=== block 1 ===
### Congestion heat map, block 1

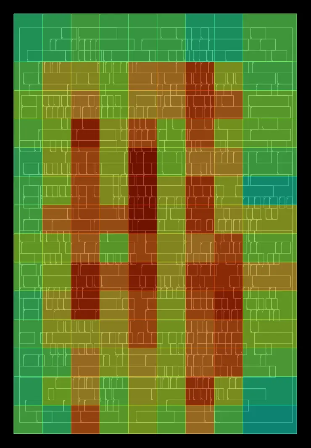
### Met2 routing, block 1

Drawn at 4 px/µm.
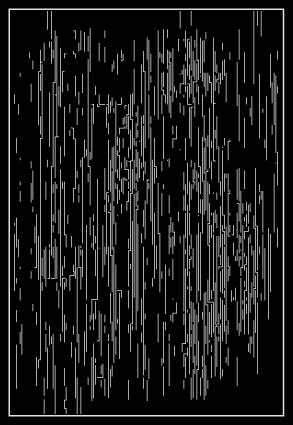
### Cell sizes after repair, block 1

Drawn at 4 px/µm.
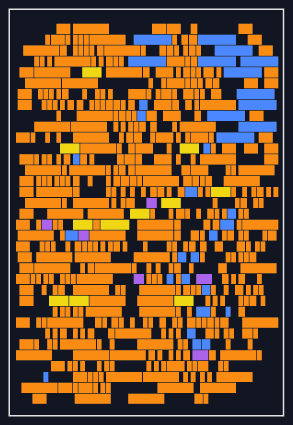
==> src/rtl/seven_seg_scan_driver.sv <==
`default_nettype none
// ============================================================================
// Module   : seven_seg_scan_driver
// Purpose  : Time-multiplexed hex driver for a common-anode multi-digit
//            7-segment display with guard slots, leading-zero blanking,
//            per-digit decimal points and frame-synchronous value updates.
// Revision : 1.0  initial release
// ============================================================================
module seven_seg_scan_driver #(
    parameter int NUM_DIGITS     = 4,
    parameter int REFRESH_DIV    = 100000,
    parameter int GUARD_CYCLES   = 2,
    parameter int SEG_ACTIVE_LOW = 1,
    parameter int AN_ACTIVE_LOW  = 1
) (
    input  logic                    clk,
    input  logic                    rst,
    input  logic                    enable,
    input  logic [4*NUM_DIGITS-1:0] value_in,
    input  logic [NUM_DIGITS-1:0]   dp_in,
    input  logic                    lz_blank,
    input  logic                    load,
    output logic                    pending,
    output logic [6:0]              seg,
    output logic                    dp,
    output logic [NUM_DIGITS-1:0]   an,
    output logic                    frame_done
);

    localparam int c_idx_w   = $clog2(NUM_DIGITS);
    localparam int c_presc_w = (REFRESH_DIV > 1) ? $clog2(REFRESH_DIV) : 1;

    localparam logic [c_idx_w-1:0]    c_last_idx   = c_idx_w'(NUM_DIGITS - 1);
    localparam logic [c_presc_w-1:0]  c_last_presc = c_presc_w'(REFRESH_DIV - 1);
    localparam logic [c_presc_w-1:0]  c_guard      = c_presc_w'(GUARD_CYCLES);
    localparam logic                  c_seg_pol    = (SEG_ACTIVE_LOW != 0);
    localparam logic                  c_an_pol     = (AN_ACTIVE_LOW != 0);
    localparam logic [6:0]            c_seg_off    = {7{c_seg_pol}};
    localparam logic [NUM_DIGITS-1:0] c_an_off     = {NUM_DIGITS{c_an_pol}};
    localparam logic [NUM_DIGITS-1:0] c_one        = NUM_DIGITS'(1);

    typedef enum logic [1:0] {
        S_IDLE  = 2'd0,
        S_GUARD = 2'd1,
        S_DRIVE = 2'd2
    } state_t;

    state_t                  r_state;
    state_t                  w_state_nx;
    logic [c_presc_w-1:0]    r_presc;
    logic [c_presc_w-1:0]    w_presc_nx;
    logic [c_idx_w-1:0]      r_idx;
    logic [c_idx_w-1:0]      w_idx_nx;

    logic [4*NUM_DIGITS-1:0] r_act_val;
    logic [NUM_DIGITS-1:0]   r_act_dp;
    logic [4*NUM_DIGITS-1:0] r_pend_val;
    logic [NUM_DIGITS-1:0]   r_pend_dp;
    logic                    r_pending;

    logic [6:0]              r_seg;
    logic                    r_dp;
    logic [NUM_DIGITS-1:0]   r_an;
    logic                    r_frame_done;

    logic                    w_boundary;
    logic                    w_xfer;
    logic                    w_zero_run;
    logic [NUM_DIGITS-1:0]   w_blank;
    logic [3:0]              w_nibble;
    logic [6:0]              w_lit;
    logic [NUM_DIGITS-1:0]   w_onehot;

    // Logical lit pattern, bit 6 = segment a ... bit 0 = segment g
    function automatic logic [6:0] hex_lit(input logic [3:0] h);
        logic [6:0] l;
        case (h)
            4'h0:    l = 7'b1111110;
            4'h1:    l = 7'b0110000;
            4'h2:    l = 7'b1101101;
            4'h3:    l = 7'b1111001;
            4'h4:    l = 7'b0110011;
            4'h5:    l = 7'b1011011;
            4'h6:    l = 7'b1011111;
            4'h7:    l = 7'b1110000;
            4'h8:    l = 7'b1111111;
            4'h9:    l = 7'b1111011;
            4'hA:    l = 7'b1110111;
            4'hB:    l = 7'b0011111;
            4'hC:    l = 7'b1001110;
            4'hD:    l = 7'b0111101;
            4'hE:    l = 7'b1001111;
            default: l = 7'b1000111;
        endcase
        return l;
    endfunction

    always_comb begin
        w_state_nx = r_state;
        w_presc_nx = r_presc;
        w_idx_nx   = r_idx;
        if (!enable) begin
            w_state_nx = S_IDLE;
            w_presc_nx = '0;
            w_idx_nx   = '0;
        end else begin
            case (r_state)
                S_GUARD, S_DRIVE: begin
                    if (r_presc == c_last_presc) begin
                        w_presc_nx = '0;
                        w_idx_nx   = (r_idx == c_last_idx) ? '0 : r_idx + 1'b1;
                    end else begin
                        w_presc_nx = r_presc + 1'b1;
                    end
                    w_state_nx = (w_presc_nx < c_guard) ? S_GUARD : S_DRIVE;
                end
                default: begin
                    w_presc_nx = '0;
                    w_idx_nx   = '0;
                    w_state_nx = (c_guard == '0) ? S_DRIVE : S_GUARD;
                end
            endcase
        end
    end

    always_ff @(posedge clk or posedge rst) begin
        if (rst) begin
            r_state <= S_IDLE;
            r_presc <= '0;
            r_idx   <= '0;
        end else begin
            r_state <= w_state_nx;
            r_presc <= w_presc_nx;
            r_idx   <= w_idx_nx;
        end
    end

    assign w_boundary = enable && (r_state != S_IDLE) &&
                        (r_presc == c_last_presc) && (r_idx == c_last_idx);
    // While idle nothing is on screen, so a new value may be adopted at once
    assign w_xfer     = w_boundary || (r_state == S_IDLE);

    always_ff @(posedge clk or posedge rst) begin
        if (rst) begin
            r_act_val  <= '0;
            r_act_dp   <= '0;
            r_pend_val <= '0;
            r_pend_dp  <= '0;
            r_pending  <= 1'b0;
        end else begin
            if (load) begin
                r_pend_val <= value_in;
                r_pend_dp  <= dp_in;
            end
            if (w_xfer) begin
                r_pending <= 1'b0;
                if (load) begin
                    r_act_val <= value_in;
                    r_act_dp  <= dp_in;
                end else if (r_pending) begin
                    r_act_val <= r_pend_val;
                    r_act_dp  <= r_pend_dp;
                end
            end else if (load) begin
                r_pending <= 1'b1;
            end
        end
    end

    // A digit is blank when it and every more significant nibble are zero
    always_comb begin
        w_zero_run = 1'b1;
        w_blank    = '0;
        for (int i = NUM_DIGITS - 1; i > 0; i--) begin
            w_zero_run = w_zero_run && (r_act_val[4*i +: 4] == 4'h0);
            w_blank[i] = w_zero_run && lz_blank;
        end
    end

    assign w_nibble = 4'(r_act_val >> {r_idx, 2'b00});
    assign w_lit    = w_blank[r_idx] ? 7'b0000000 : hex_lit(w_nibble);
    assign w_onehot = c_one << r_idx;

    always_ff @(posedge clk or posedge rst) begin
        if (rst) begin
            r_seg        <= c_seg_off;
            r_dp         <= c_seg_pol;
            r_an         <= c_an_off;
            r_frame_done <= 1'b0;
        end else begin
            r_frame_done <= w_boundary;
            if (enable && (r_state == S_DRIVE)) begin
                r_an  <= w_onehot ^ c_an_off;
                r_seg <= w_lit ^ c_seg_off;
                r_dp  <= r_act_dp[r_idx] ^ c_seg_pol;
            end else begin
                r_an  <= c_an_off;
                r_seg <= c_seg_off;
                r_dp  <= c_seg_pol;
            end
        end
    end

    assign pending    = r_pending;
    assign seg        = r_seg;
    assign dp         = r_dp;
    assign an         = r_an;
    assign frame_done = r_frame_done;

endmodule
`default_nettype wire

==> config.mk <==
export PLATFORM = sky130hd
export DESIGN_NAME = seven_seg_scan_driver
export DESIGN_NICKNAME = d
export VERILOG_FILES = /design/src/rtl/seven_seg_scan_driver.sv
export SDC_FILE = /design/constraint.sdc
export NUM_CORES = 1
export LEC_CHECK = 0
export ABC_AREA = 1
export CAP_MARGIN = 20
export CORE_ASPECT_RATIO = 1.5
export CORE_UTILIZATION = 57
export DETAILED_ROUTE_END_ITERATION = 10
export PLACE_DENSITY_LB_ADDON = 0.2
export SKIP_CTS_REPAIR_TIMING = 1
export SLEW_MARGIN = 40
export SYNTH_ARGS = -nofsm -noshare
export SYNTH_HDL_FRONTEND = slang
export SYNTH_SLANG_ARGS = --single-unit
==> constraint.sdc <==
create_clock -name clk -period 2.7 [get_ports clk]
set_input_delay 0.405 -clock clk [delete_from_list [all_inputs] [get_ports clk]]
set_output_delay 0.405 -clock clk [all_outputs]
set_load 0.01 [all_outputs]
==> summary.txt <==
Notes on the flow outputs.

- The flow ran to the end, and the final reports show no timing, DRC or antenna violations.
- The highest attainable clock frequency reads 0.483 GHz.
- The fill cell instance count of the final layout is 529.
- Adding up every negative setup slack in the final design gives 0 ns.
- The ratio of cells with drive above 1 in the final layout reads under 10%.
- The register share after synthesis reads approximately half.
- The total area of sequential cells is 1890 µm².
- The area share of xor/xnor cells in the synthesized design reads 0%.
- The clock-pin slew on the worst setup and hold paths is 0.07 ns.
- Logic depth along the worst register-to-register path is recorded as 10.
- The ratio of final minimum period to clock period reads 76.6%.
- In this design, the stage delay of the slowest critical-path cell is between 0.4 and 0.5 ns.
- For this design the top-level I/O count stands at 39.
- The pin count of the biggest net entering global routing reads 41.
- The combinational fraction of the cell area reads 35.7%.
- The non-clock inverters instantiated in the layout total 62.
- The finished layout holds ~600 standard cells, fillers aside.
- The time the final worst path needs with I/O delays and setup is 2.07 ns.
- For this run, asynchronously set or reset flops after synthesis account for 100%.
- The arrival time at the worst endpoint reads 2.34 ns.
- The switching share of total power reads 29.4%.
- The power attributed to sequential cells reads 1.31 mW.
- The post-synthesis cell type with the largest combined area is dfrtp_1.
- The part of the total power dissipated in sequential elements reads 52.3%.
- The number of flip-flops in the largest register is 17.
- The launching point of the worst reg2reg path is r_idx[1].
- The number of flip-flops and latches reads 75.
- The relative slew slack is 55.2%.
- The setup slack at placement is 0.641 ns.
- The worst setup path is captured at a flop.
- The OpenROAD warning count reads 34.
- The basic-gate share of the synthesized area counting and, or, nand and nor cells is 30.0%.
- Each instance of the synthesized netlist takes up on average 7.87 µm².
- The total nets after synthesis reads 513.
- The worst vdd rail ir drop is 0.449 mV.
- The count of inserted tapcells reads approximately 74.
- The max-cap violation count reads 0.
- The register share of the cell area is 43.2%.
- The critical-path maximum fanout reads 10.
- The height of the die is 101 µm.
- In the detailed route, the total length drawn on met2 is 4.03 mm.
- The area share of buffers outside the clock network is 9.84%.
- The number of port buffers reads 38.
- The instance tally after logic synthesis reads around 480.
## Picture notes: 'Congestion heat map' of block 1
average wire per cell in the routed design: 12.9 µm
most congested layer reported by global routing: met2
global-route total usage across every layer: 26.7%
GR Util met2: 45.0%
GR Layer Usage met1: 32.3%

## Picture notes: 'Met2 routing' of block 1
main direction	vertical
longest straight run	55.4 µm
share of all routed wire	52%
wire length on this layer	4030 µm
wire length after detailed routing: 7.69 mm
detailed-route via count: 3115

## Picture notes: 'Cell sizes after repair' of block 1
colour	size	cells	share	most used
yellow	_6 and larger	11	2.1%	clkbuf_8
purple	_3 and _4 cells	6	1.1%	buf_4
orange	_0 and _1 cells	474	91%	nand2_1
blue	_2 cells	32	6.1%	dfstp_2
final non-filler cell area: 4380 µm²
Worst Slack Setup Final: 0.632 ns
non-clock buffer count: 43


=== block 2 ===
==> src/rtl/aes_puf_sequencer.sv <==
// aes_puf_sequencer: clocked sequencer that holds an AES core in reset until a
// stable PUF key is available, feeds it one plaintext block at a time over a
// valid/ready handshake, and returns the ciphertext over a second handshake.
// A RUN-state watchdog raises a sticky error if the core never completes.
module aes_puf_sequencer #(
    parameter int RST_CYCLES     = 2,
    parameter int TIMEOUT_CYCLES = 256,
    parameter int CNT_W          = 16
) (
    input  logic             clk,
    input  logic             reset,
    input  logic             key_valid,
    input  logic [127:0]     key_in,
    input  logic             in_valid,
    output logic             in_ready,
    input  logic [127:0]     in_data,
    output logic             aes_reset,
    output logic [127:0]     aes_data,
    output logic [127:0]     aes_key,
    input  logic             aes_done,
    input  logic [127:0]     aes_result,
    output logic             out_valid,
    input  logic             out_ready,
    output logic [127:0]     out_data,
    output logic             err,
    input  logic             err_clear,
    output logic [CNT_W-1:0] blk_count
);

    localparam int RC_W = (RST_CYCLES < 2) ? 1 : $clog2(RST_CYCLES + 1);
    localparam int TO_W = (TIMEOUT_CYCLES < 2) ? 1 : $clog2(TIMEOUT_CYCLES);

    typedef enum logic [2:0] {
        WAIT_KEY = 3'd0,
        IDLE     = 3'd1,
        LOAD     = 3'd2,
        RUN      = 3'd3,
        OUT      = 3'd4,
        ERR      = 3'd5
    } state_t;

    state_t             state_q,     state_d;
    logic               in_ready_q,  in_ready_d;
    logic               aes_reset_q, aes_reset_d;
    logic [127:0]       aes_data_q,  aes_data_d;
    logic [127:0]       aes_key_q,   aes_key_d;
    logic               out_valid_q, out_valid_d;
    logic [127:0]       out_data_q,  out_data_d;
    logic               err_q,       err_d;
    logic [CNT_W-1:0]   blk_count_q, blk_count_d;
    logic [RC_W-1:0]    rst_cnt_q,   rst_cnt_d;
    logic [TO_W-1:0]    to_cnt_q,    to_cnt_d;

    // Next-state and next-output computation for the sequencing FSM.
    always_comb begin
        state_d     = state_q;
        aes_reset_d = aes_reset_q;
        aes_data_d  = aes_data_q;
        aes_key_d   = aes_key_q;
        out_valid_d = out_valid_q;
        out_data_d  = out_data_q;
        err_d       = err_q;
        blk_count_d = blk_count_q;
        rst_cnt_d   = rst_cnt_q;
        to_cnt_d    = to_cnt_q;

        case (state_q)
            WAIT_KEY: begin
                aes_reset_d = 1'b1;
                if (key_valid) begin
                    aes_key_d = key_in;
                    state_d   = IDLE;
                end
            end

            IDLE: begin
                // Losing the key takes priority over a pending handshake, so a
                // block is never accepted against a key that just went away.
                if (!key_valid) begin
                    aes_key_d = '0;
                    state_d   = WAIT_KEY;
                end else if (in_valid && in_ready_q) begin
                    aes_data_d = in_data;
                    rst_cnt_d  = RC_W'(RST_CYCLES);
                    state_d    = LOAD;
                end
            end

            LOAD: begin
                // aes_reset is already high on entry; release it after the
                // last LOAD cycle so the core sees a clean reset per block.
                aes_reset_d = 1'b1;
                if (rst_cnt_q == RC_W'(1)) begin
                    aes_reset_d = 1'b0;
                    to_cnt_d    = '0;
                    state_d     = RUN;
                end else begin
                    rst_cnt_d = rst_cnt_q - RC_W'(1);
                end
            end

            RUN: begin
                // A done seen in the first RUN cycle may be left over from the
                // previous block before reset took effect, so it is ignored.
                if ((to_cnt_q != '0) && aes_done) begin
                    out_data_d  = aes_result;
                    out_valid_d = 1'b1;
                    blk_count_d = blk_count_q + CNT_W'(1);
                    state_d     = OUT;
                end else if (to_cnt_q == TO_W'(TIMEOUT_CYCLES - 1)) begin
                    err_d       = 1'b1;
                    aes_reset_d = 1'b1;
                    state_d     = ERR;
                end else begin
                    to_cnt_d = to_cnt_q + TO_W'(1);
                end
            end

            OUT: begin
                if (out_ready) begin
                    out_valid_d = 1'b0;
                    aes_reset_d = 1'b1;
                    state_d     = key_valid ? IDLE : WAIT_KEY;
                end
            end

            ERR: begin
                aes_reset_d = 1'b1;
                out_valid_d = 1'b0;
                if (err_clear) begin
                    err_d     = 1'b0;
                    aes_key_d = '0;
                    state_d   = WAIT_KEY;
                end
            end

            default: begin
                aes_reset_d = 1'b1;
                state_d     = WAIT_KEY;
            end
        endcase

        // Ready depends only on where the FSM is heading and the key status.
        in_ready_d = (state_d == IDLE) && key_valid;
    end

    // State register with asynchronous clear of every flop.
    always_ff @(posedge clk or posedge reset) begin
        if (reset) begin
            state_q     <= WAIT_KEY;
            in_ready_q  <= 1'b0;
            aes_reset_q <= 1'b1;
            aes_data_q  <= '0;
            aes_key_q   <= '0;
            out_valid_q <= 1'b0;
            out_data_q  <= '0;
            err_q       <= 1'b0;
            blk_count_q <= '0;
            rst_cnt_q   <= '0;
            to_cnt_q    <= '0;
        end else begin
            state_q     <= state_d;
            in_ready_q  <= in_ready_d;
            aes_reset_q <= aes_reset_d;
            aes_data_q  <= aes_data_d;
            aes_key_q   <= aes_key_d;
            out_valid_q <= out_valid_d;
            out_data_q  <= out_data_d;
            err_q       <= err_d;
            blk_count_q <= blk_count_d;
            rst_cnt_q   <= rst_cnt_d;
            to_cnt_q    <= to_cnt_d;
        end
    end

    assign in_ready  = in_ready_q;
    assign aes_reset = aes_reset_q;
    assign aes_data  = aes_data_q;
    assign aes_key   = aes_key_q;
    assign out_valid = out_valid_q;
    assign out_data  = out_data_q;
    assign err       = err_q;
    assign blk_count = blk_count_q;

endmodule
==> config.mk <==
export PLATFORM = sky130hd
export DESIGN_NAME = aes_puf_sequencer
export DESIGN_NICKNAME = d
export VERILOG_FILES = /design/src/rtl/aes_puf_sequencer.sv
export SDC_FILE = /design/constraint.sdc
export NUM_CORES = 1
export LEC_CHECK = 0
export ABC_AREA = 1
export CAP_MARGIN = 20
export CORE_AREA = 5 5 308 310
export CTS_CLUSTER_DIAMETER = 150
export DETAILED_ROUTE_END_ITERATION = 6
export DIE_AREA = 0 0 313 315
export GPL_TIMING_DRIVEN = 0
export HOLD_SLACK_MARGIN = 0.08
export PLACE_DENSITY = 0.55
export SLEW_MARGIN = 20
export SYNTH_ARGS = -nofsm -noshare
export SYNTH_HDL_FRONTEND = slang
export SYNTH_SLANG_ARGS = --single-unit
==> constraint.sdc <==
create_clock -name clk -period 14 [get_ports clk]
set_clock_uncertainty 0.15 [all_clocks]
set_input_delay 2.8 -clock clk [delete_from_list [all_inputs] [get_ports clk]]
set_output_delay 2.8 -clock clk [all_outputs]
set_load 0.02 [all_outputs]
==> summary.txt <==
Notes on the flow outputs.

- TritonCTS created 50 clock buffers.
- The TritonCTS clock tree is built.
- The highest layer touched by signal routing is met4.
- The warning tally printed by Yosys for this design is 0.
- The register share after synthesis reads between 60% and 70%.
- The run finished with clean final reports.
- The part of the total power dissipated in combinational logic is 47.6%.
- The OpenROAD warning count reads 27.
- The post-synthesis area per instance reads about 8.6 µm².
- In the final layout, multi-input gates take up 19.6% of the cell area.
- The arrival time at the worst endpoint reads 1.77 ns.
- The signed area change from the synthesized netlist to the final layout reads 68.8%.
- The number of port buffers is 794.
- The total clock sinks reads 417.
- The fill cell instance count of the final layout is between 9k and 10k.
- The commonest register cell is dfrtp_1.
- The net count of the finished layout is ~3.2k.
- The STA report counts the stages on the worst setup path as 1.
- The total leakage power reads 13.1 nW.
- The met1 capacity usage during global routing is 16.0%.
- The total area of sequential cells is 10400 µm².
- The met2 demand-to-capacity share in global routing reads between 20% and 30%.
- The tightest hold path in the finished design has a slack of between 0.3 and 0.4 ns.
- The number of flip-flops and latches reads 417.
- The overall die width is around 310 µm.
- The final setup TNS is 0 ns.
- The main power-consuming group reads combinational logic.
- The number of cells in the finished layout apart from fillers is approximately 4k.
- The transition at the pin with the smallest max-transition slack reads 0.687 ns.
- Per the post-route antenna check, the number of violating nets is 0.
- The destination of the worst register-to-register timing path is aes_data[1].
- The count of inserted tapcells is roughly 1.2k.
- The total inserted antenna cells reads 8.
- The AND-OR/OR-AND share of the synthesized area reads 4.51%.
- Setup violations remaining at the end of the flow were counted as 0.
- The total nets after synthesis is 2310.
- The layer with the highest usage after global routing reads met2.
- The instance area at placement is 26300 µm².
- The setup slack at placement reads 8.79 ns.
- The switching share of total power reads between 40% and 50%.
- Per the log, the first TritonRoute iteration ended with a DRC count of 988.
- The design area reads 27900 µm².
- The average wire per cell in the routed design is 18.1 µm.
- The number of flip-flops and latches in the synthesized netlist is 417.
- The cell resize tally after clock tree synthesis reads 0.
- The unique cell type count in the Yosys netlist is 25.
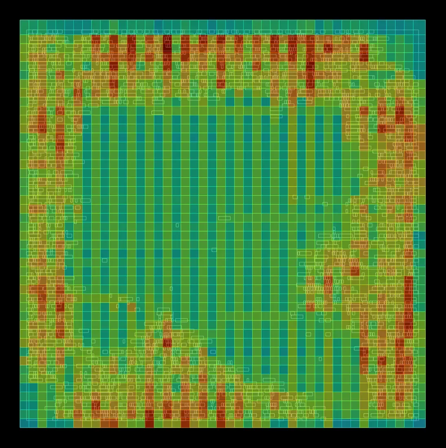
*Congestion heat map, block 2*
final design utilization: 30.5%
global-route total usage across every layer: 13.8%

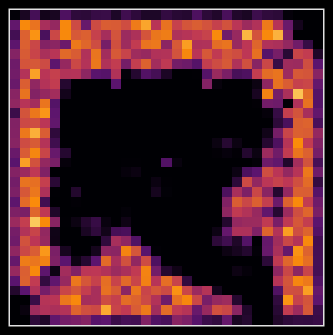
*Placement density heat map, block 2*
Drawn at 1 px/µm. 31 x 32 tiles, from black (low) to pale yellow (high), 0 to 100% covered.
emptiest ninth of the die	centre
fullest tile	88%
nearly empty tiles	35%
tiles over 75% full	1.8%
mean over tiles	27%
Core Util at FP: 18.1%
standard cell core area: 91400 µm²


=== block 3 ===
$ cat src/rtl/alu_pkg.sv
// rtl/alu_pkg.sv - shared width, opcodes and state encoding for the ALU sequencer
package alu_pkg;

  localparam int WIDTH = 8;

  localparam logic [1:0] OP_ADD = 2'b00;
  localparam logic [1:0] OP_SUB = 2'b01;
  localparam logic [1:0] OP_MUL = 2'b10;
  localparam logic [1:0] OP_DIV = 2'b11;

  typedef enum logic [1:0] {
    IDLE = 2'b00,
    EXEC = 2'b01,
    ITER = 2'b10,
    DONE = 2'b11
  } state_e;

endpackage

$ cat src/rtl/alu_seq_ctrl.sv
// rtl/alu_seq_ctrl.sv - multi-cycle add/sub/mul/div sequencer around an external add/sub unit
module alu_seq_ctrl
  import alu_pkg::*;
#(
  parameter int ITERS = WIDTH
) (
  input  logic               clk,
  input  logic               rst_n,
  input  logic               start,
  input  logic [1:0]         opcode,
  input  logic [WIDTH-1:0]   a,
  input  logic [WIDTH-1:0]   b,
  output logic               busy,
  output logic               done,
  output logic [2*WIDTH-1:0] result,
  output logic               carry,
  output logic               zero,
  output logic               div_zero,
  output logic [WIDTH-1:0]   add_x,
  output logic [WIDTH-1:0]   add_y,
  output logic               add_c_in,
  output logic               add_op,
  input  logic [WIDTH-1:0]   add_z,
  input  logic               add_c_out
);

  localparam int CNT_W = $clog2(ITERS);
  localparam logic [CNT_W-1:0] CNT_LAST = CNT_W'(ITERS - 1);

  state_e               state_q, state_d;
  logic [1:0]           op_q, op_d;
  logic [WIDTH-1:0]     a_q, a_d;
  logic [WIDTH-1:0]     b_q, b_d;
  logic [WIDTH-1:0]     p_q, p_d;
  logic [WIDTH-1:0]     q_q, q_d;
  logic [CNT_W-1:0]     cnt_q, cnt_d;
  logic [2*WIDTH-1:0]   result_q, result_d;
  logic                 carry_q, carry_d;
  logic                 zero_q, zero_d;
  logic                 div_zero_q, div_zero_d;
  logic                 res_load;

  always_ff @(posedge clk or negedge rst_n) begin
    if (!rst_n) begin
      state_q    <= IDLE;
      op_q       <= '0;
      a_q        <= '0;
      b_q        <= '0;
      p_q        <= '0;
      q_q        <= '0;
      cnt_q      <= '0;
      result_q   <= '0;
      carry_q    <= 1'b0;
      zero_q     <= 1'b0;
      div_zero_q <= 1'b0;
    end else begin
      state_q    <= state_d;
      op_q       <= op_d;
      a_q        <= a_d;
      b_q        <= b_d;
      p_q        <= p_d;
      q_q        <= q_d;
      cnt_q      <= cnt_d;
      result_q   <= result_d;
      carry_q    <= carry_d;
      zero_q     <= zero_d;
      div_zero_q <= div_zero_d;
    end
  end

  always_comb begin
    state_d    = state_q;
    op_d       = op_q;
    a_d        = a_q;
    b_d        = b_q;
    p_d        = p_q;
    q_d        = q_q;
    cnt_d      = cnt_q;
    result_d   = result_q;
    carry_d    = carry_q;
    zero_d     = zero_q;
    div_zero_d = div_zero_q;
    res_load   = 1'b0;
    add_x      = '0;
    add_y      = '0;
    add_c_in   = 1'b0;
    add_op     = 1'b0;

    unique case (state_q)
      IDLE: begin
        if (start) begin
          op_d       = opcode;
          a_d        = a;
          b_d        = b;
          p_d        = '0;
          cnt_d      = '0;
          div_zero_d = 1'b0;
          unique case (opcode)
            OP_MUL: begin
              q_d     = b;
              state_d = ITER;
            end
            OP_DIV: begin
              q_d     = a;
              // A zero divisor never enters the iteration loop.
              state_d = (b == '0) ? EXEC : ITER;
            end
            default: begin
              state_d = EXEC;
            end
          endcase
        end
      end

      EXEC: begin
        res_load = 1'b1;
        state_d  = DONE;
        if (op_q == OP_DIV) begin
          result_d   = {a_q, {WIDTH{1'b1}}};
          carry_d    = 1'b0;
          div_zero_d = 1'b1;
        end else begin
          add_x    = a_q;
          add_y    = b_q;
          add_c_in = (op_q == OP_SUB);
          add_op   = (op_q == OP_SUB);
          result_d = {{(WIDTH-1){1'b0}}, add_c_out, add_z};
          carry_d  = add_c_out;
        end
      end

      ITER: begin
        if (op_q == OP_MUL) begin
          add_x      = p_q;
          add_y      = q_q[0] ? a_q : '0;
          {p_d, q_d} = {add_c_out, add_z, q_q[WIDTH-1:1]};
        end else begin
          // Restoring step: R[7] set means the shifted remainder overflowed 8 bits,
          // so the subtraction must be kept regardless of the adder carry.
          add_x    = {p_q[WIDTH-2:0], q_q[WIDTH-1]};
          add_y    = b_q;
          add_c_in = 1'b1;
          add_op   = 1'b1;
          if (p_q[WIDTH-1] | add_c_out) begin
            p_d = add_z;
            q_d = {q_q[WIDTH-2:0], 1'b1};
          end else begin
            p_d = {p_q[WIDTH-2:0], q_q[WIDTH-1]};
            q_d = {q_q[WIDTH-2:0], 1'b0};
          end
        end
        cnt_d = cnt_q + CNT_W'(1);
        if (cnt_q == CNT_LAST) begin
          res_load = 1'b1;
          result_d = {p_d, q_d};
          carry_d  = 1'b0;
          state_d  = DONE;
        end
      end

      DONE: begin
        state_d = IDLE;
      end

      default: begin
        state_d = IDLE;
      end
    endcase

    if (res_load) begin
      zero_d = (result_d == '0);
    end
  end

  assign busy     = (state_q != IDLE);
  assign done     = (state_q == DONE);
  assign result   = result_q;
  assign carry    = carry_q;
  assign zero     = zero_q;
  assign div_zero = div_zero_q;

endmodule

$ cat config.mk
export PLATFORM = sky130hd
export DESIGN_NAME = alu_seq_ctrl
export DESIGN_NICKNAME = d
export VERILOG_FILES = /design/src/rtl/alu_pkg.sv /design/src/rtl/alu_seq_ctrl.sv
export SDC_FILE = /design/constraint.sdc
export NUM_CORES = 1
export LEC_CHECK = 0
export CAP_MARGIN = 10
export CORE_ASPECT_RATIO = 0.6
export CORE_UTILIZATION = 47
export CTS_CLUSTER_SIZE = 25
export DETAILED_ROUTE_END_ITERATION = 10
export GPL_TIMING_DRIVEN = 0
export HOLD_SLACK_MARGIN = 0.08
export PLACE_DENSITY = 0.73
export SYNTH_ARGS = -nofsm -noshare
export SYNTH_HDL_FRONTEND = slang
export SYNTH_SLANG_ARGS = --single-unit
$ cat constraint.sdc
create_clock -name clk -period 2.57 [get_ports clk]
set_input_delay 0.3855 -clock clk [delete_from_list [all_inputs] [get_ports clk]]
set_output_delay 0.3855 -clock clk [all_outputs]
set_load 0.02 [all_outputs]
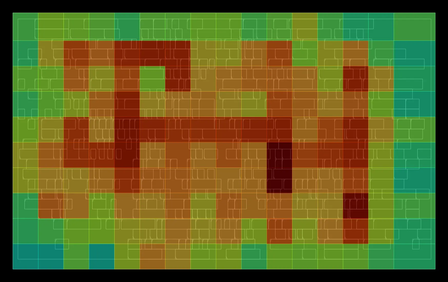
*Congestion heat map, block 3*
GR Layer Usage met1: 49.5%
final design utilization: 66.5%

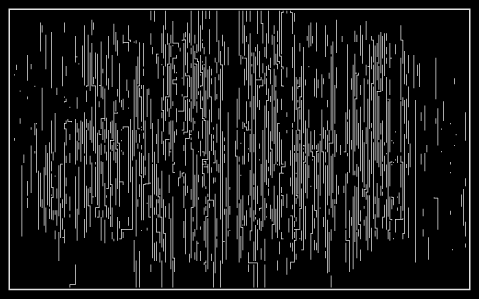
*Met2 routing, block 3*
Drawn at 4 px/µm.
longest straight run	40.5 µm
nets with wire on the layer	422
main direction	vertical
wire length on this layer	4980 µm
wire length after detailed routing: 12.2 mm
detailed-route via count: 3569
GR Util met2: 45.9%

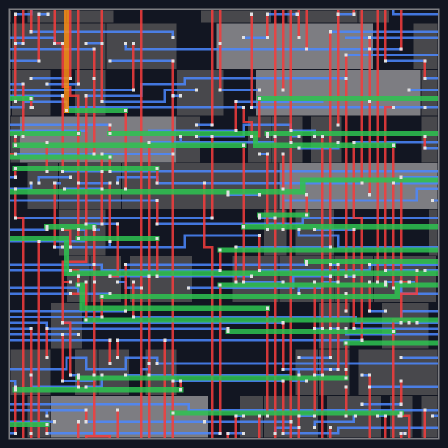
*Layout detail, block 3*
Window x 45 to 70, y 22 to 47 µm. Cells in grey, sequential cells in the stronger grey; small squares are vias.
colour	layer
green	metal 3
red	metal 2
blue	metal 1
orange	metal 4
most frequent	nor2_1 (4)
netlist names of flops here include	op_q (2), p_q (2)
cells with their middle in the window	44
sequential cells in the window	5

==> summary.txt <==
Notes on the flow outputs.

- The final critical path takes up 100% of the cycle.
- The total area of sequential cells is 1450 µm².
- In the final layout, excluding clock buffers the buffer count is about 100.
- The highest attainable clock frequency is 0.389 GHz.
- The buffer-and-inverter tally for the worst setup path is 0.
- Sorting the synthesis cell report by count puts at the top dfrtp_1.
- In the synthesized netlist, the number of instances is ~390.
- The relative slew slack reads 49.3%.
- The inverter count reads 7.
- The number of post-CTS setup repair buffers reads 7.
- The post-synthesis cell type with the largest combined area is dfrtp_1.
- The internal power reads between 4 and 5 mW.
- The final weighted congestion in routability-driven placement reads 0.935.
- The critical path in the final layout is reported with a setup slack of -0.00364 ns.
- The number of flip-flops and latches reads between 50 and 60.
- The transition at the pin with the smallest max-transition slack is 0.756 ns.
- The run finished, with violations left.
- The destination of the worst register-to-register timing path is zero.
- Yosys reported that registers with async set or reset make up 100%.
- The combined area of all synthesized cells reads around 3600 µm².
- The setup slack at placement reads -0.946 ns.
- The basic-gate share of the synthesized area counting and, or, nand and nor cells is 16.3%.
- The register share of the cell area reads 29.8%.
- The final reports fail on negative setup slack.
- The part of the total power dissipated in combinational logic reads 56.7%.
- Traced cell by cell, the critical path runs through ha_2 -> ha_4 -> and2b_2 -> o21ai_4 -> o211ai_2 -> or4_1 -> or4b_4 -> o31ai_2.
- The hold buffer count at CTS reads 1.
- After Yosys synthesis, AND-OR and OR-AND compound gates account for a little under a quarter of the synthesized area.
- The number of clock buffers added by TritonCTS is 9.
- The layer with the highest usage after global routing reads met1.
- The end-of-flow timing check tallies setup violations at 1.
- The clock network power consumption reads roughly 1.4 mW.
- Power comes to about 7.2 mW.
- The worst register-to-register path has a depth of 8.
- Max fanout on the critical path was recorded as 5.
- The share of the synthesized area in the top cell type reads 40.5%.
- The overall global routing resource usage is 33.1%.
- The time the final worst path needs with I/O delays and setup is 2.57 ns.
- The multiplexer fraction of the synthesized cell area is a little under an eighth.
- The cell total after placement is 555.
- Post-synth the commonest register cell is dfrtp_1.
- At the worst endpoint, the arrival time is 2.82 ns.
- The total clock sinks reads 58.
- The maximum clock skew at final layout is 0.00531 ns.
- The share of total power in the clock network reads 18.9%.
- According to the timing report, the critical path is launched from cnt_q[0].
- The met1 layer wirelength in the final routing reads 5.61 mm.
- The category of the most critical setup path reads flop to flop.
- The biggest cell category by area in the final layout reads combinational gates.
- The amount of wire on met2 after detailed routing is 4.98 mm.
- Setup repair after global routing could not meet its margin everywhere.
- The clock-pin slew on the worst setup and hold paths is 0.05 ns.

=== block 4 ===
<file path="config.mk">
export PLATFORM = sky130hd
export DESIGN_NAME = uart_core
export DESIGN_NICKNAME = d
export VERILOG_FILES = /design/src/rtl/uart_pkg.sv /design/src/rtl/uart_baud_gen.sv /design/src/rtl/uart_core.sv
export SDC_FILE = /design/constraint.sdc
export NUM_CORES = 1
export LEC_CHECK = 0
export CORE_MARGIN = 2
export CORE_UTILIZATION = 57
export CTS_CLUSTER_DIAMETER = 150
export CTS_CLUSTER_SIZE = 30
export DETAILED_ROUTE_END_ITERATION = 8
export HOLD_SLACK_MARGIN = 0.1
export PLACE_DENSITY = 0.8
export SLEW_MARGIN = 20
export SYNTH_ARGS = -nofsm -noshare
export SYNTH_HDL_FRONTEND = slang
export SYNTH_HIERARCHICAL = 1
export SYNTH_SLANG_ARGS = --single-unit
</file>
<file path="constraint.sdc">
create_clock -name clk -period 2.6 [get_ports clk]
set_clock_uncertainty 0.1 [all_clocks]
set_input_delay 0.26 -clock clk [delete_from_list [all_inputs] [get_ports clk]]
set_output_delay 0.26 -clock clk [all_outputs]
set_load 0.02 [all_outputs]
</file>
<file path="src/rtl/uart_pkg.sv">
`default_nettype none
// ============================================================================
// Module      : uart_pkg
// Description : Shared constants, FSM state types and the baud divider helper
//               for the 8N1 UART core.
// Macro       : UART_FRAMING_CHECK_EN adds the RX_WAIT_HIGH receiver state.
// Revision    : 1.0  initial release
// ============================================================================
package uart_pkg;

   localparam int DATA_BITS  = 8;
   localparam int OVERSAMPLE = 16;

   typedef enum logic [1:0] {
      TX_IDLE  = 2'd0,
      TX_START = 2'd1,
      TX_DATA  = 2'd2,
      TX_STOP  = 2'd3
   } tx_state_t;

   typedef enum logic [2:0] {
      RX_IDLE      = 3'd0,
      RX_START     = 3'd1,
      RX_DATA      = 3'd2,
      RX_STOP      = 3'd3
`ifdef UART_FRAMING_CHECK_EN
      , RX_WAIT_HIGH = 3'd4
`endif
   } rx_state_t;

   // Oversampling tick divider, truncated, never below 1.
   function automatic int calc_div(input int freq_hz, input int baud);
      int d;
      d = freq_hz / (baud * OVERSAMPLE);
      return (d < 1) ? 1 : d;
   endfunction

endpackage
`default_nettype wire

</file>
<file path="src/rtl/uart_baud_gen.sv">
`default_nettype none
// ============================================================================
// Module      : uart_baud_gen
// Description : Free-running 1-cycle tick strobe, one pulse every DIV clocks.
// Ports       : clk   - system clock
//               reset - asynchronous, active-low
//               tick  - 1-cycle strobe
// Revision    : 1.0  initial release
// ============================================================================
module uart_baud_gen #(
   parameter int DIV = 27
) (
   input  logic clk,
   input  logic reset,
   output logic tick
);

   localparam int c_CW = (DIV > 1) ? $clog2(DIV) : 1;

   logic [c_CW-1:0] r_cnt;

   always_ff @(posedge clk or negedge reset) begin
      if (!reset) begin
         r_cnt <= '0;
         tick  <= 1'b0;
      end else if (r_cnt == c_CW'(DIV - 1)) begin
         r_cnt <= '0;
         tick  <= 1'b1;
      end else begin
         r_cnt <= r_cnt + 1'b1;
         tick  <= 1'b0;
      end
   end

endmodule
`default_nettype wire

</file>
<file path="src/rtl/uart_core.sv">
`default_nettype none
// ============================================================================
// Module      : uart_core
// Description : 8N1 full-duplex UART. RX runs on a 16x oversampling tick,
//               TX uses an exact 16*DIV clock per-bit counter.
// Ports       : clk, reset (async active-low)
//               uart_rxd / uart_txd      - serial pins, idle high
//               rx_data, rx_avail, rx_error, rx_ack - receive handshake
//               tx_data, tx_wr, tx_busy  - transmit handshake
// Macro       : UART_FRAMING_CHECK_EN - enables stop-bit checking, rx_error
//               and the wait-for-line-high state after a framing error.
// Revision    : 1.0  initial release
// ============================================================================
module uart_core
   import uart_pkg::*;
#(
   parameter int freq_hz = 50000000,
   parameter int baud    = 115200
) (
   input  logic       clk,
   input  logic       reset,
   input  logic       uart_rxd,
   output logic       uart_txd,
   output logic [7:0] rx_data,
   output logic       rx_avail,
   output logic       rx_error,
   input  logic       rx_ack,
   input  logic [7:0] tx_data,
   input  logic       tx_wr,
   output logic       tx_busy
);

   localparam int c_DIV        = calc_div(freq_hz, baud);
   localparam int c_BIT_CYCLES = OVERSAMPLE * c_DIV;
   localparam int c_TXW        = $clog2(c_BIT_CYCLES);

   // ------------------------------------------------------------------ TX
   tx_state_t        r_tx_state;
   logic [c_TXW-1:0] r_tx_cnt;
   logic [2:0]       r_tx_bit;
   logic [7:0]       r_tx_shift;
   logic             w_tx_bit_end;

   assign w_tx_bit_end = (r_tx_cnt == c_TXW'(c_BIT_CYCLES - 1));

   always_ff @(posedge clk or negedge reset) begin
      if (!reset) begin
         r_tx_state <= TX_IDLE;
         r_tx_cnt   <= '0;
         r_tx_bit   <= '0;
         r_tx_shift <= '0;
         uart_txd   <= 1'b1;
         tx_busy    <= 1'b0;
      end else begin
         if (r_tx_state != TX_IDLE)
            r_tx_cnt <= w_tx_bit_end ? '0 : r_tx_cnt + 1'b1;
         case (r_tx_state)
            TX_IDLE: if (tx_wr) begin
               r_tx_shift <= tx_data;
               r_tx_cnt   <= '0;
               r_tx_bit   <= '0;
               uart_txd   <= 1'b0;
               tx_busy    <= 1'b1;
               r_tx_state <= TX_START;
            end
            TX_START: if (w_tx_bit_end) begin
               uart_txd   <= r_tx_shift[0];
               r_tx_shift <= {1'b0, r_tx_shift[7:1]};
               r_tx_state <= TX_DATA;
            end
            TX_DATA: if (w_tx_bit_end) begin
               if (r_tx_bit == 3'(DATA_BITS - 1)) begin
                  uart_txd   <= 1'b1;
                  r_tx_state <= TX_STOP;
               end else begin
                  uart_txd   <= r_tx_shift[0];
                  r_tx_shift <= {1'b0, r_tx_shift[7:1]};
                  r_tx_bit   <= r_tx_bit + 1'b1;
               end
            end
            TX_STOP: if (w_tx_bit_end) begin
               tx_busy    <= 1'b0;
               r_tx_state <= TX_IDLE;
            end
            default: r_tx_state <= TX_IDLE;
         endcase
      end
   end

   // ------------------------------------------------------------------ RX
   logic       w_tick;
   rx_state_t  r_rx_state;
   logic       r_rx_meta;
   logic       r_rx_sync;
   logic [3:0] r_rx_cnt;
   logic [2:0] r_rx_bit;
   logic [7:0] r_rx_shift;
   logic       w_rx_half;
   logic       w_rx_full;

   uart_baud_gen #(.DIV(c_DIV)) u_baud_gen (
      .clk   (clk),
      .reset (reset),
      .tick  (w_tick)
   );

   assign w_rx_half = (r_rx_cnt == 4'(OVERSAMPLE / 2 - 1));
   assign w_rx_full = (r_rx_cnt == 4'(OVERSAMPLE - 1));

`ifndef UART_FRAMING_CHECK_EN
   assign rx_error = 1'b0;
`endif

   always_ff @(posedge clk or negedge reset) begin
      if (!reset) begin
         r_rx_state <= RX_IDLE;
         r_rx_meta  <= 1'b1;        // synchronizer idles at line-idle level
         r_rx_sync  <= 1'b1;
         r_rx_cnt   <= '0;
         r_rx_bit   <= '0;
         r_rx_shift <= '0;
         rx_data    <= '0;
         rx_avail   <= 1'b0;
`ifdef UART_FRAMING_CHECK_EN
         rx_error   <= 1'b0;
`endif
      end else begin
         r_rx_meta <= uart_rxd;
         r_rx_sync <= r_rx_meta;

         // Ack clears first so a completion in the same cycle overrides it.
         if (rx_ack) begin
            rx_avail <= 1'b0;
`ifdef UART_FRAMING_CHECK_EN
            rx_error <= 1'b0;
`endif
         end

         case (r_rx_state)
            RX_IDLE: if (w_tick && !r_rx_sync) begin
               r_rx_cnt   <= '0;
               r_rx_state <= RX_START;
            end
            RX_START: if (w_tick) begin
               if (w_rx_half) begin
                  r_rx_cnt <= '0;
                  r_rx_bit <= '0;
                  // Line back high at mid start bit: treat as a glitch.
                  r_rx_state <= r_rx_sync ? RX_IDLE : RX_DATA;
               end else begin
                  r_rx_cnt <= r_rx_cnt + 1'b1;
               end
            end
            RX_DATA: if (w_tick) begin
               if (w_rx_full) begin
                  r_rx_cnt   <= '0;
                  r_rx_shift <= {r_rx_sync, r_rx_shift[7:1]};
                  if (r_rx_bit == 3'(DATA_BITS - 1))
                     r_rx_state <= RX_STOP;
                  else
                     r_rx_bit <= r_rx_bit + 1'b1;
               end else begin
                  r_rx_cnt <= r_rx_cnt + 1'b1;
               end
            end
            RX_STOP: if (w_tick) begin
               if (w_rx_full) begin
                  r_rx_cnt <= '0;
`ifdef UART_FRAMING_CHECK_EN
                  if (r_rx_sync) begin
                     rx_data    <= r_rx_shift;
                     rx_avail   <= 1'b1;
                     r_rx_state <= RX_IDLE;
                  end else begin
                     rx_error   <= 1'b1;
                     r_rx_state <= RX_WAIT_HIGH;
                  end
`else
                  rx_data    <= r_rx_shift;
                  rx_avail   <= 1'b1;
                  r_rx_state <= RX_IDLE;
`endif
               end else begin
                  r_rx_cnt <= r_rx_cnt + 1'b1;
               end
            end
`ifdef UART_FRAMING_CHECK_EN
            // Hold off until the broken frame releases the line.
            RX_WAIT_HIGH: if (r_rx_sync) r_rx_state <= RX_IDLE;
`endif
            default: r_rx_state <= RX_IDLE;
         endcase
      end
   end

endmodule
`default_nettype wire

</file>
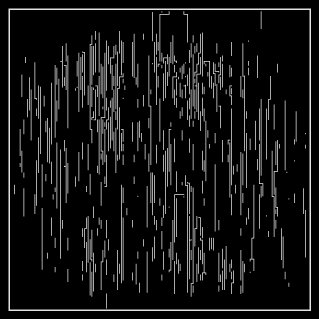
*Met2 routing, block 4*
Drawn at 4 px/µm.
main direction	vertical
share of all routed wire	47%
longest straight run	27.2 µm
wire length on this layer	2300 µm
detailed-route via count: 1960
GR Util met2: 31.8%
wire length after detailed routing: 4.85 mm

==> summary.txt <==
Notes on the flow outputs.

- The run finished with clean final reports.
- The launching point of the worst reg2reg path reads r_tx_state[0].
- The cell family with the largest share of critical-path delay reads simple AND/OR/NAND/NOR gates.
- Looking at the clock tree report, the H-tree level count equals 3.
- The number of flip-flops and latches is 58.
- The average vias per placed instance reads between 5 and 6.
- Per the synthesis report, the AND-OR/OR-AND share of the synthesized area is 12.2%.
- The timing report gives the worst reg2reg path a setup slack of 0.44 ns.
- The part of the total power dissipated in combinational logic reads 33.0%.
- The start point of the critical path reads r_tx_state[0].
- The setup path with the least slack is of type flop to flop.
- The buffer-and-inverter tally for the worst setup path reads 1.
- The topmost layer with routed signal wires reads met4.
- The final timing report derives a shortest allowable period of roughly 2.2 ns.
- The highest attainable clock frequency reads 0.463 GHz.

=== block 5 ===
**src/rtl/sram_serial_host.sv**
```systemverilog
// Parallel request port that sequences the bit-serial load / command / unload
// protocol of SRAM_IO_CTRL to write or read a single SRAM byte.
module sram_serial_host #(
    parameter int ADDR_W  = 9,
    parameter int DATA_W  = 8,
    parameter int TIMEOUT = 16
) (
    input  logic              CLK,
    input  logic              RST_N,
    input  logic              REQ,
    input  logic              WR,
    input  logic [ADDR_W-1:0] ADDR,
    input  logic [DATA_W-1:0] WDATA,
    output logic              BUSY,
    output logic              DONE,
    output logic [DATA_W-1:0] RDATA,
    output logic              ERR,
    output logic              BGN,
    output logic              SI,
    output logic              LOAD_N,
    output logic [1:0]        CTRL,
    input  logic              RDY,
    input  logic              SO
);

    localparam int unsigned NXFER = DATA_W + ADDR_W + 1;
    localparam int unsigned XW    = $clog2(NXFER + 1);
    localparam int unsigned TW    = $clog2(TIMEOUT + 1);

    typedef enum logic [2:0] {S_IDLE, S_SETUP, S_PULSE, S_RELEASE, S_FINISH} state_t;

    state_t            state_q, state_d;
    logic [XW-1:0]     xfer_q, xfer_d;
    logic [TW-1:0]     tmo_q, tmo_d;
    logic              wr_q, wr_d;
    logic [ADDR_W-1:0] addr_q, addr_d;
    logic [DATA_W-1:0] wdata_q, wdata_d;
    logic [DATA_W-1:0] shadow_q, shadow_d;
    logic [DATA_W-1:0] rdata_q, rdata_d;
    logic              err_q, err_d;
    logic              bgn_q, bgn_d;
    logic              busy_q, busy_d;
    logic              done_q, done_d;
    logic              si_q, si_d;
    logic              load_n_q, load_n_d;
    logic [1:0]        ctrl_q, ctrl_d;
    logic              in_xfer;

    always_comb begin
        state_d  = state_q;
        xfer_d   = xfer_q;
        tmo_d    = tmo_q;
        wr_d     = wr_q;
        addr_d   = addr_q;
        wdata_d  = wdata_q;
        shadow_d = shadow_q;
        rdata_d  = rdata_q;
        err_d    = err_q;

        case (state_q)
            S_IDLE: begin
                if (REQ) begin
                    state_d = S_SETUP;
                    xfer_d  = '0;
                    wr_d    = WR;
                    addr_d  = ADDR;
                    wdata_d = WDATA;
                    err_d   = 1'b0;
                end
            end
            S_SETUP: begin
                state_d = S_PULSE;
                tmo_d   = '0;
                // Read unload transfers follow the address shifts and the command.
                for (int unsigned k = 0; k < DATA_W; k++) begin
                    if (!wr_q && xfer_q == XW'(ADDR_W + 1 + k)) shadow_d[k] = SO;
                end
            end
            S_PULSE: begin
                if (RDY) begin
                    state_d = S_RELEASE;
                    tmo_d   = '0;
                end else if (tmo_q == TW'(TIMEOUT - 1)) begin
                    state_d = S_FINISH;
                    err_d   = 1'b1;
                end else begin
                    tmo_d = tmo_q + 1'b1;
                end
            end
            S_RELEASE: begin
                if (!RDY) begin
                    tmo_d = '0;
                    if (xfer_q == XW'(NXFER - 1)) begin
                        state_d = S_FINISH;
                        if (!wr_q) rdata_d = shadow_q;
                    end else begin
                        state_d = S_SETUP;
                        xfer_d  = xfer_q + 1'b1;
                    end
                end else if (tmo_q == TW'(TIMEOUT - 1)) begin
                    state_d = S_FINISH;
                    err_d   = 1'b1;
                end else begin
                    tmo_d = tmo_q + 1'b1;
                end
            end
            S_FINISH: state_d = S_IDLE;
            default:  state_d = S_IDLE;
        endcase
    end

    // Outputs are decoded from next-state values so every pin comes straight from a flop.
    always_comb begin
        in_xfer  = (state_d == S_SETUP) || (state_d == S_PULSE) || (state_d == S_RELEASE);
        bgn_d    = 1'b1;
        busy_d   = (state_d != S_IDLE);
        done_d   = (state_d == S_FINISH);
        load_n_d = (state_d != S_PULSE);
        si_d     = 1'b0;
        ctrl_d   = 2'b00;
        if (in_xfer) begin
            for (int unsigned k = 0; k < DATA_W; k++) begin
                if (wr_d && xfer_d == XW'(k)) si_d = wdata_d[k];
            end
            for (int unsigned k = 0; k < ADDR_W; k++) begin
                if (wr_d && xfer_d == XW'(DATA_W + k)) si_d = addr_d[k];
                if (!wr_d && xfer_d == XW'(k)) si_d = addr_d[k];
            end
            if (wr_d && xfer_d == XW'(NXFER - 1)) ctrl_d = 2'b11;
            if (!wr_d && xfer_d == XW'(ADDR_W)) ctrl_d = 2'b01;
        end
    end

    always_ff @(posedge CLK or negedge RST_N) begin
        if (!RST_N) begin
            state_q  <= S_IDLE;
            xfer_q   <= '0;
            tmo_q    <= '0;
            wr_q     <= 1'b0;
            addr_q   <= '0;
            wdata_q  <= '0;
            shadow_q <= '0;
            rdata_q  <= '0;
            err_q    <= 1'b0;
            bgn_q    <= 1'b0;
            busy_q   <= 1'b0;
            done_q   <= 1'b0;
            si_q     <= 1'b0;
            load_n_q <= 1'b1;
            ctrl_q   <= 2'b00;
        end else begin
            state_q  <= state_d;
            xfer_q   <= xfer_d;
            tmo_q    <= tmo_d;
            wr_q     <= wr_d;
            addr_q   <= addr_d;
            wdata_q  <= wdata_d;
            shadow_q <= shadow_d;
            rdata_q  <= rdata_d;
            err_q    <= err_d;
            bgn_q    <= bgn_d;
            busy_q   <= busy_d;
            done_q   <= done_d;
            si_q     <= si_d;
            load_n_q <= load_n_d;
            ctrl_q   <= ctrl_d;
        end
    end

    assign BUSY   = busy_q;
    assign DONE   = done_q;
    assign RDATA  = rdata_q;
    assign ERR    = err_q;
    assign BGN    = bgn_q;
    assign SI     = si_q;
    assign LOAD_N = load_n_q;
    assign CTRL   = ctrl_q;

endmodule

```
**config.mk**
```make
export PLATFORM = sky130hd
export DESIGN_NAME = sram_serial_host
export DESIGN_NICKNAME = d
export VERILOG_FILES = /design/src/rtl/sram_serial_host.sv
export SDC_FILE = /design/constraint.sdc
export NUM_CORES = 1
export LEC_CHECK = 0
export ABC_AREA = 1
export CORE_UTILIZATION = 59
export DETAILED_ROUTE_END_ITERATION = 6
export GPL_TIMING_DRIVEN = 0
export PLACE_DENSITY = 0.95
export SYNTH_ARGS = -nofsm -noshare
export SYNTH_HDL_FRONTEND = slang
export SYNTH_SLANG_ARGS = --single-unit
```
**constraint.sdc**
```tcl
create_clock -name CLK -period 6.2 [get_ports CLK]
set_input_delay 1.24 -clock CLK [delete_from_list [all_inputs] [get_ports CLK]]
set_output_delay 1.24 -clock CLK [all_outputs]
set_load 0.02 [all_outputs]
```
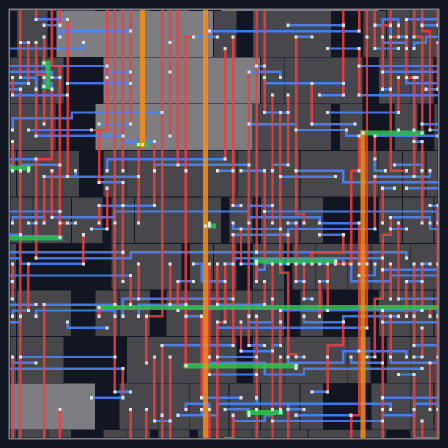
*Layout detail, block 5*
Window x 24 to 49, y 24 to 49 µm. Cells in grey, sequential cells in the stronger grey; small squares are vias.
colour	layer
green	metal 3
orange	metal 4
blue	metal 1
red	metal 2
cells with their middle in the window	69
netlist names of flops here include	xfer_q (2)
most frequent	nand2_1 (16), nand3_1 (13)
sequential cells in the window	4

==> summary.txt <==
Notes on the flow outputs.

- The AND-OR/OR-AND share of the synthesized area is 7.64%.
- A synthesized cell averages 8.28 µm².
- Buffers inserted during clock tree synthesis total 5.
- The buffer-and-inverter tally for the worst setup path reads 4.
- The total cell area reported by yosys after synthesis reads between 2000 and 3000 µm².
- The cell family with the largest share of critical-path delay is simple AND/OR/NAND/NOR gates.
- The share of the core filled with cells in the final layout reads between 70 and 80%.
- In the final report, the number of hold violations comes to 0.
- The slowest cell on the critical path reads clkdlybuf4s50_1.
- Traced cell by cell, the critical path runs through clkdlybuf4s50_1 -> inv_1 -> nand3_1 -> nand2_2 -> nand2_1 -> nand2_2 -> inv_2 -> nand3_1 -> inv_1 -> nand2_1 -> o21ai_1 -> nand2_1 -> nand2_1 -> nand2_1 -> nand2_1 -> nand3_1 -> nand2_1 -> nand2_1 -> nand2_1 -> nand3_1 -> nand2_1 -> a21oi_2.
- The most frequent cell after synthesis is nand2_1.
- The wire length of the first global-routing pass reads 10.2 mm.
- The clock network power consumption is ~240 µW.
- The share of the synthesized area in the top cell type is 45.8%.
- The worst hold path begins at addr_q[4].
- The number of cells in the finished layout apart from fillers is 469.
- The startpoint class of the critical path reads an input port.
- The ratio of final minimum period to clock period reads 50.9%.
- The design area reads 3530 µm².
- The maximum clock skew at final layout is around 0.0043 ns.
- At the worst endpoint, the arrival time is around 3.4 ns.
- The worst setup path endpoint is SI.
- The DRC violations left is 0.
- The topmost layer with routed signal wires is met4.
- Of the total synthesized cell area, the portion taken by AND, OR, NAND and NOR gates is 31.6%.
- The total leakage power reads 1.74 nW.
- The combinational power reads ~600 µW.
- Per the layout report, the design carries 43 non-clock buffers.
- STA classifies the critical path endpoint as a flop.
- The relative slew slack reads 64.0%.
- The sum of routed wire length over all layers is 5.82 mm.
- STA lists the startpoint of the worst register-to-register path as xfer_q[1].
- The floorplan report lists the tap cell count as about 67.
- The most used cell along the critical path is nand2_1.
- The total power divided by cell area is 380 nW/µm².
- The synthesis warning total reads 0.
- The routed layout has 2485 vias.
- The number of top-level pins is 39.
- The total nets after synthesis is 385.
- The switching share of total power is 41.1%.
- For reference, the top cells by area after synthesis are dfrtp_1, nand2_1, nand3_1.
- Counting flops with an async set or reset pin after synthesis yields a share of 100%.
- In the final layout, non-clock buffers account for 11.9% of the cell area.
- The number of failing setup endpoints in the final timing report is 0.
- The combined area of all synthesized cells reads 2950 µm².
- In the placement report, post-DP HPWL is listed as between 4 and 5 mm.
- The first TritonRoute pass finished after 4 iterations.
- The cell at the root of the clock tree is clkbuf_8.
- The number of flops mapped to enable cells by yosys reads 0.
- Wire segments on met3 add up to roughly 260 µm in the final route.
- The minimum setup slack in the final design reads 3.04 ns.
- The run finished with clean final reports.
- The share of total power dissipated in sequential elements is around 37%.
- The final setup TNS is 0 ns.
- The overall power is ~1.3 mW.

=== block 6 ===
[src/rtl/shared_pipe_pkg.sv]
// Shared types and helpers for the shared pipeline arbiter.
package shared_pipe_pkg;

    typedef enum logic {
        ARB  = 1'b0,
        HOLD = 1'b1
    } state_t;

    localparam int BURST_CNT_W = 8;

    function automatic int rr_next(input int ptr, input int n);
        return (ptr + 1 >= n) ? 0 : ptr + 1;
    endfunction

endpackage

[src/rtl/shared_pipe_arbiter_rr_pick.sv]
// Round-robin pick: first set request at or after ptr, wrapping modulo N.
module rr_pick #(
    parameter int N    = 4,
    parameter int ID_W = $clog2(N)
) (
    input  logic [N-1:0]    req,
    input  logic [ID_W-1:0] ptr,
    output logic [N-1:0]    grant,
    output logic [ID_W-1:0] idx,
    output logic            any
);

    logic [2*N-1:0] dbl;
    logic [2*N-1:0] masked;

    // The upper copy of req supplies the wrapped candidates below ptr.
    always_comb begin
        dbl    = {req, req};
        masked = '0;
        for (int i = 0; i < 2*N; i++) begin
            masked[i] = dbl[i] && (i >= int'(ptr));
        end
        any = 1'b0;
        idx = '0;
        for (int i = 0; i < 2*N; i++) begin
            if (!any && masked[i]) begin
                any = 1'b1;
                idx = ID_W'(i % N);
            end
        end
        grant = '0;
        if (any) grant[idx] = 1'b1;
    end

endmodule

[src/rtl/shared_pipe_arbiter.sv]
// Round-robin, burst-limited arbiter feeding a shared two-stage pipeline.
//   state | meaning
//   ARB   | search for a winner starting at ptr
//   HOLD  | owner keeps the grant until MAX_BURST beats or it drops valid
module shared_pipe_arbiter
    import shared_pipe_pkg::*;
#(
    parameter int NUM_REQ   = 4,
    parameter int DATA_W    = 8,
    parameter int MAX_BURST = 4,
    parameter int ID_W      = $clog2(NUM_REQ)
) (
    input  logic                      clk,
    input  logic                      rst_n,
    input  logic [NUM_REQ-1:0]        req_valid,
    input  logic [NUM_REQ*DATA_W-1:0] req_data,
    output logic [NUM_REQ-1:0]        req_ready,
    output logic                      rsp_valid,
    input  logic                      rsp_ready,
    output logic [DATA_W-1:0]         rsp_data,
    output logic [ID_W-1:0]           rsp_id,
    output logic                      busy
);

    state_t                 state_q, state_d;
    logic [ID_W-1:0]        ptr_q, ptr_d, owner_q, owner_d;
    logic [BURST_CNT_W-1:0] burst_q, burst_d, burst_inc;

    logic                   s1_valid, s2_valid;
    logic [ID_W-1:0]        s1_id, s2_id;
    logic [DATA_W-1:0]      s1_data, s2_data;

    logic                   adv, hold_keep, issue, grant_any;
    logic [ID_W-1:0]        search_ptr, owner_next, grant_idx;
    logic [ID_W-1:0]        pick_idx;
    logic [NUM_REQ-1:0]     pick_grant, ready_vec;
    logic                   pick_any;

    assign adv        = !s2_valid || rsp_ready;
    assign owner_next = ID_W'(rr_next(int'(owner_q), NUM_REQ));
    assign hold_keep  = (state_q == HOLD) && req_valid[owner_q];
    assign burst_inc  = (burst_q == '1) ? burst_q : burst_q + 1'b1;

    // A dropped owner hands over in the same cycle, searching from owner+1.
    assign search_ptr = (state_q == HOLD) ? owner_next : ptr_q;

    rr_pick #(.N(NUM_REQ), .ID_W(ID_W)) u_pick (
        .req   (req_valid),
        .ptr   (search_ptr),
        .grant (pick_grant),
        .idx   (pick_idx),
        .any   (pick_any)
    );

    always_comb begin
        grant_idx = hold_keep ? owner_q : pick_idx;
        grant_any = hold_keep || pick_any;
        ready_vec = hold_keep ? (NUM_REQ'(1) << owner_q) : pick_grant;
        issue     = rst_n && adv && grant_any;
        req_ready = issue ? ready_vec : '0;
    end

    always_comb begin
        state_d = state_q;
        ptr_d   = ptr_q;
        owner_d = owner_q;
        burst_d = burst_q;
        if (adv) begin
            if (hold_keep) begin
                burst_d = burst_inc;
                if (burst_inc >= BURST_CNT_W'(MAX_BURST)) begin
                    ptr_d   = owner_next;
                    burst_d = '0;
                    state_d = ARB;
                end
            end else begin
                if (state_q == HOLD) begin
                    ptr_d   = owner_next;
                    burst_d = '0;
                    state_d = ARB;
                end
                if (issue) begin
                    owner_d = grant_idx;
                    burst_d = BURST_CNT_W'(1);
                    if (MAX_BURST > 1) begin
                        state_d = HOLD;
                    end else begin
                        state_d = ARB;
                        ptr_d   = ID_W'(rr_next(int'(grant_idx), NUM_REQ));
                    end
                end
            end
        end
    end

    always_ff @(posedge clk) begin
        if (!rst_n) begin
            state_q <= ARB;
            ptr_q   <= '0;
            owner_q <= '0;
            burst_q <= '0;
        end else begin
            state_q <= state_d;
            ptr_q   <= ptr_d;
            owner_q <= owner_d;
            burst_q <= burst_d;
        end
    end

    // Stage 2 holds inverted data, so its reset value of all ones reads out as zero.
    always_ff @(posedge clk) begin
        if (!rst_n) begin
            s1_valid <= 1'b0;
            s1_id    <= '0;
            s1_data  <= '0;
            s2_valid <= 1'b0;
            s2_id    <= '0;
            s2_data  <= '1;
        end else if (adv) begin
            s1_valid <= issue;
            s1_id    <= grant_idx;
            s1_data  <= req_data[int'(grant_idx)*DATA_W +: DATA_W];
            s2_valid <= s1_valid;
            s2_id    <= s1_id;
            s2_data  <= ~s1_data;
        end
    end

    assign rsp_valid = s2_valid;
    assign rsp_id    = s2_id;
    assign rsp_data  = ~s2_data;
    assign busy      = s1_valid || s2_valid;

endmodule

[config.mk]
export PLATFORM = sky130hd
export DESIGN_NAME = shared_pipe_arbiter
export DESIGN_NICKNAME = d
export VERILOG_FILES = /design/src/rtl/shared_pipe_pkg.sv /design/src/rtl/shared_pipe_arbiter_rr_pick.sv /design/src/rtl/shared_pipe_arbiter.sv
export SDC_FILE = /design/constraint.sdc
export NUM_CORES = 1
export LEC_CHECK = 0
export CAP_MARGIN = 25
export CORE_UTILIZATION = 30
export CTS_BUF_LIST = sky130_fd_sc_hd__clkbuf_4
export CTS_CLUSTER_DIAMETER = 100
export DETAILED_ROUTE_END_ITERATION = 8
export PLACE_DENSITY = 0.54
export SLEW_MARGIN = 5
export SYNTH_ARGS = -nofsm -noshare
export SYNTH_HDL_FRONTEND = slang
export SYNTH_SLANG_ARGS = --single-unit
[constraint.sdc]
create_clock -name clk -period 4.6 [get_ports clk]
set_input_delay 1.15 -clock clk [delete_from_list [all_inputs] [get_ports clk]]
set_output_delay 1.15 -clock clk [all_outputs]
set_load 0.01 [all_outputs]
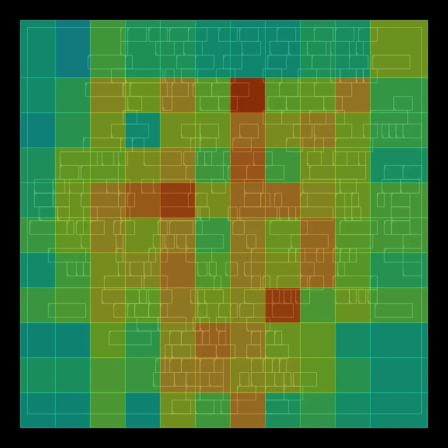
*Congestion heat map, block 6*
average wire per cell in the routed design: 12.3 µm
GR Util met2: 24.0%
global-route total usage across every layer: 15.1%
global routing usage on met3: 3.86%
most congested layer reported by global routing: met2

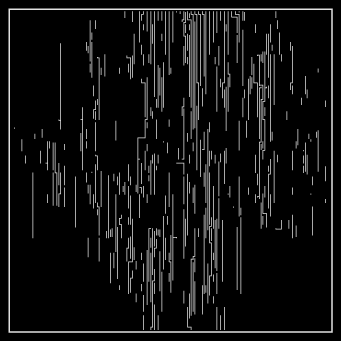
*Met2 routing, block 6*
Drawn at 4 px/µm.
nets with wire on the layer	254
share of all routed wire	49%
detailed-route via count: 1663
wire length after detailed routing: 4.37 mm

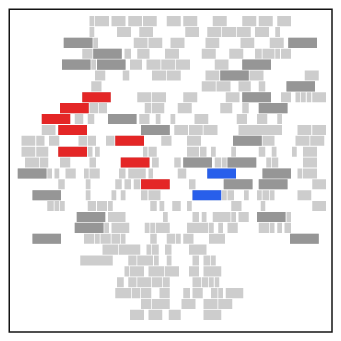
*Register map, names as in the netlist, block 6*
Drawn at 4 px/µm. Other sequential cells in the stronger grey, the rest of the logic in the fainter grey.
colour	signal	flops
blue	owner_q	2
red	burst_q	8
Flop+latch power: 358 µW
register cell area after layout: 701 µm²

==> summary.txt <==
Notes on the flow outputs.

- The category of the most critical setup path is input port to output port.
- The most used cell along the critical path is clkdlybuf4s50_1.
- The async set-reset flop share out of synthesis reads 0%.
- The share of total power in the clock network is 26.0%.
- The flow ran to the end, and the final reports show no timing, DRC or antenna violations.
- The highest attainable clock frequency reads 0.222 GHz.
- The report lists the cells along the critical path as clkdlybuf4s50_1 -> inv_1 -> nor4_1 -> or4_4 -> or3b_2 -> a21oi_1 -> clkdlybuf4s50_1.
- The setup slack at placement reads 0.0367 ns.
- In this run, the synthesized area fraction spent on adder and majority cells is recorded as 4.08%.
- The final setup TNS reads 0 ns.
- All stages included, the depth of the critical timing path comes to 7.
- The number of hold violations in the final report reads 0.
- Per the finish-stage timing summary, setup violations number 0.
- Before any placement, the netlist area is recorded as between 1500 and 2000 µm².
- The critical path data required time is approximately 3.5 ns.
- The clock network power consumption is 214 µW.
- The worst hold path depth is 2.
- The overall die width reads 80.3 µm.
- The number of cells in the finished layout apart from fillers is approximately 350.
- The area growth from synthesis to layout is 40.6%.
- The post-route antenna net violation count reads 0.
- The switching share of total power reads 28.9%.
- The internal portion of the total power is 584 µW.
- The net count reported at finish is 323.
- The count of inserted tapcells is around 75.
- Together, buffers and inverters on the worst path number 3.
- The vertical die dimension reported for this design is between 80 and 90 µm.
- The wire length of the first global-routing pass is about 7.4 mm.
- The combinational power is 249 µW.
- The register share after synthesis is 38.1%.
- The CTS buffer count reads 5.
- After clock tree synthesis, the flow added hold-fix buffers numbering 0.
- Once the clock tree was built, the setup fixing pass inserted 0 buffers.
- The cell sitting at the root of the clock tree is a clkbuf_4.
- The transition time recorded at the tightest slew-check pin is 0.558 ns.
- The amount of wire on met2 after detailed routing reads 2.14 mm.
- Setup repair after global routing left no endpoint under its margin.
- The end of the worst hold path reads rsp_id[1].
- The clock-pin slew on the worst setup and hold paths is 0.11 ns.
- The total power divided by cell area is 318 nW/µm².
- The inverter count reads 13.
- STA classifies the critical path startpoint as an input port.
- The biggest cell category by area in the final layout is combinational gates.
- STA classifies the critical path endpoint as an output port.
- The dominant kind of combinational cell reads simple AND/OR/NAND/NOR gates.
- The worst vdd rail ir drop is around 0.18 mV.
- The number of placement rows is 28.
- The launch instance of the worst min-delay path is rsp_id[1].
- For this design, Yosys synthesis ends with a cell count of 217.
- Per report_power, the top consumer among the power groups is registers.
- Per the cell usage report, the commonest logic cells after layout are clkdlybuf4s50_1, dfxtp_1, nand2_1, nor2_1, mux2i_1.
- The area share of buffers outside the clock network is between 20% and 30%.
- The sum of met3 wire segment lengths after detailed routing is between 100 and 150 µm.
- The number of flip-flops and latches in the synthesized netlist is 35.
- The number of slew-limit violations in the final report reads 0.
- The part of the total power dissipated in combinational logic reads 30.3%.
- The arrival time at the worst endpoint reads 3.35 ns.
- The fill cell instance count of the final layout is between 600 and 700.
- The clock latency reported for the late side of the worst-skew pair reads 0.34 ns.
- The largest single stage delay on the critical path is roughly 0.55 ns.
- The number of flops mapped to enable cells by yosys is 0.
- OpenSTA lists the critical path startpoint as req_valid[0].
- On met1, the global router reports a usage of 19.6%.
- The synthesis warning total reads 0.
- The total cell area reported by yosys after synthesis reads 1840 µm².
- The post-synthesis cell type with the largest combined area is dfxtp_1.

=== block 7 ===
### Layout detail, block 7

Window x 13 to 38, y 14 to 39 µm. Cells in grey, sequential cells in the stronger grey; small squares are vias.
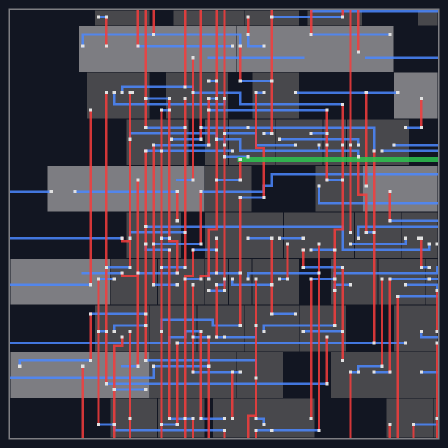
### Placement density heat map, block 7

Drawn at 8 px/µm. 10 x 11 tiles, from black (low) to pale yellow (high), 0 to 100% covered.
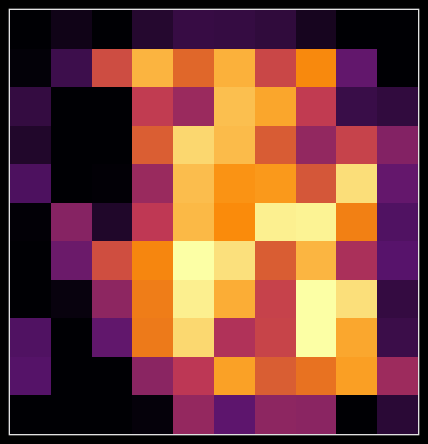
### Congestion heat map, block 7

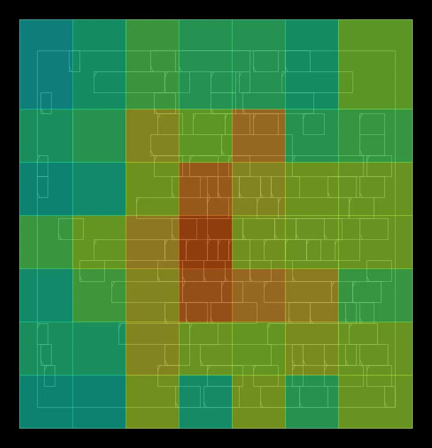
--- src/rtl/decode_ctrl_stage.sv ---
// decode_ctrl_stage: registered RV32I main-control decode with valid/ready output register.
// Optional illegal-opcode flag and saturating counter when DECODE_ILLEGAL_TRAP_EN is defined.
module decode_ctrl_stage #(
    parameter int WIDTH_RS  = 2,
    parameter int WIDTH_IMM = 3,
    parameter int WIDTH_ALU = 3,
    parameter int CNT_W     = 8
) (
    input  logic                 clk,
    input  logic                 rst_n,
    input  logic                 in_valid,
    output logic                 in_ready,
    input  logic [6:0]           op,
    input  logic                 flush,
    output logic                 out_valid,
    input  logic                 out_ready,
    output logic                 reg_write,
    output logic                 alu_src,
    output logic                 mem_write,
    output logic                 branch,
    output logic                 jump,
    output logic                 jump_src,
    output logic [WIDTH_RS-1:0]  result_src,
    output logic [WIDTH_IMM-1:0] imm_src,
    output logic [WIDTH_ALU-1:0] alu_op,
    output logic                 illegal,
    output logic [CNT_W-1:0]     illegal_cnt
);
    // {reg_write, imm_src[2:0], alu_src, mem_write, result_src[1:0], branch, alu_op[2:0], jump, jump_src}
    logic [13:0] d, q;
    logic        accept, take;

    always_comb begin
        d = '0;
        case (op)
            7'b0110011: d = 14'b1_000_0_0_00_0_000_0_0;
            7'b0000011: d = 14'b1_001_1_0_01_0_001_0_0;
            7'b0010011: d = 14'b1_001_1_0_00_0_000_0_0;
            7'b0100011: d = 14'b0_011_1_1_00_0_010_0_0;
            7'b1100011: d = 14'b0_100_0_0_00_1_011_0_0;
            7'b0010111: d = 14'b1_010_1_0_00_0_100_0_0;
            7'b0110111: d = 14'b1_010_1_0_00_0_101_0_0;
            7'b1100111: d = 14'b1_001_0_0_10_0_110_1_1;
            7'b1101111: d = 14'b1_101_0_0_10_0_111_1_0;
            default:    d = '0;
        endcase
    end

    assign in_ready = !out_valid || out_ready;
    assign accept   = in_valid && in_ready;
    assign take     = accept && !flush;

    // Draining with no new accept clears the bundle so an idle stage always reads zero.
    always_ff @(posedge clk or negedge rst_n) begin
        if (!rst_n) begin
            out_valid <= 1'b0;
            q         <= '0;
        end else if (flush || accept || out_ready) begin
            out_valid <= take;
            q         <= take ? d : '0;
        end
    end

    assign reg_write  = q[13];
    assign imm_src    = WIDTH_IMM'(q[12:10]);
    assign alu_src    = q[9];
    assign mem_write  = q[8];
    assign result_src = WIDTH_RS'(q[7:6]);
    assign branch     = q[5];
    assign alu_op     = WIDTH_ALU'(q[4:2]);
    assign jump       = q[1];
    assign jump_src   = q[0];

`ifdef DECODE_ILLEGAL_TRAP_EN
    // Every recognised opcode decodes to a non-zero bundle, so zero marks an unknown opcode.
    logic             ill_q;
    logic [CNT_W-1:0] cnt;
    always_ff @(posedge clk or negedge rst_n) begin
        if (!rst_n) begin
            ill_q <= 1'b0;
            cnt   <= '0;
        end else begin
            if (flush || accept || out_ready)
                ill_q <= take && (d == '0);
            if (take && (d == '0) && cnt != '1)
                cnt <= cnt + 1'b1;
        end
    end
    assign illegal     = ill_q;
    assign illegal_cnt = cnt;
`else
    assign illegal     = 1'b0;
    assign illegal_cnt = '0;
`endif
endmodule

--- config.mk ---
export PLATFORM = sky130hd
export DESIGN_NAME = decode_ctrl_stage
export DESIGN_NICKNAME = d
export VERILOG_FILES = /design/src/rtl/decode_ctrl_stage.sv
export SDC_FILE = /design/constraint.sdc
export NUM_CORES = 1
export LEC_CHECK = 0
export CAP_MARGIN = 20
export CORE_AREA = 2 2 49 51
export DETAILED_ROUTE_END_ITERATION = 12
export DIE_AREA = 0 0 51 53
export GPL_ROUTABILITY_DRIVEN = 1
export PLACE_DENSITY = 0.71
export SYNTH_ARGS = -nofsm -noshare
export SYNTH_HDL_FRONTEND = slang
export SYNTH_SLANG_ARGS = --single-unit
--- constraint.sdc ---
create_clock -name clk -period 1.4 [get_ports clk]
set_input_delay 0.21 -clock clk [delete_from_list [all_inputs] [get_ports clk]]
set_output_delay 0.21 -clock clk [all_outputs]
set_load 0.02 [all_outputs]
==> summary.txt <==
Notes on the flow outputs.

- The run finished with clean final reports.
- For this run, the top clock speed supported by timing is about 0.75 GHz.
- For this run, combinational gates with multiple inputs come to 45.
- The ratio of cells with drive above 1 in the final layout reads around 28%.
- The total cell area reported by yosys after synthesis is 727 µm².
- TritonCTS built the clock tree.
- The pin count of the biggest net entering global routing is 15.
- The OpenROAD report gives the critical path a required time of ~1.6 ns.
- The design area reads approximately 1200 µm².
- The footprint of the multi-input gates reads 365 µm².
- The overall power reads 855 µW.
- The wire length of the first global-routing pass reads 3.08 mm.
- The most frequent cell after synthesis reads dfrtp_1.
- The share of the core filled with cells in the final layout reads 53.8%.
- Per the final report, the share of cell area in clock cells is 3.14%.
- The switching share of total power is 25.5%.
- The sum of routed wire length over all layers is 1.80 mm.
- The critical path depth in cells is 6.
- The met1 layer wirelength in the final routing is 799 µm.
- The adder and majority gate portion of the synthesized area reads 0%.
- The cell total after placement is 131.
- The tightest hold margin reads about 0.25 ns.
- The total leakage power reads just under 0.7 nW.
- The via count of the first global-routing pass came to 689.
- The register with the most flip-flops in the final layout is q.
- Detailed-route iteration 0 reported a violation count of 10.
- In this run the full chip footprint comes out at 2700 µm².
- The post-synthesis area per instance reads 11.4 µm².
- The final layout contains a sequential cell count of 14.
- The worst register-to-register path begins at out_valid.
Notes on 'Layout detail' of block 7 above:
colour	layer
blue	metal 1
green	metal 3
red	metal 2
sequential cells in the window	5
most frequent	buf_4 (12), dfrtp_1 (5), clkbuf_4 (3)
netlist names of flops here include	q (5)
cells with their middle in the window	40

Notes on 'Placement density heat map' of block 7 above:
tiles over 75% full	23%
mean over tiles	41%
nearly empty tiles	21%
fullest tile	100%
densest ninth of the die	centre
standard cell core area: 2150 µm²
Core Util at FP: 33.8%

Notes on 'Congestion heat map' of block 7 above:
most congested layer reported by global routing: met2
average wire per cell in the routed design: 13.4 µm
global-route total usage across every layer: 15.5%
GR Layer Usage met1: 18.7%
GR Util met2: 26.8%


=== block 8 ===
## config.mk

```make
export PLATFORM = sky130hd
export DESIGN_NAME = pipe_clk_ctrl
export DESIGN_NICKNAME = d
export VERILOG_FILES = /design/src/rtl/pipe_pkg.sv /design/src/rtl/pipe_clk_ctrl_rst_sync.sv /design/src/rtl/pipe_clk_ctrl.sv
export SDC_FILE = /design/constraint.sdc
export NUM_CORES = 1
export LEC_CHECK = 0
export CAP_MARGIN = 25
export CORE_ASPECT_RATIO = 0.75
export CORE_MARGIN = 10
export CORE_UTILIZATION = 45
export DETAILED_ROUTE_END_ITERATION = 6
export PLACE_DENSITY = 0.73
export SYNTH_ARGS = -nofsm -noshare
export SYNTH_HDL_FRONTEND = slang
export SYNTH_SLANG_ARGS = --single-unit
```

## constraint.sdc

```tcl
create_clock -name clk -period 5.08 [get_ports clk]
set_clock_uncertainty 0.2 [all_clocks]
set_input_delay 0.762 -clock clk [delete_from_list [all_inputs] [get_ports clk]]
set_output_delay 0.762 -clock clk [all_outputs]
set_load 0.01 [all_outputs]
```

## src/rtl/pipe_pkg.sv

```systemverilog
// Shared definitions for the pipeline clock/reset controller.
// State encoding and pipeline stage indices used by pipe_clk_ctrl.
package pipe_pkg;

  // Controller state as presented on the 2-bit state output
  typedef enum logic [1:0] {
    ST_RSTSEQ = 2'd0,
    ST_HALTED = 2'd1,
    ST_RUN    = 2'd2,
    ST_STEP   = 2'd3
  } pipe_state_e;

  // Stage indices into stage_rst_n (IF releases first, WB last)
  localparam int unsigned STG_IF  = 0;
  localparam int unsigned STG_ID  = 1;
  localparam int unsigned STG_EX  = 2;
  localparam int unsigned STG_MEM = 3;
  localparam int unsigned STG_WB  = 4;

  localparam int unsigned STAGE_CNT = STG_WB + 1;

  // True for states in which the pipeline advances every cycle
  function automatic logic is_advancing(input pipe_state_e s);
    return (s == ST_RUN) || (s == ST_STEP);
  endfunction

endpackage

```

## src/rtl/pipe_clk_ctrl_rst_sync.sv

```systemverilog
// Reset-release synchroniser: asserts asynchronously, deasserts after STAGES clock edges.
module rst_sync #(
  parameter int unsigned STAGES = 2
) (
  input  logic i_clk,
  input  logic i_rst_n,
  output logic o_sync_rst_n
);

  logic [STAGES-1:0] r_sync;

  // Shift ones in once reset is released; async clear on reset assertion
  always_ff @(posedge i_clk or negedge i_rst_n) begin
    if (!i_rst_n) begin
      r_sync <= '0;
    end else begin
      r_sync <= {r_sync[STAGES-2:0], 1'b1};
    end
  end

  assign o_sync_rst_n = r_sync[STAGES-1];

endmodule

```

## src/rtl/pipe_clk_ctrl.sv

```systemverilog
// Consumer-side clock/reset controller for the pipelined core.
// Sequences per-stage reset release, gates pipeline advance (run/halt/step)
// and counts advanced cycles.
// Build option: PIPE_CLK_CNT_SAT_EN makes cycle_cnt saturate instead of wrap.
module pipe_clk_ctrl
  import pipe_pkg::*;
#(
  parameter int unsigned SYNC_STAGES = 2,
  parameter int unsigned NUM_STAGES  = STAGE_CNT,
  parameter int unsigned CNT_W       = 32,
  parameter int unsigned STEP_W      = 8
) (
  input  logic                  clk,
  input  logic                  rst_n,
  input  logic                  run_req,
  input  logic                  halt_req,
  input  logic                  step_req,
  input  logic [STEP_W-1:0]     step_count,
  output logic [NUM_STAGES-1:0] stage_rst_n,
  output logic                  clk_en,
  output logic [1:0]            state,
  output logic [CNT_W-1:0]      cycle_cnt,
  output logic                  step_done
);

  logic                  w_sync_rst_n;
  logic [NUM_STAGES-1:0] w_stage_nxt;
  pipe_state_e           w_state_nxt;
  logic                  w_step_done_nxt;
  logic [STEP_W-1:0]     w_step_cnt_nxt;

  pipe_state_e           r_state;
  logic [NUM_STAGES-1:0] r_stage;
  logic                  r_clk_en;
  logic                  r_step_done;
  logic [STEP_W-1:0]     r_step_cnt;
  logic [CNT_W-1:0]      r_cycle_cnt;

  rst_sync #(
    .STAGES (SYNC_STAGES)
  ) u_rst_sync (
    .i_clk        (clk),
    .i_rst_n      (rst_n),
    .o_sync_rst_n (w_sync_rst_n)
  );

  // Stage release shifter input: synchronised reset enters at IF and walks toward WB
  always_comb begin
    w_stage_nxt         = r_stage << 1;
    w_stage_nxt[STG_IF] = w_sync_rst_n;
  end

  // Next-state, step counter and step_done decode
  always_comb begin
    w_state_nxt     = r_state;
    w_step_done_nxt = 1'b0;
    w_step_cnt_nxt  = r_step_cnt;
    case (r_state)
      ST_RSTSEQ: begin
        // leave reset sequencing on the edge the last stage is released
        if (w_stage_nxt[NUM_STAGES-1]) begin
          w_state_nxt = ST_HALTED;
        end
      end
      ST_HALTED: begin
        if (halt_req) begin
          w_state_nxt = ST_HALTED;
        end else if (step_req && (step_count != '0)) begin
          w_state_nxt    = ST_STEP;
          w_step_cnt_nxt = step_count;
        end else if (run_req) begin
          w_state_nxt = ST_RUN;
        end
      end
      ST_RUN: begin
        if (halt_req || !run_req) begin
          w_state_nxt = ST_HALTED;
        end
      end
      ST_STEP: begin
        // each edge in STEP retires one advanced cycle
        if (halt_req || (r_step_cnt == STEP_W'(1))) begin
          w_state_nxt     = ST_HALTED;
          w_step_done_nxt = 1'b1;
          w_step_cnt_nxt  = '0;
        end else begin
          w_step_cnt_nxt = r_step_cnt - STEP_W'(1);
        end
      end
      default: begin
        w_state_nxt = ST_RSTSEQ;
      end
    endcase
  end

  // State, stage release and registered control outputs
  always_ff @(posedge clk or negedge rst_n) begin
    if (!rst_n) begin
      r_state     <= ST_RSTSEQ;
      r_stage     <= '0;
      r_clk_en    <= 1'b0;
      r_step_done <= 1'b0;
      r_step_cnt  <= '0;
    end else begin
      r_state     <= w_state_nxt;
      r_stage     <= w_stage_nxt;
      r_clk_en    <= is_advancing(w_state_nxt);
      r_step_done <= w_step_done_nxt;
      r_step_cnt  <= w_step_cnt_nxt;
    end
  end

  // Advanced-cycle counter
  always_ff @(posedge clk or negedge rst_n) begin
    if (!rst_n) begin
      r_cycle_cnt <= '0;
    end else if (r_clk_en) begin
`ifdef PIPE_CLK_CNT_SAT_EN
      if (r_cycle_cnt != {CNT_W{1'b1}}) begin
        r_cycle_cnt <= r_cycle_cnt + CNT_W'(1);
      end
`else
      r_cycle_cnt <= r_cycle_cnt + CNT_W'(1);
`endif
    end
  end

  assign stage_rst_n = r_stage;
  assign clk_en      = r_clk_en;
  assign state       = r_state;
  assign cycle_cnt   = r_cycle_cnt;
  assign step_done   = r_step_done;

endmodule

```

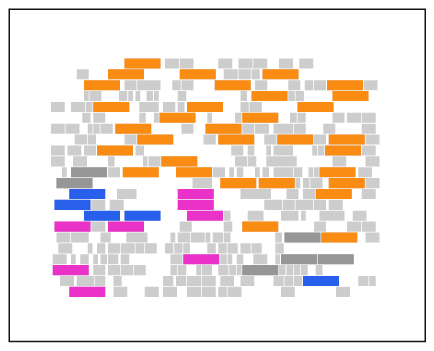
*Register map, names as in the netlist, block 8*
Drawn at 4 px/µm. Other sequential cells in the stronger grey, the rest of the logic in the fainter grey.
colour	signal	flops
orange	cycle_cnt	32
blue	stage_rst_n	5
magenta	r_step_cnt	8
Flop+latch power: 580 µW
register cell area after layout: 1280 µm²
sequential cell area share: 41.7%
final design utilization: 61.5%

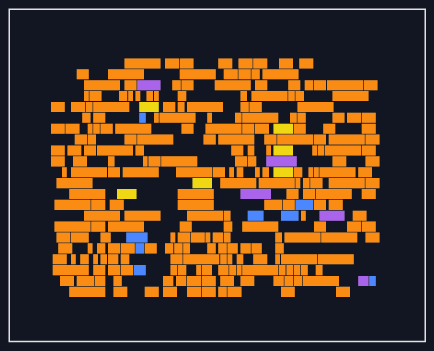
*Cell sizes after repair, block 8*
Drawn at 4 px/µm.
colour	size	cells	share	most used
yellow	_6 and larger	6	2.3%	clkbuf_8
purple	_3 and _4 cells	5	1.9%	nor4_4
orange	_0 and _1 cells	244	93%	clkdlybuf4s50_1
blue	_2 cells	8	3.0%	nand4_2
non-clock buffer count: 54
final non-filler cell area: 3060 µm²
synthesis-to-finish area growth: 29.7%

==> summary.txt <==
Notes on the flow outputs.

- The clock distribution area overhead in the final layout reads 2.86%.
- approximately 150 cells are multi-input combinational gates.
- The cell resize tally after clock tree synthesis reads 0.
- The sum of routed wire length over all layers is roughly 5.3 mm.
- The yosys cell count reads 204.
- The share of total power in the clock network reads 20.0%.
- In this run, the number of DRC markers left after iteration 0 of detailed routing was a little over 90.
- The via count of the first global-routing pass is 1786.
- The instance area at placement reads 2970 µm².
- The dominant kind of combinational cell is simple AND/OR/NAND/NOR gates.
- The launching point of the worst reg2reg path reads r_step_cnt[1].
- The pin count of the biggest net entering global routing reads 52.
- The sort of element at the end of the critical path is a flop.
- Per the area breakdown, the dominant cell category is flip-flops and latches.
- In this run the critical path is formed by clkdlybuf4s50_1 -> nor4_1 -> a21oi_1 -> nor2_2 -> mux2i_1.
- The start point of the critical path reads step_count[4].
- The classification of the worst-slack hold path reads flop to flop.
- The main area contributors are dfrtp_1, xnor2_1, nand4_1.
- The effective utilization at floorplan reads 47.4%.
- After synthesis the netlist holds a flip-flop and latch count of 51.
- The synthesis stats list as the most numerous cell dfrtp_1.
- The synthesis warning total reads 0.
- The fill cell instance count of the final layout is around 400.
- The basic-gate share of the synthesized area counting and, or, nand and nor cells reads 20.5%.
- The part of the total power dissipated in sequential elements is 49.4%.
- The number of post-CTS setup repair buffers is 0.
- The region available for standard cell placement spans between 4000 and 5000 µm².
- The flow ran to the end, and the final reports show no timing, DRC or antenna violations.
- The topmost layer with routed signal wires reads met4.
- The number of flops mapped to enable cells by yosys is 0.
- The number of antenna violations at the first check in global routing reads 0.
- The AND-OR/OR-AND share of the synthesized area reads under 10%.
- The critical path data required time is 5.10 ns.

=== block 9 ===
### Cell sizes after repair, block 9

Drawn at 3 px/µm.
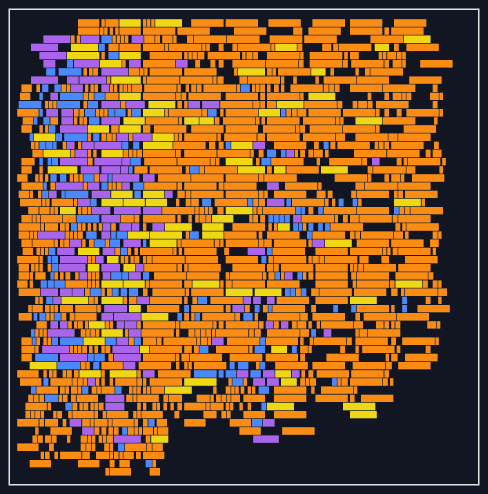
### Register map, names as in the netlist, block 9

Drawn at 2 px/µm. Other sequential cells in the stronger grey, the rest of the logic in the fainter grey.
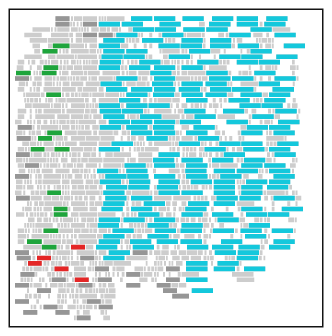
### Met2 routing, block 9

Drawn at 2 px/µm.
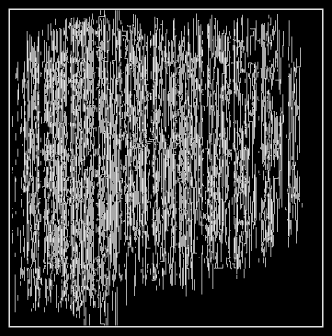
`src/rtl/max_pool_stream.sv`:
```
// rtl/max_pool_stream.sv - streaming signed max pooling (stride = window) with optional ReLU
module max_pool_stream #(
  parameter int DATA_WIDTH = 16,
  parameter int IMG_W      = 28,
  parameter int IMG_H      = 28,
  parameter int POOL       = 2,
  parameter int RELU_EN    = 0
) (
  input  logic                         clk,
  input  logic                         reset,
  input  logic signed [DATA_WIDTH-1:0] in_data,
  input  logic                         in_valid,
  output logic                         in_ready,
  output logic signed [DATA_WIDTH-1:0] out_data,
  output logic                         out_valid,
  input  logic                         out_ready,
  output logic                         out_last
);

  localparam int OW = IMG_W / POOL;
  localparam int OH = IMG_H / POOL;
  localparam int CW = $clog2(IMG_W + 1);
  localparam int RW = $clog2(IMG_H + 1);
  localparam int PW = $clog2(POOL);
  localparam int XW = (OW > 1) ? $clog2(OW) : 1;
  localparam int YW = (OH > 1) ? $clog2(OH) : 1;

  localparam logic [CW-1:0] COL_LAST = CW'(IMG_W - 1);
  localparam logic [CW-1:0] COL_USED = CW'(OW * POOL);
  localparam logic [RW-1:0] ROW_LAST = RW'(IMG_H - 1);
  localparam logic [RW-1:0] ROW_USED = RW'(OH * POOL);
  localparam logic [PW-1:0] PH_LAST  = PW'(POOL - 1);
  localparam logic [XW-1:0] WX_LAST  = XW'(OW - 1);
  localparam logic [YW-1:0] WY_LAST  = YW'(OH - 1);

  // Raster position plus in-window phase and window index, so no divides are needed.
  logic [CW-1:0] col;
  logic [RW-1:0] row;
  logic [PW-1:0] cph, rph;
  logic [XW-1:0] wx;
  logic [YW-1:0] wy;

  logic signed [DATA_WIDTH-1:0] hmax, hnext, vmax, res;
  logic signed [DATA_WIDTH-1:0] lb [OW];
  logic accept, in_win, win_end, col_wrap;

  function automatic logic signed [DATA_WIDTH-1:0] smax(
    input logic signed [DATA_WIDTH-1:0] a,
    input logic signed [DATA_WIDTH-1:0] b
  );
    return (a > b) ? a : b;
  endfunction

  // A held result blocks intake until downstream takes it.
  assign in_ready = !out_valid || out_ready;
  assign accept   = in_valid && in_ready;
  assign in_win   = (col < COL_USED) && (row < ROW_USED);
  assign col_wrap = (col == COL_LAST);
  assign win_end  = accept && in_win && (cph == PH_LAST);

  // Horizontal max of the current window row, then merge with the line-buffer partial.
  always_comb begin
    hnext = (cph == '0) ? in_data : smax(hmax, in_data);
    vmax  = (rph == '0) ? hnext : smax(lb[wx], hnext);
    res   = vmax;
    if ((RELU_EN != 0) && vmax[DATA_WIDTH-1]) res = '0;
  end

  // Position counters and horizontal running max advance on accepted pixels only.
  always_ff @(posedge clk) begin
    if (reset) begin
      col  <= '0;
      row  <= '0;
      cph  <= '0;
      rph  <= '0;
      wx   <= '0;
      wy   <= '0;
      hmax <= '0;
    end else if (accept) begin
      hmax <= hnext;
      if (col_wrap) begin
        col <= '0;
        cph <= '0;
        wx  <= '0;
        if (row == ROW_LAST) begin
          row <= '0;
          rph <= '0;
          wy  <= '0;
        end else begin
          row <= row + 1'b1;
          if (rph == PH_LAST) begin
            rph <= '0;
            wy  <= wy + 1'b1;
          end else begin
            rph <= rph + 1'b1;
          end
        end
      end else begin
        col <= col + 1'b1;
        if (cph == PH_LAST) begin
          cph <= '0;
          wx  <= wx + 1'b1;
        end else begin
          cph <= cph + 1'b1;
        end
      end
    end
  end

  // Partial column maxima; the final window row goes straight to the output instead.
  always_ff @(posedge clk) begin
    if (win_end && (rph != PH_LAST)) lb[wx] <= vmax;
  end

  // Output register: load on a completed window, otherwise drop after a handshake.
  always_ff @(posedge clk) begin
    if (reset) begin
      out_data  <= '0;
      out_valid <= 1'b0;
      out_last  <= 1'b0;
    end else if (win_end && (rph == PH_LAST)) begin
      out_data  <= res;
      out_valid <= 1'b1;
      out_last  <= (wy == WY_LAST) && (wx == WX_LAST);
    end else if (out_valid && out_ready) begin
      out_valid <= 1'b0;
      out_last  <= 1'b0;
    end
  end

endmodule

```
`config.mk`:
```
export PLATFORM = sky130hd
export DESIGN_NAME = max_pool_stream
export DESIGN_NICKNAME = d
export VERILOG_FILES = /design/src/rtl/max_pool_stream.sv
export SDC_FILE = /design/constraint.sdc
export NUM_CORES = 1
export LEC_CHECK = 0
export ABC_AREA = 1
export CORE_AREA = 2 2 154 156
export CTS_CLUSTER_DIAMETER = 150
export DETAILED_ROUTE_END_ITERATION = 8
export DIE_AREA = 0 0 156 158
export GPL_TIMING_DRIVEN = 0
export HOLD_SLACK_MARGIN = 0.05
export PLACE_DENSITY = 0.75
export SLEW_MARGIN = 40
export SYNTH_ARGS = -nofsm -noshare
export SYNTH_HDL_FRONTEND = slang
export SYNTH_SLANG_ARGS = --single-unit
export TNS_END_PERCENT = 50
```
`constraint.sdc`:
```
create_clock -name clk -period 3.3 [get_ports clk]
set_clock_uncertainty 0.1 [all_clocks]
set_input_delay 0.33 -clock clk [delete_from_list [all_inputs] [get_ports clk]]
set_output_delay 0.33 -clock clk [all_outputs]
set_load 0.01 [all_outputs]
```
==> summary.txt <==
Notes on the flow outputs.

- Per the synthesis report, the single largest cell type by area occupies 53.7% of cell area.
- The start point of the critical path is hmax[0].
- The share of total power in the clock network is around two fifths.
- Of the total power, the share spent switching nets is between 20% and 30%.
- The minimum setup slack in the final design is -0.732 ns.
- The cell resize tally after clock tree synthesis is 217.
- The largest total area in the synthesized netlist belongs to edfxtp_1.
- The arrival time at the worst endpoint is between 4 and 5 ns.
- The clock passes through at most 3 buffers.
- The flow ran to the end, but the final reports show violations.
- Max-cap violations in this run came to 0.
- The group that draws the most power in this run is registers.
- The longest individual stage delay on the worst path is 0.34 ns.
- TritonRoute reported its final design rule violation total as 0.
- The average vias per placed instance reads 6.52.
- The register with the most flip-flops in the layout has 224 of them.
- The number of flops mapped to enable cells by yosys reads roughly 220.
- The routed wirelength on the met1 layer is recorded as 14.4 mm.
- Post-synth the commonest register cell is edfxtp_1.
- The routed design uses 5.29 mm of met3 wire.
- The share of the Yosys chip area taken by registers is 63.0%.
- The via count of the first global-routing pass is 10.3k.
- The worst hold path depth is 7.
- The TritonCTS clock tree is built.
- The core region is 23100 µm².
- Setup repair after global routing could not meet its margin everywhere.
- The total leakage power is a little over 6 nW.
- The worst register-to-register path depth is 31.
- The clock buffers instantiated in the layout total 36.
- The number of flip-flops and latches in the synthesized netlist reads 282.
- The checks that failed: negative setup slack.
- The adder and majority gate portion of the synthesized area reads 4.00%.
- The hold buffer count at CTS reads 0.
- For the final routed database, the setup TNS stands at -158.61 ns.
- STA classifies the critical path endpoint as a flop.
- The footprint of the multi-input gates is approximately 5400 µm².
- The count of inserted tapcells reads 290.
- The final weighted congestion in routability-driven placement reads 0.876.
- The number of antenna violations at the first check in global routing reads 0.
- The number of placement rows is 56.
- The dominant kind of combinational cell reads simple AND/OR/NAND/NOR gates.
- The basic-gate share of the synthesized area counting and, or, nand and nor cells reads 15.1%.
- The end of the worst hold path is hmax[12].
- The launch instance of the worst min-delay path is in_data[12].
- The number of failing setup endpoints in the final timing report is 240.
- The total number of H-tree levels is 1.
- The ratio of cells with drive above 1 in the final layout reads a little over a quarter.
About 'Cell sizes after repair' of block 9:
colour	size	cells	share	most used
blue	_2 cells	162	12%	nand2_2
yellow	_6 and larger	83	6.1%	clkbuf_16
orange	_0 and _1 cells	992	73%	edfxtp_1
purple	_3 and _4 cells	120	8.8%	nand2_4
non-clock buffer count: 140
final non-filler cell area: 16300 µm²
Worst Slack Setup Final: -0.732 ns

About 'Register map, names as in the netlist' of block 9:
colour	signal	flops
cyan	lb	224
red	col	5
green	hmax	16
register cell area after layout: 7910 µm²
final design utilization: 70.7%

About 'Met2 routing' of block 9:
nets with wire on the layer	1224
longest straight run	81.6 µm
share of all routed wire	47%
main direction	vertical
wire length on this layer	19800 µm
detailed-route via count: 10.7k
wire length after detailed routing: 42.0 mm
GR Util met2: 53.2%


=== block 10 ===
### Register map, names as in the netlist, block 10

Drawn at 4 px/µm. Other sequential cells in the stronger grey, the rest of the logic in the fainter grey.
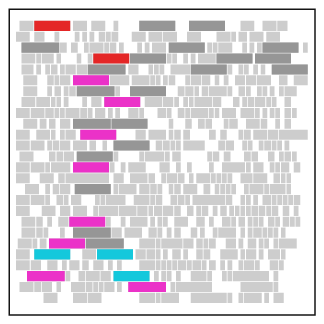
### Congestion heat map, block 10

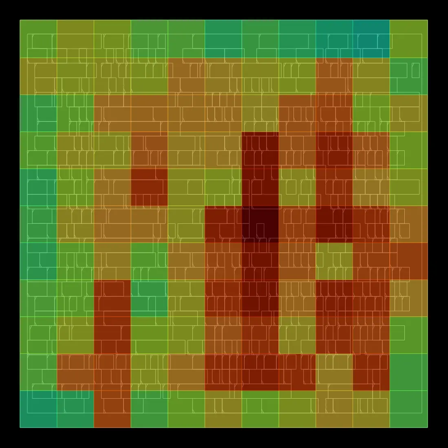
### Layout detail, block 10

Window x 26 to 51, y 26 to 51 µm. Cells in grey, sequential cells in the stronger grey; small squares are vias.
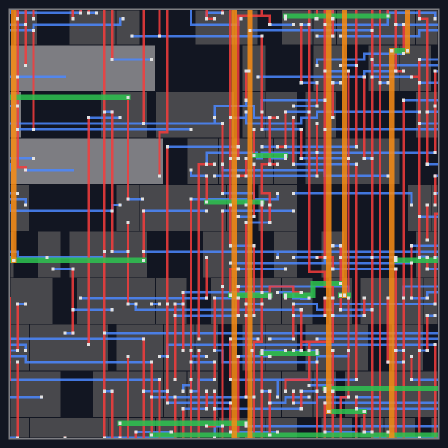
### src/rtl/alu_pkg.sv
`default_nettype none
// ============================================================================
// Module   : alu_pkg
// Brief    : Shared widths, FSM state encoding and ALU function codes.
// Revision : 1.0
// ============================================================================
package alu_pkg;

  localparam int DATA_W_DEF = 8;
  localparam int FUNC_W_DEF = 3;

  localparam logic [1:0] ST_IDLE = 2'd0;
  localparam logic [1:0] ST_EXEC = 2'd1;
  localparam logic [1:0] ST_RESP = 2'd2;

  localparam logic [FUNC_W_DEF-1:0] FUNC_ADD  = 3'b000;
  localparam logic [FUNC_W_DEF-1:0] FUNC_SUB  = 3'b001;
  localparam logic [FUNC_W_DEF-1:0] FUNC_AND  = 3'b010;
  localparam logic [FUNC_W_DEF-1:0] FUNC_OR   = 3'b011;
  localparam logic [FUNC_W_DEF-1:0] FUNC_XOR  = 3'b100;
  localparam logic [FUNC_W_DEF-1:0] FUNC_SHL  = 3'b101;
  localparam logic [FUNC_W_DEF-1:0] FUNC_SHR  = 3'b110;
  localparam logic [FUNC_W_DEF-1:0] FUNC_PASS = 3'b111;

endpackage
`default_nettype wire

### src/rtl/alu_arbiter_alu.sv
`default_nettype none
// ============================================================================
// Module   : alu
// Brief    : Single-cycle combinational SISD ALU; outputs are all zero when
//            i_en is low. Overflow is signed overflow for add/sub, else 0.
// Revision : 1.0
// ============================================================================
module alu
  import alu_pkg::*;
#(
  parameter int DATA_W = DATA_W_DEF,
  parameter int FUNC_W = FUNC_W_DEF
) (
  input  logic              i_en,
  input  logic [DATA_W-1:0] i_s1,
  input  logic [DATA_W-1:0] i_s2,
  input  logic [FUNC_W-1:0] i_func,
  output logic [DATA_W-1:0] o_result,
  output logic              o_zero,
  output logic              o_negative,
  output logic              o_overflow
);

  logic [DATA_W-1:0] result;
  logic              overflow;

  always_comb begin
    result   = '0;
    overflow = 1'b0;
    if (i_en) begin
      case (i_func)
        FUNC_ADD: begin
          result   = i_s1 + i_s2;
          overflow = (i_s1[DATA_W-1] == i_s2[DATA_W-1]) &&
                     (result[DATA_W-1] != i_s1[DATA_W-1]);
        end
        FUNC_SUB: begin
          result   = i_s1 - i_s2;
          overflow = (i_s1[DATA_W-1] != i_s2[DATA_W-1]) &&
                     (result[DATA_W-1] != i_s1[DATA_W-1]);
        end
        FUNC_AND:  result = i_s1 & i_s2;
        FUNC_OR:   result = i_s1 | i_s2;
        FUNC_XOR:  result = i_s1 ^ i_s2;
        FUNC_SHL:  result = {i_s1[DATA_W-2:0], 1'b0};
        FUNC_SHR:  result = {1'b0, i_s1[DATA_W-1:1]};
        default:   result = i_s1;
      endcase
    end
  end

  assign o_result   = result;
  assign o_zero     = i_en && (result == '0);
  assign o_negative = result[DATA_W-1];
  assign o_overflow = overflow;

endmodule
`default_nettype wire

### src/rtl/alu_arbiter.sv
`default_nettype none
// ============================================================================
// Module   : alu_arbiter
// Brief    : Shares one alu between two requesters (IDLE -> EXEC -> RESP).
//            Define ALU_ARB_ROUND_ROBIN_EN for round-robin contention.
// Revision : 1.0
// ============================================================================
module alu_arbiter
  import alu_pkg::*;
#(
  parameter int DATA_W = DATA_W_DEF,
  parameter int FUNC_W = FUNC_W_DEF
) (
  input  logic              i_clk,
  input  logic              i_rst_n,
  input  logic              i_req0_valid,
  output logic              o_req0_ready,
  input  logic [DATA_W-1:0] i_req0_s1,
  input  logic [DATA_W-1:0] i_req0_s2,
  input  logic [FUNC_W-1:0] i_req0_func,
  input  logic              i_req1_valid,
  output logic              o_req1_ready,
  input  logic [DATA_W-1:0] i_req1_s1,
  input  logic [DATA_W-1:0] i_req1_s2,
  input  logic [FUNC_W-1:0] i_req1_func,
  output logic              o_rsp_valid,
  input  logic              i_rsp_ready,
  output logic              o_rsp_id,
  output logic [DATA_W-1:0] o_rsp_result,
  output logic              o_rsp_zero,
  output logic              o_rsp_negative,
  output logic              o_rsp_overflow
);

`ifdef ALU_ARB_ROUND_ROBIN_EN
  localparam logic c_RR_EN = 1'b1;
`else
  localparam logic c_RR_EN = 1'b0;
`endif

  logic [1:0]        state_q, state_d;
  logic [DATA_W-1:0] s1_q, s1_d;
  logic [DATA_W-1:0] s2_q, s2_d;
  logic [FUNC_W-1:0] func_q, func_d;
  logic              last_grant_q, last_grant_d;
  logic              rsp_id_q, rsp_id_d;
  logic [DATA_W-1:0] rsp_result_q, rsp_result_d;
  logic              rsp_zero_q, rsp_zero_d;
  logic              rsp_negative_q, rsp_negative_d;
  logic              rsp_overflow_q, rsp_overflow_d;

  logic              grant_en;
  logic              contention;
  logic              pick1;
  logic              xfer;
  logic              alu_en;
  logic [DATA_W-1:0] alu_result;
  logic              alu_zero;
  logic              alu_negative;
  logic              alu_overflow;

  // Readys are held low during reset even though state_q already reads IDLE.
  assign grant_en     = (state_q == ST_IDLE) && i_rst_n;
  assign contention   = i_req0_valid && i_req1_valid;
  assign pick1        = contention ? (c_RR_EN && !last_grant_q) : i_req1_valid;
  assign o_req0_ready = grant_en && i_req0_valid && !pick1;
  assign o_req1_ready = grant_en && i_req1_valid && pick1;
  assign xfer         = o_req0_ready || o_req1_ready;
  assign alu_en       = (state_q == ST_EXEC);

  alu #(
    .DATA_W (DATA_W),
    .FUNC_W (FUNC_W)
  ) u_alu (
    .i_en       (alu_en),
    .i_s1       (s1_q),
    .i_s2       (s2_q),
    .i_func     (func_q),
    .o_result   (alu_result),
    .o_zero     (alu_zero),
    .o_negative (alu_negative),
    .o_overflow (alu_overflow)
  );

  always_comb begin
    state_d        = state_q;
    s1_d           = s1_q;
    s2_d           = s2_q;
    func_d         = func_q;
    last_grant_d   = last_grant_q;
    rsp_id_d       = rsp_id_q;
    rsp_result_d   = rsp_result_q;
    rsp_zero_d     = rsp_zero_q;
    rsp_negative_d = rsp_negative_q;
    rsp_overflow_d = rsp_overflow_q;
    case (state_q)
      ST_IDLE: begin
        if (xfer) begin
          s1_d         = pick1 ? i_req1_s1   : i_req0_s1;
          s2_d         = pick1 ? i_req1_s2   : i_req0_s2;
          func_d       = pick1 ? i_req1_func : i_req0_func;
          last_grant_d = pick1;
          state_d      = ST_EXEC;
        end
      end
      ST_EXEC: begin
        // last_grant_q holds the id of the op in flight.
        rsp_id_d       = last_grant_q;
        rsp_result_d   = alu_result;
        rsp_zero_d     = alu_zero;
        rsp_negative_d = alu_negative;
        rsp_overflow_d = alu_overflow;
        state_d        = ST_RESP;
      end
      ST_RESP: begin
        if (i_rsp_ready) state_d = ST_IDLE;
      end
      default: state_d = ST_IDLE;
    endcase
  end

  always_ff @(posedge i_clk or negedge i_rst_n) begin
    if (!i_rst_n) begin
      state_q        <= ST_IDLE;
      s1_q           <= '0;
      s2_q           <= '0;
      func_q         <= '0;
      last_grant_q   <= 1'b1;
      rsp_id_q       <= 1'b0;
      rsp_result_q   <= '0;
      rsp_zero_q     <= 1'b0;
      rsp_negative_q <= 1'b0;
      rsp_overflow_q <= 1'b0;
    end else begin
      state_q        <= state_d;
      s1_q           <= s1_d;
      s2_q           <= s2_d;
      func_q         <= func_d;
      last_grant_q   <= last_grant_d;
      rsp_id_q       <= rsp_id_d;
      rsp_result_q   <= rsp_result_d;
      rsp_zero_q     <= rsp_zero_d;
      rsp_negative_q <= rsp_negative_d;
      rsp_overflow_q <= rsp_overflow_d;
    end
  end

  assign o_rsp_valid    = (state_q == ST_RESP);
  assign o_rsp_id       = rsp_id_q;
  assign o_rsp_result   = rsp_result_q;
  assign o_rsp_zero     = rsp_zero_q;
  assign o_rsp_negative = rsp_negative_q;
  assign o_rsp_overflow = rsp_overflow_q;

endmodule
`default_nettype wire

### config.mk
export PLATFORM = sky130hd
export DESIGN_NAME = alu_arbiter
export DESIGN_NICKNAME = d
export VERILOG_FILES = /design/src/rtl/alu_pkg.sv /design/src/rtl/alu_arbiter_alu.sv /design/src/rtl/alu_arbiter.sv
export SDC_FILE = /design/constraint.sdc
export NUM_CORES = 1
export LEC_CHECK = 0
export ABC_AREA = 1
export CORE_UTILIZATION = 53
export CTS_CLUSTER_SIZE = 8
export DETAILED_ROUTE_END_ITERATION = 16
export GPL_TIMING_DRIVEN = 0
export MAX_ROUTING_LAYER = met4
export PLACE_DENSITY_LB_ADDON = 0.2
export SYNTH_ARGS = -nofsm -noshare
export SYNTH_HDL_FRONTEND = slang
export SYNTH_SLANG_ARGS = --single-unit
### constraint.sdc
create_clock -name i_clk -period 2.11 [get_ports i_clk]
set_input_delay 0.3165 -clock i_clk [delete_from_list [all_inputs] [get_ports i_clk]]
set_output_delay 0.3165 -clock i_clk [all_outputs]
set_load 0.02 [all_outputs]
==> summary.txt <==
Notes on the flow outputs.

- The finished cells cover just under 4000 µm².
- The share of the synthesized area in the top cell type reads around 28%.
- The adder and majority gate portion of the synthesized area reads ~11%.
- The combinational power is around 3.9 mW.
- The AND-OR/OR-AND share of the synthesized area is 15.2%.
- The cell family with the largest share of critical-path delay is simple AND/OR/NAND/NOR gates.
- The TritonCTS clock tree is built.
- The basic-gate share of the synthesized area counting and, or, nand and nor cells is about a third.
- The synthesis warning total is 0.
- The effective utilization at floorplan is 55.8%.
- The dominant kind of combinational cell reads simple AND/OR/NAND/NOR gates.
- The count of inserted tapcells is 70.
- The flow ran to the end, and the final reports show no timing, DRC or antenna violations.
- The multi-input logic cell count is 334.
- The non-clock buffer count in the final layout reads 91.
- The remaining global-route overflow is 0.
- The setup slack at placement is -0.211 ns.
- The register share after synthesis reads around 28%.
- The total power divided by cell area reads ~1400 nW/µm².
- The longest clock path from root to sink contains 2 buffers.
- The number of buffers and inverters on the critical path is 2.
- The clock-pin slew on the worst setup and hold paths reads 0.07 ns.
- The via count of the first global-routing pass reads 3007.
- Looking at the reg2reg group, the worst path ends at o_rsp_zero.
- The category of the most critical setup path reads flop to flop.
- The most numerous logic cell after layout is nand2_1.
- Per report_power, the sequential group accounts for 20.4% of the total.
- The full die area is 5780 µm².
- The post-synth count of flops with an enable pin is 0.
- The async set-reset flop share out of synthesis is 100%.
- The classification of the worst-slack hold path is flop to flop.
- The floorplan core area is 5200 µm².
- The vias after detailed routing is 3242.
- For this design, the sink count on the clock tree is 33.
- The switching share of total power reads 50.1%.
- The startpoint class of the critical path reads a flop.
- The instance tally after logic synthesis reads 440.
- After layout, the worst path uses 98.1% of the clock period.
- The final weighted congestion in routability-driven placement reads 0.963.
- The inverter count reads approximately 54.
- Summed over all nets, wire length on met2 after detailed routing comes to roughly 4.1 mm.
- The largest individual stage delay along the critical path comes from the cell fa_2.
- The main flop type after synthesis is dfrtp_1.
- The minimum setup slack in the final design is roughly 0.04 ns.
- For this run, global-route usage on met1 was measured as 37.5%.
- The setup slack of the most critical reg-to-reg path reads 0.04 ns.
- The critical-path maximum fanout reads 3.
- The main power-consuming group is combinational logic.
- Per the placement log, port buffering inserted ~57 buffers.
- Per the detailed placement report, the placed cell area equals roughly 3600 µm².
About 'Register map, names as in the netlist' of block 10:
colour	signal	flops
cyan	func_q	3
magenta	s2_q	8
red	state_q	2
not coloured	20
sequential cell area share: 21.2%
final design utilization: 75.9%
register cell area after layout: 836 µm²
Flop+latch power: 1.16 mW

About 'Congestion heat map' of block 10:
most congested layer reported by global routing: met2
GR Util met2: 51.7%

About 'Layout detail' of block 10:
colour	layer
blue	metal 1
orange	metal 4
red	metal 2
green	metal 3
netlist names of flops here include	o_rsp_id (1), s1_q (1)
sequential cells in the window	2
most frequent	nand2_1 (14), o21ai_0 (7)
cells with their middle in the window	64


=== block 11 ===
### config.mk
export PLATFORM = sky130hd
export DESIGN_NAME = corescore_receiver_uart
export DESIGN_NICKNAME = d
export VERILOG_FILES = /design/src/rtl/corescore_receiver_uart.sv
export SDC_FILE = /design/constraint.sdc
export NUM_CORES = 1
export LEC_CHECK = 0
export CAP_MARGIN = 20
export CORE_ASPECT_RATIO = 0.8
export CORE_MARGIN = 5
export CORE_UTILIZATION = 54
export DETAILED_ROUTE_END_ITERATION = 10
export PLACE_DENSITY = 0.78
export SYNTH_ARGS = -nofsm -noshare
export SYNTH_HDL_FRONTEND = slang
export SYNTH_SLANG_ARGS = --single-unit
### constraint.sdc
create_clock -name i_clk -period 2 [get_ports i_clk]
set_clock_uncertainty 0.2 [all_clocks]
set_input_delay 0.2 -clock i_clk [delete_from_list [all_inputs] [get_ports i_clk]]
set_output_delay 0.2 -clock i_clk [all_outputs]
set_load 0.01 [all_outputs]
### src/rtl/corescore_receiver_uart.sv
// 8N1 UART receiver: oversampled serial input, one-entry holding register with
// valid/ready handshake, single-cycle framing-error and overrun pulses.
module corescore_receiver_uart #(
  parameter int clk_freq_hz = 10000000,
  parameter int baud_rate   = 1000000
) (
  input  logic       i_clk,
  input  logic       i_rst,
  input  logic       i_uart_rx,
  output logic [7:0] o_data,
  output logic       o_valid,
  input  logic       i_ready,
  output logic       o_frame_err,
  output logic       o_overrun
);

  localparam int CLKS_PER_BIT = clk_freq_hz / baud_rate;
  localparam int HALF_BIT     = CLKS_PER_BIT / 2;
  localparam int CW           = $clog2(CLKS_PER_BIT);

  localparam logic [CW-1:0] CNT_HALF = CW'(HALF_BIT);
  localparam logic [CW-1:0] CNT_FULL = CW'(CLKS_PER_BIT - 1);
  localparam logic [CW-1:0] CNT_ONE  = CW'(1);

  typedef enum logic [2:0] {
    IDLE,
    START,
    DATA,
    STOP,
    WAIT_IDLE
  } state_t;

  state_t        state, state_n;
  logic          sync1, rx_s;
  logic [CW-1:0] cnt, cnt_n;
  logic [2:0]    bit_idx, bit_idx_n;
  logic [7:0]    shift, shift_n;
  logic [7:0]    data_n;
  logic          valid_n, frame_err_n, overrun_n;

  always_ff @(posedge i_clk or posedge i_rst) begin
    if (i_rst) begin
      sync1       <= 1'b1;
      rx_s        <= 1'b1;
      state       <= IDLE;
      cnt         <= '0;
      bit_idx     <= '0;
      shift       <= '0;
      o_data      <= '0;
      o_valid     <= 1'b0;
      o_frame_err <= 1'b0;
      o_overrun   <= 1'b0;
    end else begin
      sync1       <= i_uart_rx;
      rx_s        <= sync1;
      state       <= state_n;
      cnt         <= cnt_n;
      bit_idx     <= bit_idx_n;
      shift       <= shift_n;
      o_data      <= data_n;
      o_valid     <= valid_n;
      o_frame_err <= frame_err_n;
      o_overrun   <= overrun_n;
    end
  end

  always_comb begin
    state_n     = state;
    cnt_n       = cnt;
    bit_idx_n   = bit_idx;
    shift_n     = shift;
    data_n      = o_data;
    valid_n     = o_valid;
    frame_err_n = 1'b0;
    overrun_n   = 1'b0;

    // Pop first; a delivery in the same cycle overrides it below.
    if (o_valid && i_ready) valid_n = 1'b0;

    case (state)
      IDLE: begin
        if (!rx_s) begin
          state_n = START;
          cnt_n   = '0;
        end
      end
      START: begin
        if (cnt == CNT_HALF) begin
          cnt_n     = '0;
          bit_idx_n = '0;
          state_n   = rx_s ? IDLE : DATA;
        end else begin
          cnt_n = cnt + CNT_ONE;
        end
      end
      DATA: begin
        if (cnt == CNT_FULL) begin
          cnt_n     = '0;
          shift_n   = {rx_s, shift[7:1]};
          bit_idx_n = bit_idx + 3'd1;
          if (bit_idx == 3'd7) state_n = STOP;
        end else begin
          cnt_n = cnt + CNT_ONE;
        end
      end
      STOP: begin
        if (cnt == CNT_FULL) begin
          cnt_n = '0;
          if (rx_s) begin
            // Leave half a bit early so a back-to-back start edge is not missed.
            state_n = IDLE;
            if (!o_valid || i_ready) begin
              data_n  = shift;
              valid_n = 1'b1;
            end else begin
              overrun_n = 1'b1;
            end
          end else begin
            frame_err_n = 1'b1;
            state_n     = WAIT_IDLE;
          end
        end else begin
          cnt_n = cnt + CNT_ONE;
        end
      end
      WAIT_IDLE: begin
        if (rx_s) state_n = IDLE;
      end
      default: state_n = IDLE;
    endcase
  end

endmodule

==> summary.txt <==
Notes on the flow outputs.

- The run finished with clean final reports.
- Entering global routing, the biggest net connects 32 pins.
- The overall power reads between 2 and 2.5 mW.
- The area share of xor/xnor cells in the synthesized design reads 0%.
- The via count of the first global-routing pass reads 920.
- By startpoint and endpoint, the worst setup path is classified as flop to flop.
- The cell family with the largest share of critical-path delay is simple AND/OR/NAND/NOR gates.
- The design area reads ~1700 µm².
- The combinational fraction of the cell area reads between 30% and 40%.
- The total area of sequential cells is 778 µm².
- For the combinational group, total power comes out at 711 µW.
- The layout report gives the register share of total cell area as a little under half.
- The count of inserted tapcells reads 36.
- Once the clock tree was built, the setup fixing pass inserted 0 buffers.
- The clock network consumes a total of between 300 and 400 µW.
- The launching point of the worst reg2reg path reads cnt[1].
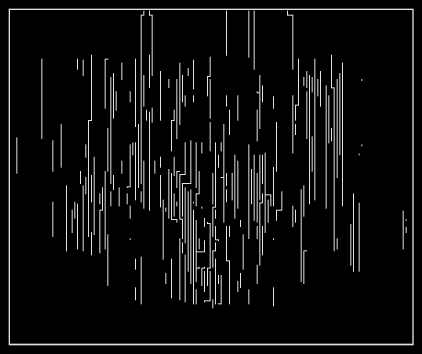
*Met2 routing, block 11*
Drawn at 6 px/µm.
main direction	vertical
nets with wire on the layer	120
share of all routed wire	50%
detailed-route via count: 910
GR Util met2: 23.0%
wire length after detailed routing: 2.48 mm


=== block 12 ===
$ cat config.mk
export PLATFORM = sky130hd
export DESIGN_NAME = sync_fifo_param
export DESIGN_NICKNAME = d
export VERILOG_FILES = /design/src/rtl/sync_fifo_param.sv
export SDC_FILE = /design/constraint.sdc
export NUM_CORES = 1
export LEC_CHECK = 0
export CAP_MARGIN = 0
export CORE_UTILIZATION = 45
export CTS_BUF_LIST = sky130_fd_sc_hd__clkbuf_8
export CTS_CLUSTER_DIAMETER = 40
export CTS_CLUSTER_SIZE = 16
export DETAILED_ROUTE_END_ITERATION = 12
export HOLD_SLACK_MARGIN = 0.1
export PLACE_DENSITY = 0.65
export SLEW_MARGIN = 20
export SYNTH_ARGS = -nofsm -noshare
export SYNTH_HDL_FRONTEND = slang
export SYNTH_SLANG_ARGS = --single-unit
$ cat constraint.sdc
create_clock -name clk -period 2.6 [get_ports clk]
set_input_delay 0.39 -clock clk [delete_from_list [all_inputs] [get_ports clk]]
set_output_delay 0.39 -clock clk [all_outputs]
set_load 0.02 [all_outputs]
$ cat src/rtl/sync_fifo_param.sv
// Single-clock parametrised FIFO with occupancy count, threshold flags and sticky errors.
// Define FWFT_EN for first-word-fall-through reads; otherwise reads are registered.
module sync_fifo_param #(
    parameter int DATA_W    = 8,
    parameter int ADDR_W    = 4,
    parameter int AF_THRESH = 12,
    parameter int AE_THRESH = 2
) (
    input  logic              clk,
    input  logic              rst,
    input  logic              wren,
    input  logic [DATA_W-1:0] wrdata,
    input  logic              rden,
    input  logic              err_clr,
    output logic [DATA_W-1:0] rddata,
    output logic              rdvalid,
    output logic              full,
    output logic              empty,
    output logic              almost_full,
    output logic              almost_empty,
    output logic [ADDR_W:0]   count,
    output logic              overflow,
    output logic              underflow
);

    localparam int              DEPTH   = 2 ** ADDR_W;
    localparam logic [ADDR_W:0] C_DEPTH = (ADDR_W + 1)'(DEPTH);
    localparam logic [ADDR_W:0] C_AF    = (ADDR_W + 1)'(AF_THRESH);
    localparam logic [ADDR_W:0] C_AE    = (ADDR_W + 1)'(AE_THRESH);
    localparam logic [ADDR_W:0] C_ONE   = (ADDR_W + 1)'(1);

    logic [DATA_W-1:0] r_mem [DEPTH];
    logic [ADDR_W:0]   r_wrptr;
    logic [ADDR_W:0]   r_rdptr;
    logic [ADDR_W:0]   r_count;
    logic              r_overflow;
    logic              r_underflow;

    logic              w_full;
    logic              w_empty;
    logic              w_wr_ok;
    logic              w_rd_ok;
    logic [ADDR_W-1:0] w_wr_idx;
    logic [ADDR_W-1:0] w_rd_idx;

    // Requests are accepted only against the pre-edge occupancy: a write is taken
    // when wren & ~full, a read when rden & ~empty; rejected requests change nothing.
    assign w_full   = (r_count == C_DEPTH);
    assign w_empty  = (r_count == '0);
    assign w_wr_ok  = wren & ~w_full;
    assign w_rd_ok  = rden & ~w_empty;
    assign w_wr_idx = r_wrptr[ADDR_W-1:0];
    assign w_rd_idx = r_rdptr[ADDR_W-1:0];

    assign full         = w_full;
    assign empty        = w_empty;
    assign almost_full  = (r_count >= C_AF);
    assign almost_empty = (r_count <= C_AE);
    assign count        = r_count;
    assign overflow     = r_overflow;
    assign underflow    = r_underflow;

    always_ff @(posedge clk) begin
        if (rst) begin
            r_wrptr <= '0;
            r_rdptr <= '0;
            r_count <= '0;
        end else begin
            if (w_wr_ok) r_wrptr <= r_wrptr + C_ONE;
            if (w_rd_ok) r_rdptr <= r_rdptr + C_ONE;
            case ({w_wr_ok, w_rd_ok})
                2'b10:   r_count <= r_count + C_ONE;
                2'b01:   r_count <= r_count - C_ONE;
                default: r_count <= r_count;
            endcase
        end
    end

    // Storage is deliberately not reset.
    always_ff @(posedge clk) begin
        if (w_wr_ok && !rst) r_mem[w_wr_idx] <= wrdata;
    end

    // A fresh error in the same cycle as err_clr keeps the flag set.
    always_ff @(posedge clk) begin
        if (rst) begin
            r_overflow  <= 1'b0;
            r_underflow <= 1'b0;
        end else begin
            if (wren && w_full)      r_overflow <= 1'b1;
            else if (err_clr)        r_overflow <= 1'b0;
            if (rden && w_empty)     r_underflow <= 1'b1;
            else if (err_clr)        r_underflow <= 1'b0;
        end
    end

`ifdef FWFT_EN
    assign rddata  = r_mem[w_rd_idx];
    assign rdvalid = ~w_empty;
`else
    logic [DATA_W-1:0] r_rddata;
    logic              r_rdvalid;

    always_ff @(posedge clk) begin
        if (rst) begin
            r_rddata  <= '0;
            r_rdvalid <= 1'b0;
        end else begin
            r_rdvalid <= w_rd_ok;
            if (w_rd_ok) r_rddata <= r_mem[w_rd_idx];
        end
    end

    assign rddata  = r_rddata;
    assign rdvalid = r_rdvalid;
`endif

endmodule

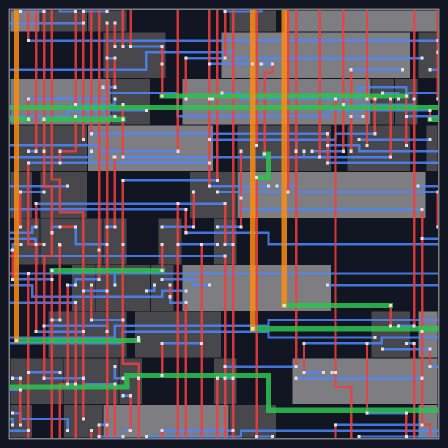
*Layout detail, block 12*
Window x 47 to 72, y 47 to 72 µm. Cells in grey, sequential cells in the stronger grey; small squares are vias.
colour	layer
blue	metal 1
orange	metal 4
red	metal 2
green	metal 3
most frequent	nor2_1 (8), edfxtp_1 (5)
sequential cells in the window	8
cells with their middle in the window	37
netlist names of flops here include	r_mem (5), r_rdptr (3)

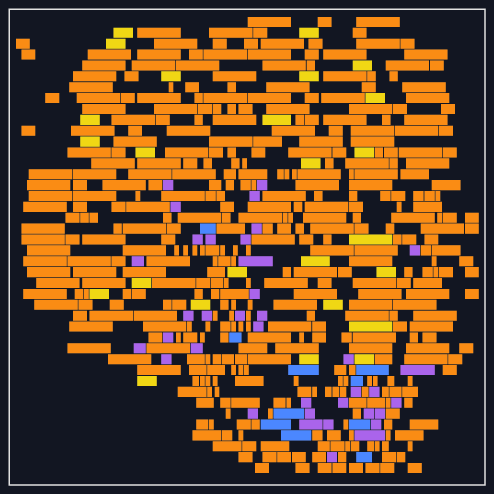
*Cell sizes after repair, block 12*
Drawn at 4 px/µm.
colour	size	cells	share	most used
purple	_3 and _4 cells	37	7.7%	buf_4
yellow	_6 and larger	25	5.2%	clkbuf_8
orange	_0 and _1 cells	406	85%	edfxtp_1
blue	_2 cells	10	2.1%	dfxtp_2
synthesis-to-finish area growth: 18.1%
non-clock buffer count: 64
final non-filler cell area: 7220 µm²
Worst Slack Setup Final: 0.130 ns

==> summary.txt <==
Notes on the flow outputs.

- The run finished with clean final reports.
- Per the cell usage report, the commonest logic cells after layout are edfxtp_1, mux2i_1, nor2_1, o22ai_1, clkdlybuf4s50_1.
- The synthesized netlist contains 38 unique library cells.
- The synthesized instance count is 402.
- The pin count of the biggest net entering global routing reads 25.
- Once detailed placement completed, the half-perimeter wirelength came to between 8 and 9 mm.
- The main flop type after synthesis is edfxtp_1.
- The AND-OR/OR-AND share of the synthesized area is under 10%.
- The combinational power is 1.57 mW.
- After detailed routing, the met2 layer carries 6.17 mm of wire.
- The sort of element at the end of the critical path reads a flop.
- The buffer-and-inverter tally for the worst setup path is 2.
- The cell family with the largest share of critical-path delay reads simple AND/OR/NAND/NOR gates.
- The number of port buffers is 32.
- Per the layout area report, the combinational fraction of cell area is 22.9%.
- In this run the worst path has a maximum fanout of 3.
- The maximum number of buffers from clock root to sink is 2.
- The maximum clock skew at final layout is 0.00806 ns.
- The cell total after placement reads slightly above 600.
- Detailed routing inserted a total of 3519 vias.
- Along the worst hold path, the cell count comes to 2.
- The area share of buffers outside the clock network is 8.11%.
- The endpoint of the worst hold path is reported as rddata[0].
- The async set-reset flop share out of synthesis reads 0%.
- The post-synthesis area per instance is ~15 µm².
- In the per-layer summary, the met1 wirelength comes to 5.82 mm.
- The total inserted antenna cells is 0.
- The instance area at placement is around 6800 µm².
- The most used cell along the critical path reads inv_1.
- The remaining global-route overflow reads 0.
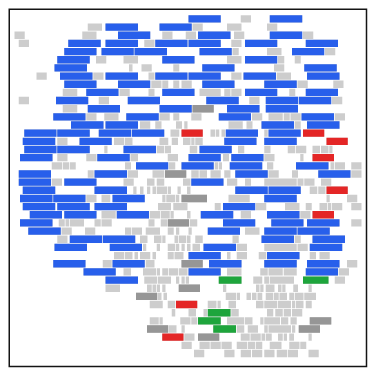
*Register map, names as in the netlist, block 12*
Drawn at 3 px/µm. Other sequential cells in the stronger grey, the rest of the logic in the fainter grey.
colour	signal	flops
blue	r_mem	128
red	rddata	8
green	count	5
not coloured	11
sequential cell area share: 60.0%
final design utilization: 54.6%
register cell area after layout: 4340 µm²


=== block 13 ===
### Congestion heat map, block 13

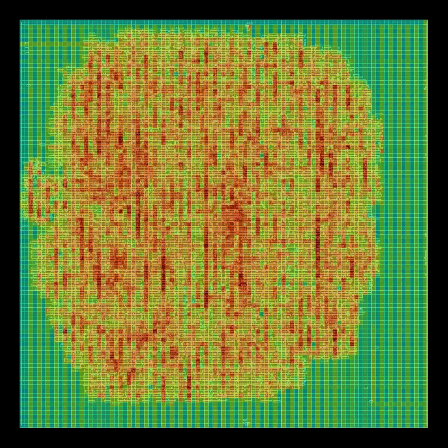
### Met2 routing, block 13

Drawn at 1 px/µm.
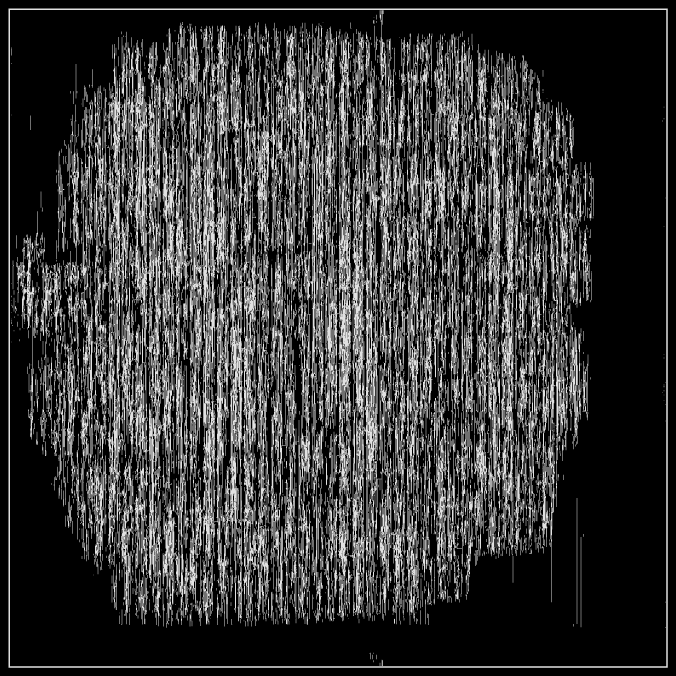
### Register map, names as in the netlist, block 13

Drawn at 1 px/µm. Other sequential cells in the stronger grey, the rest of the logic in the fainter grey.
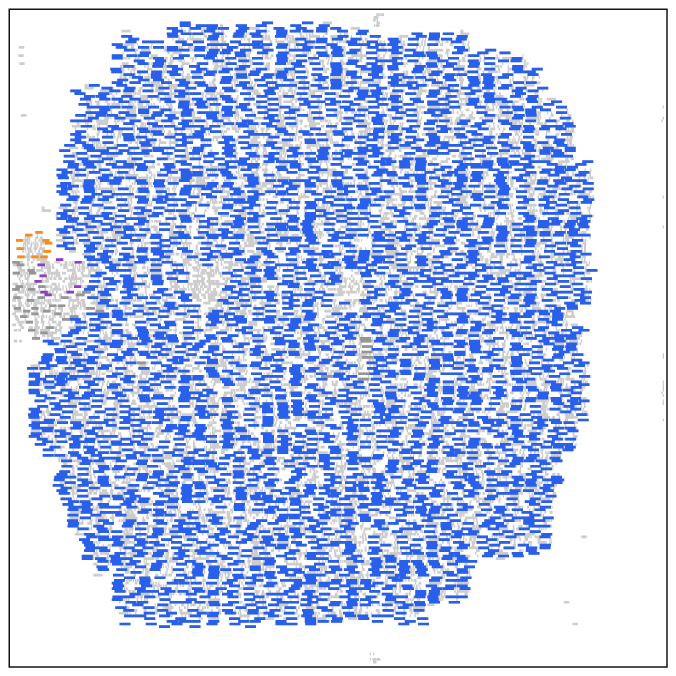
===== src/rtl/sample_capture_pkg.sv =====
// Shared types and default widths for the sample capture buffer.
package sample_capture_pkg;

  typedef enum logic [2:0] {
    IDLE,
    REQ,
    WAIT_START,
    CAPTURE,
    READY,
    READOUT
  } state_e;

  localparam int DEFAULT_DATA_W = 8;
  localparam int DEFAULT_ADDR_W = 9;
  localparam int CHECKSUM_W     = 16;

endpackage


===== src/rtl/capture_ram.sv =====
// Simple dual-port sample store: synchronous write, registered 1-cycle read.
module capture_ram
  import sample_capture_pkg::*;
#(
  parameter int DATA_W = DEFAULT_DATA_W,
  parameter int ADDR_W = DEFAULT_ADDR_W
) (
  input  logic              clk,
  input  logic              wr_en,
  input  logic [ADDR_W-1:0] wr_addr,
  input  logic [DATA_W-1:0] wr_data,
  input  logic              rd_en,
  input  logic [ADDR_W-1:0] rd_addr,
  output logic [DATA_W-1:0] rd_data
);

  logic [DATA_W-1:0] mem [2**ADDR_W];
  logic [DATA_W-1:0] rd_data_q;

  always_ff @(posedge clk) begin
    if (wr_en) begin
      mem[wr_addr] <= wr_data;
    end
    if (rd_en) begin
      rd_data_q <= mem[rd_addr];
    end
  end

  assign rd_data = rd_data_q;

endmodule


===== src/rtl/sample_capture_buffer.sv =====
// Sampling-handshake consumer: requests a window, captures ADC words, serves them back.
// Optional running checksum of captured words is built when CAPTURE_CHECKSUM_EN is defined.
module sample_capture_buffer
  import sample_capture_pkg::*;
#(
  parameter int DATA_NUM          = 405,
  parameter int DATA_W            = DEFAULT_DATA_W,
  parameter int ADDR_W            = DEFAULT_ADDR_W,
  parameter int REQ_PULSE_CNT     = 20,
  parameter int START_TIMEOUT_CNT = 1000
) (
  input  logic                  in_clk,
  input  logic                  in_rst,
  input  logic                  in_start,
  output logic                  out_request_n,
  input  logic                  in_measure_sig,
  input  logic                  in_adc_clk,
  input  logic [DATA_W-1:0]     in_adc_data,
  output logic                  out_busy,
  output logic                  out_done,
  output logic                  out_error,
  output logic [ADDR_W-1:0]     out_sample_cnt,
  input  logic                  in_rd_req,
  output logic [DATA_W-1:0]     out_rd_data,
  output logic                  out_rd_valid,
  output logic                  out_rd_last,
  output logic [CHECKSUM_W-1:0] out_checksum
);

  localparam int REQ_W = $clog2(REQ_PULSE_CNT + 1);
  localparam int TO_W  = $clog2(START_TIMEOUT_CNT + 1);

  localparam logic [REQ_W-1:0]  REQ_LAST = REQ_W'(REQ_PULSE_CNT - 1);
  localparam logic [TO_W-1:0]   TO_LAST  = TO_W'(START_TIMEOUT_CNT - 1);
  localparam logic [ADDR_W-1:0] DEPTH    = ADDR_W'(DATA_NUM);

  state_e            state_q, state_d;
  logic [REQ_W-1:0]  req_cnt_q, req_cnt_d;
  logic [TO_W-1:0]   to_cnt_q, to_cnt_d;
  logic [ADDR_W-1:0] wr_ptr_q, wr_ptr_d;
  logic [ADDR_W-1:0] rd_ptr_q, rd_ptr_d;
  logic [ADDR_W-1:0] sample_cnt_q, sample_cnt_d;
  logic              request_n_q, request_n_d;
  logic              busy_q, busy_d;
  logic              done_q, done_d;
  logic              error_q, error_d;
  logic              rd_valid_q, rd_valid_d;
  logic              rd_last_q, rd_last_d;
  logic              adc_clk_d_q;
  logic              measure_d_q;

  logic              adc_rise;
  logic              measure_fall;
  logic              wr_en;
  logic              rd_en;
  logic [DATA_W-1:0] ram_rd_data;

  assign adc_rise     = in_adc_clk & ~adc_clk_d_q;
  assign measure_fall = measure_d_q & ~in_measure_sig;
  assign wr_en        = (state_q == CAPTURE) && adc_rise && (wr_ptr_q != DEPTH);
  assign rd_en        = (state_q == READY) && in_rd_req && !in_start;

  always_comb begin
    state_d      = state_q;
    req_cnt_d    = req_cnt_q;
    to_cnt_d     = to_cnt_q;
    wr_ptr_d     = wr_ptr_q;
    rd_ptr_d     = rd_ptr_q;
    sample_cnt_d = sample_cnt_q;
    request_n_d  = request_n_q;
    error_d      = 1'b0;
    rd_valid_d   = 1'b0;
    rd_last_d    = 1'b0;

    case (state_q)
      IDLE, READY: begin
        if (in_start) begin
          state_d      = REQ;
          req_cnt_d    = '0;
          wr_ptr_d     = '0;
          sample_cnt_d = '0;
          request_n_d  = 1'b0;
        end else if (state_q == READY && in_rd_req) begin
          state_d    = READOUT;
          rd_valid_d = 1'b1;
          rd_last_d  = (rd_ptr_q == sample_cnt_q - 1'b1);
        end
      end
      REQ: begin
        if (req_cnt_q == REQ_LAST) begin
          state_d     = WAIT_START;
          request_n_d = 1'b1;
          to_cnt_d    = '0;
        end else begin
          req_cnt_d = req_cnt_q + 1'b1;
        end
      end
      WAIT_START: begin
        if (in_measure_sig) begin
          state_d = CAPTURE;
        end else if (to_cnt_q == TO_LAST) begin
          state_d = IDLE;
          error_d = 1'b1;
        end else begin
          to_cnt_d = to_cnt_q + 1'b1;
        end
      end
      CAPTURE: begin
        if (wr_en) begin
          wr_ptr_d = wr_ptr_q + 1'b1;
        end
        // The write that fills the last slot closes the window in the same cycle.
        if (measure_fall || (wr_en && wr_ptr_d == DEPTH)) begin
          sample_cnt_d = wr_ptr_d;
          rd_ptr_d     = '0;
          state_d      = (wr_ptr_d == '0) ? IDLE : READY;
        end
      end
      READOUT: begin
        rd_ptr_d = rd_ptr_q + 1'b1;
        state_d  = rd_last_q ? IDLE : READY;
      end
      default: begin
        state_d     = IDLE;
        request_n_d = 1'b1;
      end
    endcase

    busy_d = !(state_d inside {IDLE, READY});
    done_d = (state_d == READY);
  end

  always_ff @(posedge in_clk) begin
    if (in_rst) begin
      state_q      <= IDLE;
      req_cnt_q    <= '0;
      to_cnt_q     <= '0;
      wr_ptr_q     <= '0;
      rd_ptr_q     <= '0;
      sample_cnt_q <= '0;
      request_n_q  <= 1'b1;
      busy_q       <= 1'b0;
      done_q       <= 1'b0;
      error_q      <= 1'b0;
      rd_valid_q   <= 1'b0;
      rd_last_q    <= 1'b0;
      adc_clk_d_q  <= 1'b0;
      measure_d_q  <= 1'b0;
    end else begin
      state_q      <= state_d;
      req_cnt_q    <= req_cnt_d;
      to_cnt_q     <= to_cnt_d;
      wr_ptr_q     <= wr_ptr_d;
      rd_ptr_q     <= rd_ptr_d;
      sample_cnt_q <= sample_cnt_d;
      request_n_q  <= request_n_d;
      busy_q       <= busy_d;
      done_q       <= done_d;
      error_q      <= error_d;
      rd_valid_q   <= rd_valid_d;
      rd_last_q    <= rd_last_d;
      adc_clk_d_q  <= in_adc_clk;
      measure_d_q  <= in_measure_sig;
    end
  end

  capture_ram #(
    .DATA_W(DATA_W),
    .ADDR_W(ADDR_W)
  ) u_ram (
    .clk    (in_clk),
    .wr_en  (wr_en),
    .wr_addr(wr_ptr_q),
    .wr_data(in_adc_data),
    .rd_en  (rd_en),
    .rd_addr(rd_ptr_q),
    .rd_data(ram_rd_data)
  );

`ifdef CAPTURE_CHECKSUM_EN
  logic                  enter_req;
  logic [CHECKSUM_W-1:0] cksum_q, cksum_d;

  assign enter_req = (state_d == REQ) && (state_q != REQ);

  always_comb begin
    cksum_d = cksum_q;
    if (enter_req) begin
      cksum_d = '0;
    end else if (wr_en) begin
      cksum_d = cksum_q + CHECKSUM_W'(in_adc_data);
    end
  end

  always_ff @(posedge in_clk) begin
    if (in_rst) begin
      cksum_q <= '0;
    end else begin
      cksum_q <= cksum_d;
    end
  end

  assign out_checksum = cksum_q;
`else
  assign out_checksum = '0;
`endif

  assign out_request_n  = request_n_q;
  assign out_busy       = busy_q;
  assign out_done       = done_q;
  assign out_error      = error_q;
  assign out_sample_cnt = sample_cnt_q;
  assign out_rd_valid   = rd_valid_q;
  assign out_rd_last    = rd_last_q;
  // RAM output register is not reset, so gate it to keep the bus quiet outside a valid beat.
  assign out_rd_data    = rd_valid_q ? ram_rd_data : '0;

endmodule


===== config.mk =====
export PLATFORM = sky130hd
export DESIGN_NAME = sample_capture_buffer
export DESIGN_NICKNAME = d
export VERILOG_FILES = /design/src/rtl/sample_capture_pkg.sv /design/src/rtl/capture_ram.sv /design/src/rtl/sample_capture_buffer.sv
export SDC_FILE = /design/constraint.sdc
export NUM_CORES = 2
export LEC_CHECK = 0
export ABC_AREA = 1
export ABC_CLOCK_PERIOD_IN_PS = 3800
export CAP_MARGIN = 0
export CORE_MARGIN = 2
export CORE_UTILIZATION = 40
export CTS_CLUSTER_SIZE = 40
export DETAILED_ROUTE_END_ITERATION = 10
export SLEW_MARGIN = 15
export SYNTH_ARGS = -nofsm -noshare
export SYNTH_HDL_FRONTEND = slang
export SYNTH_HIERARCHICAL = 1
export SYNTH_SLANG_ARGS = --single-unit
export TNS_END_PERCENT = 30

===== constraint.sdc =====
create_clock -name in_clk -period 3.8 [get_ports in_clk]
set_clock_uncertainty 0.1 [all_clocks]
set_input_delay 0.76 -clock in_clk [delete_from_list [all_inputs] [get_ports in_clk]]
set_output_delay 0.76 -clock in_clk [all_outputs]
set_load 0.02 [all_outputs]

==> summary.txt <==
Notes on the flow outputs.

- The flow inserted 5663 tap cells.
- The startpoint class of the critical path reads a flop.
- The time the final worst path needs with I/O delays and setup reads between 3 and 4 ns.
- The most numerous logic cell after layout is nand2_1.
- Logic depth along the worst register-to-register path is recorded as 12.
- The remaining global-route overflow is 0.
- The effective utilization at floorplan is 40.1%.
- For this run, the final setup violation count is recorded as 0.
- The met1 layer wirelength in the final routing is a little over 200 mm.
- The design draws approximately 93 mW.
- Looking at the gate-level netlist, the highest instance count belongs to nand2_1.
- According to the floorplan log, the row count is 239.
- The number of port buffers reads 36.
- The register share after synthesis is 73.1%.
- The fill cell instance count of the final layout is 37.6k.
- The slowest cell on the critical path reads dfxtp_2.
- The transition at the pin with the smallest max-transition slack is 0.979 ns.
- The multi-input combinational cells in the finished layout cover a total of between 30000 and 40000 µm².
- The critical path maximum fanout is 8.
- The tightest min-delay check is of the input port to flop type.
- The part of the total power dissipated in sequential elements is between 50% and 60%.
- The dominant kind of combinational cell is simple AND/OR/NAND/NOR gates.
- The global-route track usage on met3 reads 3.22%.
- The AND-OR/OR-AND share of the synthesized area is less than 1%.
- The overall die width reads about 660 µm.
- The biggest cell category by area in the final layout reads flip-flops and latches.
- The instance area at placement reads 182000 µm².
- The critical path depth in cells reads 3.
- Hold analysis lists the worst path endpoint as u_ram/mem[16][2].
- The global routing stage identified its most utilized layer as met2.
- The floorplan core area is 424000 µm².
- The violation count after the first detailed-route iteration is approximately 13k.
- The global routing report lists combined usage of all routing layers as ~22%.
- The max-cap violation count is 0.
- The internal power is 74.1 mW.
- The register with the most flip-flops is u_ram/mem.
- The tightest hold margin reads 0.106 ns.
- At the later pin of the worst-skew pair, clock insertion delay measures 0.97 ns.
- The multi-input logic cell count reads 9127.
- The critical path goes through nand2_1 -> inv_1 -> clkdlybuf4s50_1.
- Together, buffers and inverters on the worst path number 2.
- The run finished with clean final reports.
- STA lists the startpoint of the worst register-to-register path as rd_ptr_q[1].
- The main flop type after synthesis reads edfxtp_1.
- The number of post-CTS setup repair buffers reads 0.
- The total clock sinks is roughly 4.2k.
- The worst setup path is captured at an output port.
- The net load switching power is 18.6 mW.
- The synthesis warning total is 6.
- The number of top-level pins reads 53.
- The number of iterations in the first detailed-routing pass reads 7.
- The worst-case reg-to-reg setup slack stands at 0.23 ns.
- In this run the layout overhead on the synthesized area is reported as 15.1%.
- The maximum number of buffers from clock root to sink reads 4.
- Synthesis instantiated 44 different standard cells from the library.
- VDD sags by at most 0.410 mV.
- The number of flip-flops in the largest register is around 4k.
- The total inserted antenna cells is 11.
- The destination of the worst register-to-register timing path reads u_ram/rd_data[6].
- The number of flip-flops and latches reads 4157.
- The share of the synthesized area in the top cell type reads 72.4%.
- The setup slack at placement is ~0.099 ns.
- Looking at hold timing, the worst path starts from in_adc_data[2].
- The total number of H-tree levels reads 5.
- The floorplan step set the die height to 656 µm.
- The number of flops mapped to enable cells by yosys reads 4104.
## Picture notes: 'Congestion heat map' of block 13
GR Layer Usage met1: 30.5%
average wire per cell in the routed design: 23.3 µm

## Picture notes: 'Met2 routing' of block 13
wire length on this layer	229 mm
share of all routed wire	47%
longest straight run	213 µm
main direction	vertical
detailed-route via count: 113k
wire length after detailed routing: 487 mm
GR Util met2: 35.6%

## Picture notes: 'Register map, names as in the netlist' of block 13
colour	signal	flops
purple	wr_ptr_q	9
blue	u_ram/mem	4096
orange	to_cnt_q	10
not coloured	42
final design utilization: 46.2%
sequential cell area share: 63.5%
register cell area after layout: 124000 µm²
Flop+latch power: 50.4 mW


=== block 14 ===
**src/rtl/fan_sched_if.sv**
```systemverilog
// Handshake and node-control bundle between the fan_sched controller and its environment.
interface fan_sched_if #(
    parameter int unsigned NUM_NODE = 8,
    parameter int unsigned SEL_IN   = 2
);
    logic                         cfg_valid;
    logic                         cfg_ready;
    logic [NUM_NODE-1:0]          cfg_add_en;
    logic [NUM_NODE-1:0]          cfg_bypass_en;
    logic [NUM_NODE*2*SEL_IN-1:0] cfg_sel;
    logic                         in_valid;
    logic                         in_ready;
    logic [NUM_NODE-1:0]          node_add_en;
    logic [NUM_NODE-1:0]          node_bypass_en;
    logic [NUM_NODE*2*SEL_IN-1:0] node_sel;
    logic                         launch;
    logic                         out_valid;
    logic                         out_ready;
    logic                         busy;
    logic [15:0]                  job_cnt;
    logic                         err_cfg;

    modport master (
        output cfg_valid, cfg_add_en, cfg_bypass_en, cfg_sel, in_valid, out_ready,
        input  cfg_ready, in_ready, node_add_en, node_bypass_en, node_sel, launch,
        input  out_valid, busy, job_cnt, err_cfg
    );

    modport slave (
        input  cfg_valid, cfg_add_en, cfg_bypass_en, cfg_sel, in_valid, out_ready,
        output cfg_ready, in_ready, node_add_en, node_bypass_en, node_sel, launch,
        output out_valid, busy, job_cnt, err_cfg
    );
endinterface

```
**src/rtl/fan_sched.sv**
```systemverilog
// Sequences one reduction job at a time through an array of fan_adder nodes:
// config FIFO -> apply config -> launch -> wait full adder-tree latency -> present result.
module fan_sched #(
    parameter int unsigned NUM_NODE   = 8,
    parameter int unsigned SEL_IN     = 2,
    parameter int unsigned ADD_LAT    = 11,
    parameter int unsigned LEVELS     = 3,
    parameter int unsigned FIFO_DEPTH = 4
) (
    input logic        clk,
    input logic        rst,
    fan_sched_if.slave bus
);
    localparam int unsigned SEL_W   = NUM_NODE * 2 * SEL_IN;
    localparam int unsigned CFG_W   = 2 * NUM_NODE + SEL_W;
    localparam int unsigned JOB_CYC = LEVELS * ADD_LAT;
    localparam int unsigned CNT_W   = $clog2(JOB_CYC + 1);
    localparam int unsigned PTR_W   = (FIFO_DEPTH > 1) ? $clog2(FIFO_DEPTH) : 1;

    typedef enum logic [1:0] {StIdle, StArm, StWait, StDone} state_t;

    state_t              r_state, w_state_d;
    logic [CNT_W-1:0]    r_cnt, w_cnt_d;
    logic [CFG_W-1:0]    r_mem [FIFO_DEPTH];
    logic [PTR_W-1:0]    r_wr_ptr, r_rd_ptr;
    logic [PTR_W:0]      r_fill;
    logic [NUM_NODE-1:0] r_add_en, r_bypass_en;
    logic [SEL_W-1:0]    r_sel;
    logic [15:0]         r_job_cnt;
    logic                r_err;

    logic                w_full, w_empty, w_push, w_pop, w_clr;
    logic                w_launch, w_in_ready, w_out_valid, w_job_inc;
    logic [NUM_NODE-1:0] w_conflict;
    logic [CFG_W-1:0]    w_cfg_in, w_head;

    assign w_full     = (r_fill == (PTR_W + 1)'(FIFO_DEPTH));
    assign w_empty    = (r_fill == '0);
    assign w_push     = bus.cfg_valid & ~w_full;
    // Nodes asking for both add and bypass are neutralised rather than passed on.
    assign w_conflict = bus.cfg_add_en & bus.cfg_bypass_en;
    assign w_cfg_in   = {bus.cfg_sel, bus.cfg_bypass_en & ~w_conflict,
                         bus.cfg_add_en & ~w_conflict};
    assign w_head     = r_mem[r_rd_ptr];

    always_ff @(posedge clk) begin
        if (w_push) begin
            r_mem[r_wr_ptr] <= w_cfg_in;
        end
    end

    always_ff @(posedge clk or posedge rst) begin
        if (rst) begin
            r_wr_ptr <= '0;
            r_rd_ptr <= '0;
            r_fill   <= '0;
            r_err    <= 1'b0;
        end else begin
            if (w_push) r_wr_ptr <= r_wr_ptr + 1'b1;
            if (w_pop)  r_rd_ptr <= r_rd_ptr + 1'b1;
            if (w_push && !w_pop) begin
                r_fill <= r_fill + 1'b1;
            end else if (!w_push && w_pop) begin
                r_fill <= r_fill - 1'b1;
            end
            if (w_push && (|w_conflict)) r_err <= 1'b1;
        end
    end

    always_comb begin
        w_state_d   = r_state;
        w_cnt_d     = r_cnt;
        w_pop       = 1'b0;
        w_clr       = 1'b0;
        w_launch    = 1'b0;
        w_in_ready  = 1'b0;
        w_out_valid = 1'b0;
        w_job_inc   = 1'b0;
        unique case (r_state)
            StIdle: begin
                if (!w_empty) begin
                    w_pop     = 1'b1;
                    w_state_d = StArm;
                end
            end
            StArm: begin
                w_in_ready = 1'b1;
                if (bus.in_valid) begin
                    w_launch  = 1'b1;
                    w_cnt_d   = CNT_W'(JOB_CYC - 1);
                    w_state_d = StWait;
                end
            end
            StWait: begin
                // Leaving when the count reaches 0 puts out_valid exactly JOB_CYC after launch.
                if (r_cnt != '0) w_cnt_d = r_cnt - 1'b1;
                if (r_cnt <= CNT_W'(1)) w_state_d = StDone;
            end
            StDone: begin
                w_out_valid = 1'b1;
                if (bus.out_ready) begin
                    w_job_inc = 1'b1;
                    if (!w_empty) begin
                        w_pop     = 1'b1;
                        w_state_d = StArm;
                    end else begin
                        w_clr     = 1'b1;
                        w_state_d = StIdle;
                    end
                end
            end
            default: w_state_d = StIdle;
        endcase
    end

    always_ff @(posedge clk or posedge rst) begin
        if (rst) begin
            r_state     <= StIdle;
            r_cnt       <= '0;
            r_add_en    <= '0;
            r_bypass_en <= '0;
            r_sel       <= '0;
            r_job_cnt   <= '0;
        end else begin
            r_state <= w_state_d;
            r_cnt   <= w_cnt_d;
            if (w_pop) begin
                r_add_en    <= w_head[NUM_NODE-1:0];
                r_bypass_en <= w_head[2*NUM_NODE-1:NUM_NODE];
                r_sel       <= w_head[CFG_W-1:2*NUM_NODE];
            end else if (w_clr) begin
                r_add_en    <= '0;
                r_bypass_en <= '0;
                r_sel       <= '0;
            end
            if (w_job_inc) r_job_cnt <= r_job_cnt + 16'd1;
        end
    end

    assign bus.cfg_ready      = ~w_full;
    assign bus.in_ready       = w_in_ready;
    assign bus.launch         = w_launch;
    assign bus.out_valid      = w_out_valid;
    assign bus.node_add_en    = r_add_en;
    assign bus.node_bypass_en = r_bypass_en;
    assign bus.node_sel       = r_sel;
    assign bus.busy           = (r_state != StIdle);
    assign bus.job_cnt        = r_job_cnt;
    assign bus.err_cfg        = r_err;
endmodule

```
**src/flat_wrapper.sv**
```systemverilog
// flat-port wrapper written by rule: the top's interface ports become plain ports
module fan_sched_flat 
#(
    parameter int unsigned NUM_NODE   = 8,
    parameter int unsigned SEL_IN     = 2,
    parameter int unsigned ADD_LAT    = 11,
    parameter int unsigned LEVELS     = 3,
    parameter int unsigned FIFO_DEPTH = 4
)
  (clk, rst, bus_cfg_valid, bus_cfg_add_en, bus_cfg_bypass_en, bus_cfg_sel, bus_in_valid, bus_out_ready, bus_cfg_ready, bus_in_ready, bus_node_add_en, bus_node_bypass_en, bus_node_sel, bus_launch, bus_out_valid, bus_busy, bus_job_cnt, bus_err_cfg);
  fan_sched_if #(.NUM_NODE(NUM_NODE), .SEL_IN(SEL_IN)) bus_i ();
  input logic clk;
  input logic rst;
  input wire logic [$bits(bus_i.cfg_valid)-1:0] bus_cfg_valid;
  input wire logic [$bits(bus_i.cfg_add_en)-1:0] bus_cfg_add_en;
  input wire logic [$bits(bus_i.cfg_bypass_en)-1:0] bus_cfg_bypass_en;
  input wire logic [$bits(bus_i.cfg_sel)-1:0] bus_cfg_sel;
  input wire logic [$bits(bus_i.in_valid)-1:0] bus_in_valid;
  input wire logic [$bits(bus_i.out_ready)-1:0] bus_out_ready;
  output wire logic [$bits(bus_i.cfg_ready)-1:0] bus_cfg_ready;
  output wire logic [$bits(bus_i.in_ready)-1:0] bus_in_ready;
  output wire logic [$bits(bus_i.node_add_en)-1:0] bus_node_add_en;
  output wire logic [$bits(bus_i.node_bypass_en)-1:0] bus_node_bypass_en;
  output wire logic [$bits(bus_i.node_sel)-1:0] bus_node_sel;
  output wire logic [$bits(bus_i.launch)-1:0] bus_launch;
  output wire logic [$bits(bus_i.out_valid)-1:0] bus_out_valid;
  output wire logic [$bits(bus_i.busy)-1:0] bus_busy;
  output wire logic [$bits(bus_i.job_cnt)-1:0] bus_job_cnt;
  output wire logic [$bits(bus_i.err_cfg)-1:0] bus_err_cfg;
  assign bus_i.cfg_valid = bus_cfg_valid;
  assign bus_i.cfg_add_en = bus_cfg_add_en;
  assign bus_i.cfg_bypass_en = bus_cfg_bypass_en;
  assign bus_i.cfg_sel = bus_cfg_sel;
  assign bus_i.in_valid = bus_in_valid;
  assign bus_i.out_ready = bus_out_ready;
  assign bus_cfg_ready = bus_i.cfg_ready;
  assign bus_in_ready = bus_i.in_ready;
  assign bus_node_add_en = bus_i.node_add_en;
  assign bus_node_bypass_en = bus_i.node_bypass_en;
  assign bus_node_sel = bus_i.node_sel;
  assign bus_launch = bus_i.launch;
  assign bus_out_valid = bus_i.out_valid;
  assign bus_busy = bus_i.busy;
  assign bus_job_cnt = bus_i.job_cnt;
  assign bus_err_cfg = bus_i.err_cfg;
  fan_sched #(.NUM_NODE(NUM_NODE), .SEL_IN(SEL_IN), .ADD_LAT(ADD_LAT), .LEVELS(LEVELS), .FIFO_DEPTH(FIFO_DEPTH)) u_core (.clk(clk), .rst(rst), .bus(bus_i));
endmodule
```
**config.mk**
```make
export PLATFORM = sky130hd
export DESIGN_NAME = fan_sched_flat
export DESIGN_NICKNAME = d
export VERILOG_FILES = /design/src/rtl/fan_sched_if.sv /design/src/rtl/fan_sched.sv /design/src/flat_wrapper.sv
export SDC_FILE = /design/constraint.sdc
export NUM_CORES = 1
export LEC_CHECK = 0
export CORE_MARGIN = 1
export CORE_UTILIZATION = 45
export DETAILED_ROUTE_END_ITERATION = 12
export PLACE_DENSITY = 0.68
export SLEW_MARGIN = 20
export SYNTH_ARGS = -nofsm -noshare
export SYNTH_HDL_FRONTEND = slang
export SYNTH_SLANG_ARGS = --single-unit
```
**constraint.sdc**
```tcl
create_clock -name clk -period 2.47 [get_ports clk]
set_input_delay 0.3705 -clock clk [delete_from_list [all_inputs] [get_ports clk]]
set_output_delay 0.3705 -clock clk [all_outputs]
set_load 0.02 [all_outputs]
```
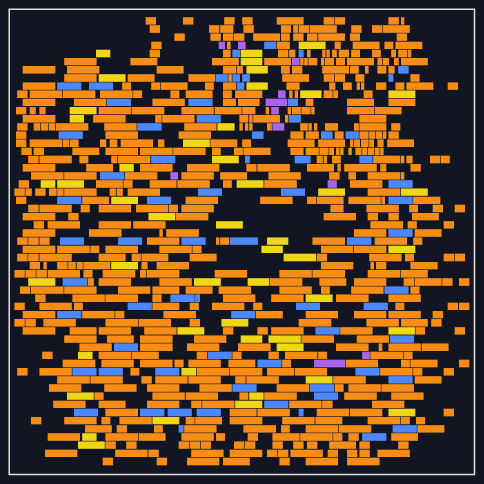
*Cell sizes after repair, block 14*
Drawn at 3 px/µm.
colour	size	cells	share	most used
blue	_2 cells	69	9.8%	mux4_2
purple	_3 and _4 cells	11	1.6%	buf_4
yellow	_6 and larger	48	6.8%	clkbuf_16
orange	_0 and _1 cells	579	82%	edfxtp_1
non-clock buffer count: 137
final non-filler cell area: 13100 µm²
Worst Slack Setup Final: 0.0890 ns

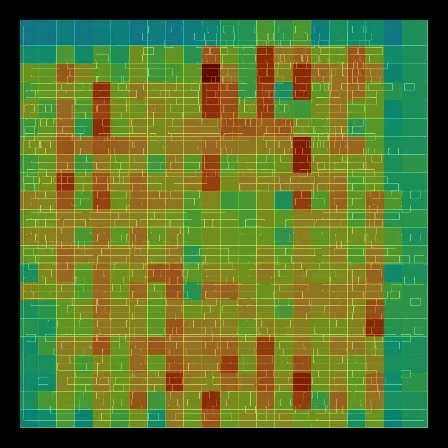
*Congestion heat map, block 14*
final design utilization: 57.8%
global-route total usage across every layer: 18.2%
average wire per cell in the routed design: 21.2 µm

==> summary.txt <==
Notes on the flow outputs.

- The run finished with clean final reports.
- STA reports a reg2reg setup slack of 0.19 ns.
- In the final layout, flip-flops and latches take up 59.2% of the cell area.
- For reference, the top cells by area after synthesis are edfxtp_1, dfrtp_1, mux4_2.
- The synthesis warning total is 0.
- The part of the total power dissipated in combinational logic is 33.4%.
- In this design, the stage delay of the slowest critical-path cell is ~0.65 ns.
- The relative slew slack is 55.2%.
- Once the clock tree was built, the setup fixing pass inserted 0 buffers.
- After synthesis the cells add up to 10500 µm².
- The instance area at placement reads 12200 µm².
- The instance tally after logic synthesis reads 543.
- The dominant kind of combinational cell reads multiplexers.
- In the per-layer summary, the met1 wirelength comes to 8.76 mm.
- The tree is rooted in a clkbuf_16.
- The hold buffer count at CTS reads 0.
- The final design was reported to hold multi-input combinational gates totalling 234.
- The combinational power is 5.55 mW.
- The adder and majority gate portion of the synthesized area is 1.74%.
- The share of the synthesized area in the top cell type reads 55.0%.
- At the worst endpoint, the required time is about 2.1 ns.
- The cell resize tally after clock tree synthesis is 1.
- The cell family contributing the most delay on the critical path is buffers and inverters.
- The destination of the worst register-to-register timing path reads u_core.r_fill[1].
- The maximum number of buffers from clock root to sink reads 3.
- The slowest cell on the critical path reads clkdlybuf4s50_1.
- The number of cells in the finished layout apart from fillers reads 992.
- The basic-gate share of the synthesized area counting and, or, nand and nor cells is under 10%.
- The TritonCTS clock tree reads built.
- The overall die width is 155 µm.
- The floorplan core area is 22700 µm².
- The OpenROAD warning count is 34.
- The library cell used most frequently in the layout, excluding fill and tap cells, is edfxtp_1.
- The sum of met3 wire segment lengths after detailed routing reads roughly 980 µm.
- Setup repair after global routing left no endpoint under its margin.
- The synthesis run shows multiplexers occupying roughly 11% of the cell area.
- Per the TritonCTS log, the buffer count is 28.
- The biggest cell category by area in the final layout reads flip-flops and latches.
- The main flop type after synthesis reads edfxtp_1.
- Looking at the worst setup and hold paths, the clock pins of their registers show a slew of 0.06 ns.
- The clock network power consumption reads 4.22 mW.
- The total area of sequential cells is 7770 µm².
- The power report lists the sequential group at between 6 and 7 mW.
- The time the final worst path needs with I/O delays and setup is 2.38 ns.
- The global-route track usage on met3 is 2.69%.
- The capture point of the critical path was reported as bus_in_ready.
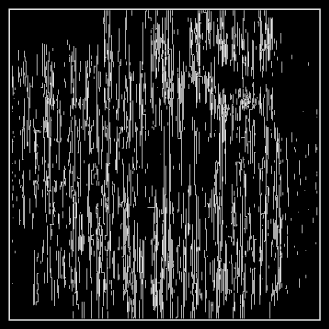
*Met2 routing, block 14*
Drawn at 2 px/µm.
longest straight run	90.6 µm
wire length on this layer	10900 µm
share of all routed wire	52%
main direction	vertical
nets with wire on the layer	699
wire length after detailed routing: 21.0 mm
GR Util met2: 32.1%
detailed-route via count: 5512


=== block 15 ===
==> config.mk <==
export PLATFORM = sky130hd
export DESIGN_NAME = riscv_mc_controller_flat
export DESIGN_NICKNAME = d
export VERILOG_FILES = /design/src/rtl/riscv_mc_controller_if.sv /design/src/rtl/riscv_mc_controller.sv /design/src/flat_wrapper.sv
export SDC_FILE = /design/constraint.sdc
export NUM_CORES = 1
export LEC_CHECK = 0
export CORE_MARGIN = 10
export CORE_UTILIZATION = 49
export CTS_BUF_LIST = sky130_fd_sc_hd__clkbuf_16
export CTS_CLUSTER_SIZE = 24
export DETAILED_ROUTE_END_ITERATION = 7
export PLACE_DENSITY = 0.82
export REMOVE_ABC_BUFFERS = 1
export SYNTH_ARGS = -nofsm -noshare
export SYNTH_HDL_FRONTEND = slang
export SYNTH_SLANG_ARGS = --single-unit
==> constraint.sdc <==
create_clock -name Clk -period 3.8 [get_ports Clk]
set_input_delay 1.14 -clock Clk [delete_from_list [all_inputs] [get_ports Clk]]
set_output_delay 1.14 -clock Clk [all_outputs]
set_load 0.01 [all_outputs]
==> src/rtl/riscv_mc_controller_if.sv <==
// Unified instruction/data memory port of the multi-cycle RV32I core.
// The controller masters the req/ready handshake and the address select.
interface riscv_mc_controller_if;
  logic MemReq;
  logic MemWrite;
  logic AdrSrc;
  logic MemReady;

  modport master (output MemReq, output MemWrite, output AdrSrc, input MemReady);
  modport slave  (input MemReq, input MemWrite, input AdrSrc, output MemReady);
endinterface

==> src/rtl/riscv_mc_controller.sv <==
// Multi-cycle RV32I control FSM: sequences fetch/decode/execute over one shared
// memory port and drives every datapath mux/enable; halts on illegal ops or memory timeouts.
module riscv_mc_controller #(
  parameter int MEM_TIMEOUT = 16,
  parameter int ALUCTRL_W   = 4,
  parameter int IMMSRC_W    = 3
) (
  input  logic                     Clk,
  input  logic                     Rst,
  riscv_mc_controller_if.master    mem,
  input  logic [6:0]               op,
  input  logic [2:0]               func3,
  input  logic [6:0]               func7,
  input  logic                     Zero,
  output logic                     IRWrite,
  output logic                     PCWrite,
  output logic                     RegWrite,
  output logic [1:0]               ResultSrc,
  output logic [1:0]               ALUSrcA,
  output logic [1:0]               ALUSrcB,
  output logic [ALUCTRL_W-1:0]     ALUControl,
  output logic [IMMSRC_W-1:0]      ImmSrc,
  output logic                     InstrDone,
  output logic                     Halted
);

  typedef enum logic [3:0] {
    S_FETCH, S_DECODE, S_MEMADR, S_MEMRD, S_MEMWB, S_MEMWR, S_EXECR, S_EXECI,
    S_ALUWB, S_BRANCH, S_JAL, S_JALR, S_JALR2, S_LUI, S_AUIPC, S_HALT
  } state_t;

  localparam logic [6:0] OP_LOAD  = 7'b0000011;
  localparam logic [6:0] OP_STORE = 7'b0100011;
  localparam logic [6:0] OP_R     = 7'b0110011;
  localparam logic [6:0] OP_I     = 7'b0010011;
  localparam logic [6:0] OP_BR    = 7'b1100011;
  localparam logic [6:0] OP_JAL   = 7'b1101111;
  localparam logic [6:0] OP_JALR  = 7'b1100111;
  localparam logic [6:0] OP_LUI   = 7'b0110111;
  localparam logic [6:0] OP_AUIPC = 7'b0010111;

  localparam logic [ALUCTRL_W-1:0] ALU_ADD  = ALUCTRL_W'(0);
  localparam logic [ALUCTRL_W-1:0] ALU_SUB  = ALUCTRL_W'(1);
  localparam logic [ALUCTRL_W-1:0] ALU_AND  = ALUCTRL_W'(2);
  localparam logic [ALUCTRL_W-1:0] ALU_OR   = ALUCTRL_W'(3);
  localparam logic [ALUCTRL_W-1:0] ALU_XOR  = ALUCTRL_W'(4);
  localparam logic [ALUCTRL_W-1:0] ALU_SLT  = ALUCTRL_W'(5);
  localparam logic [ALUCTRL_W-1:0] ALU_SLTU = ALUCTRL_W'(6);
  localparam logic [ALUCTRL_W-1:0] ALU_SLL  = ALUCTRL_W'(7);
  localparam logic [ALUCTRL_W-1:0] ALU_SRL  = ALUCTRL_W'(8);
  localparam logic [ALUCTRL_W-1:0] ALU_SRA  = ALUCTRL_W'(9);

  localparam logic [IMMSRC_W-1:0] IMM_I = IMMSRC_W'(0);
  localparam logic [IMMSRC_W-1:0] IMM_S = IMMSRC_W'(1);
  localparam logic [IMMSRC_W-1:0] IMM_B = IMMSRC_W'(2);
  localparam logic [IMMSRC_W-1:0] IMM_U = IMMSRC_W'(4);

  state_t     state_reg, state_next;
  logic [7:0] wait_cnt_reg, wait_next;
  logic       halted_reg;
  logic [8:0] wait_inc;
  logic       timeout_hit;
  logic       mem_req, mem_write, adr_src;
  logic [ALUCTRL_W-1:0] alu_op_dec, alu_br;
  logic       br_taken, br_illegal;
  logic       unused_func7;

  assign unused_func7 = ^{func7[6], func7[4:0]};
  assign wait_inc     = {1'b0, wait_cnt_reg} + 9'd1;
  assign timeout_hit  = (wait_inc >= 9'(MEM_TIMEOUT));

  // func7[5] only means sub for register-register adds; both forms use it for sra.
  always_comb begin
    alu_op_dec = ALU_ADD;
    case (func3)
      3'b000:  alu_op_dec = (state_reg == S_EXECR && func7[5]) ? ALU_SUB : ALU_ADD;
      3'b001:  alu_op_dec = ALU_SLL;
      3'b010:  alu_op_dec = ALU_SLT;
      3'b011:  alu_op_dec = ALU_SLTU;
      3'b100:  alu_op_dec = ALU_XOR;
      3'b101:  alu_op_dec = func7[5] ? ALU_SRA : ALU_SRL;
      3'b110:  alu_op_dec = ALU_OR;
      default: alu_op_dec = ALU_AND;
    endcase
  end

  // slt/sltu leave Zero clear when "less", so the lt-style branches invert Zero.
  assign alu_br     = func3[2] ? (func3[1] ? ALU_SLTU : ALU_SLT) : ALU_SUB;
  assign br_taken   = (func3[2] ? ~Zero : Zero) ^ func3[0];
  assign br_illegal = (func3[2:1] == 2'b01);

  always_comb begin
    state_next = state_reg;
    wait_next  = '0;
    mem_req    = 1'b0;
    mem_write  = 1'b0;
    adr_src    = 1'b0;
    IRWrite    = 1'b0;
    PCWrite    = 1'b0;
    RegWrite   = 1'b0;
    InstrDone  = 1'b0;
    ResultSrc  = 2'b00;
    ALUSrcA    = 2'b00;
    ALUSrcB    = 2'b00;
    ALUControl = ALU_ADD;
    ImmSrc     = IMM_I;
    case (state_reg)
      S_FETCH: begin
        mem_req   = 1'b1;
        ALUSrcB   = 2'b10;
        ResultSrc = 2'b10;
        if (mem.MemReady) begin
          IRWrite    = 1'b1;
          PCWrite    = 1'b1;
          state_next = S_DECODE;
        end
      end
      S_DECODE: begin
        ALUSrcA = 2'b01;
        ALUSrcB = 2'b01;
        ImmSrc  = IMM_B;
        case (op)
          OP_LOAD, OP_STORE: state_next = S_MEMADR;
          OP_R:              state_next = S_EXECR;
          OP_I:              state_next = S_EXECI;
          OP_BR:             state_next = S_BRANCH;
          OP_JAL:            state_next = S_JAL;
          OP_JALR:           state_next = S_JALR;
          OP_LUI:            state_next = S_LUI;
          OP_AUIPC:          state_next = S_AUIPC;
          default:           state_next = S_HALT;
        endcase
      end
      S_MEMADR: begin
        ALUSrcA    = 2'b10;
        ALUSrcB    = 2'b01;
        ImmSrc     = (op == OP_STORE) ? IMM_S : IMM_I;
        state_next = (op == OP_STORE) ? S_MEMWR : S_MEMRD;
      end
      S_MEMRD: begin
        mem_req = 1'b1;
        adr_src = 1'b1;
        if (mem.MemReady) state_next = S_MEMWB;
      end
      S_MEMWB: begin
        ResultSrc  = 2'b01;
        RegWrite   = 1'b1;
        InstrDone  = 1'b1;
        state_next = S_FETCH;
      end
      S_MEMWR: begin
        mem_req   = 1'b1;
        mem_write = 1'b1;
        adr_src   = 1'b1;
        if (mem.MemReady) begin
          InstrDone  = 1'b1;
          state_next = S_FETCH;
        end
      end
      S_EXECR: begin
        ALUSrcA    = 2'b10;
        ALUControl = alu_op_dec;
        state_next = S_ALUWB;
      end
      S_EXECI: begin
        ALUSrcA    = 2'b10;
        ALUSrcB    = 2'b01;
        ALUControl = alu_op_dec;
        state_next = S_ALUWB;
      end
      S_ALUWB: begin
        RegWrite   = 1'b1;
        InstrDone  = 1'b1;
        state_next = S_FETCH;
      end
      S_BRANCH: begin
        ALUSrcA    = 2'b10;
        ALUControl = alu_br;
        ImmSrc     = IMM_B;
        PCWrite    = br_taken & ~br_illegal;
        InstrDone  = ~br_illegal;
        state_next = br_illegal ? S_HALT : S_FETCH;
      end
      S_JAL: begin
        ALUSrcA    = 2'b01;
        ALUSrcB    = 2'b10;
        PCWrite    = 1'b1;
        state_next = S_ALUWB;
      end
      S_JALR: begin
        ALUSrcA    = 2'b10;
        ALUSrcB    = 2'b01;
        state_next = S_JALR2;
      end
      // PC takes the jump target from ALUOut while OldPC+4 is computed for rd.
      S_JALR2: begin
        ALUSrcA    = 2'b01;
        ALUSrcB    = 2'b10;
        PCWrite    = 1'b1;
        state_next = S_ALUWB;
      end
      S_LUI: begin
        ALUSrcA    = 2'b11;
        ALUSrcB    = 2'b01;
        ImmSrc     = IMM_U;
        state_next = S_ALUWB;
      end
      S_AUIPC: begin
        ALUSrcA    = 2'b01;
        ALUSrcB    = 2'b01;
        ImmSrc     = IMM_U;
        state_next = S_ALUWB;
      end
      default: state_next = S_HALT;
    endcase

    if (mem_req && !mem.MemReady) begin
      wait_next = wait_inc[7:0];
      if (timeout_hit) state_next = S_HALT;
    end

    // Nothing may be committed while reset is held, even mid-access.
    if (Rst) begin
      mem_req   = 1'b0;
      mem_write = 1'b0;
      IRWrite   = 1'b0;
      PCWrite   = 1'b0;
      RegWrite  = 1'b0;
      InstrDone = 1'b0;
    end
  end

  always_ff @(posedge Clk) begin
    if (Rst) begin
      state_reg    <= S_FETCH;
      wait_cnt_reg <= '0;
      halted_reg   <= 1'b0;
    end else begin
      state_reg    <= state_next;
      wait_cnt_reg <= wait_next;
      halted_reg   <= halted_reg | (state_next == S_HALT);
    end
  end

  assign mem.MemReq   = mem_req;
  assign mem.MemWrite = mem_write;
  assign mem.AdrSrc   = adr_src;
  assign Halted       = halted_reg;

endmodule
==> src/flat_wrapper.sv <==
// flat-port wrapper written by rule: the top's interface ports become plain ports
module riscv_mc_controller_flat 
#(
  parameter int MEM_TIMEOUT = 16,
  parameter int ALUCTRL_W   = 4,
  parameter int IMMSRC_W    = 3
)
  (Clk, Rst, op, func3, func7, Zero, IRWrite, PCWrite, RegWrite, ResultSrc, ALUSrcA, ALUSrcB, ALUControl, ImmSrc, InstrDone, Halted, mem_MemReq, mem_MemWrite, mem_AdrSrc, mem_MemReady);
  riscv_mc_controller_if mem_i ();
  input  logic Clk;
  input  logic Rst;
  input  logic [6:0] op;
  input  logic [2:0] func3;
  input  logic [6:0] func7;
  input  logic Zero;
  output logic IRWrite;
  output logic PCWrite;
  output logic RegWrite;
  output logic [1:0] ResultSrc;
  output logic [1:0] ALUSrcA;
  output logic [1:0] ALUSrcB;
  output logic [ALUCTRL_W-1:0] ALUControl;
  output logic [IMMSRC_W-1:0] ImmSrc;
  output logic InstrDone;
  output logic Halted;
  output wire logic [$bits(mem_i.MemReq)-1:0] mem_MemReq;
  output wire logic [$bits(mem_i.MemWrite)-1:0] mem_MemWrite;
  output wire logic [$bits(mem_i.AdrSrc)-1:0] mem_AdrSrc;
  input wire logic [$bits(mem_i.MemReady)-1:0] mem_MemReady;
  assign mem_MemReq = mem_i.MemReq;
  assign mem_MemWrite = mem_i.MemWrite;
  assign mem_AdrSrc = mem_i.AdrSrc;
  assign mem_i.MemReady = mem_MemReady;
  riscv_mc_controller #(.MEM_TIMEOUT(MEM_TIMEOUT), .ALUCTRL_W(ALUCTRL_W), .IMMSRC_W(IMMSRC_W)) u_core (.Clk(Clk), .Rst(Rst), .mem(mem_i), .op(op), .func3(func3), .func7(func7), .Zero(Zero), .IRWrite(IRWrite), .PCWrite(PCWrite), .RegWrite(RegWrite), .ResultSrc(ResultSrc), .ALUSrcA(ALUSrcA), .ALUSrcB(ALUSrcB), .ALUControl(ALUControl), .ImmSrc(ImmSrc), .InstrDone(InstrDone), .Halted(Halted));
endmodule
==> summary.txt <==
Notes on the flow outputs.

- The run finished with clean final reports.
- The instance area at placement reads 1740 µm².
- The OpenROAD warning count is 34.
- The violation count after the first detailed-route iteration reads ~80.
- The worst hold path depth is 1.
- On the critical path the data arrives at 2.63 ns.
- The cell-mix breakdown from Yosys lists the adder-cell area share as between 1.5 and 2%.
- The total clock sinks reads 13.
- The number of post-CTS setup repair buffers reads 0.
- The critical path data required time reads 2.66 ns.
- The net load switching power is 483 µW.
- The CTS buffer count is 3.
- The launching point of the worst reg2reg path reads u_core.state_reg[2].
- The overall die width reads just over 70 µm.
- The via count of the first global-routing pass is 1511.
- The number of multi-input combinational cells in the layout is 154.
- For reference, the post-synthesis area per instance comes to slightly below 7 µm².
- The total cell area reported by yosys after synthesis is 1270 µm².
- The async set-reset flop share out of synthesis reads 0%.
- The cell at the root of the clock tree reads clkbuf_16.
- After synthesis, the largest area contributor takes up 20.4% of total cell area.
- Multi-input logic gates represent a cell area share of 51.0%.
- The main power-consuming group reads combinational logic.
- The remaining global-route overflow is 0.
- The global-route track usage on met3 reads 4.32%.
- The longest incremental delay of any stage on the critical path is reported as 0.51 ns.
- The post-route antenna net violation count is 0.
- The startpoint class of the critical path is an input port.
- Clock skew on the completed layout was measured at 0.000896 ns.
- Ranked by total cell area, the synthesized netlist is headed by dfxtp_1, nor2_1, nand2_1.
- The end of the worst hold path is u_core.wait_cnt_reg[0].
- The area share of xor/xnor cells in the synthesized design is between 6 and 7%.
- The launch instance of the worst min-delay path is u_core.wait_cnt_reg[0].
- The post-route netlist has 14.7% of its cells at a drive strength greater than 1.
- The part of the total power dissipated in sequential elements reads between 10% and 20%.
- The number of flip-flops and latches in the synthesized netlist is 13.
- Sorting the synthesized cells by how often they occur yields nor2_1, nand2_1, dfxtp_1, nor3_1, o21ai_0.
- The AND-OR/OR-AND share of the synthesized area is 23.2%.
- The maximum number of buffers from clock root to sink reads 2.
- The number of top-level pins reads 42.
- The relative slew slack is around 55%.
- The amount of wire on met2 after detailed routing reads between 2 and 2.5 mm.
- The number of iterations in the first detailed-routing pass reads 5.
- The dominant kind of combinational cell is simple AND/OR/NAND/NOR gates.
- The TritonCTS clock tree is built.
- The topmost layer with routed signal wires is met4.
- The overall power is 1.13 mW.
- The number of failing setup endpoints in the final timing report is 0.
- Among all cell types in the netlist, the one instantiated most often is nor2_1.
- The critical path depth in cells is 8.
- According to the tapcell log, the count of inserted taps is 30.
- The transition at the pin with the smallest max-transition slack reads 0.667 ns.
- After detailed routing, the number of vias per cell comes to 5.82.
- The register share after synthesis is 20.4%.
- The cell family with the largest share of critical-path delay reads buffers and inverters.
- The combined area of all synthesized cells reads around 1300 µm².
- The number of slew-limit violations in the final report reads 0.
- Entering global routing, the biggest net connects 21 pins.
- Post-synth the commonest register cell is dfxtp_1.
- The destination of the worst register-to-register timing path is u_core.Halted.
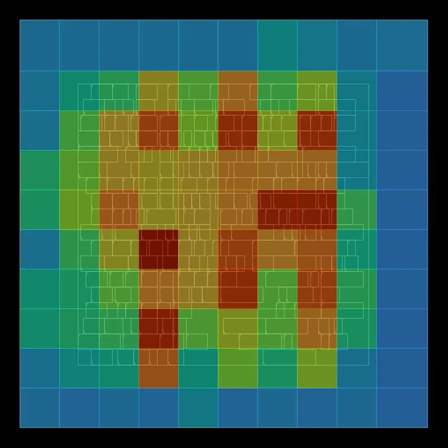
*Congestion heat map, block 15*
global-route total usage across every layer: 14.8%
average wire per cell in the routed design: 15.1 µm
most congested layer reported by global routing: met2

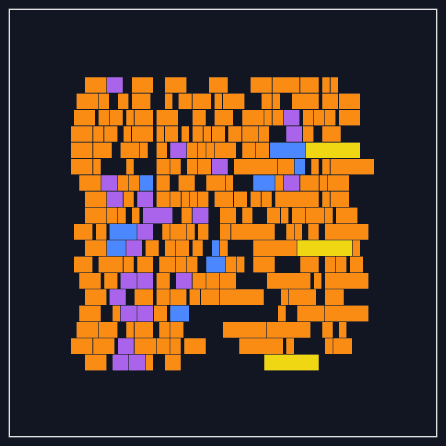
*Cell sizes after repair, block 15*
Drawn at 6 px/µm.
colour	size	cells	share
purple	_3 and _4 cells	22	9.5%
blue	_2 cells	9	3.9%
yellow	_6 and larger	3	1.3%
orange	_0 and _1 cells	197	85%
Worst Slack Setup Final: 0.0328 ns
final non-filler cell area: 1830 µm²
synthesis-to-finish area growth: 44.0%
non-clock buffer count: 56


=== block 16 ===
### Congestion heat map, block 16

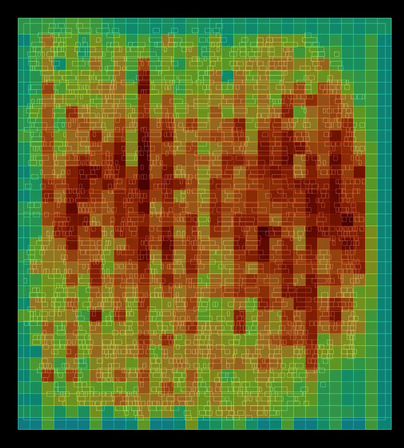
### Cell sizes after repair, block 16

Drawn at 2 px/µm.
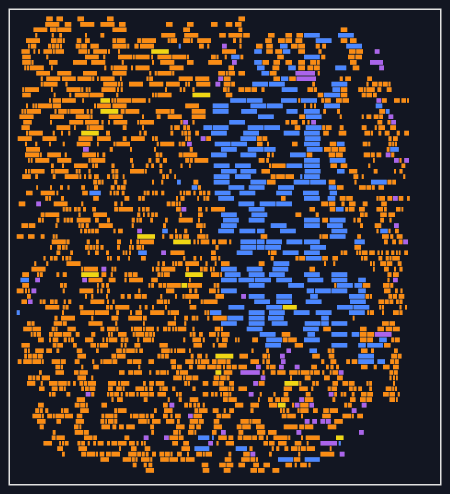
### Register map, names as in the netlist, block 16

Drawn at 1.5 px/µm. Other sequential cells in the stronger grey, the rest of the logic in the fainter grey.
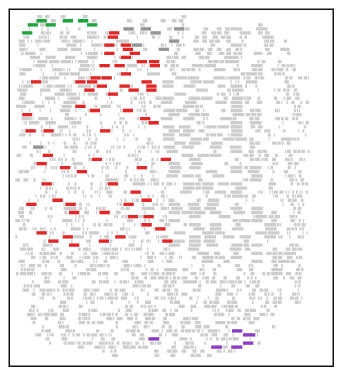
<file path="src/rtl/wnd_sched_pkg.sv">
// Shared types and helpers for the sliding-window retransmit scheduler.
package wnd_sched_pkg;

  // Widest bitmap the popcount helper accepts; narrower bitmaps are zero-extended.
  localparam int MAX_W = 256;

  // Output register occupancy.
  typedef enum logic {
    ST_EMPTY = 1'b0,
    ST_HOLD  = 1'b1
  } out_state_e;

  // Ceiling log2, usable in parameter defaults.
  function automatic int clog2_f(input int value);
    int r;
    r = 0;
    for (int i = 0; i < 31; i++) begin
      if ((1 << i) < value) r = i + 1;
    end
    return r;
  endfunction

  // Number of set bits in a (zero-extended) bitmap.
  function automatic int unsigned popcount_f(input logic [MAX_W-1:0] v);
    int unsigned c;
    c = 0;
    for (int i = 0; i < MAX_W; i++) begin
      c = c + 32'(v[i]);
    end
    return c;
  endfunction

endpackage

</file>
<file path="src/rtl/ff_wnd.sv">
// Circular find-first: returns the first bit equal to select_set_in at or after
// start_in, wrapping past the top of the vector. Purely combinational; the
// search is split into BLOCK_WIDTH-bit blocks (block-any, then bit within block).
module ff_wnd #(
  parameter int VECT_WIDTH     = 64,
  parameter int VECT_IND_WIDTH = 6,
  parameter int BLOCK_WIDTH    = 2
) (
  input  logic [VECT_WIDTH-1:0]     vect_in,
  input  logic                      select_set_in,
  input  logic [VECT_IND_WIDTH-1:0] start_in,
  output logic                      val_out,
  output logic [VECT_IND_WIDTH-1:0] ind_out
);

  localparam int NUM_BLK = VECT_WIDTH / BLOCK_WIDTH;

  logic [VECT_WIDTH-1:0]                  w_sel;
  logic [VECT_WIDTH-1:0]                  w_rot;
  logic [NUM_BLK-1:0][BLOCK_WIDTH-1:0]    w_rot_blk;
  logic [NUM_BLK-1:0]                     w_blk_any;
  int                                     w_blk_sel;
  int                                     w_bit_sel;

  // Searching for clear bits is the same as searching for set bits of the inverse.
  assign w_sel = select_set_in ? vect_in : ~vect_in;

  // Rotate so that start_in lands at position 0; index arithmetic wraps naturally.
  genvar gi;
  generate
    for (gi = 0; gi < VECT_WIDTH; gi++) begin : g_rot
      assign w_rot[gi] = w_sel[VECT_IND_WIDTH'(gi) + start_in];
    end
  endgenerate

  assign w_rot_blk = w_rot;

  generate
    for (gi = 0; gi < NUM_BLK; gi++) begin : g_blk
      assign w_blk_any[gi] = |w_rot_blk[gi];
    end
  endgenerate

  // Lowest non-empty block, then lowest set bit inside it.
  always_comb begin
    w_blk_sel = 0;
    w_bit_sel = 0;
    for (int b = NUM_BLK - 1; b >= 0; b--) begin
      if (w_blk_any[b]) w_blk_sel = b;
    end
    for (int j = BLOCK_WIDTH - 1; j >= 0; j--) begin
      if (w_rot_blk[w_blk_sel][j]) w_bit_sel = j;
    end
  end

  assign val_out = |w_blk_any;
  assign ind_out = start_in + VECT_IND_WIDTH'(w_blk_sel * BLOCK_WIDTH + w_bit_sel);

endmodule

</file>
<file path="src/rtl/wnd_sched.sv">
// Retransmit/transmit scheduler: keeps a pending-slot bitmap and a window head,
// and issues the first pending slot at or after the head on a valid/ready port.
module wnd_sched
  import wnd_sched_pkg::*;
#(
  parameter int VECT_WIDTH     = 64,
  parameter int VECT_IND_WIDTH = clog2_f(VECT_WIDTH),
  parameter int BLOCK_WIDTH    = 2
) (
  input  logic                      clk,
  input  logic                      rst_n,
  input  logic                      en_in,
  input  logic                      mark_val_in,
  input  logic [VECT_IND_WIDTH-1:0] mark_ind_in,
  input  logic                      head_val_in,
  input  logic [VECT_IND_WIDTH-1:0] head_in,
  output logic                      out_val,
  output logic [VECT_IND_WIDTH-1:0] out_ind,
  input  logic                      out_rdy,
  output logic [VECT_IND_WIDTH-1:0] head_out,
  output logic [VECT_IND_WIDTH:0]   pend_cnt_out,
  output logic                      empty_out
);

  logic [VECT_WIDTH-1:0]                     r_bitmap;
  logic [VECT_IND_WIDTH-1:0]                 r_head;
  logic [VECT_IND_WIDTH:0]                   r_pend_cnt;
  logic                                      r_empty;
  out_state_e                                r_state;
  logic [VECT_IND_WIDTH-1:0]                 r_out_ind;

  logic                                      w_wnd_val;
  logic [VECT_IND_WIDTH-1:0]                 w_wnd_ind;
  logic                                      w_load;
  logic [VECT_IND_WIDTH-1:0]                 w_adv;
  logic [VECT_WIDTH-1:0][VECT_IND_WIDTH-1:0] w_dist;
  logic [VECT_WIDTH-1:0]                     w_clr;
  logic [VECT_WIDTH-1:0]                     w_mark_hit;
  logic [VECT_WIDTH-1:0]                     w_load_hit;
  logic [VECT_WIDTH-1:0]                     w_bitmap_next;
  logic [VECT_IND_WIDTH:0]                   w_pend_cnt_next;

  // Scan the registered bitmap from the registered head.
  ff_wnd #(
    .VECT_WIDTH    (VECT_WIDTH),
    .VECT_IND_WIDTH(VECT_IND_WIDTH),
    .BLOCK_WIDTH   (BLOCK_WIDTH)
  ) u_ff_wnd (
    .vect_in      (r_bitmap),
    .select_set_in(1'b1),
    .start_in     (r_head),
    .val_out      (w_wnd_val),
    .ind_out      (w_wnd_ind)
  );

  // A new index is taken when the output register is free or being drained.
  assign w_load = en_in & w_wnd_val & ((r_state == ST_EMPTY) | out_rdy);

  // Distance the head moves; slots within that distance behind the new head drop out.
  assign w_adv = head_in - r_head;

  genvar gi;
  generate
    for (gi = 0; gi < VECT_WIDTH; gi++) begin : g_bit
      assign w_dist[gi]     = VECT_IND_WIDTH'(gi) - r_head;
      assign w_clr[gi]      = head_val_in & (w_dist[gi] < w_adv);
      assign w_mark_hit[gi] = mark_val_in & (mark_ind_in == VECT_IND_WIDTH'(gi));
      assign w_load_hit[gi] = w_load & (w_wnd_ind == VECT_IND_WIDTH'(gi));
      // Head clear beats mark, mark beats load, so a re-marked loaded slot stays pending.
      assign w_bitmap_next[gi] = w_clr[gi]      ? 1'b0 :
                                 w_mark_hit[gi] ? 1'b1 :
                                 w_load_hit[gi] ? 1'b0 : r_bitmap[gi];
    end
  endgenerate

  assign w_pend_cnt_next = (VECT_IND_WIDTH + 1)'(popcount_f(MAX_W'(w_bitmap_next)));

  // Bitmap, head and the status counters derived from the next-state bitmap.
  always_ff @(posedge clk) begin
    if (!rst_n) begin
      r_bitmap   <= '0;
      r_head     <= '0;
      r_pend_cnt <= '0;
      r_empty    <= 1'b1;
    end else begin
      r_bitmap   <= w_bitmap_next;
      r_pend_cnt <= w_pend_cnt_next;
      r_empty    <= (w_bitmap_next == '0);
      if (head_val_in) r_head <= head_in;
    end
  end

  // Output register FSM: a held index stays put until the consumer accepts it.
  always_ff @(posedge clk) begin
    if (!rst_n) begin
      r_state   <= ST_EMPTY;
      r_out_ind <= '0;
    end else begin
      case (r_state)
        ST_EMPTY: begin
          if (w_load) begin
            r_out_ind <= w_wnd_ind;
            r_state   <= ST_HOLD;
          end
        end
        ST_HOLD: begin
          if (w_load) begin
            r_out_ind <= w_wnd_ind;
          end else if (out_rdy) begin
            r_state <= ST_EMPTY;
          end
        end
        default: r_state <= ST_EMPTY;
      endcase
    end
  end

  assign out_val      = (r_state == ST_HOLD);
  assign out_ind      = r_out_ind;
  assign head_out     = r_head;
  assign pend_cnt_out = r_pend_cnt;
  assign empty_out    = r_empty;

endmodule

</file>
<file path="config.mk">
export PLATFORM = sky130hd
export DESIGN_NAME = wnd_sched
export DESIGN_NICKNAME = d
export VERILOG_FILES = /design/src/rtl/wnd_sched_pkg.sv /design/src/rtl/ff_wnd.sv /design/src/rtl/wnd_sched.sv
export SDC_FILE = /design/constraint.sdc
export NUM_CORES = 1
export LEC_CHECK = 0
export CORE_AREA = 3 3 212 234
export DETAILED_ROUTE_END_ITERATION = 12
export DIE_AREA = 0 0 215 237
export HOLD_SLACK_MARGIN = 0.02
export PLACE_DENSITY_LB_ADDON = 0.1
export SLEW_MARGIN = 15
export SYNTH_ARGS = -nofsm -noshare
export SYNTH_HDL_FRONTEND = slang
export SYNTH_SLANG_ARGS = --single-unit
export TNS_END_PERCENT = 1
</file>
<file path="constraint.sdc">
create_clock -name clk -period 14.75 [get_ports clk]
set_clock_uncertainty 0.1 [all_clocks]
set_input_delay 2.95 -clock clk [delete_from_list [all_inputs] [get_ports clk]]
set_output_delay 2.95 -clock clk [all_outputs]
set_load 0.1 [all_outputs]
</file>
==> summary.txt <==
Notes on the flow outputs.

- The share of total power in the clock network is 18.0%.
- The repair_antennas step left the layout with diodes totalling 1.
- The first global-routing pass estimated 107 mm of wire.
- The final layout contains a sequential cell count of ~85.
- The power report lists the combinational group at 823 µW.
- The full die area reads roughly 50000 µm².
- In the synthesized netlist, the cells that appear most often are inv_1, ha_1, mux4_2.
- The number of failing setup endpoints in the final timing report reads 0.
- The flow reported a cell area power density of a little over 70 nW/µm².
- The classification of the worst-slack hold path is flop to flop.
- The worst setup path is launched from a flop.
- The setup slack at placement is -0.0489 ns.
- According to the I/O placement log, the pin count is 39.
- The logic depth of the worst register-to-register path is 44.
- The arrival time at the worst endpoint reads between 10 and 15 ns.
- The flow ran to the end, and the final reports show no timing, DRC or antenna violations.
- Entering global routing, the biggest net connects between 50 and 60 pins.
- The slowest cell on the critical path reads xnor2_1.
- The launching point of the worst reg2reg path is head_out[1].
- The clock passes through at most 2 buffers.
- The final weighted congestion in routability-driven placement is approximately 1.0.
- The height of the die is 237 µm.
- The combined area of all synthesized cells reads around 17000 µm².
- The TritonCTS clock tree reads built.
- The start point of the critical path reads head_out[1].
- The ratio of final minimum period to clock period reads 96.1%.
- The launch instance of the worst min-delay path reads out_val.
- The total leakage power reads 7.77 nW.
- The switching share of total power reads 50.3%.
- The number of port buffers reads 38.
- Once the clock tree was built, the setup fixing pass inserted 0 buffers.
- The commonest register cell is dfxtp_1.
- The transition at the pin with the smallest max-transition slack reads 1.20 ns.
- The worst VDD IR drop from the latest analysis is ~0.056 mV.
- The number of antenna violations at the first check in global routing reads 1.
- The internal power of the cells totals 646 µW.
- Buffers inserted to repair hold after CTS numbered 0.
- For this design the total switching power over the nets is about 650 µW.
## Picture notes: 'Congestion heat map' of block 16
global routing usage on met3: 3.18%
most congested layer reported by global routing: met2
final design utilization: 38.4%
average wire per cell in the routed design: 29.6 µm
GR Util met2: 49.2%

## Picture notes: 'Cell sizes after repair' of block 16
colour	size	cells	share	most used
orange	_0 and _1 cells	1571	84%	inv_1
yellow	_6 and larger	16	0.86%	clkbuf_16
blue	_2 cells	213	11%	mux4_2
purple	_3 and _4 cells	68	3.6%	buf_4
Worst Slack Setup Final: 0.582 ns
final non-filler cell area: 18300 µm²
synthesis-to-finish area growth: 10.5%
non-clock buffer count: 101

## Picture notes: 'Register map, names as in the netlist' of block 16
colour	signal	flops
green	pend_cnt_out	7
purple	head_out	6
red	r_bitmap	64
not coloured	8
register cell area after layout: 1710 µm²
sequential cell area share: 9.35%


=== block 17 ===
### Met2 routing, block 17

Drawn at 2 px/µm.
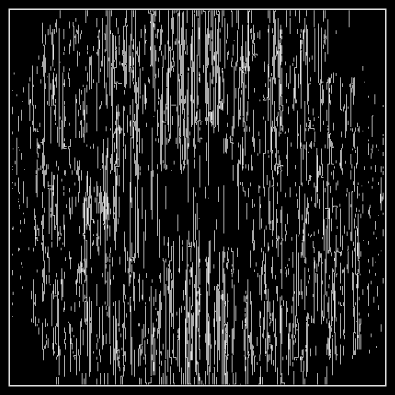
$ cat src/rtl/ex_mem_pipe_stage_if.sv
// Handshake bundle for the elastic EX/MEM stage.
// The upstream/downstream environment uses master; the stage itself uses slave.
interface ex_mem_pipe_stage_if #(
   parameter int unsigned DW = 101,
   parameter int unsigned CW = 6
);
   logic          flush;
   logic          in_valid;
   logic          in_ready;
   logic [DW-1:0] in_data;
   logic [CW-1:0] in_ctrl;
   logic          in_zero;
   logic          out_valid;
   logic          out_ready;
   logic [DW-1:0] out_data;
   logic [CW-1:0] out_ctrl;
   logic          out_zero;
   logic [1:0]    occupancy;

   modport master (
      output flush, in_valid, in_data, in_ctrl, in_zero, out_ready,
      input  in_ready, out_valid, out_data, out_ctrl, out_zero, occupancy
   );

   modport slave (
      input  flush, in_valid, in_data, in_ctrl, in_zero, out_ready,
      output in_ready, out_valid, out_data, out_ctrl, out_zero, occupancy
   );
endinterface

$ cat src/rtl/ex_mem_pipe_stage.sv
// Elastic EX/MEM boundary: valid/ready stage with a 2-entry skid buffer and flush.
// Handshake outputs depend on registered state only, so stalls never form a comb path.
module ex_mem_pipe_stage #(
   parameter int unsigned DW = 101,
   parameter int unsigned CW = 6
) (
   input logic                clk,
   input logic                rst,
   ex_mem_pipe_stage_if.slave bus
);

   typedef enum logic [1:0] {StEmpty, StHalf, StFull} state_e;

   state_e        state_q, state_d;
   logic [DW-1:0] m_data_q, m_data_d, s_data_q, s_data_d;
   logic [CW-1:0] m_ctrl_q, m_ctrl_d, s_ctrl_q, s_ctrl_d;
   logic          m_zero_q, m_zero_d, s_zero_q, s_zero_d;
   logic          acc, pop;

   assign bus.in_ready  = (state_q != StFull);
   assign bus.out_valid = (state_q != StEmpty);
   assign acc           = bus.in_valid & bus.in_ready;
   assign pop           = bus.out_valid & bus.out_ready;

   always_comb begin
      state_d  = state_q;
      m_data_d = m_data_q;
      m_ctrl_d = m_ctrl_q;
      m_zero_d = m_zero_q;
      s_data_d = s_data_q;
      s_ctrl_d = s_ctrl_q;
      s_zero_d = s_zero_q;
      if (bus.flush) begin
         // Data may stay stale; clearing ctrl is what turns entries into bubbles.
         state_d  = StEmpty;
         m_ctrl_d = '0;
         s_ctrl_d = '0;
      end else begin
         unique case (state_q)
            StEmpty: begin
               if (acc) begin
                  state_d  = StHalf;
                  m_data_d = bus.in_data;
                  m_ctrl_d = bus.in_ctrl;
                  m_zero_d = bus.in_zero;
               end
            end
            StHalf: begin
               if (acc && pop) begin
                  m_data_d = bus.in_data;
                  m_ctrl_d = bus.in_ctrl;
                  m_zero_d = bus.in_zero;
               end else if (acc) begin
                  state_d  = StFull;
                  s_data_d = bus.in_data;
                  s_ctrl_d = bus.in_ctrl;
                  s_zero_d = bus.in_zero;
               end else if (pop) begin
                  state_d = StEmpty;
               end
            end
            StFull: begin
               if (pop) begin
                  state_d  = StHalf;
                  m_data_d = s_data_q;
                  m_ctrl_d = s_ctrl_q;
                  m_zero_d = s_zero_q;
               end
            end
            default: state_d = StEmpty;
         endcase
      end
   end

   always_ff @(posedge clk) begin
      if (!rst) begin
         state_q  <= StEmpty;
         m_data_q <= '0;
         m_ctrl_q <= '0;
         m_zero_q <= 1'b0;
         s_data_q <= '0;
         s_ctrl_q <= '0;
         s_zero_q <= 1'b0;
      end else begin
         state_q  <= state_d;
         m_data_q <= m_data_d;
         m_ctrl_q <= m_ctrl_d;
         m_zero_q <= m_zero_d;
         s_data_q <= s_data_d;
         s_ctrl_q <= s_ctrl_d;
         s_zero_q <= s_zero_d;
      end
   end

   assign bus.out_data = m_data_q;
   assign bus.out_zero = m_zero_q;
   // Masked so a popped entry's stale ctrl can never leak onto a bubble.
   assign bus.out_ctrl = bus.out_valid ? m_ctrl_q : '0;

   always_comb begin
      unique case (state_q)
         StHalf:  bus.occupancy = 2'd1;
         StFull:  bus.occupancy = 2'd2;
         default: bus.occupancy = 2'd0;
      endcase
   end

endmodule
$ cat src/flat_wrapper.sv
// flat-port wrapper written by rule: the top's interface ports become plain ports
module ex_mem_pipe_stage_flat 
#(
   parameter int unsigned DW = 101,
   parameter int unsigned CW = 6
)
  (clk, rst, bus_flush, bus_in_valid, bus_in_data, bus_in_ctrl, bus_in_zero, bus_out_ready, bus_in_ready, bus_out_valid, bus_out_data, bus_out_ctrl, bus_out_zero, bus_occupancy);
  ex_mem_pipe_stage_if #(.DW(DW), .CW(CW)) bus_i ();
  input logic clk;
  input logic rst;
  input wire logic [$bits(bus_i.flush)-1:0] bus_flush;
  input wire logic [$bits(bus_i.in_valid)-1:0] bus_in_valid;
  input wire logic [$bits(bus_i.in_data)-1:0] bus_in_data;
  input wire logic [$bits(bus_i.in_ctrl)-1:0] bus_in_ctrl;
  input wire logic [$bits(bus_i.in_zero)-1:0] bus_in_zero;
  input wire logic [$bits(bus_i.out_ready)-1:0] bus_out_ready;
  output wire logic [$bits(bus_i.in_ready)-1:0] bus_in_ready;
  output wire logic [$bits(bus_i.out_valid)-1:0] bus_out_valid;
  output wire logic [$bits(bus_i.out_data)-1:0] bus_out_data;
  output wire logic [$bits(bus_i.out_ctrl)-1:0] bus_out_ctrl;
  output wire logic [$bits(bus_i.out_zero)-1:0] bus_out_zero;
  output wire logic [$bits(bus_i.occupancy)-1:0] bus_occupancy;
  assign bus_i.flush = bus_flush;
  assign bus_i.in_valid = bus_in_valid;
  assign bus_i.in_data = bus_in_data;
  assign bus_i.in_ctrl = bus_in_ctrl;
  assign bus_i.in_zero = bus_in_zero;
  assign bus_i.out_ready = bus_out_ready;
  assign bus_in_ready = bus_i.in_ready;
  assign bus_out_valid = bus_i.out_valid;
  assign bus_out_data = bus_i.out_data;
  assign bus_out_ctrl = bus_i.out_ctrl;
  assign bus_out_zero = bus_i.out_zero;
  assign bus_occupancy = bus_i.occupancy;
  ex_mem_pipe_stage #(.DW(DW), .CW(CW)) u_core (.clk(clk), .rst(rst), .bus(bus_i));
endmodule
$ cat config.mk
export PLATFORM = sky130hd
export DESIGN_NAME = ex_mem_pipe_stage_flat
export DESIGN_NICKNAME = d
export VERILOG_FILES = /design/src/rtl/ex_mem_pipe_stage_if.sv /design/src/rtl/ex_mem_pipe_stage.sv /design/src/flat_wrapper.sv
export SDC_FILE = /design/constraint.sdc
export NUM_CORES = 1
export LEC_CHECK = 0
export ABC_CLOCK_PERIOD_IN_PS = 1600
export CELL_PAD_IN_SITES_DETAIL_PLACEMENT = 0
export CELL_PAD_IN_SITES_GLOBAL_PLACEMENT = 1
export CORE_UTILIZATION = 28
export CTS_BUF_LIST = sky130_fd_sc_hd__clkbuf_16
export DETAILED_ROUTE_END_ITERATION = 10
export PLACE_DENSITY_LB_ADDON = 0.1
export SLEW_MARGIN = 40
export SYNTH_ARGS = -nofsm -noshare
export SYNTH_HDL_FRONTEND = slang
export SYNTH_SLANG_ARGS = --single-unit
$ cat constraint.sdc
create_clock -name clk -period 1.6 [get_ports clk]
set_input_delay 0.32 -clock clk [delete_from_list [all_inputs] [get_ports clk]]
set_output_delay 0.32 -clock clk [all_outputs]
set_load 0.005 [all_outputs]
==> summary.txt <==
Notes on the flow outputs.

- The logic depth of the worst register-to-register path is 9.
- At the later pin of the worst-skew pair, clock insertion delay measures approximately 0.52 ns.
- The basic-gate share of the synthesized area counting and, or, nand and nor cells is 14.2%.
- Looking at the hold checks, the worst path lands on u_core.bus.out_data[79].
- The biggest cell category by area in the final layout is combinational gates.
- After detailed routing, the met3 layer carries 1.62 mm of wire.
- The worst hold path depth reads 3.
- The number of antenna violations at the first check in global routing was 2.
- The STA report counts the stages on the worst setup path as 9.
- Yosys stat counts 1100 cells in the synthesized netlist.
- The async set-reset flop share out of synthesis is 0%.
- The DRC violations left reads 0.
- The share of the core filled with cells in the final layout reads a little over two fifths.
- The post-synthesis cell type with the largest combined area reads dfxtp_1.
- The leakage power in the latest report is 5.58 nW.
- The inverter count reads 2.
- The launching point of the worst reg2reg path reads u_core.state_q[1].
- The combinational power reads around 1.6 mW.
- The violation count after the first detailed-route iteration reads ~340.
- After detailed routing, the average wire length per cell comes to 18.1 µm.
- STA lists the maximum fanout along the critical path as 5.
- The checks that failed: negative setup slack.
- The TritonCTS clock tree is built.
- The full die area reads 35200 µm².
- The share of total power dissipated in combinational logic is between 10% and 20%.
- The footprint of the multi-input gates reads 4920 µm².
- The tightest min-delay check is of the input port to flop type.
- Overall routing resource usage recorded by global route was roughly 18%.
- The count of inserted tapcells reads around 450.
- Yosys instantiated no cell more often than nand2_1.
- The total power divided by cell area is between 900 and 1000 nW/µm².
- Before placement the cells fill approximately 29% of the core.
- The ratio of final minimum period to clock period is 106%.
- Headroom to the max-slew limit came out at roughly 57%.
- The height of the die reads 188 µm.
- The most used cell along the critical path reads buf_6.
- The setup slack of the most critical reg-to-reg path is -0.1 ns.
- The hold buffer count at CTS is 0.
- For this run, the final setup violation count is recorded as around 200.
- Entering global routing, the biggest net connects 68 pins.
- The instance area at placement reads 12600 µm².
- The total nets after synthesis is between 1k and 1.5k.
- The slowest stage of the critical path belongs to the cell dfxtp_4.
- The flow ran to the end, but the final reports show violations.
- Of the combinational cells, the family taking the most area is AND-OR/OR-AND gates.
- In this run the post-CTS setup repair buffer count came out at 12.
- The minimum setup slack in the final design reads -0.0961 ns.
- The clock-pin slew on the worst setup and hold paths reads ~0.060 ns.
- For reference, the mux area share after synthesis is between 10% and 20%.
- The time the final worst path needs with I/O delays and setup reads 1.70 ns.
About 'Met2 routing' of block 17:
longest straight run	71.7 µm
wire length on this layer	14500 µm
main direction	vertical
share of all routed wire	44%
detailed-route via count: 8558
wire length after detailed routing: 32.6 mm


=== block 18 ===
### src/rtl/nibble_serial_adder.sv
// ---------------------------------------------------------------------------
// nibble_serial_adder
//
// Adds two WIDTH-bit operands by pushing one 4-bit slice per cycle through a
// single 4-bit ripple-carry adder (RCA). The carry between slices is held in
// a register, so the combinational path is one RCA plus the slice muxes.
//
// Ports:
//   clk        clock, all state changes on the rising edge
//   rst_n      asynchronous active-low reset
//   in_valid   operands a/b/cin presented
//   in_ready   block idle and able to take operands
//   a, b       WIDTH-bit operands (two's complement for ovf)
//   cin        carry into bit 0
//   out_valid  sum/cout/ovf hold a finished result
//   out_ready  consumer takes the result
//   sum        a + b + cin modulo 2^WIDTH
//   cout       carry out of bit WIDTH-1
//   ovf        signed overflow
//   busy       an operation is in flight or waiting to be collected
//
// WIDTH must be a multiple of 4 and at least 4.
// ---------------------------------------------------------------------------

// 4-bit ripple-carry adder built from full-adder cells.
module RCA (
    input  logic [3:0] a,
    input  logic [3:0] b,
    input  logic       cin,
    output logic [3:0] sum,
    output logic       cout
);
    logic [4:0] carry;

    assign carry[0] = cin;

    generate
        for (genvar gi = 0; gi < 4; gi++) begin : g_fa
            assign sum[gi]       = a[gi] ^ b[gi] ^ carry[gi];
            assign carry[gi + 1] = (a[gi] & b[gi]) | (carry[gi] & (a[gi] ^ b[gi]));
        end
    endgenerate

    assign cout = carry[4];
endmodule

module nibble_serial_adder #(
    parameter int WIDTH = 16
) (
    input  logic             clk,
    input  logic             rst_n,
    input  logic             in_valid,
    output logic             in_ready,
    input  logic [WIDTH-1:0] a,
    input  logic [WIDTH-1:0] b,
    input  logic             cin,
    output logic             out_valid,
    input  logic             out_ready,
    output logic [WIDTH-1:0] sum,
    output logic             cout,
    output logic             ovf,
    output logic             busy
);
    localparam int NIB   = WIDTH / 4;
    localparam int IDX_W = (NIB > 1) ? $clog2(NIB) : 1;

    typedef enum logic [1:0] {
        IDLE = 2'd0,
        RUN  = 2'd1,
        DONE = 2'd2
    } state_t;

    state_t             state_reg;
    state_t             state_next;

    logic [WIDTH-1:0]   a_reg;
    logic [WIDTH-1:0]   b_reg;
    logic [WIDTH-1:0]   sum_reg;
    logic [WIDTH-1:0]   sum_next;
    logic               carry_reg;
    logic               ovf_reg;
    logic [IDX_W-1:0]   idx_reg;

    logic [3:0]         rca_a;
    logic [3:0]         rca_b;
    logic [3:0]         rca_sum;
    logic               rca_cout;
    logic               accept;
    logic               last_nib;

    assign accept   = in_valid && (state_reg == IDLE);
    assign last_nib = (idx_reg == IDX_W'(NIB - 1));

    // Select the current operand slices for the shared adder.
    always_comb begin
        rca_a = '0;
        rca_b = '0;
        for (int i = 0; i < NIB; i++) begin
            if (idx_reg == IDX_W'(i)) begin
                rca_a = a_reg[4*i +: 4];
                rca_b = b_reg[4*i +: 4];
            end
        end
    end

    RCA u_rca (
        .a    (rca_a),
        .b    (rca_b),
        .cin  (carry_reg),
        .sum  (rca_sum),
        .cout (rca_cout)
    );

    // Result register with only the active slice replaced.
    generate
        for (genvar gi = 0; gi < NIB; gi++) begin : g_sum
            assign sum_next[4*gi +: 4] = (idx_reg == IDX_W'(gi)) ? rca_sum
                                                                 : sum_reg[4*gi +: 4];
        end
    endgenerate

    // State register.
    always_ff @(posedge clk or negedge rst_n) begin
        if (!rst_n) begin
            state_reg <= IDLE;
        end else begin
            state_reg <= state_next;
        end
    end

    // Next-state logic.
    always_comb begin
        state_next = state_reg;
        case (state_reg)
            IDLE: if (in_valid)  state_next = RUN;
            RUN:  if (last_nib)  state_next = DONE;
            DONE: if (out_ready) state_next = IDLE;
            default:             state_next = IDLE;
        endcase
    end

    // Datapath registers.
    always_ff @(posedge clk or negedge rst_n) begin
        if (!rst_n) begin
            a_reg     <= '0;
            b_reg     <= '0;
            sum_reg   <= '0;
            carry_reg <= 1'b0;
            ovf_reg   <= 1'b0;
            idx_reg   <= '0;
        end else if (accept) begin
            a_reg     <= a;
            b_reg     <= b;
            carry_reg <= cin;
            idx_reg   <= '0;
        end else if (state_reg == RUN) begin
            sum_reg   <= sum_next;
            carry_reg <= rca_cout;
            if (last_nib) begin
                // Carry into the MSB equals a^b^sum at that bit.
                ovf_reg <= a_reg[WIDTH-1] ^ b_reg[WIDTH-1] ^ rca_sum[3] ^ rca_cout;
            end else begin
                idx_reg <= idx_reg + IDX_W'(1);
            end
        end
    end

    // Handshake flags decode straight from the state register.
    assign in_ready  = (state_reg == IDLE);
    assign out_valid = (state_reg == DONE);
    assign busy      = (state_reg != IDLE);

    assign sum  = sum_reg;
    assign cout = carry_reg;
    assign ovf  = ovf_reg;
endmodule

### config.mk
export PLATFORM = sky130hd
export DESIGN_NAME = nibble_serial_adder
export DESIGN_NICKNAME = d
export VERILOG_FILES = /design/src/rtl/nibble_serial_adder.sv
export SDC_FILE = /design/constraint.sdc
export NUM_CORES = 1
export LEC_CHECK = 0
export CAP_MARGIN = 5
export CORE_ASPECT_RATIO = 0.75
export CORE_MARGIN = 3
export CORE_UTILIZATION = 40
export CTS_CLUSTER_SIZE = 8
export DETAILED_ROUTE_END_ITERATION = 12
export PLACE_DENSITY = 0.68
export SYNTH_ARGS = -nofsm -noshare
export SYNTH_HDL_FRONTEND = slang
export SYNTH_SLANG_ARGS = --single-unit
### constraint.sdc
create_clock -name clk -period 3.44 [get_ports clk]
set_clock_uncertainty 0.05 [all_clocks]
set_input_delay 0.516 -clock clk [delete_from_list [all_inputs] [get_ports clk]]
set_output_delay 0.516 -clock clk [all_outputs]
set_load 0.005 [all_outputs]
==> summary.txt <==
Notes on the flow outputs.

- The critical path maximum fanout is 9.
- The synthesized netlist handed to floorplanning was reported with a cell count of around 200.
- In this run, power in combinational logic comes to around 2.2 mW.
- The longest individual stage delay on the worst path reads approximately 0.44 ns.
- The number of maximum-capacitance violations recorded for the run is 0.
- After clock tree synthesis, the clock-pin slew on the worst setup and hold paths is ~0.090 ns.
- The number of antenna violations at the first check in global routing is 0.
- The count of inserted tapcells is 81.
- The library cells used most frequently in the layout, excluding fill and tap cells, are clkdlybuf4s50_1, dfrtp_1, mux2_4, buf_4, nand2_1.
- In this run the critical register-to-register path is captured at sum[15].
- Of the cells placed in the final design, the portion with a size suffix greater than 1 is 31.3%.
- The category of the most critical setup path reads flop to flop.
- The ratio of final minimum period to clock period reads 97.2%.
- Per the summary, power density relative to cell area is 1090 nW/µm².
- The buffer-and-inverter tally for the worst setup path reads 6.
- STA reports the tightest min-delay check as being of type input port to async pin.
- The post-route antenna net violation count reads 0.
- The total number of H-tree levels reads 2.
- The CTS buffer count reads 5.
- The worst vdd rail ir drop reads roughly 0.37 mV.
- The most frequent cell after synthesis is dfrtp_1.
- The power report lists cell-internal power as around 2.5 mW.
- For this run, the number of Yosys warnings is 0.
- The transition time recorded at the tightest slew-check pin is 0.571 ns.
- Per the cell usage report, the commonest logic cell in the layout is clkdlybuf4s50_1.
- The topmost layer with routed signal wires reads met4.
- The critical path depth in cells reads 13.
- The tightest hold margin reads between 0.1 and 0.15 ns.
- The smallest clock period supported by the final layout is computed as 3.34 ns.
- The run finished with clean final reports.
- The share of the synthesized area in the top cell type reads 51.0%.
- The clock buffer instance count of the final layout is 6.
- The total inserted antenna cells is 0.
- In the final layout, non-clock buffers account for 19.8% of the cell area.
- The first global-routing pass estimated 8.78 mm of wire.
- There are around 54 flip-flops and latches.
- The finished design was reported to have a net count of about 310.
- The AND-OR/OR-AND share of the synthesized area is 9.86%.
- The OpenROAD warning count is 29.
- The total clock sinks is 54.
- The area share of xor/xnor cells in the synthesized design is 0.991%.
- The power attributed to sequential cells is 1.21 mW.
- The adder and majority gate portion of the synthesized area is under 10%.
- The clock latency reported for the late side of the worst-skew pair reads 0.30 ns.
- The average vias per placed instance is 4.95.
- The global routing report lists met2 layer usage as about 20%.
- The highest attainable clock frequency is 0.299 GHz.
- The startpoint identified for the worst register-to-register timing path is idx_reg[0].
- The post-synthesis cell type with the largest combined area reads dfrtp_1.
- The pre-CTS setup check shows a worst slack of -0.0492 ns.
- The total leakage power reads 1.56 nW.
- The overall die size recorded for this design is about 7700 µm².
- The area taken by multi-input combinational cells is reported as 1210 µm².
- The dominant power group in this design is combinational logic.
- The main area contributors are dfrtp_1, mux2_4, mux2_2.
- The floorplan core area is 6350 µm².
- The basic-gate share of the synthesized area counting and, or, nand and nor cells is 5.76%.
- Per the placement log, port buffering inserted 57 buffers.
- The overall die width reads 100 µm.
- Per the layout area report, the register area comes to 1350 µm².
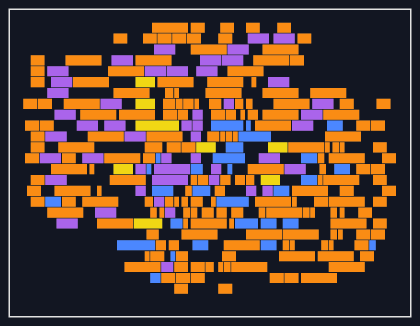
*Cell sizes after repair, block 18*
Drawn at 4 px/µm.
colour	size	cells	share	most used
orange	_0 and _1 cells	184	69%	clkdlybuf4s50_1
purple	_3 and _4 cells	48	18%	mux2_4
yellow	_6 and larger	8	3.0%	clkbuf_8
blue	_2 cells	28	10%	mux2_2
Worst Slack Setup Final: 0.0975 ns
final non-filler cell area: 3520 µm²
non-clock buffer count: 73
synthesis-to-finish area growth: 32.9%

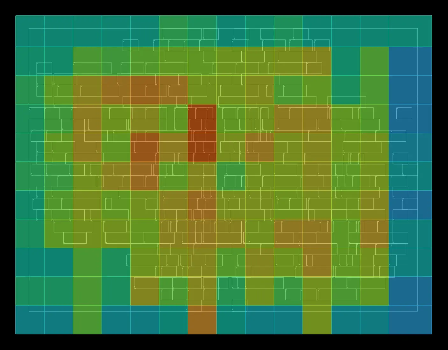
*Congestion heat map, block 18*
global-route total usage across every layer: 14.2%
average wire per cell in the routed design: 15.3 µm
GR Layer Usage met1: 22.3%
most congested layer reported by global routing: met1
final design utilization: 55.5%

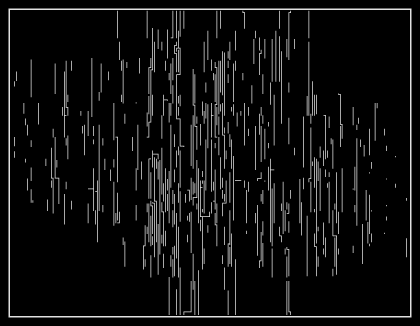
*Met2 routing, block 18*
Drawn at 4 px/µm.
main direction	vertical
share of all routed wire	43%
nets with wire on the layer	262
detailed-route via count: 1727
wire length after detailed routing: 5.34 mm


=== block 19 ===
### Cell sizes after repair, block 19

Drawn at 3 px/µm.
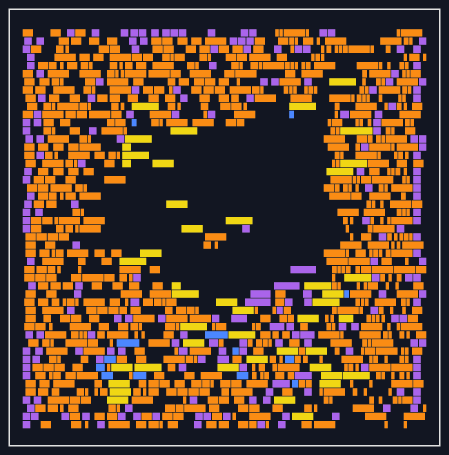
### Met2 routing, block 19

Drawn at 2 px/µm.
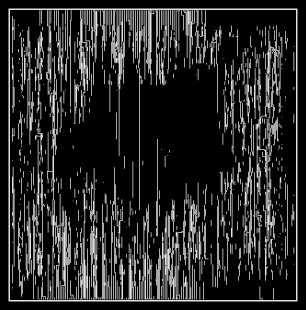
`config.mk`:
```
export PLATFORM = sky130hd
export DESIGN_NAME = sram_axi_bridge
export DESIGN_NICKNAME = d
export VERILOG_FILES = /design/src/rtl/sram_axi_bridge.sv
export SDC_FILE = /design/constraint.sdc
export NUM_CORES = 1
export LEC_CHECK = 0
export CAP_MARGIN = 20
export CORE_AREA = 4 4 139 141
export CTS_CLUSTER_SIZE = 30
export DETAILED_ROUTE_END_ITERATION = 8
export DIE_AREA = 0 0 143 145
export HOLD_SLACK_MARGIN = 0.02
export PLACE_DENSITY = 0.72
export REMOVE_ABC_BUFFERS = 1
export SLEW_MARGIN = 5
export SYNTH_ARGS = -nofsm -noshare
export SYNTH_HDL_FRONTEND = slang
export SYNTH_SLANG_ARGS = --single-unit
```
`constraint.sdc`:
```
create_clock -name clk -period 2.1 [get_ports clk]
set_clock_uncertainty 0.05 [all_clocks]
set_input_delay 0.63 -clock clk [delete_from_list [all_inputs] [get_ports clk]]
set_output_delay 0.63 -clock clk [all_outputs]
set_load 0.05 [all_outputs]
```
`src/rtl/sram_axi_bridge.sv`:
```
// rtl/sram_axi_bridge.sv - sram-like inst/data cache ports to single-outstanding AXI master bridge
module sram_axi_bridge (
    input  logic        clk,
    input  logic        rst,

    input  logic        cache_inst_req,
    input  logic        cache_inst_wr,
    input  logic [1:0]  cache_inst_size,
    input  logic [31:0] cache_inst_addr,
    input  logic [31:0] cache_inst_wdata,
    output logic [31:0] cache_inst_rdata,
    output logic        cache_inst_addr_ok,
    output logic        cache_inst_data_ok,

    input  logic        cache_data_req,
    input  logic        cache_data_wr,
    input  logic [1:0]  cache_data_size,
    input  logic [31:0] cache_data_addr,
    input  logic [31:0] cache_data_wdata,
    output logic [31:0] cache_data_rdata,
    output logic        cache_data_addr_ok,
    output logic        cache_data_data_ok,

    output logic [3:0]  arid,
    output logic [31:0] araddr,
    output logic [2:0]  arsize,
    output logic        arvalid,
    input  logic        arready,

    input  logic [3:0]  rid,
    input  logic [31:0] rdata,
    input  logic        rvalid,
    output logic        rready,

    output logic [3:0]  awid,
    output logic [31:0] awaddr,
    output logic [2:0]  awsize,
    output logic        awvalid,
    input  logic        awready,
    output logic [31:0] wdata,
    output logic [3:0]  wstrb,
    output logic        wvalid,
    input  logic        wready,
    input  logic        bvalid,
    output logic        bready
);

    typedef enum logic [2:0] {
        S_IDLE,
        S_RD_ADDR,
        S_RD_DATA,
        S_WR_REQ,
        S_WR_RESP,
        S_DONE
    } state_t;

    state_t      r_state;
    logic        r_src;
    logic [1:0]  r_size;
    logic [31:0] r_addr;
    logic [31:0] r_wdata;
    logic [31:0] r_inst_rdata;
    logic [31:0] r_data_rdata;
    logic        r_aw_pend;
    logic        r_w_pend;

    logic        w_grant_data;
    logic        w_grant_inst;
    logic        w_req_wr;
    logic [1:0]  w_req_size;
    logic [31:0] w_req_addr;
    logic [31:0] w_req_wdata;
    logic        w_aw_done;
    logic        w_w_done;
    logic [3:0]  w_wstrb;
    logic        w_unused;

    // Data cache has fixed priority over instruction fetch.
    assign w_grant_data = (r_state == S_IDLE) && cache_data_req;
    assign w_grant_inst = (r_state == S_IDLE) && !cache_data_req && cache_inst_req;

    assign w_req_wr    = cache_data_req ? cache_data_wr    : cache_inst_wr;
    assign w_req_size  = cache_data_req ? cache_data_size  : cache_inst_size;
    assign w_req_addr  = cache_data_req ? cache_data_addr  : cache_inst_addr;
    assign w_req_wdata = cache_data_req ? cache_data_wdata : cache_inst_wdata;

    assign w_aw_done = !r_aw_pend || awready;
    assign w_w_done  = !r_w_pend  || wready;
    assign w_unused  = ^rid;

    always_comb begin
        w_wstrb = 4'b1111;
        case (r_size)
            2'd0:    w_wstrb = 4'b0001 << r_addr[1:0];
            2'd1:    w_wstrb = 4'b0011 << {r_addr[1], 1'b0};
            default: w_wstrb = 4'b1111;
        endcase
    end

    always_ff @(posedge clk) begin
        if (!rst) begin
            r_state      <= S_IDLE;
            r_src        <= 1'b0;
            r_size       <= 2'd0;
            r_addr       <= 32'd0;
            r_wdata      <= 32'd0;
            r_inst_rdata <= 32'd0;
            r_data_rdata <= 32'd0;
            r_aw_pend    <= 1'b0;
            r_w_pend     <= 1'b0;
        end else begin
            case (r_state)
                S_IDLE: begin
                    if (w_grant_data || w_grant_inst) begin
                        r_src   <= w_grant_data;
                        r_size  <= w_req_size;
                        r_addr  <= w_req_addr;
                        r_wdata <= w_req_wdata;
                        if (w_req_wr) begin
                            r_state   <= S_WR_REQ;
                            r_aw_pend <= 1'b1;
                            r_w_pend  <= 1'b1;
                        end else begin
                            r_state <= S_RD_ADDR;
                        end
                    end
                end
                S_RD_ADDR: begin
                    if (arready)
                        r_state <= S_RD_DATA;
                end
                S_RD_DATA: begin
                    if (rvalid) begin
                        if (r_src)
                            r_data_rdata <= rdata;
                        else
                            r_inst_rdata <= rdata;
                        r_state <= S_DONE;
                    end
                end
                S_WR_REQ: begin
                    // AW and W complete independently, in either order.
                    if (awready)
                        r_aw_pend <= 1'b0;
                    if (wready)
                        r_w_pend <= 1'b0;
                    if (w_aw_done && w_w_done)
                        r_state <= S_WR_RESP;
                end
                S_WR_RESP: begin
                    if (bvalid)
                        r_state <= S_DONE;
                end
                S_DONE: begin
                    r_state <= S_IDLE;
                end
                default: begin
                    r_state <= S_IDLE;
                end
            endcase
        end
    end

    assign cache_data_addr_ok = w_grant_data;
    assign cache_inst_addr_ok = w_grant_inst;
    assign cache_data_data_ok = (r_state == S_DONE) && r_src;
    assign cache_inst_data_ok = (r_state == S_DONE) && !r_src;
    assign cache_data_rdata   = r_data_rdata;
    assign cache_inst_rdata   = r_inst_rdata;

    assign arid    = {3'b000, r_src};
    assign araddr  = r_addr;
    assign arsize  = {1'b0, r_size};
    assign arvalid = (r_state == S_RD_ADDR);
    assign rready  = (r_state == S_RD_DATA);

    assign awid    = 4'd1;
    assign awaddr  = r_addr;
    assign awsize  = {1'b0, r_size};
    assign awvalid = r_aw_pend;
    assign wdata   = r_wdata;
    assign wstrb   = w_wstrb;
    assign wvalid  = r_w_pend;
    assign bready  = (r_state == S_WR_RESP);

endmodule
```
==> summary.txt <==
Notes on the flow outputs.

- Once placement finished, the instance area stood at 9150 µm².
- The sort of element at the end of the critical path is an output port.
- The share of the synthesized area in the top cell type is 46.2%.
- The area taken by sequential standard cells is reported as 2740 µm².
- The multiplexer fraction of the synthesized cell area is between 10% and 20%.
- The total power divided by cell area reads 1450 nW/µm².
- The footprint of the multi-input gates is 2640 µm².
- The power attributed to sequential cells reads 3.71 mW.
- The CTS buffer count reads 17.
- The full die area reads 20700 µm².
- For reference, the critical path is launched at r_state[1].
- The arrival time at the worst endpoint is 1.38 ns.
- The run finished with clean final reports.
- The longest individual stage delay on the worst path is between 0.3 and 0.4 ns.
- The slowest cell on the critical path is dfxtp_4.
- In this run, post-CTS repair resized a total of 10 instances.
- The register share after synthesis is 46.2%.
- The count of inserted tapcells is 229.
- The number of failing setup endpoints in the final timing report is 0.
- For hold timing, the worst endpoint is cache_inst_rdata[23].
- The met1 layer wirelength in the final routing is 7.48 mm.
- The number of placement rows reads about 50.
## Picture notes: 'Cell sizes after repair' of block 19
colour	size	cells	share	most used
blue	_2 cells	13	1.3%	clkinv_2
yellow	_6 and larger	45	4.5%	buf_12
orange	_0 and _1 cells	741	74%	clkdlybuf4s50_1
purple	_3 and _4 cells	202	20%	buf_4
synthesis-to-finish area growth: 66.7%
final non-filler cell area: 9820 µm²
non-clock buffer count: 380

## Picture notes: 'Met2 routing' of block 19
longest straight run	70.7 µm
nets with wire on the layer	958
main direction	vertical
detailed-route via count: 5791
GR Util met2: 31.4%
wire length after detailed routing: 20.0 mm


=== block 20 ===
[src/rtl/spart_rx_if.sv]
// Receive-side bundle of the SPART receiver: baud tick, serial line, read handshake and status.
// The master end (consumer/testbench) drives the line and acknowledges; the slave end is the receiver.
interface spart_rx_if #(
    parameter int DATA_BITS = 8
);
    logic                 enable;
    logic                 rxd;
    logic                 rd_ack;
    logic [DATA_BITS-1:0] rx_data;
    logic                 rda;
    logic                 framing_err;
    logic                 overrun;
    logic                 busy;

    modport master (
        output enable, rxd, rd_ack,
        input  rx_data, rda, framing_err, overrun, busy
    );

    modport slave (
        input  enable, rxd, rd_ack,
        output rx_data, rda, framing_err, overrun, busy
    );
endinterface

[src/rtl/spart_rx.sv]
// SPART receiver: oversampled 8N1-style deserializer with mid-bit sampling, a data-available
// flag, framing-error and overrun status, and a read acknowledge that clears the status.
module spart_rx #(
    parameter int DATA_BITS = 8,
    parameter int OSR       = 16
) (
    input  logic      clk,
    input  logic      rst,
    spart_rx_if.slave bus
);
    localparam int CNT_W = $clog2(OSR);
    localparam int IDX_W = $clog2(DATA_BITS) + 1;
    localparam logic [CNT_W-1:0] CNT_HALF = CNT_W'(OSR / 2);
    localparam logic [CNT_W-1:0] CNT_LAST = CNT_W'(OSR - 1);
    localparam logic [IDX_W-1:0] IDX_FULL = IDX_W'(DATA_BITS);

    typedef enum logic [1:0] {IDLE, START, DATA, STOP} state_e;

    state_e               state_q, state_d;
    logic [CNT_W-1:0]     cnt_q, cnt_d;
    logic [IDX_W-1:0]     idx_q, idx_d;
    logic [DATA_BITS-1:0] shift_q, shift_d;
    logic [DATA_BITS-1:0] rx_data_q, rx_data_d;
    logic                 rda_q, rda_d;
    logic                 framing_err_q, framing_err_d;
    logic                 overrun_q, overrun_d;
    logic                 busy_q, busy_d;
    logic                 sync1_q, sync1_d;
    logic                 rxs_q, rxs_d;
    logic                 done;

    always_ff @(posedge clk) begin
        if (rst) begin
            state_q       <= IDLE;
            cnt_q         <= '0;
            idx_q         <= '0;
            shift_q       <= '0;
            rx_data_q     <= '0;
            rda_q         <= 1'b0;
            framing_err_q <= 1'b0;
            overrun_q     <= 1'b0;
            busy_q        <= 1'b0;
            sync1_q       <= 1'b1;
            rxs_q         <= 1'b1;
        end else begin
            state_q       <= state_d;
            cnt_q         <= cnt_d;
            idx_q         <= idx_d;
            shift_q       <= shift_d;
            rx_data_q     <= rx_data_d;
            rda_q         <= rda_d;
            framing_err_q <= framing_err_d;
            overrun_q     <= overrun_d;
            busy_q        <= busy_d;
            sync1_q       <= sync1_d;
            rxs_q         <= rxs_d;
        end
    end

    always_comb begin
        state_d       = state_q;
        cnt_d         = cnt_q;
        idx_d         = idx_q;
        shift_d       = shift_q;
        rx_data_d     = rx_data_q;
        rda_d         = rda_q;
        framing_err_d = framing_err_q;
        overrun_d     = overrun_q;
        done          = 1'b0;
        sync1_d       = bus.rxd;
        rxs_d         = sync1_q;

        if (bus.enable) begin
            unique case (state_q)
                IDLE: begin
                    if (!rxs_q) begin
                        state_d = START;
                        cnt_d   = CNT_W'(1);
                    end
                end
                START: begin
                    // Half a bit after the falling edge the line must still be low,
                    // otherwise the edge was a glitch and is silently dropped.
                    if (cnt_q == CNT_HALF) begin
                        cnt_d   = '0;
                        idx_d   = '0;
                        state_d = rxs_q ? IDLE : DATA;
                    end else begin
                        cnt_d = cnt_q + CNT_W'(1);
                    end
                end
                DATA: begin
                    if (cnt_q == CNT_LAST) begin
                        shift_d                = shift_q >> 1;
                        shift_d[DATA_BITS-1]   = rxs_q;
                        cnt_d                  = '0;
                        idx_d                  = idx_q + IDX_W'(1);
                        if (idx_d == IDX_FULL) begin
                            idx_d   = '0;
                            state_d = STOP;
                        end
                    end else begin
                        cnt_d = cnt_q + CNT_W'(1);
                    end
                end
                STOP: begin
                    // Leave at mid-stop so a start edge in the second half is caught.
                    if (cnt_q == CNT_LAST) begin
                        done    = 1'b1;
                        cnt_d   = '0;
                        state_d = IDLE;
                    end else begin
                        cnt_d = cnt_q + CNT_W'(1);
                    end
                end
                default: state_d = IDLE;
            endcase
        end

        // A completing frame takes precedence over a coincident acknowledge.
        if (done) begin
            rx_data_d     = shift_q;
            rda_d         = 1'b1;
            framing_err_d = ~rxs_q;
            overrun_d     = rda_q & ~bus.rd_ack;
        end else if (bus.rd_ack && rda_q) begin
            rda_d         = 1'b0;
            framing_err_d = 1'b0;
            overrun_d     = 1'b0;
        end

        busy_d = (state_d != IDLE);
    end

    assign bus.rx_data     = rx_data_q;
    assign bus.rda         = rda_q;
    assign bus.framing_err = framing_err_q;
    assign bus.overrun     = overrun_q;
    assign bus.busy        = busy_q;
endmodule

[src/flat_wrapper.sv]
// flat-port wrapper written by rule: the top's interface ports become plain ports
module spart_rx_flat 
#(
    parameter int DATA_BITS = 8,
    parameter int OSR       = 16
)
  (clk, rst, bus_enable, bus_rxd, bus_rd_ack, bus_rx_data, bus_rda, bus_framing_err, bus_overrun, bus_busy);
  spart_rx_if #(.DATA_BITS(DATA_BITS)) bus_i ();
  input  logic clk;
  input  logic rst;
  input wire logic [$bits(bus_i.enable)-1:0] bus_enable;
  input wire logic [$bits(bus_i.rxd)-1:0] bus_rxd;
  input wire logic [$bits(bus_i.rd_ack)-1:0] bus_rd_ack;
  output wire logic [$bits(bus_i.rx_data)-1:0] bus_rx_data;
  output wire logic [$bits(bus_i.rda)-1:0] bus_rda;
  output wire logic [$bits(bus_i.framing_err)-1:0] bus_framing_err;
  output wire logic [$bits(bus_i.overrun)-1:0] bus_overrun;
  output wire logic [$bits(bus_i.busy)-1:0] bus_busy;
  assign bus_i.enable = bus_enable;
  assign bus_i.rxd = bus_rxd;
  assign bus_i.rd_ack = bus_rd_ack;
  assign bus_rx_data = bus_i.rx_data;
  assign bus_rda = bus_i.rda;
  assign bus_framing_err = bus_i.framing_err;
  assign bus_overrun = bus_i.overrun;
  assign bus_busy = bus_i.busy;
  spart_rx #(.DATA_BITS(DATA_BITS), .OSR(OSR)) u_core (.clk(clk), .rst(rst), .bus(bus_i));
endmodule
[config.mk]
export PLATFORM = sky130hd
export DESIGN_NAME = spart_rx_flat
export DESIGN_NICKNAME = d
export VERILOG_FILES = /design/src/rtl/spart_rx_if.sv /design/src/rtl/spart_rx.sv /design/src/flat_wrapper.sv
export SDC_FILE = /design/constraint.sdc
export NUM_CORES = 1
export LEC_CHECK = 0
export ABC_AREA = 1
export ABC_CLOCK_PERIOD_IN_PS = 2300
export CORE_MARGIN = 10
export CORE_UTILIZATION = 30
export DETAILED_ROUTE_END_ITERATION = 16
export SYNTH_ARGS = -nofsm -noshare
export SYNTH_HDL_FRONTEND = slang
export SYNTH_SLANG_ARGS = --single-unit
export TNS_END_PERCENT = 5
[constraint.sdc]
create_clock -name clk -period 2.3 [get_ports clk]
set_input_delay 0.46 -clock clk [delete_from_list [all_inputs] [get_ports clk]]
set_output_delay 0.46 -clock clk [all_outputs]
set_load 0.01 [all_outputs]
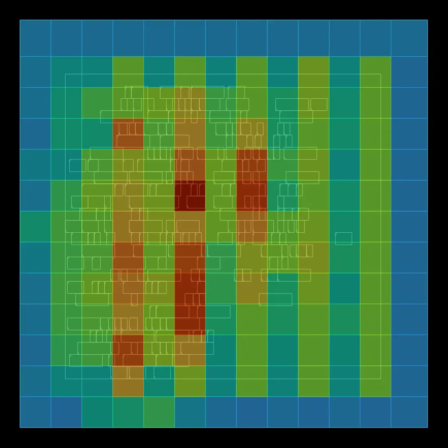
*Congestion heat map, block 20*
global routing usage on met3: 2.96%
final design utilization: 38.7%
global-route total usage across every layer: 7.58%

==> summary.txt <==
Notes on the flow outputs.

- The flow ran to the end, and the final reports show no timing, DRC or antenna violations.
- The hold buffer count at CTS is 0.
- The clock-pin slew on the worst setup and hold paths is 0.07 ns.
- The clock network accounts for 46.2% of the total power.
- The sort of element at the end of the critical path is a flop.
- The synthesis warning total is 0.
- The amount of wire on met2 after detailed routing is 1.38 mm.
- The register share of the cell area reads 34.5%.
- Hold analysis shows the worst path with a depth of 1.
- In the routed layout, each cell is associated on average with a via count of 4.41.
- The count of inserted tapcells is 67.
- The remaining global-route overflow is 0.
- The worst path meets setup with approximately 0.62 ns of slack.
- The number of port buffers is 16.
- The biggest cell category by area in the final layout is combinational gates.
- The signed area change from the synthesized netlist to the final layout is 22.8%.
- By area the synthesized netlist is led by dfxtp_1, nand2_1, nor2_1.
- The total cell area reported by yosys after synthesis is between 1500 and 2000 µm².
- The setup slack of the most critical reg-to-reg path reads 0.62 ns.

=== block 21 ===
===== src/rtl/stack_mem_master_pkg.sv =====
// stack_mem_master_pkg: MEM port widths and stack master FSM state encoding
package stack_mem_master_pkg;
  localparam int MEM_ADDR_W = 5;
  localparam int MEM_DATA_W = 8;
  typedef enum logic [2:0] {
    S_IDLE,
    S_W_SETUP,
    S_W_STROBE,
    S_W_HOLD,
    S_R_ADDR,
    S_R_CAPT
  } state_t;
endpackage


===== src/rtl/stack_mem_master.sv =====
// stack_mem_master: sequences stack push/pop commands into setup/strobe/hold MEM accesses
module stack_mem_master
  import stack_mem_master_pkg::*;
#(
  parameter int ADDR_W = MEM_ADDR_W,
  parameter int DATA_W = MEM_DATA_W,
  parameter logic [ADDR_W-1:0] BASE = '0
) (
  input  logic              clk,
  input  logic              rst,
  input  logic              push,
  input  logic              pop,
  input  logic [DATA_W-1:0] push_data,
  output logic [DATA_W-1:0] pop_data,
  output logic              pop_valid,
  output logic              push_done,
  output logic              busy,
  output logic              err,
  output logic [ADDR_W:0]   count,
  output logic              full,
  output logic              empty,
  output logic [ADDR_W-1:0] mem_adr,
  output logic [DATA_W-1:0] mem_wdata,
  output logic              mem_write,
  output logic              mem_read,
  input  logic [DATA_W-1:0] mem_rdata
);
  state_t state, state_n;
  logic [ADDR_W:0] count_n;
  logic [ADDR_W-1:0] adr_n;
  logic [DATA_W-1:0] wdata_n, pop_data_n;
  logic write_n, read_n, pop_valid_n, push_done_n, err_n;
  assign busy = state != S_IDLE;
  assign full = count[ADDR_W];
  assign empty = count == '0;
  // Address, data and the read strobe persist unless a state changes them
  always_comb begin
    state_n = state;
    count_n = count;
    adr_n = mem_adr;
    wdata_n = mem_wdata;
    write_n = 1'b0;
    read_n = mem_read;
    pop_data_n = pop_data;
    pop_valid_n = 1'b0;
    push_done_n = 1'b0;
    err_n = 1'b0;
    case (state)
      S_IDLE:
        if (push && !pop && !full) begin
          adr_n = BASE + count[ADDR_W-1:0];
          wdata_n = push_data;
          state_n = S_W_SETUP;
        end else if (pop && !push && !empty) begin
          adr_n = BASE + count[ADDR_W-1:0] - ADDR_W'(1);
          read_n = 1'b1;
          state_n = S_R_ADDR;
        end else
          err_n = push | pop;
      S_W_SETUP: begin
        write_n = 1'b1;
        state_n = S_W_STROBE;
      end
      S_W_STROBE: begin
        count_n = count + (ADDR_W+1)'(1);
        push_done_n = 1'b1;
        state_n = S_W_HOLD;
      end
      S_W_HOLD: state_n = S_IDLE;
      S_R_ADDR: state_n = S_R_CAPT;
      S_R_CAPT: begin
        pop_data_n = mem_rdata;
        read_n = 1'b0;
        count_n = count - (ADDR_W+1)'(1);
        pop_valid_n = 1'b1;
        state_n = S_IDLE;
      end
      default: state_n = S_IDLE;
    endcase
  end
  always_ff @(posedge clk) begin
    if (rst) begin
      state <= S_IDLE;
      count <= '0;
      mem_adr <= '0;
      mem_wdata <= '0;
      mem_write <= 1'b0;
      mem_read <= 1'b0;
      pop_data <= '0;
      pop_valid <= 1'b0;
      push_done <= 1'b0;
      err <= 1'b0;
    end else begin
      state <= state_n;
      count <= count_n;
      mem_adr <= adr_n;
      mem_wdata <= wdata_n;
      mem_write <= write_n;
      mem_read <= read_n;
      pop_data <= pop_data_n;
      pop_valid <= pop_valid_n;
      push_done <= push_done_n;
      err <= err_n;
    end
  end
endmodule


===== config.mk =====
export PLATFORM = sky130hd
export DESIGN_NAME = stack_mem_master
export DESIGN_NICKNAME = d
export VERILOG_FILES = /design/src/rtl/stack_mem_master_pkg.sv /design/src/rtl/stack_mem_master.sv
export SDC_FILE = /design/constraint.sdc
export NUM_CORES = 1
export LEC_CHECK = 0
export CORE_AREA = 4 4 64 66
export CTS_CLUSTER_SIZE = 16
export DETAILED_ROUTE_END_ITERATION = 8
export DIE_AREA = 0 0 68 70
export HOLD_SLACK_MARGIN = 0.15
export PLACE_DENSITY = 0.77
export SLEW_MARGIN = 10
export SYNTH_ARGS = -nofsm -noshare
export SYNTH_HDL_FRONTEND = slang
export SYNTH_SLANG_ARGS = --single-unit

===== constraint.sdc =====
create_clock -name clk -period 2.6 [get_ports clk]
set_clock_uncertainty 0.1 [all_clocks]
set_input_delay 0.65 -clock clk [delete_from_list [all_inputs] [get_ports clk]]
set_output_delay 0.65 -clock clk [all_outputs]
set_load 0.02 [all_outputs]

==> summary.txt <==
Notes on the flow outputs.

- The transition at the pin with the smallest max-transition slack is 0.512 ns.
- After synthesis the cells add up to 1520 µm².
- The instance tally after logic synthesis reads 179.
- The pin count of the biggest net entering global routing is 23.
- The most used flip-flop cell after synthesis is dfxtp_1.
- The cell at the root of the clock tree reads clkbuf_4.
- The worst hold path depth is 2.
- The internal power reads between 800 and 900 µW.
- The power report attributes to the clock group a share of ~25%.
- The highest attainable clock frequency reads between 0.4 and 0.5 GHz.
- The launching point of the worst reg2reg path is state[1].
- The total number of H-tree levels is 2.
- After detailed routing, no signal wire sits above met4.
- The non-clock buffer count in the final layout is 70.
- The number of failing setup endpoints in the final timing report is 0.
- Across the placement rows, the number of tap cells is roughly 48.
- Per the OpenROAD floorplan log, the area of the die is 4760 µm².
- Detailed-route iteration 0 reported a violation count of between 50 and 60.
- The logic depth of the worst register-to-register path reads 7.
- The run finished with clean final reports.
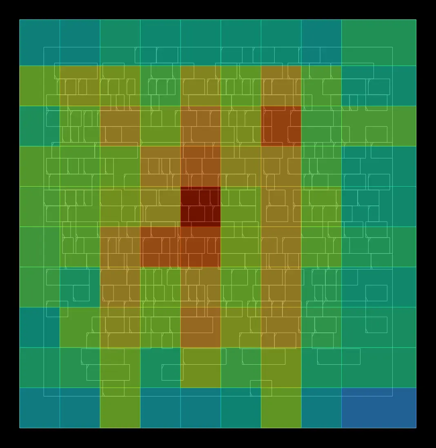
*Congestion heat map, block 21*
final design utilization: 62.5%
GR Layer Usage met1: 19.8%


=== block 22 ===
==> config.mk <==
export PLATFORM = sky130hd
export DESIGN_NAME = conv2_ch_sched
export DESIGN_NICKNAME = d
export VERILOG_FILES = /design/src/rtl/conv2_ch_sched.sv
export SDC_FILE = /design/constraint.sdc
export NUM_CORES = 1
export LEC_CHECK = 0
export ABC_AREA = 1
export CAP_MARGIN = 20
export CORE_MARGIN = 4
export CORE_UTILIZATION = 55
export CTS_BUF_LIST = sky130_fd_sc_hd__clkbuf_4 sky130_fd_sc_hd__clkbuf_8
export DETAILED_ROUTE_END_ITERATION = 10
export GPL_ROUTABILITY_DRIVEN = 0
export PLACE_DENSITY_LB_ADDON = 0.25
export SLEW_MARGIN = 5
export SYNTH_ARGS = -nofsm -noshare
export SYNTH_HDL_FRONTEND = slang
export SYNTH_SLANG_ARGS = --single-unit
==> constraint.sdc <==
create_clock -name clk -period 10.1 [get_ports clk]
set_input_delay 2.02 -clock clk [delete_from_list [all_inputs] [get_ports clk]]
set_output_delay 2.02 -clock clk [all_outputs]
set_load 0.05 [all_outputs]
==> src/rtl/conv2_ch_sched.sv <==
// Time-multiplexed XNOR-popcount scheduler for conv2: one 72-bit window per handshake,
// LANES channels per cycle from an external combinational weight ROM, 16-bit packed result.
module conv2_ch_sched #(
  parameter  int unsigned WINDOW_SIZE = 72,
  parameter  int unsigned NUM_OUT_CH  = 16,
  parameter  int unsigned LANES       = 4,
  parameter  int unsigned THRESH      = 36,
  localparam int unsigned G           = NUM_OUT_CH / LANES,
  localparam int unsigned GW          = (G > 1) ? $clog2(G) : 1
) (
  input  logic                         clk,
  input  logic                         rst_n,
  input  logic                         valid_in_buf,
  output logic                         ready_out,
  input  logic [WINDOW_SIZE-1:0]       pixel_windows,
  output logic [GW-1:0]                w_grp,
  input  logic [LANES*WINDOW_SIZE-1:0] w_data,
  output logic [NUM_OUT_CH-1:0]        conv2_out,
  output logic                         valid_out_conv2,
  input  logic                         out_ready
);

  localparam int unsigned PW = $clog2(WINDOW_SIZE + 1);

  typedef enum logic [1:0] {
    S_IDLE,
    S_CALC,
    S_OUT
  } state_e;

  state_e                  state_q, state_d;
  logic [GW-1:0]           grp_q, grp_d;
  logic [WINDOW_SIZE-1:0]  win_q, win_d;
  logic [NUM_OUT_CH-1:0]   res_q, res_d;
  logic [NUM_OUT_CH-1:0]   out_q, out_d;
  logic                    vld_q, vld_d;
  logic [LANES-1:0]        lane_hit;

  // Per-lane XNOR popcount against the group's weights, thresholded
  always_comb begin
    logic [WINDOW_SIZE-1:0] match;
    logic [PW-1:0]          cnt;
    lane_hit = '0;
    for (int unsigned l = 0; l < LANES; l++) begin
      match = ~(win_q ^ w_data[l*WINDOW_SIZE +: WINDOW_SIZE]);
      cnt   = '0;
      for (int unsigned b = 0; b < WINDOW_SIZE; b++) begin
        cnt = cnt + PW'(match[b]);
      end
      lane_hit[l] = (cnt >= PW'(THRESH));
    end
  end

  always_comb begin
    state_d   = state_q;
    grp_d     = grp_q;
    win_d     = win_q;
    res_d     = res_q;
    out_d     = out_q;
    vld_d     = vld_q;
    ready_out = 1'b0;

    case (state_q)
      S_IDLE: begin
        ready_out = 1'b1;
        if (valid_in_buf) begin
          win_d   = pixel_windows;
          grp_d   = '0;
          state_d = S_CALC;
        end
      end

      S_CALC: begin
        for (int unsigned g = 0; g < G; g++) begin
          for (int unsigned l = 0; l < LANES; l++) begin
            if (grp_q == GW'(g)) begin
              res_d[g*LANES + l] = lane_hit[l];
            end
          end
        end
        grp_d = grp_q + GW'(1);
        // The final group's bits go straight to the output register with the rest
        if (grp_q == GW'(G - 1)) begin
          out_d   = res_d;
          vld_d   = 1'b1;
          grp_d   = '0;
          state_d = S_OUT;
        end
      end

      S_OUT: begin
        ready_out = out_ready;
        if (out_ready) begin
          out_d = '0;
          vld_d = 1'b0;
          if (valid_in_buf) begin
            win_d   = pixel_windows;
            grp_d   = '0;
            state_d = S_CALC;
          end else begin
            state_d = S_IDLE;
          end
        end
      end

      default: begin
        state_d = S_IDLE;
        grp_d   = '0;
        out_d   = '0;
        vld_d   = 1'b0;
      end
    endcase
  end

  always_ff @(posedge clk or negedge rst_n) begin
    if (!rst_n) begin
      state_q <= S_IDLE;
      grp_q   <= '0;
      win_q   <= '0;
      res_q   <= '0;
      out_q   <= '0;
      vld_q   <= 1'b0;
    end else begin
      state_q <= state_d;
      grp_q   <= grp_d;
      win_q   <= win_d;
      res_q   <= res_d;
      out_q   <= out_d;
      vld_q   <= vld_d;
    end
  end

  assign w_grp           = (state_q == S_CALC) ? grp_q : '0;
  assign conv2_out       = out_q;
  assign valid_out_conv2 = vld_q;

endmodule

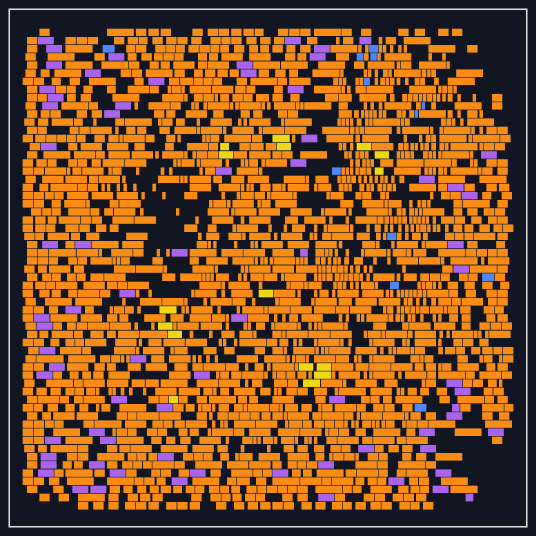
*Cell sizes after repair, block 22*
Drawn at 3 px/µm.
colour	size	cells	share	most used
purple	_3 and _4 cells	73	4.1%	mux2_4
orange	_0 and _1 cells	1676	94%	clkdlybuf4s50_1
blue	_2 cells	12	0.68%	a21oi_2
yellow	_6 and larger	16	0.90%	clkbuf_8
synthesis-to-finish area growth: 27.8%
Worst Slack Setup Final: 1.78 ns
non-clock buffer count: 385

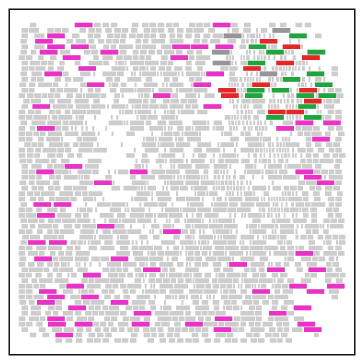
*Register map, names as in the netlist, block 22*
Drawn at 2 px/µm. Other sequential cells in the stronger grey, the rest of the logic in the fainter grey.
colour	signal	flops	where
red	res_q	12	upper right
magenta	win_q	72	spread over the die
green	conv2_out	16	upper right
not coloured	5
sequential cell area share: 13.9%
final design utilization: 72.0%
register cell area after layout: 2630 µm²

==> summary.txt <==
Notes on the flow outputs.

- The largest register by flop count is win_q.
- The setup slack of the most critical reg-to-reg path is 3.31 ns.
- The launching point of the worst reg2reg path is win_q[45].
- The number of flip-flops and latches in the synthesized netlist reads 105.
- Per the timing report, the most critical flop-to-flop path finishes at conv2_out[11].
- The multi-input combinational cells in the finished layout cover a total of 10500 µm².
- The slowest cell on the critical path reads fa_1.
- The via count of the first global-routing pass is 11.7k.
- The maximum number of buffers from clock root to sink reads 2.
- When the netlist entered floorplanning its net count stood at 2139.
- The dominant kind of combinational cell is adder cells.
- The global-route track usage on met3 reads under 10%.
- The longest individual stage delay on the worst path reads 0.59 ns.
- Ranking logic cells in the layout by count gives the top entries clkdlybuf4s50_1, inv_1, fa_1, xor2_1, xnor2_1.
- The DRC violations left is 0.
- The sum of met3 wire segment lengths after detailed routing is around 2.4 mm.
- Per the layout area report, the combinational fraction of cell area is 55.5%.
- The total inserted antenna cells is 2.
- The cell total after placement is ~2.1k.
- The fill cell instance count of the final layout reads 1974.
- The time the final worst path needs with I/O delays and setup is 8.32 ns.
- Hold is met by 0.496 ns.
- The endpoint of the worst hold path is reported as res_q[7].
- The main flop type after synthesis is dfrtp_1.
- The start point of the critical path is w_data[261].
- The met1 capacity usage during global routing reads 34.0%.
- The number of gates resized after CTS was 0.
- The logic depth of the worst register-to-register path reads 27.
- The critical-path maximum fanout reads 4.
- Counting endpoints that fail hold in the final report gives 0.
- The number of antenna violations at the first check in global routing reads 2.
- The floorplan report gives the top-level pin count as about 380.
- The run finished with clean final reports.
- The design area is 18900 µm².
- The max-cap violation count reads 0.
- In the CTS report, the clock slew at the register clock pins of the worst setup and hold paths is listed as 0.11 ns.
- The net count reported at finish is ~2.5k.
- Counting the clock-network buffers in the layout gives 9.
- The worst hold path depth reads 2.
- The synthesis warning total reads 0.
- Counting flops with a built-in enable in the synthesized netlist gives 0.
- In this run the most used layer during global routing was met2.
- The cell type that accounts for the most area after synthesis is fa_1.
- The combined area of all synthesized cells is approximately 15000 µm².
- Of all flip-flops after synthesis, the portion carrying an async set or reset was 100%.
- The multiplexer fraction of the synthesized cell area is 7.23%.
- Derived from the worst setup path, the maximum achievable clock frequency is 0.120 GHz.
- The detailed placement HPWL reads 34.8 mm.
- The floorplan step set the die height to 172 µm.
- The pin count of the biggest net entering global routing reads 67.
- The number of placement rows reads roughly 59.
- Setup repair after global routing left no endpoint under its margin.
- In the final report, the number of endpoints failing setup comes to 0.

=== block 23 ===
### Register map, names as in the netlist, block 23

Drawn at 4 px/µm. Other sequential cells in the stronger grey, the rest of the logic in the fainter grey.
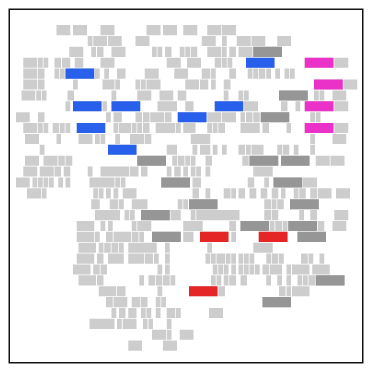
### Met2 routing, block 23

Drawn at 4 px/µm.
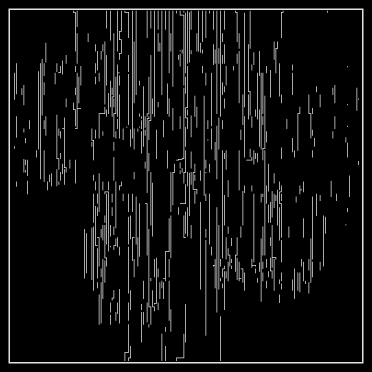
### Congestion heat map, block 23

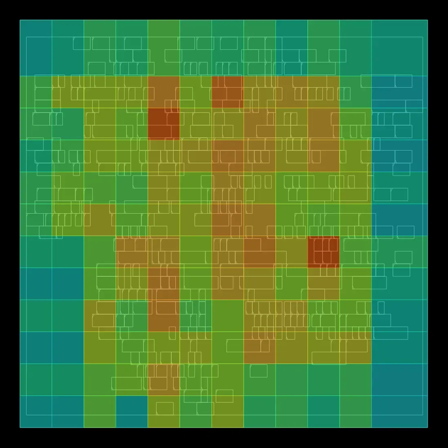
## src/rtl/latch_ctrl_pkg.sv

```systemverilog
// Shared state encoding and width helpers for the latch bank write controller.
package latch_ctrl_pkg;

   typedef enum logic [2:0] {
      StIdle   = 3'd0,
      StSetup  = 3'd1,
      StEnable = 3'd2,
      StHold   = 3'd3,
      StAck    = 3'd4
   } state_e;

   function automatic int unsigned clog2(input int unsigned v);
      int unsigned r;
      r = 0;
      for (int unsigned i = 0; i < 32; i++) begin
         if ((32'd1 << i) < v) r = i + 1;
      end
      return r;
   endfunction

   // Index width that never collapses to zero bits.
   function automatic int unsigned idx_width(input int unsigned v);
      return (clog2(v) < 1) ? 1 : clog2(v);
   endfunction

   function automatic int unsigned max3(input int unsigned a, input int unsigned b,
                                        input int unsigned c);
      int unsigned m;
      m = a;
      if (b > m) m = b;
      if (c > m) m = c;
      return m;
   endfunction

endpackage

```

## src/rtl/rr_arbiter.sv

```systemverilog
// Combinational round-robin arbiter: searches upward from last+1 with wrap, one-hot grant.
module rr_arbiter
   import latch_ctrl_pkg::*;
#(
   parameter int unsigned N = 4
) (
   input  logic [N-1:0]            req,
   input  logic [idx_width(N)-1:0] last,
   output logic [N-1:0]            gnt
);

   localparam int unsigned LW = idx_width(N);

   logic          found;
   logic [LW-1:0] idx;

   always_comb begin
      gnt   = '0;
      found = 1'b0;
      idx   = '0;
      for (int unsigned k = 1; k <= N; k++) begin
         idx = LW'((32'(last) + k) % N);
         if (!found && req[idx]) begin
            gnt[idx] = 1'b1;
            found    = 1'b1;
         end
      end
   end

endmodule

```

## src/rtl/latch_bank_ctrl.sv

```systemverilog
// Write sequencer for a shared gated-latch bank: arbitrates requesters and runs a
// setup / enable / hold sequence per write with fully registered outputs.
module latch_bank_ctrl
   import latch_ctrl_pkg::*;
#(
   parameter int unsigned N_REQ     = 4,
   parameter int unsigned WIDTH     = 8,
   parameter int unsigned DEPTH     = 4,
   parameter int unsigned SETUP_CYC = 1,
   parameter int unsigned EN_CYC    = 2,
   parameter int unsigned HOLD_CYC  = 1
) (
   input  logic                             Clk,
   input  logic                             Reset_n,
   input  logic [N_REQ-1:0]                 Req,
   input  logic [N_REQ*clog2(DEPTH)-1:0]    ReqAddr,
   input  logic [N_REQ*WIDTH-1:0]           ReqData,
   output logic [N_REQ-1:0]                 Ack,
   output logic [N_REQ-1:0]                 Grant,
   output logic [WIDTH-1:0]                 LatchD,
   output logic [DEPTH-1:0]                 LatchEn,
   output logic                             Busy
);

   localparam int unsigned AW = clog2(DEPTH);
   localparam int unsigned LW = idx_width(N_REQ);
   localparam int unsigned CW = max3(SETUP_CYC, EN_CYC, HOLD_CYC);

   state_e           state;
   logic [CW-1:0]    cnt;
   logic [LW-1:0]    last;
   logic [LW-1:0]    gidx;
   logic [AW-1:0]    addr;
   logic [N_REQ-1:0] gnt;
   logic [LW-1:0]    win_idx;
   logic [AW-1:0]    win_addr;
   logic [WIDTH-1:0] win_data;
   logic [DEPTH-1:0] en_dec;

   rr_arbiter #(
      .N(N_REQ)
   ) u_arb (
      .req (Req),
      .last(last),
      .gnt (gnt)
   );

   always_comb begin
      win_idx  = '0;
      win_addr = '0;
      win_data = '0;
      for (int unsigned i = 0; i < N_REQ; i++) begin
         if (gnt[i]) begin
            win_idx  = LW'(i);
            win_addr = ReqAddr[i*AW +: AW];
            win_data = ReqData[i*WIDTH +: WIDTH];
         end
      end
   end

   always_comb begin
      en_dec = '0;
      for (int unsigned k = 0; k < DEPTH; k++) begin
         en_dec[k] = (32'(addr) == k);
      end
   end

   // Outputs are set on the edge entering each phase, so LatchD only moves while
   // LatchEn is low (grant edge and return to idle).
   always_ff @(posedge Clk) begin
      if (!Reset_n) begin
         state   <= StIdle;
         cnt     <= '0;
         last    <= LW'(N_REQ - 1);
         gidx    <= '0;
         addr    <= '0;
         Grant   <= '0;
         Ack     <= '0;
         LatchD  <= '0;
         LatchEn <= '0;
         Busy    <= 1'b0;
      end else begin
         Ack <= '0;
         case (state)
            StIdle: begin
               if (|Req) begin
                  Grant  <= gnt;
                  gidx   <= win_idx;
                  addr   <= win_addr;
                  LatchD <= win_data;
                  Busy   <= 1'b1;
                  cnt    <= CW'(SETUP_CYC - 1);
                  state  <= StSetup;
               end
            end
            StSetup: begin
               if (cnt == '0) begin
                  LatchEn <= en_dec;
                  cnt     <= CW'(EN_CYC - 1);
                  state   <= StEnable;
               end else begin
                  cnt <= cnt - 1'b1;
               end
            end
            StEnable: begin
               if (cnt == '0) begin
                  LatchEn <= '0;
                  cnt     <= CW'(HOLD_CYC - 1);
                  state   <= StHold;
               end else begin
                  cnt <= cnt - 1'b1;
               end
            end
            StHold: begin
               if (cnt == '0) begin
                  Ack   <= Grant;
                  state <= StAck;
               end else begin
                  cnt <= cnt - 1'b1;
               end
            end
            StAck: begin
               last   <= gidx;
               Grant  <= '0;
               LatchD <= '0;
               Busy   <= 1'b0;
               state  <= StIdle;
            end
            default: state <= StIdle;
         endcase
      end
   end

endmodule

```

## config.mk

```make
export PLATFORM = sky130hd
export DESIGN_NAME = latch_bank_ctrl
export DESIGN_NICKNAME = d
export VERILOG_FILES = /design/src/rtl/latch_ctrl_pkg.sv /design/src/rtl/rr_arbiter.sv /design/src/rtl/latch_bank_ctrl.sv
export SDC_FILE = /design/constraint.sdc
export NUM_CORES = 1
export LEC_CHECK = 0
export ABC_AREA = 1
export ABC_CLOCK_PERIOD_IN_PS = 3900
export CAP_MARGIN = 5
export CORE_UTILIZATION = 29
export CTS_CLUSTER_DIAMETER = 60
export CTS_CLUSTER_SIZE = 12
export DETAILED_ROUTE_END_ITERATION = 12
export MAX_ROUTING_LAYER = met4
export PLACE_DENSITY_LB_ADDON = 0.15
export SLEW_MARGIN = 20
export SYNTH_ARGS = -nofsm -noshare
export SYNTH_HDL_FRONTEND = slang
export SYNTH_SLANG_ARGS = --single-unit
```

## constraint.sdc

```tcl
create_clock -name Clk -period 3.9 [get_ports Clk]
set_input_delay 0.78 -clock Clk [delete_from_list [all_inputs] [get_ports Clk]]
set_output_delay 0.78 -clock Clk [all_outputs]
set_load 0.01 [all_outputs]
```

==> summary.txt <==
Notes on the flow outputs.

- The global routing report lists met1 layer usage as 19.9%.
- The share of the synthesized area in the top cell type is between 20% and 30%.
- The design area reads roughly 3000 µm².
- Per the run summary, max-cap violations total 0.
- The part of the total power dissipated in sequential elements is 34.0%.
- The register share after synthesis reads 29.9%.
- Wires add up to 5.62 mm.
- The clock distribution area overhead in the final layout reads 4.20%.
- Yosys printed 0 warnings.
- The full die area is slightly below 8000 µm².
- The DRC violations left is 0.
- The pin count of the biggest net entering global routing reads 21.
- The number of port buffers reads 66.
- Among the non-sequential cells, simple AND/OR/NAND/NOR gates take the most area.
- Per the layout area report, the combinational gate area comes to 1300 µm².
- Per the GRT congestion report, total overflow comes to 0.
- After the first detailed-routing iteration, the DRC count stood at 67.
- The cell family with the largest share of critical-path delay reads simple AND/OR/NAND/NOR gates.
- The tightest hold margin is 0.445 ns.
- The ratio of cells with drive above 1 in the final layout reads 11.5%.
- For reference, the final report shows the hold violation count at 0.
- The start point of the critical path is last[0].
- For this run, combinational gates with multiple inputs come to 244.
- The met1 layer wirelength in the final routing reads 2.68 mm.
- Adding up every negative setup slack in the final design gives 0 ns.
- The switching share of total power is 33.1%.
- In this run the remaining antenna-violating nets after routing total 0.
- The layout has 68 buffers outside the clock class.
- The worst hold path depth reads 2.
- The TritonCTS clock tree reads built.
- In the detailed route, the total length drawn on met3 is 208 µm.
- In this run the core area contains 30 standard-cell rows.
- Excluding fillers, the count of instances in the completed layout stands at 487.
- In this run the worst hold path is classified as flop to flop.
- The overall power reads 1.17 mW.
- The combined area of all synthesized cells reads 2140 µm².
- The flow ran to the end, and the final reports show no timing, DRC or antenna violations.
- The area share of buffers outside the clock network reads 22.5%.
- Setup repair after global routing left no endpoint under its margin.
- The main power-consuming group is combinational logic.
- The net count reported at finish is between 400 and 500.
- Per the OpenROAD floorplan log, the height of the die is between 80 and 90 µm.
- The post-synthesis cell type with the largest combined area reads dfxtp_1.
- The hold buffer count at CTS reads 0.
- The register with the most flip-flops in the layout has 8 of them.
- Looking at the cell usage after synthesis, the top flip-flop cell is dfxtp_1.
- The number of antenna violations at the first check in global routing reads 0.
- The maximum clock skew at final layout is 0.00885 ns.
- The relative slew slack is 54.0%.
- The cell at the root of the clock tree reads clkbuf_8.
- The adder and majority gate portion of the synthesized area reads under 10%.
- The count of inserted tapcells reads ~96.
- The fill cell instance count of the final layout is 746.
- After synthesis, the cell types taking the most area are dfxtp_1, nand2_1, a21oi_1.
- The floorplan core area reads roughly 7000 µm².
- The total power divided by cell area reads 389 nW/µm².
- The post-placement cell area is 2880 µm².
- The OpenROAD warning count is 35.
- The destination of the worst register-to-register timing path reads addr[0].
- The power report lists cell-internal power as 782 µW.
Notes on 'Register map, names as in the netlist' of block 23 above:
colour	signal	flops
magenta	Ack	4
blue	LatchD	8
red	state	3
not coloured	17
register cell area after layout: 641 µm²
final design utilization: 43.1%
sequential cell area share: 21.3%
Flop+latch power: 398 µW

Notes on 'Met2 routing' of block 23 above:
share of all routed wire	47%
longest straight run	31.8 µm
main direction	vertical
wire length on this layer	2660 µm
nets with wire on the layer	332
detailed-route via count: 2190
GR Util met2: 25.7%

Notes on 'Congestion heat map' of block 23 above:
average wire per cell in the routed design: 11.5 µm
global-route total usage across every layer: 15.7%
most congested layer reported by global routing: met2



==> gallery <==
Met2 routing.
shot_01.png
Drawn at 4 px/µm.
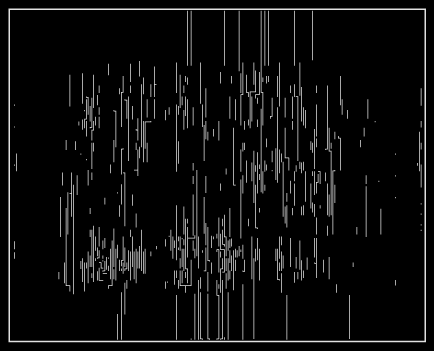
shot_02.png
Drawn at 1 px/µm.
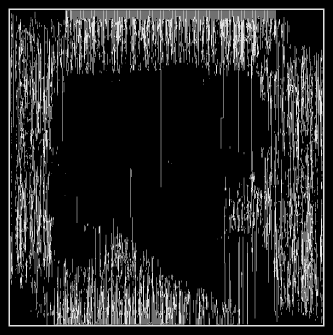
shot_03.png
Drawn at 4 px/µm.
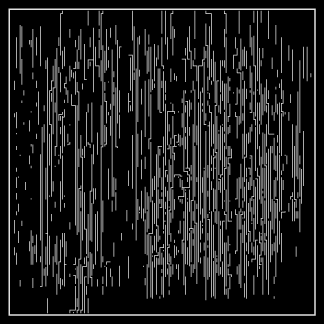
shot_04.png
Drawn at 6 px/µm.
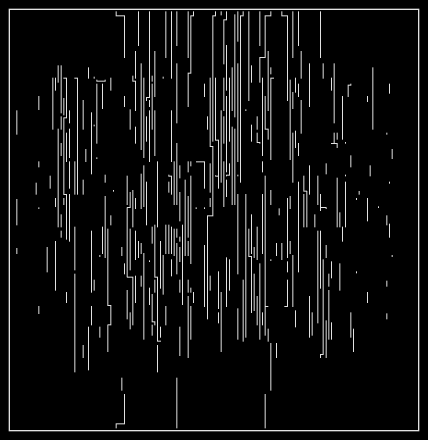
shot_05.png
Drawn at 4 px/µm.
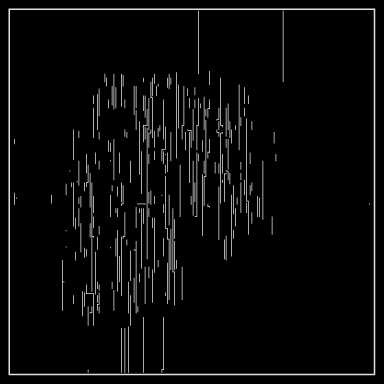
shot_06.png
Drawn at 8 px/µm.
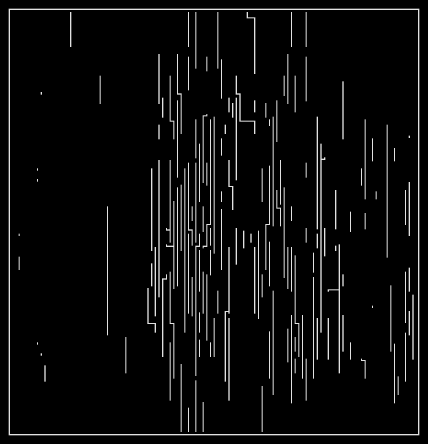
The one with the smallest die is shot_06.png.
shot_02.png is block 2.
shot_04.png is block 21.
shot_06.png is block 7.
shot_05.png is block 20.
shot_03.png is block 10.
shot_01.png is block 8.

Key to shot_05.png:
share of all routed wire	43%
wire length on this layer	1380 µm
longest straight run	32.6 µm
main direction	vertical
nets with wire on the layer	160


==> notes/layouts.md <==
Pictures saved along the way, in no particular order.

Cell sizes after repair.
Plate I
Drawn at 6 px/µm.
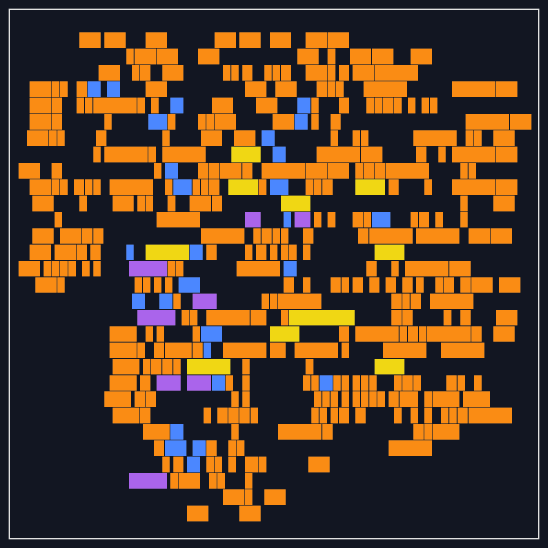
Plate II
Drawn at 4 px/µm.
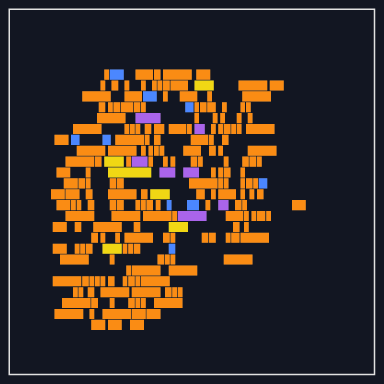
Plate III
Drawn at 6 px/µm.
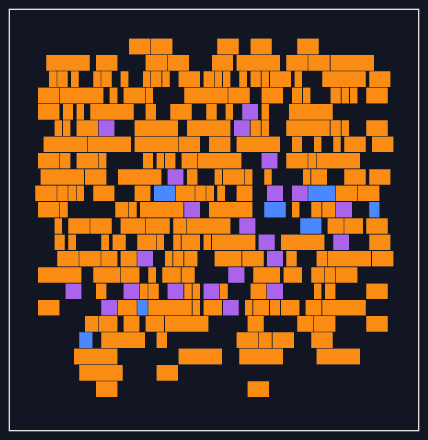
Plate IV
Drawn at 6 px/µm.
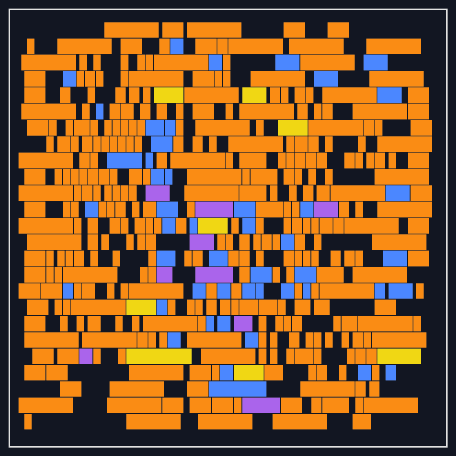
Plate V
Drawn at 6 px/µm.
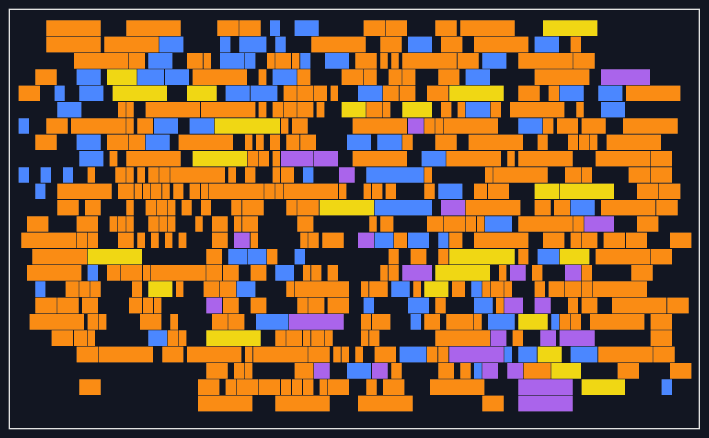
Plate VI
Drawn at 6 px/µm.
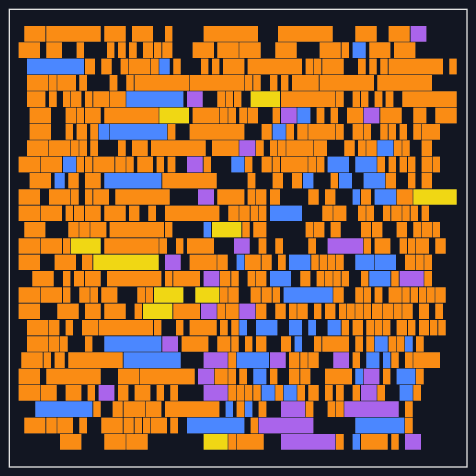
block 21 -> Plate III
block 23 -> Plate I
block 10 -> Plate VI
block 3 -> Plate V
block 20 -> Plate II
block 5 -> Plate IV

Power and IR drop assume default switching activity.
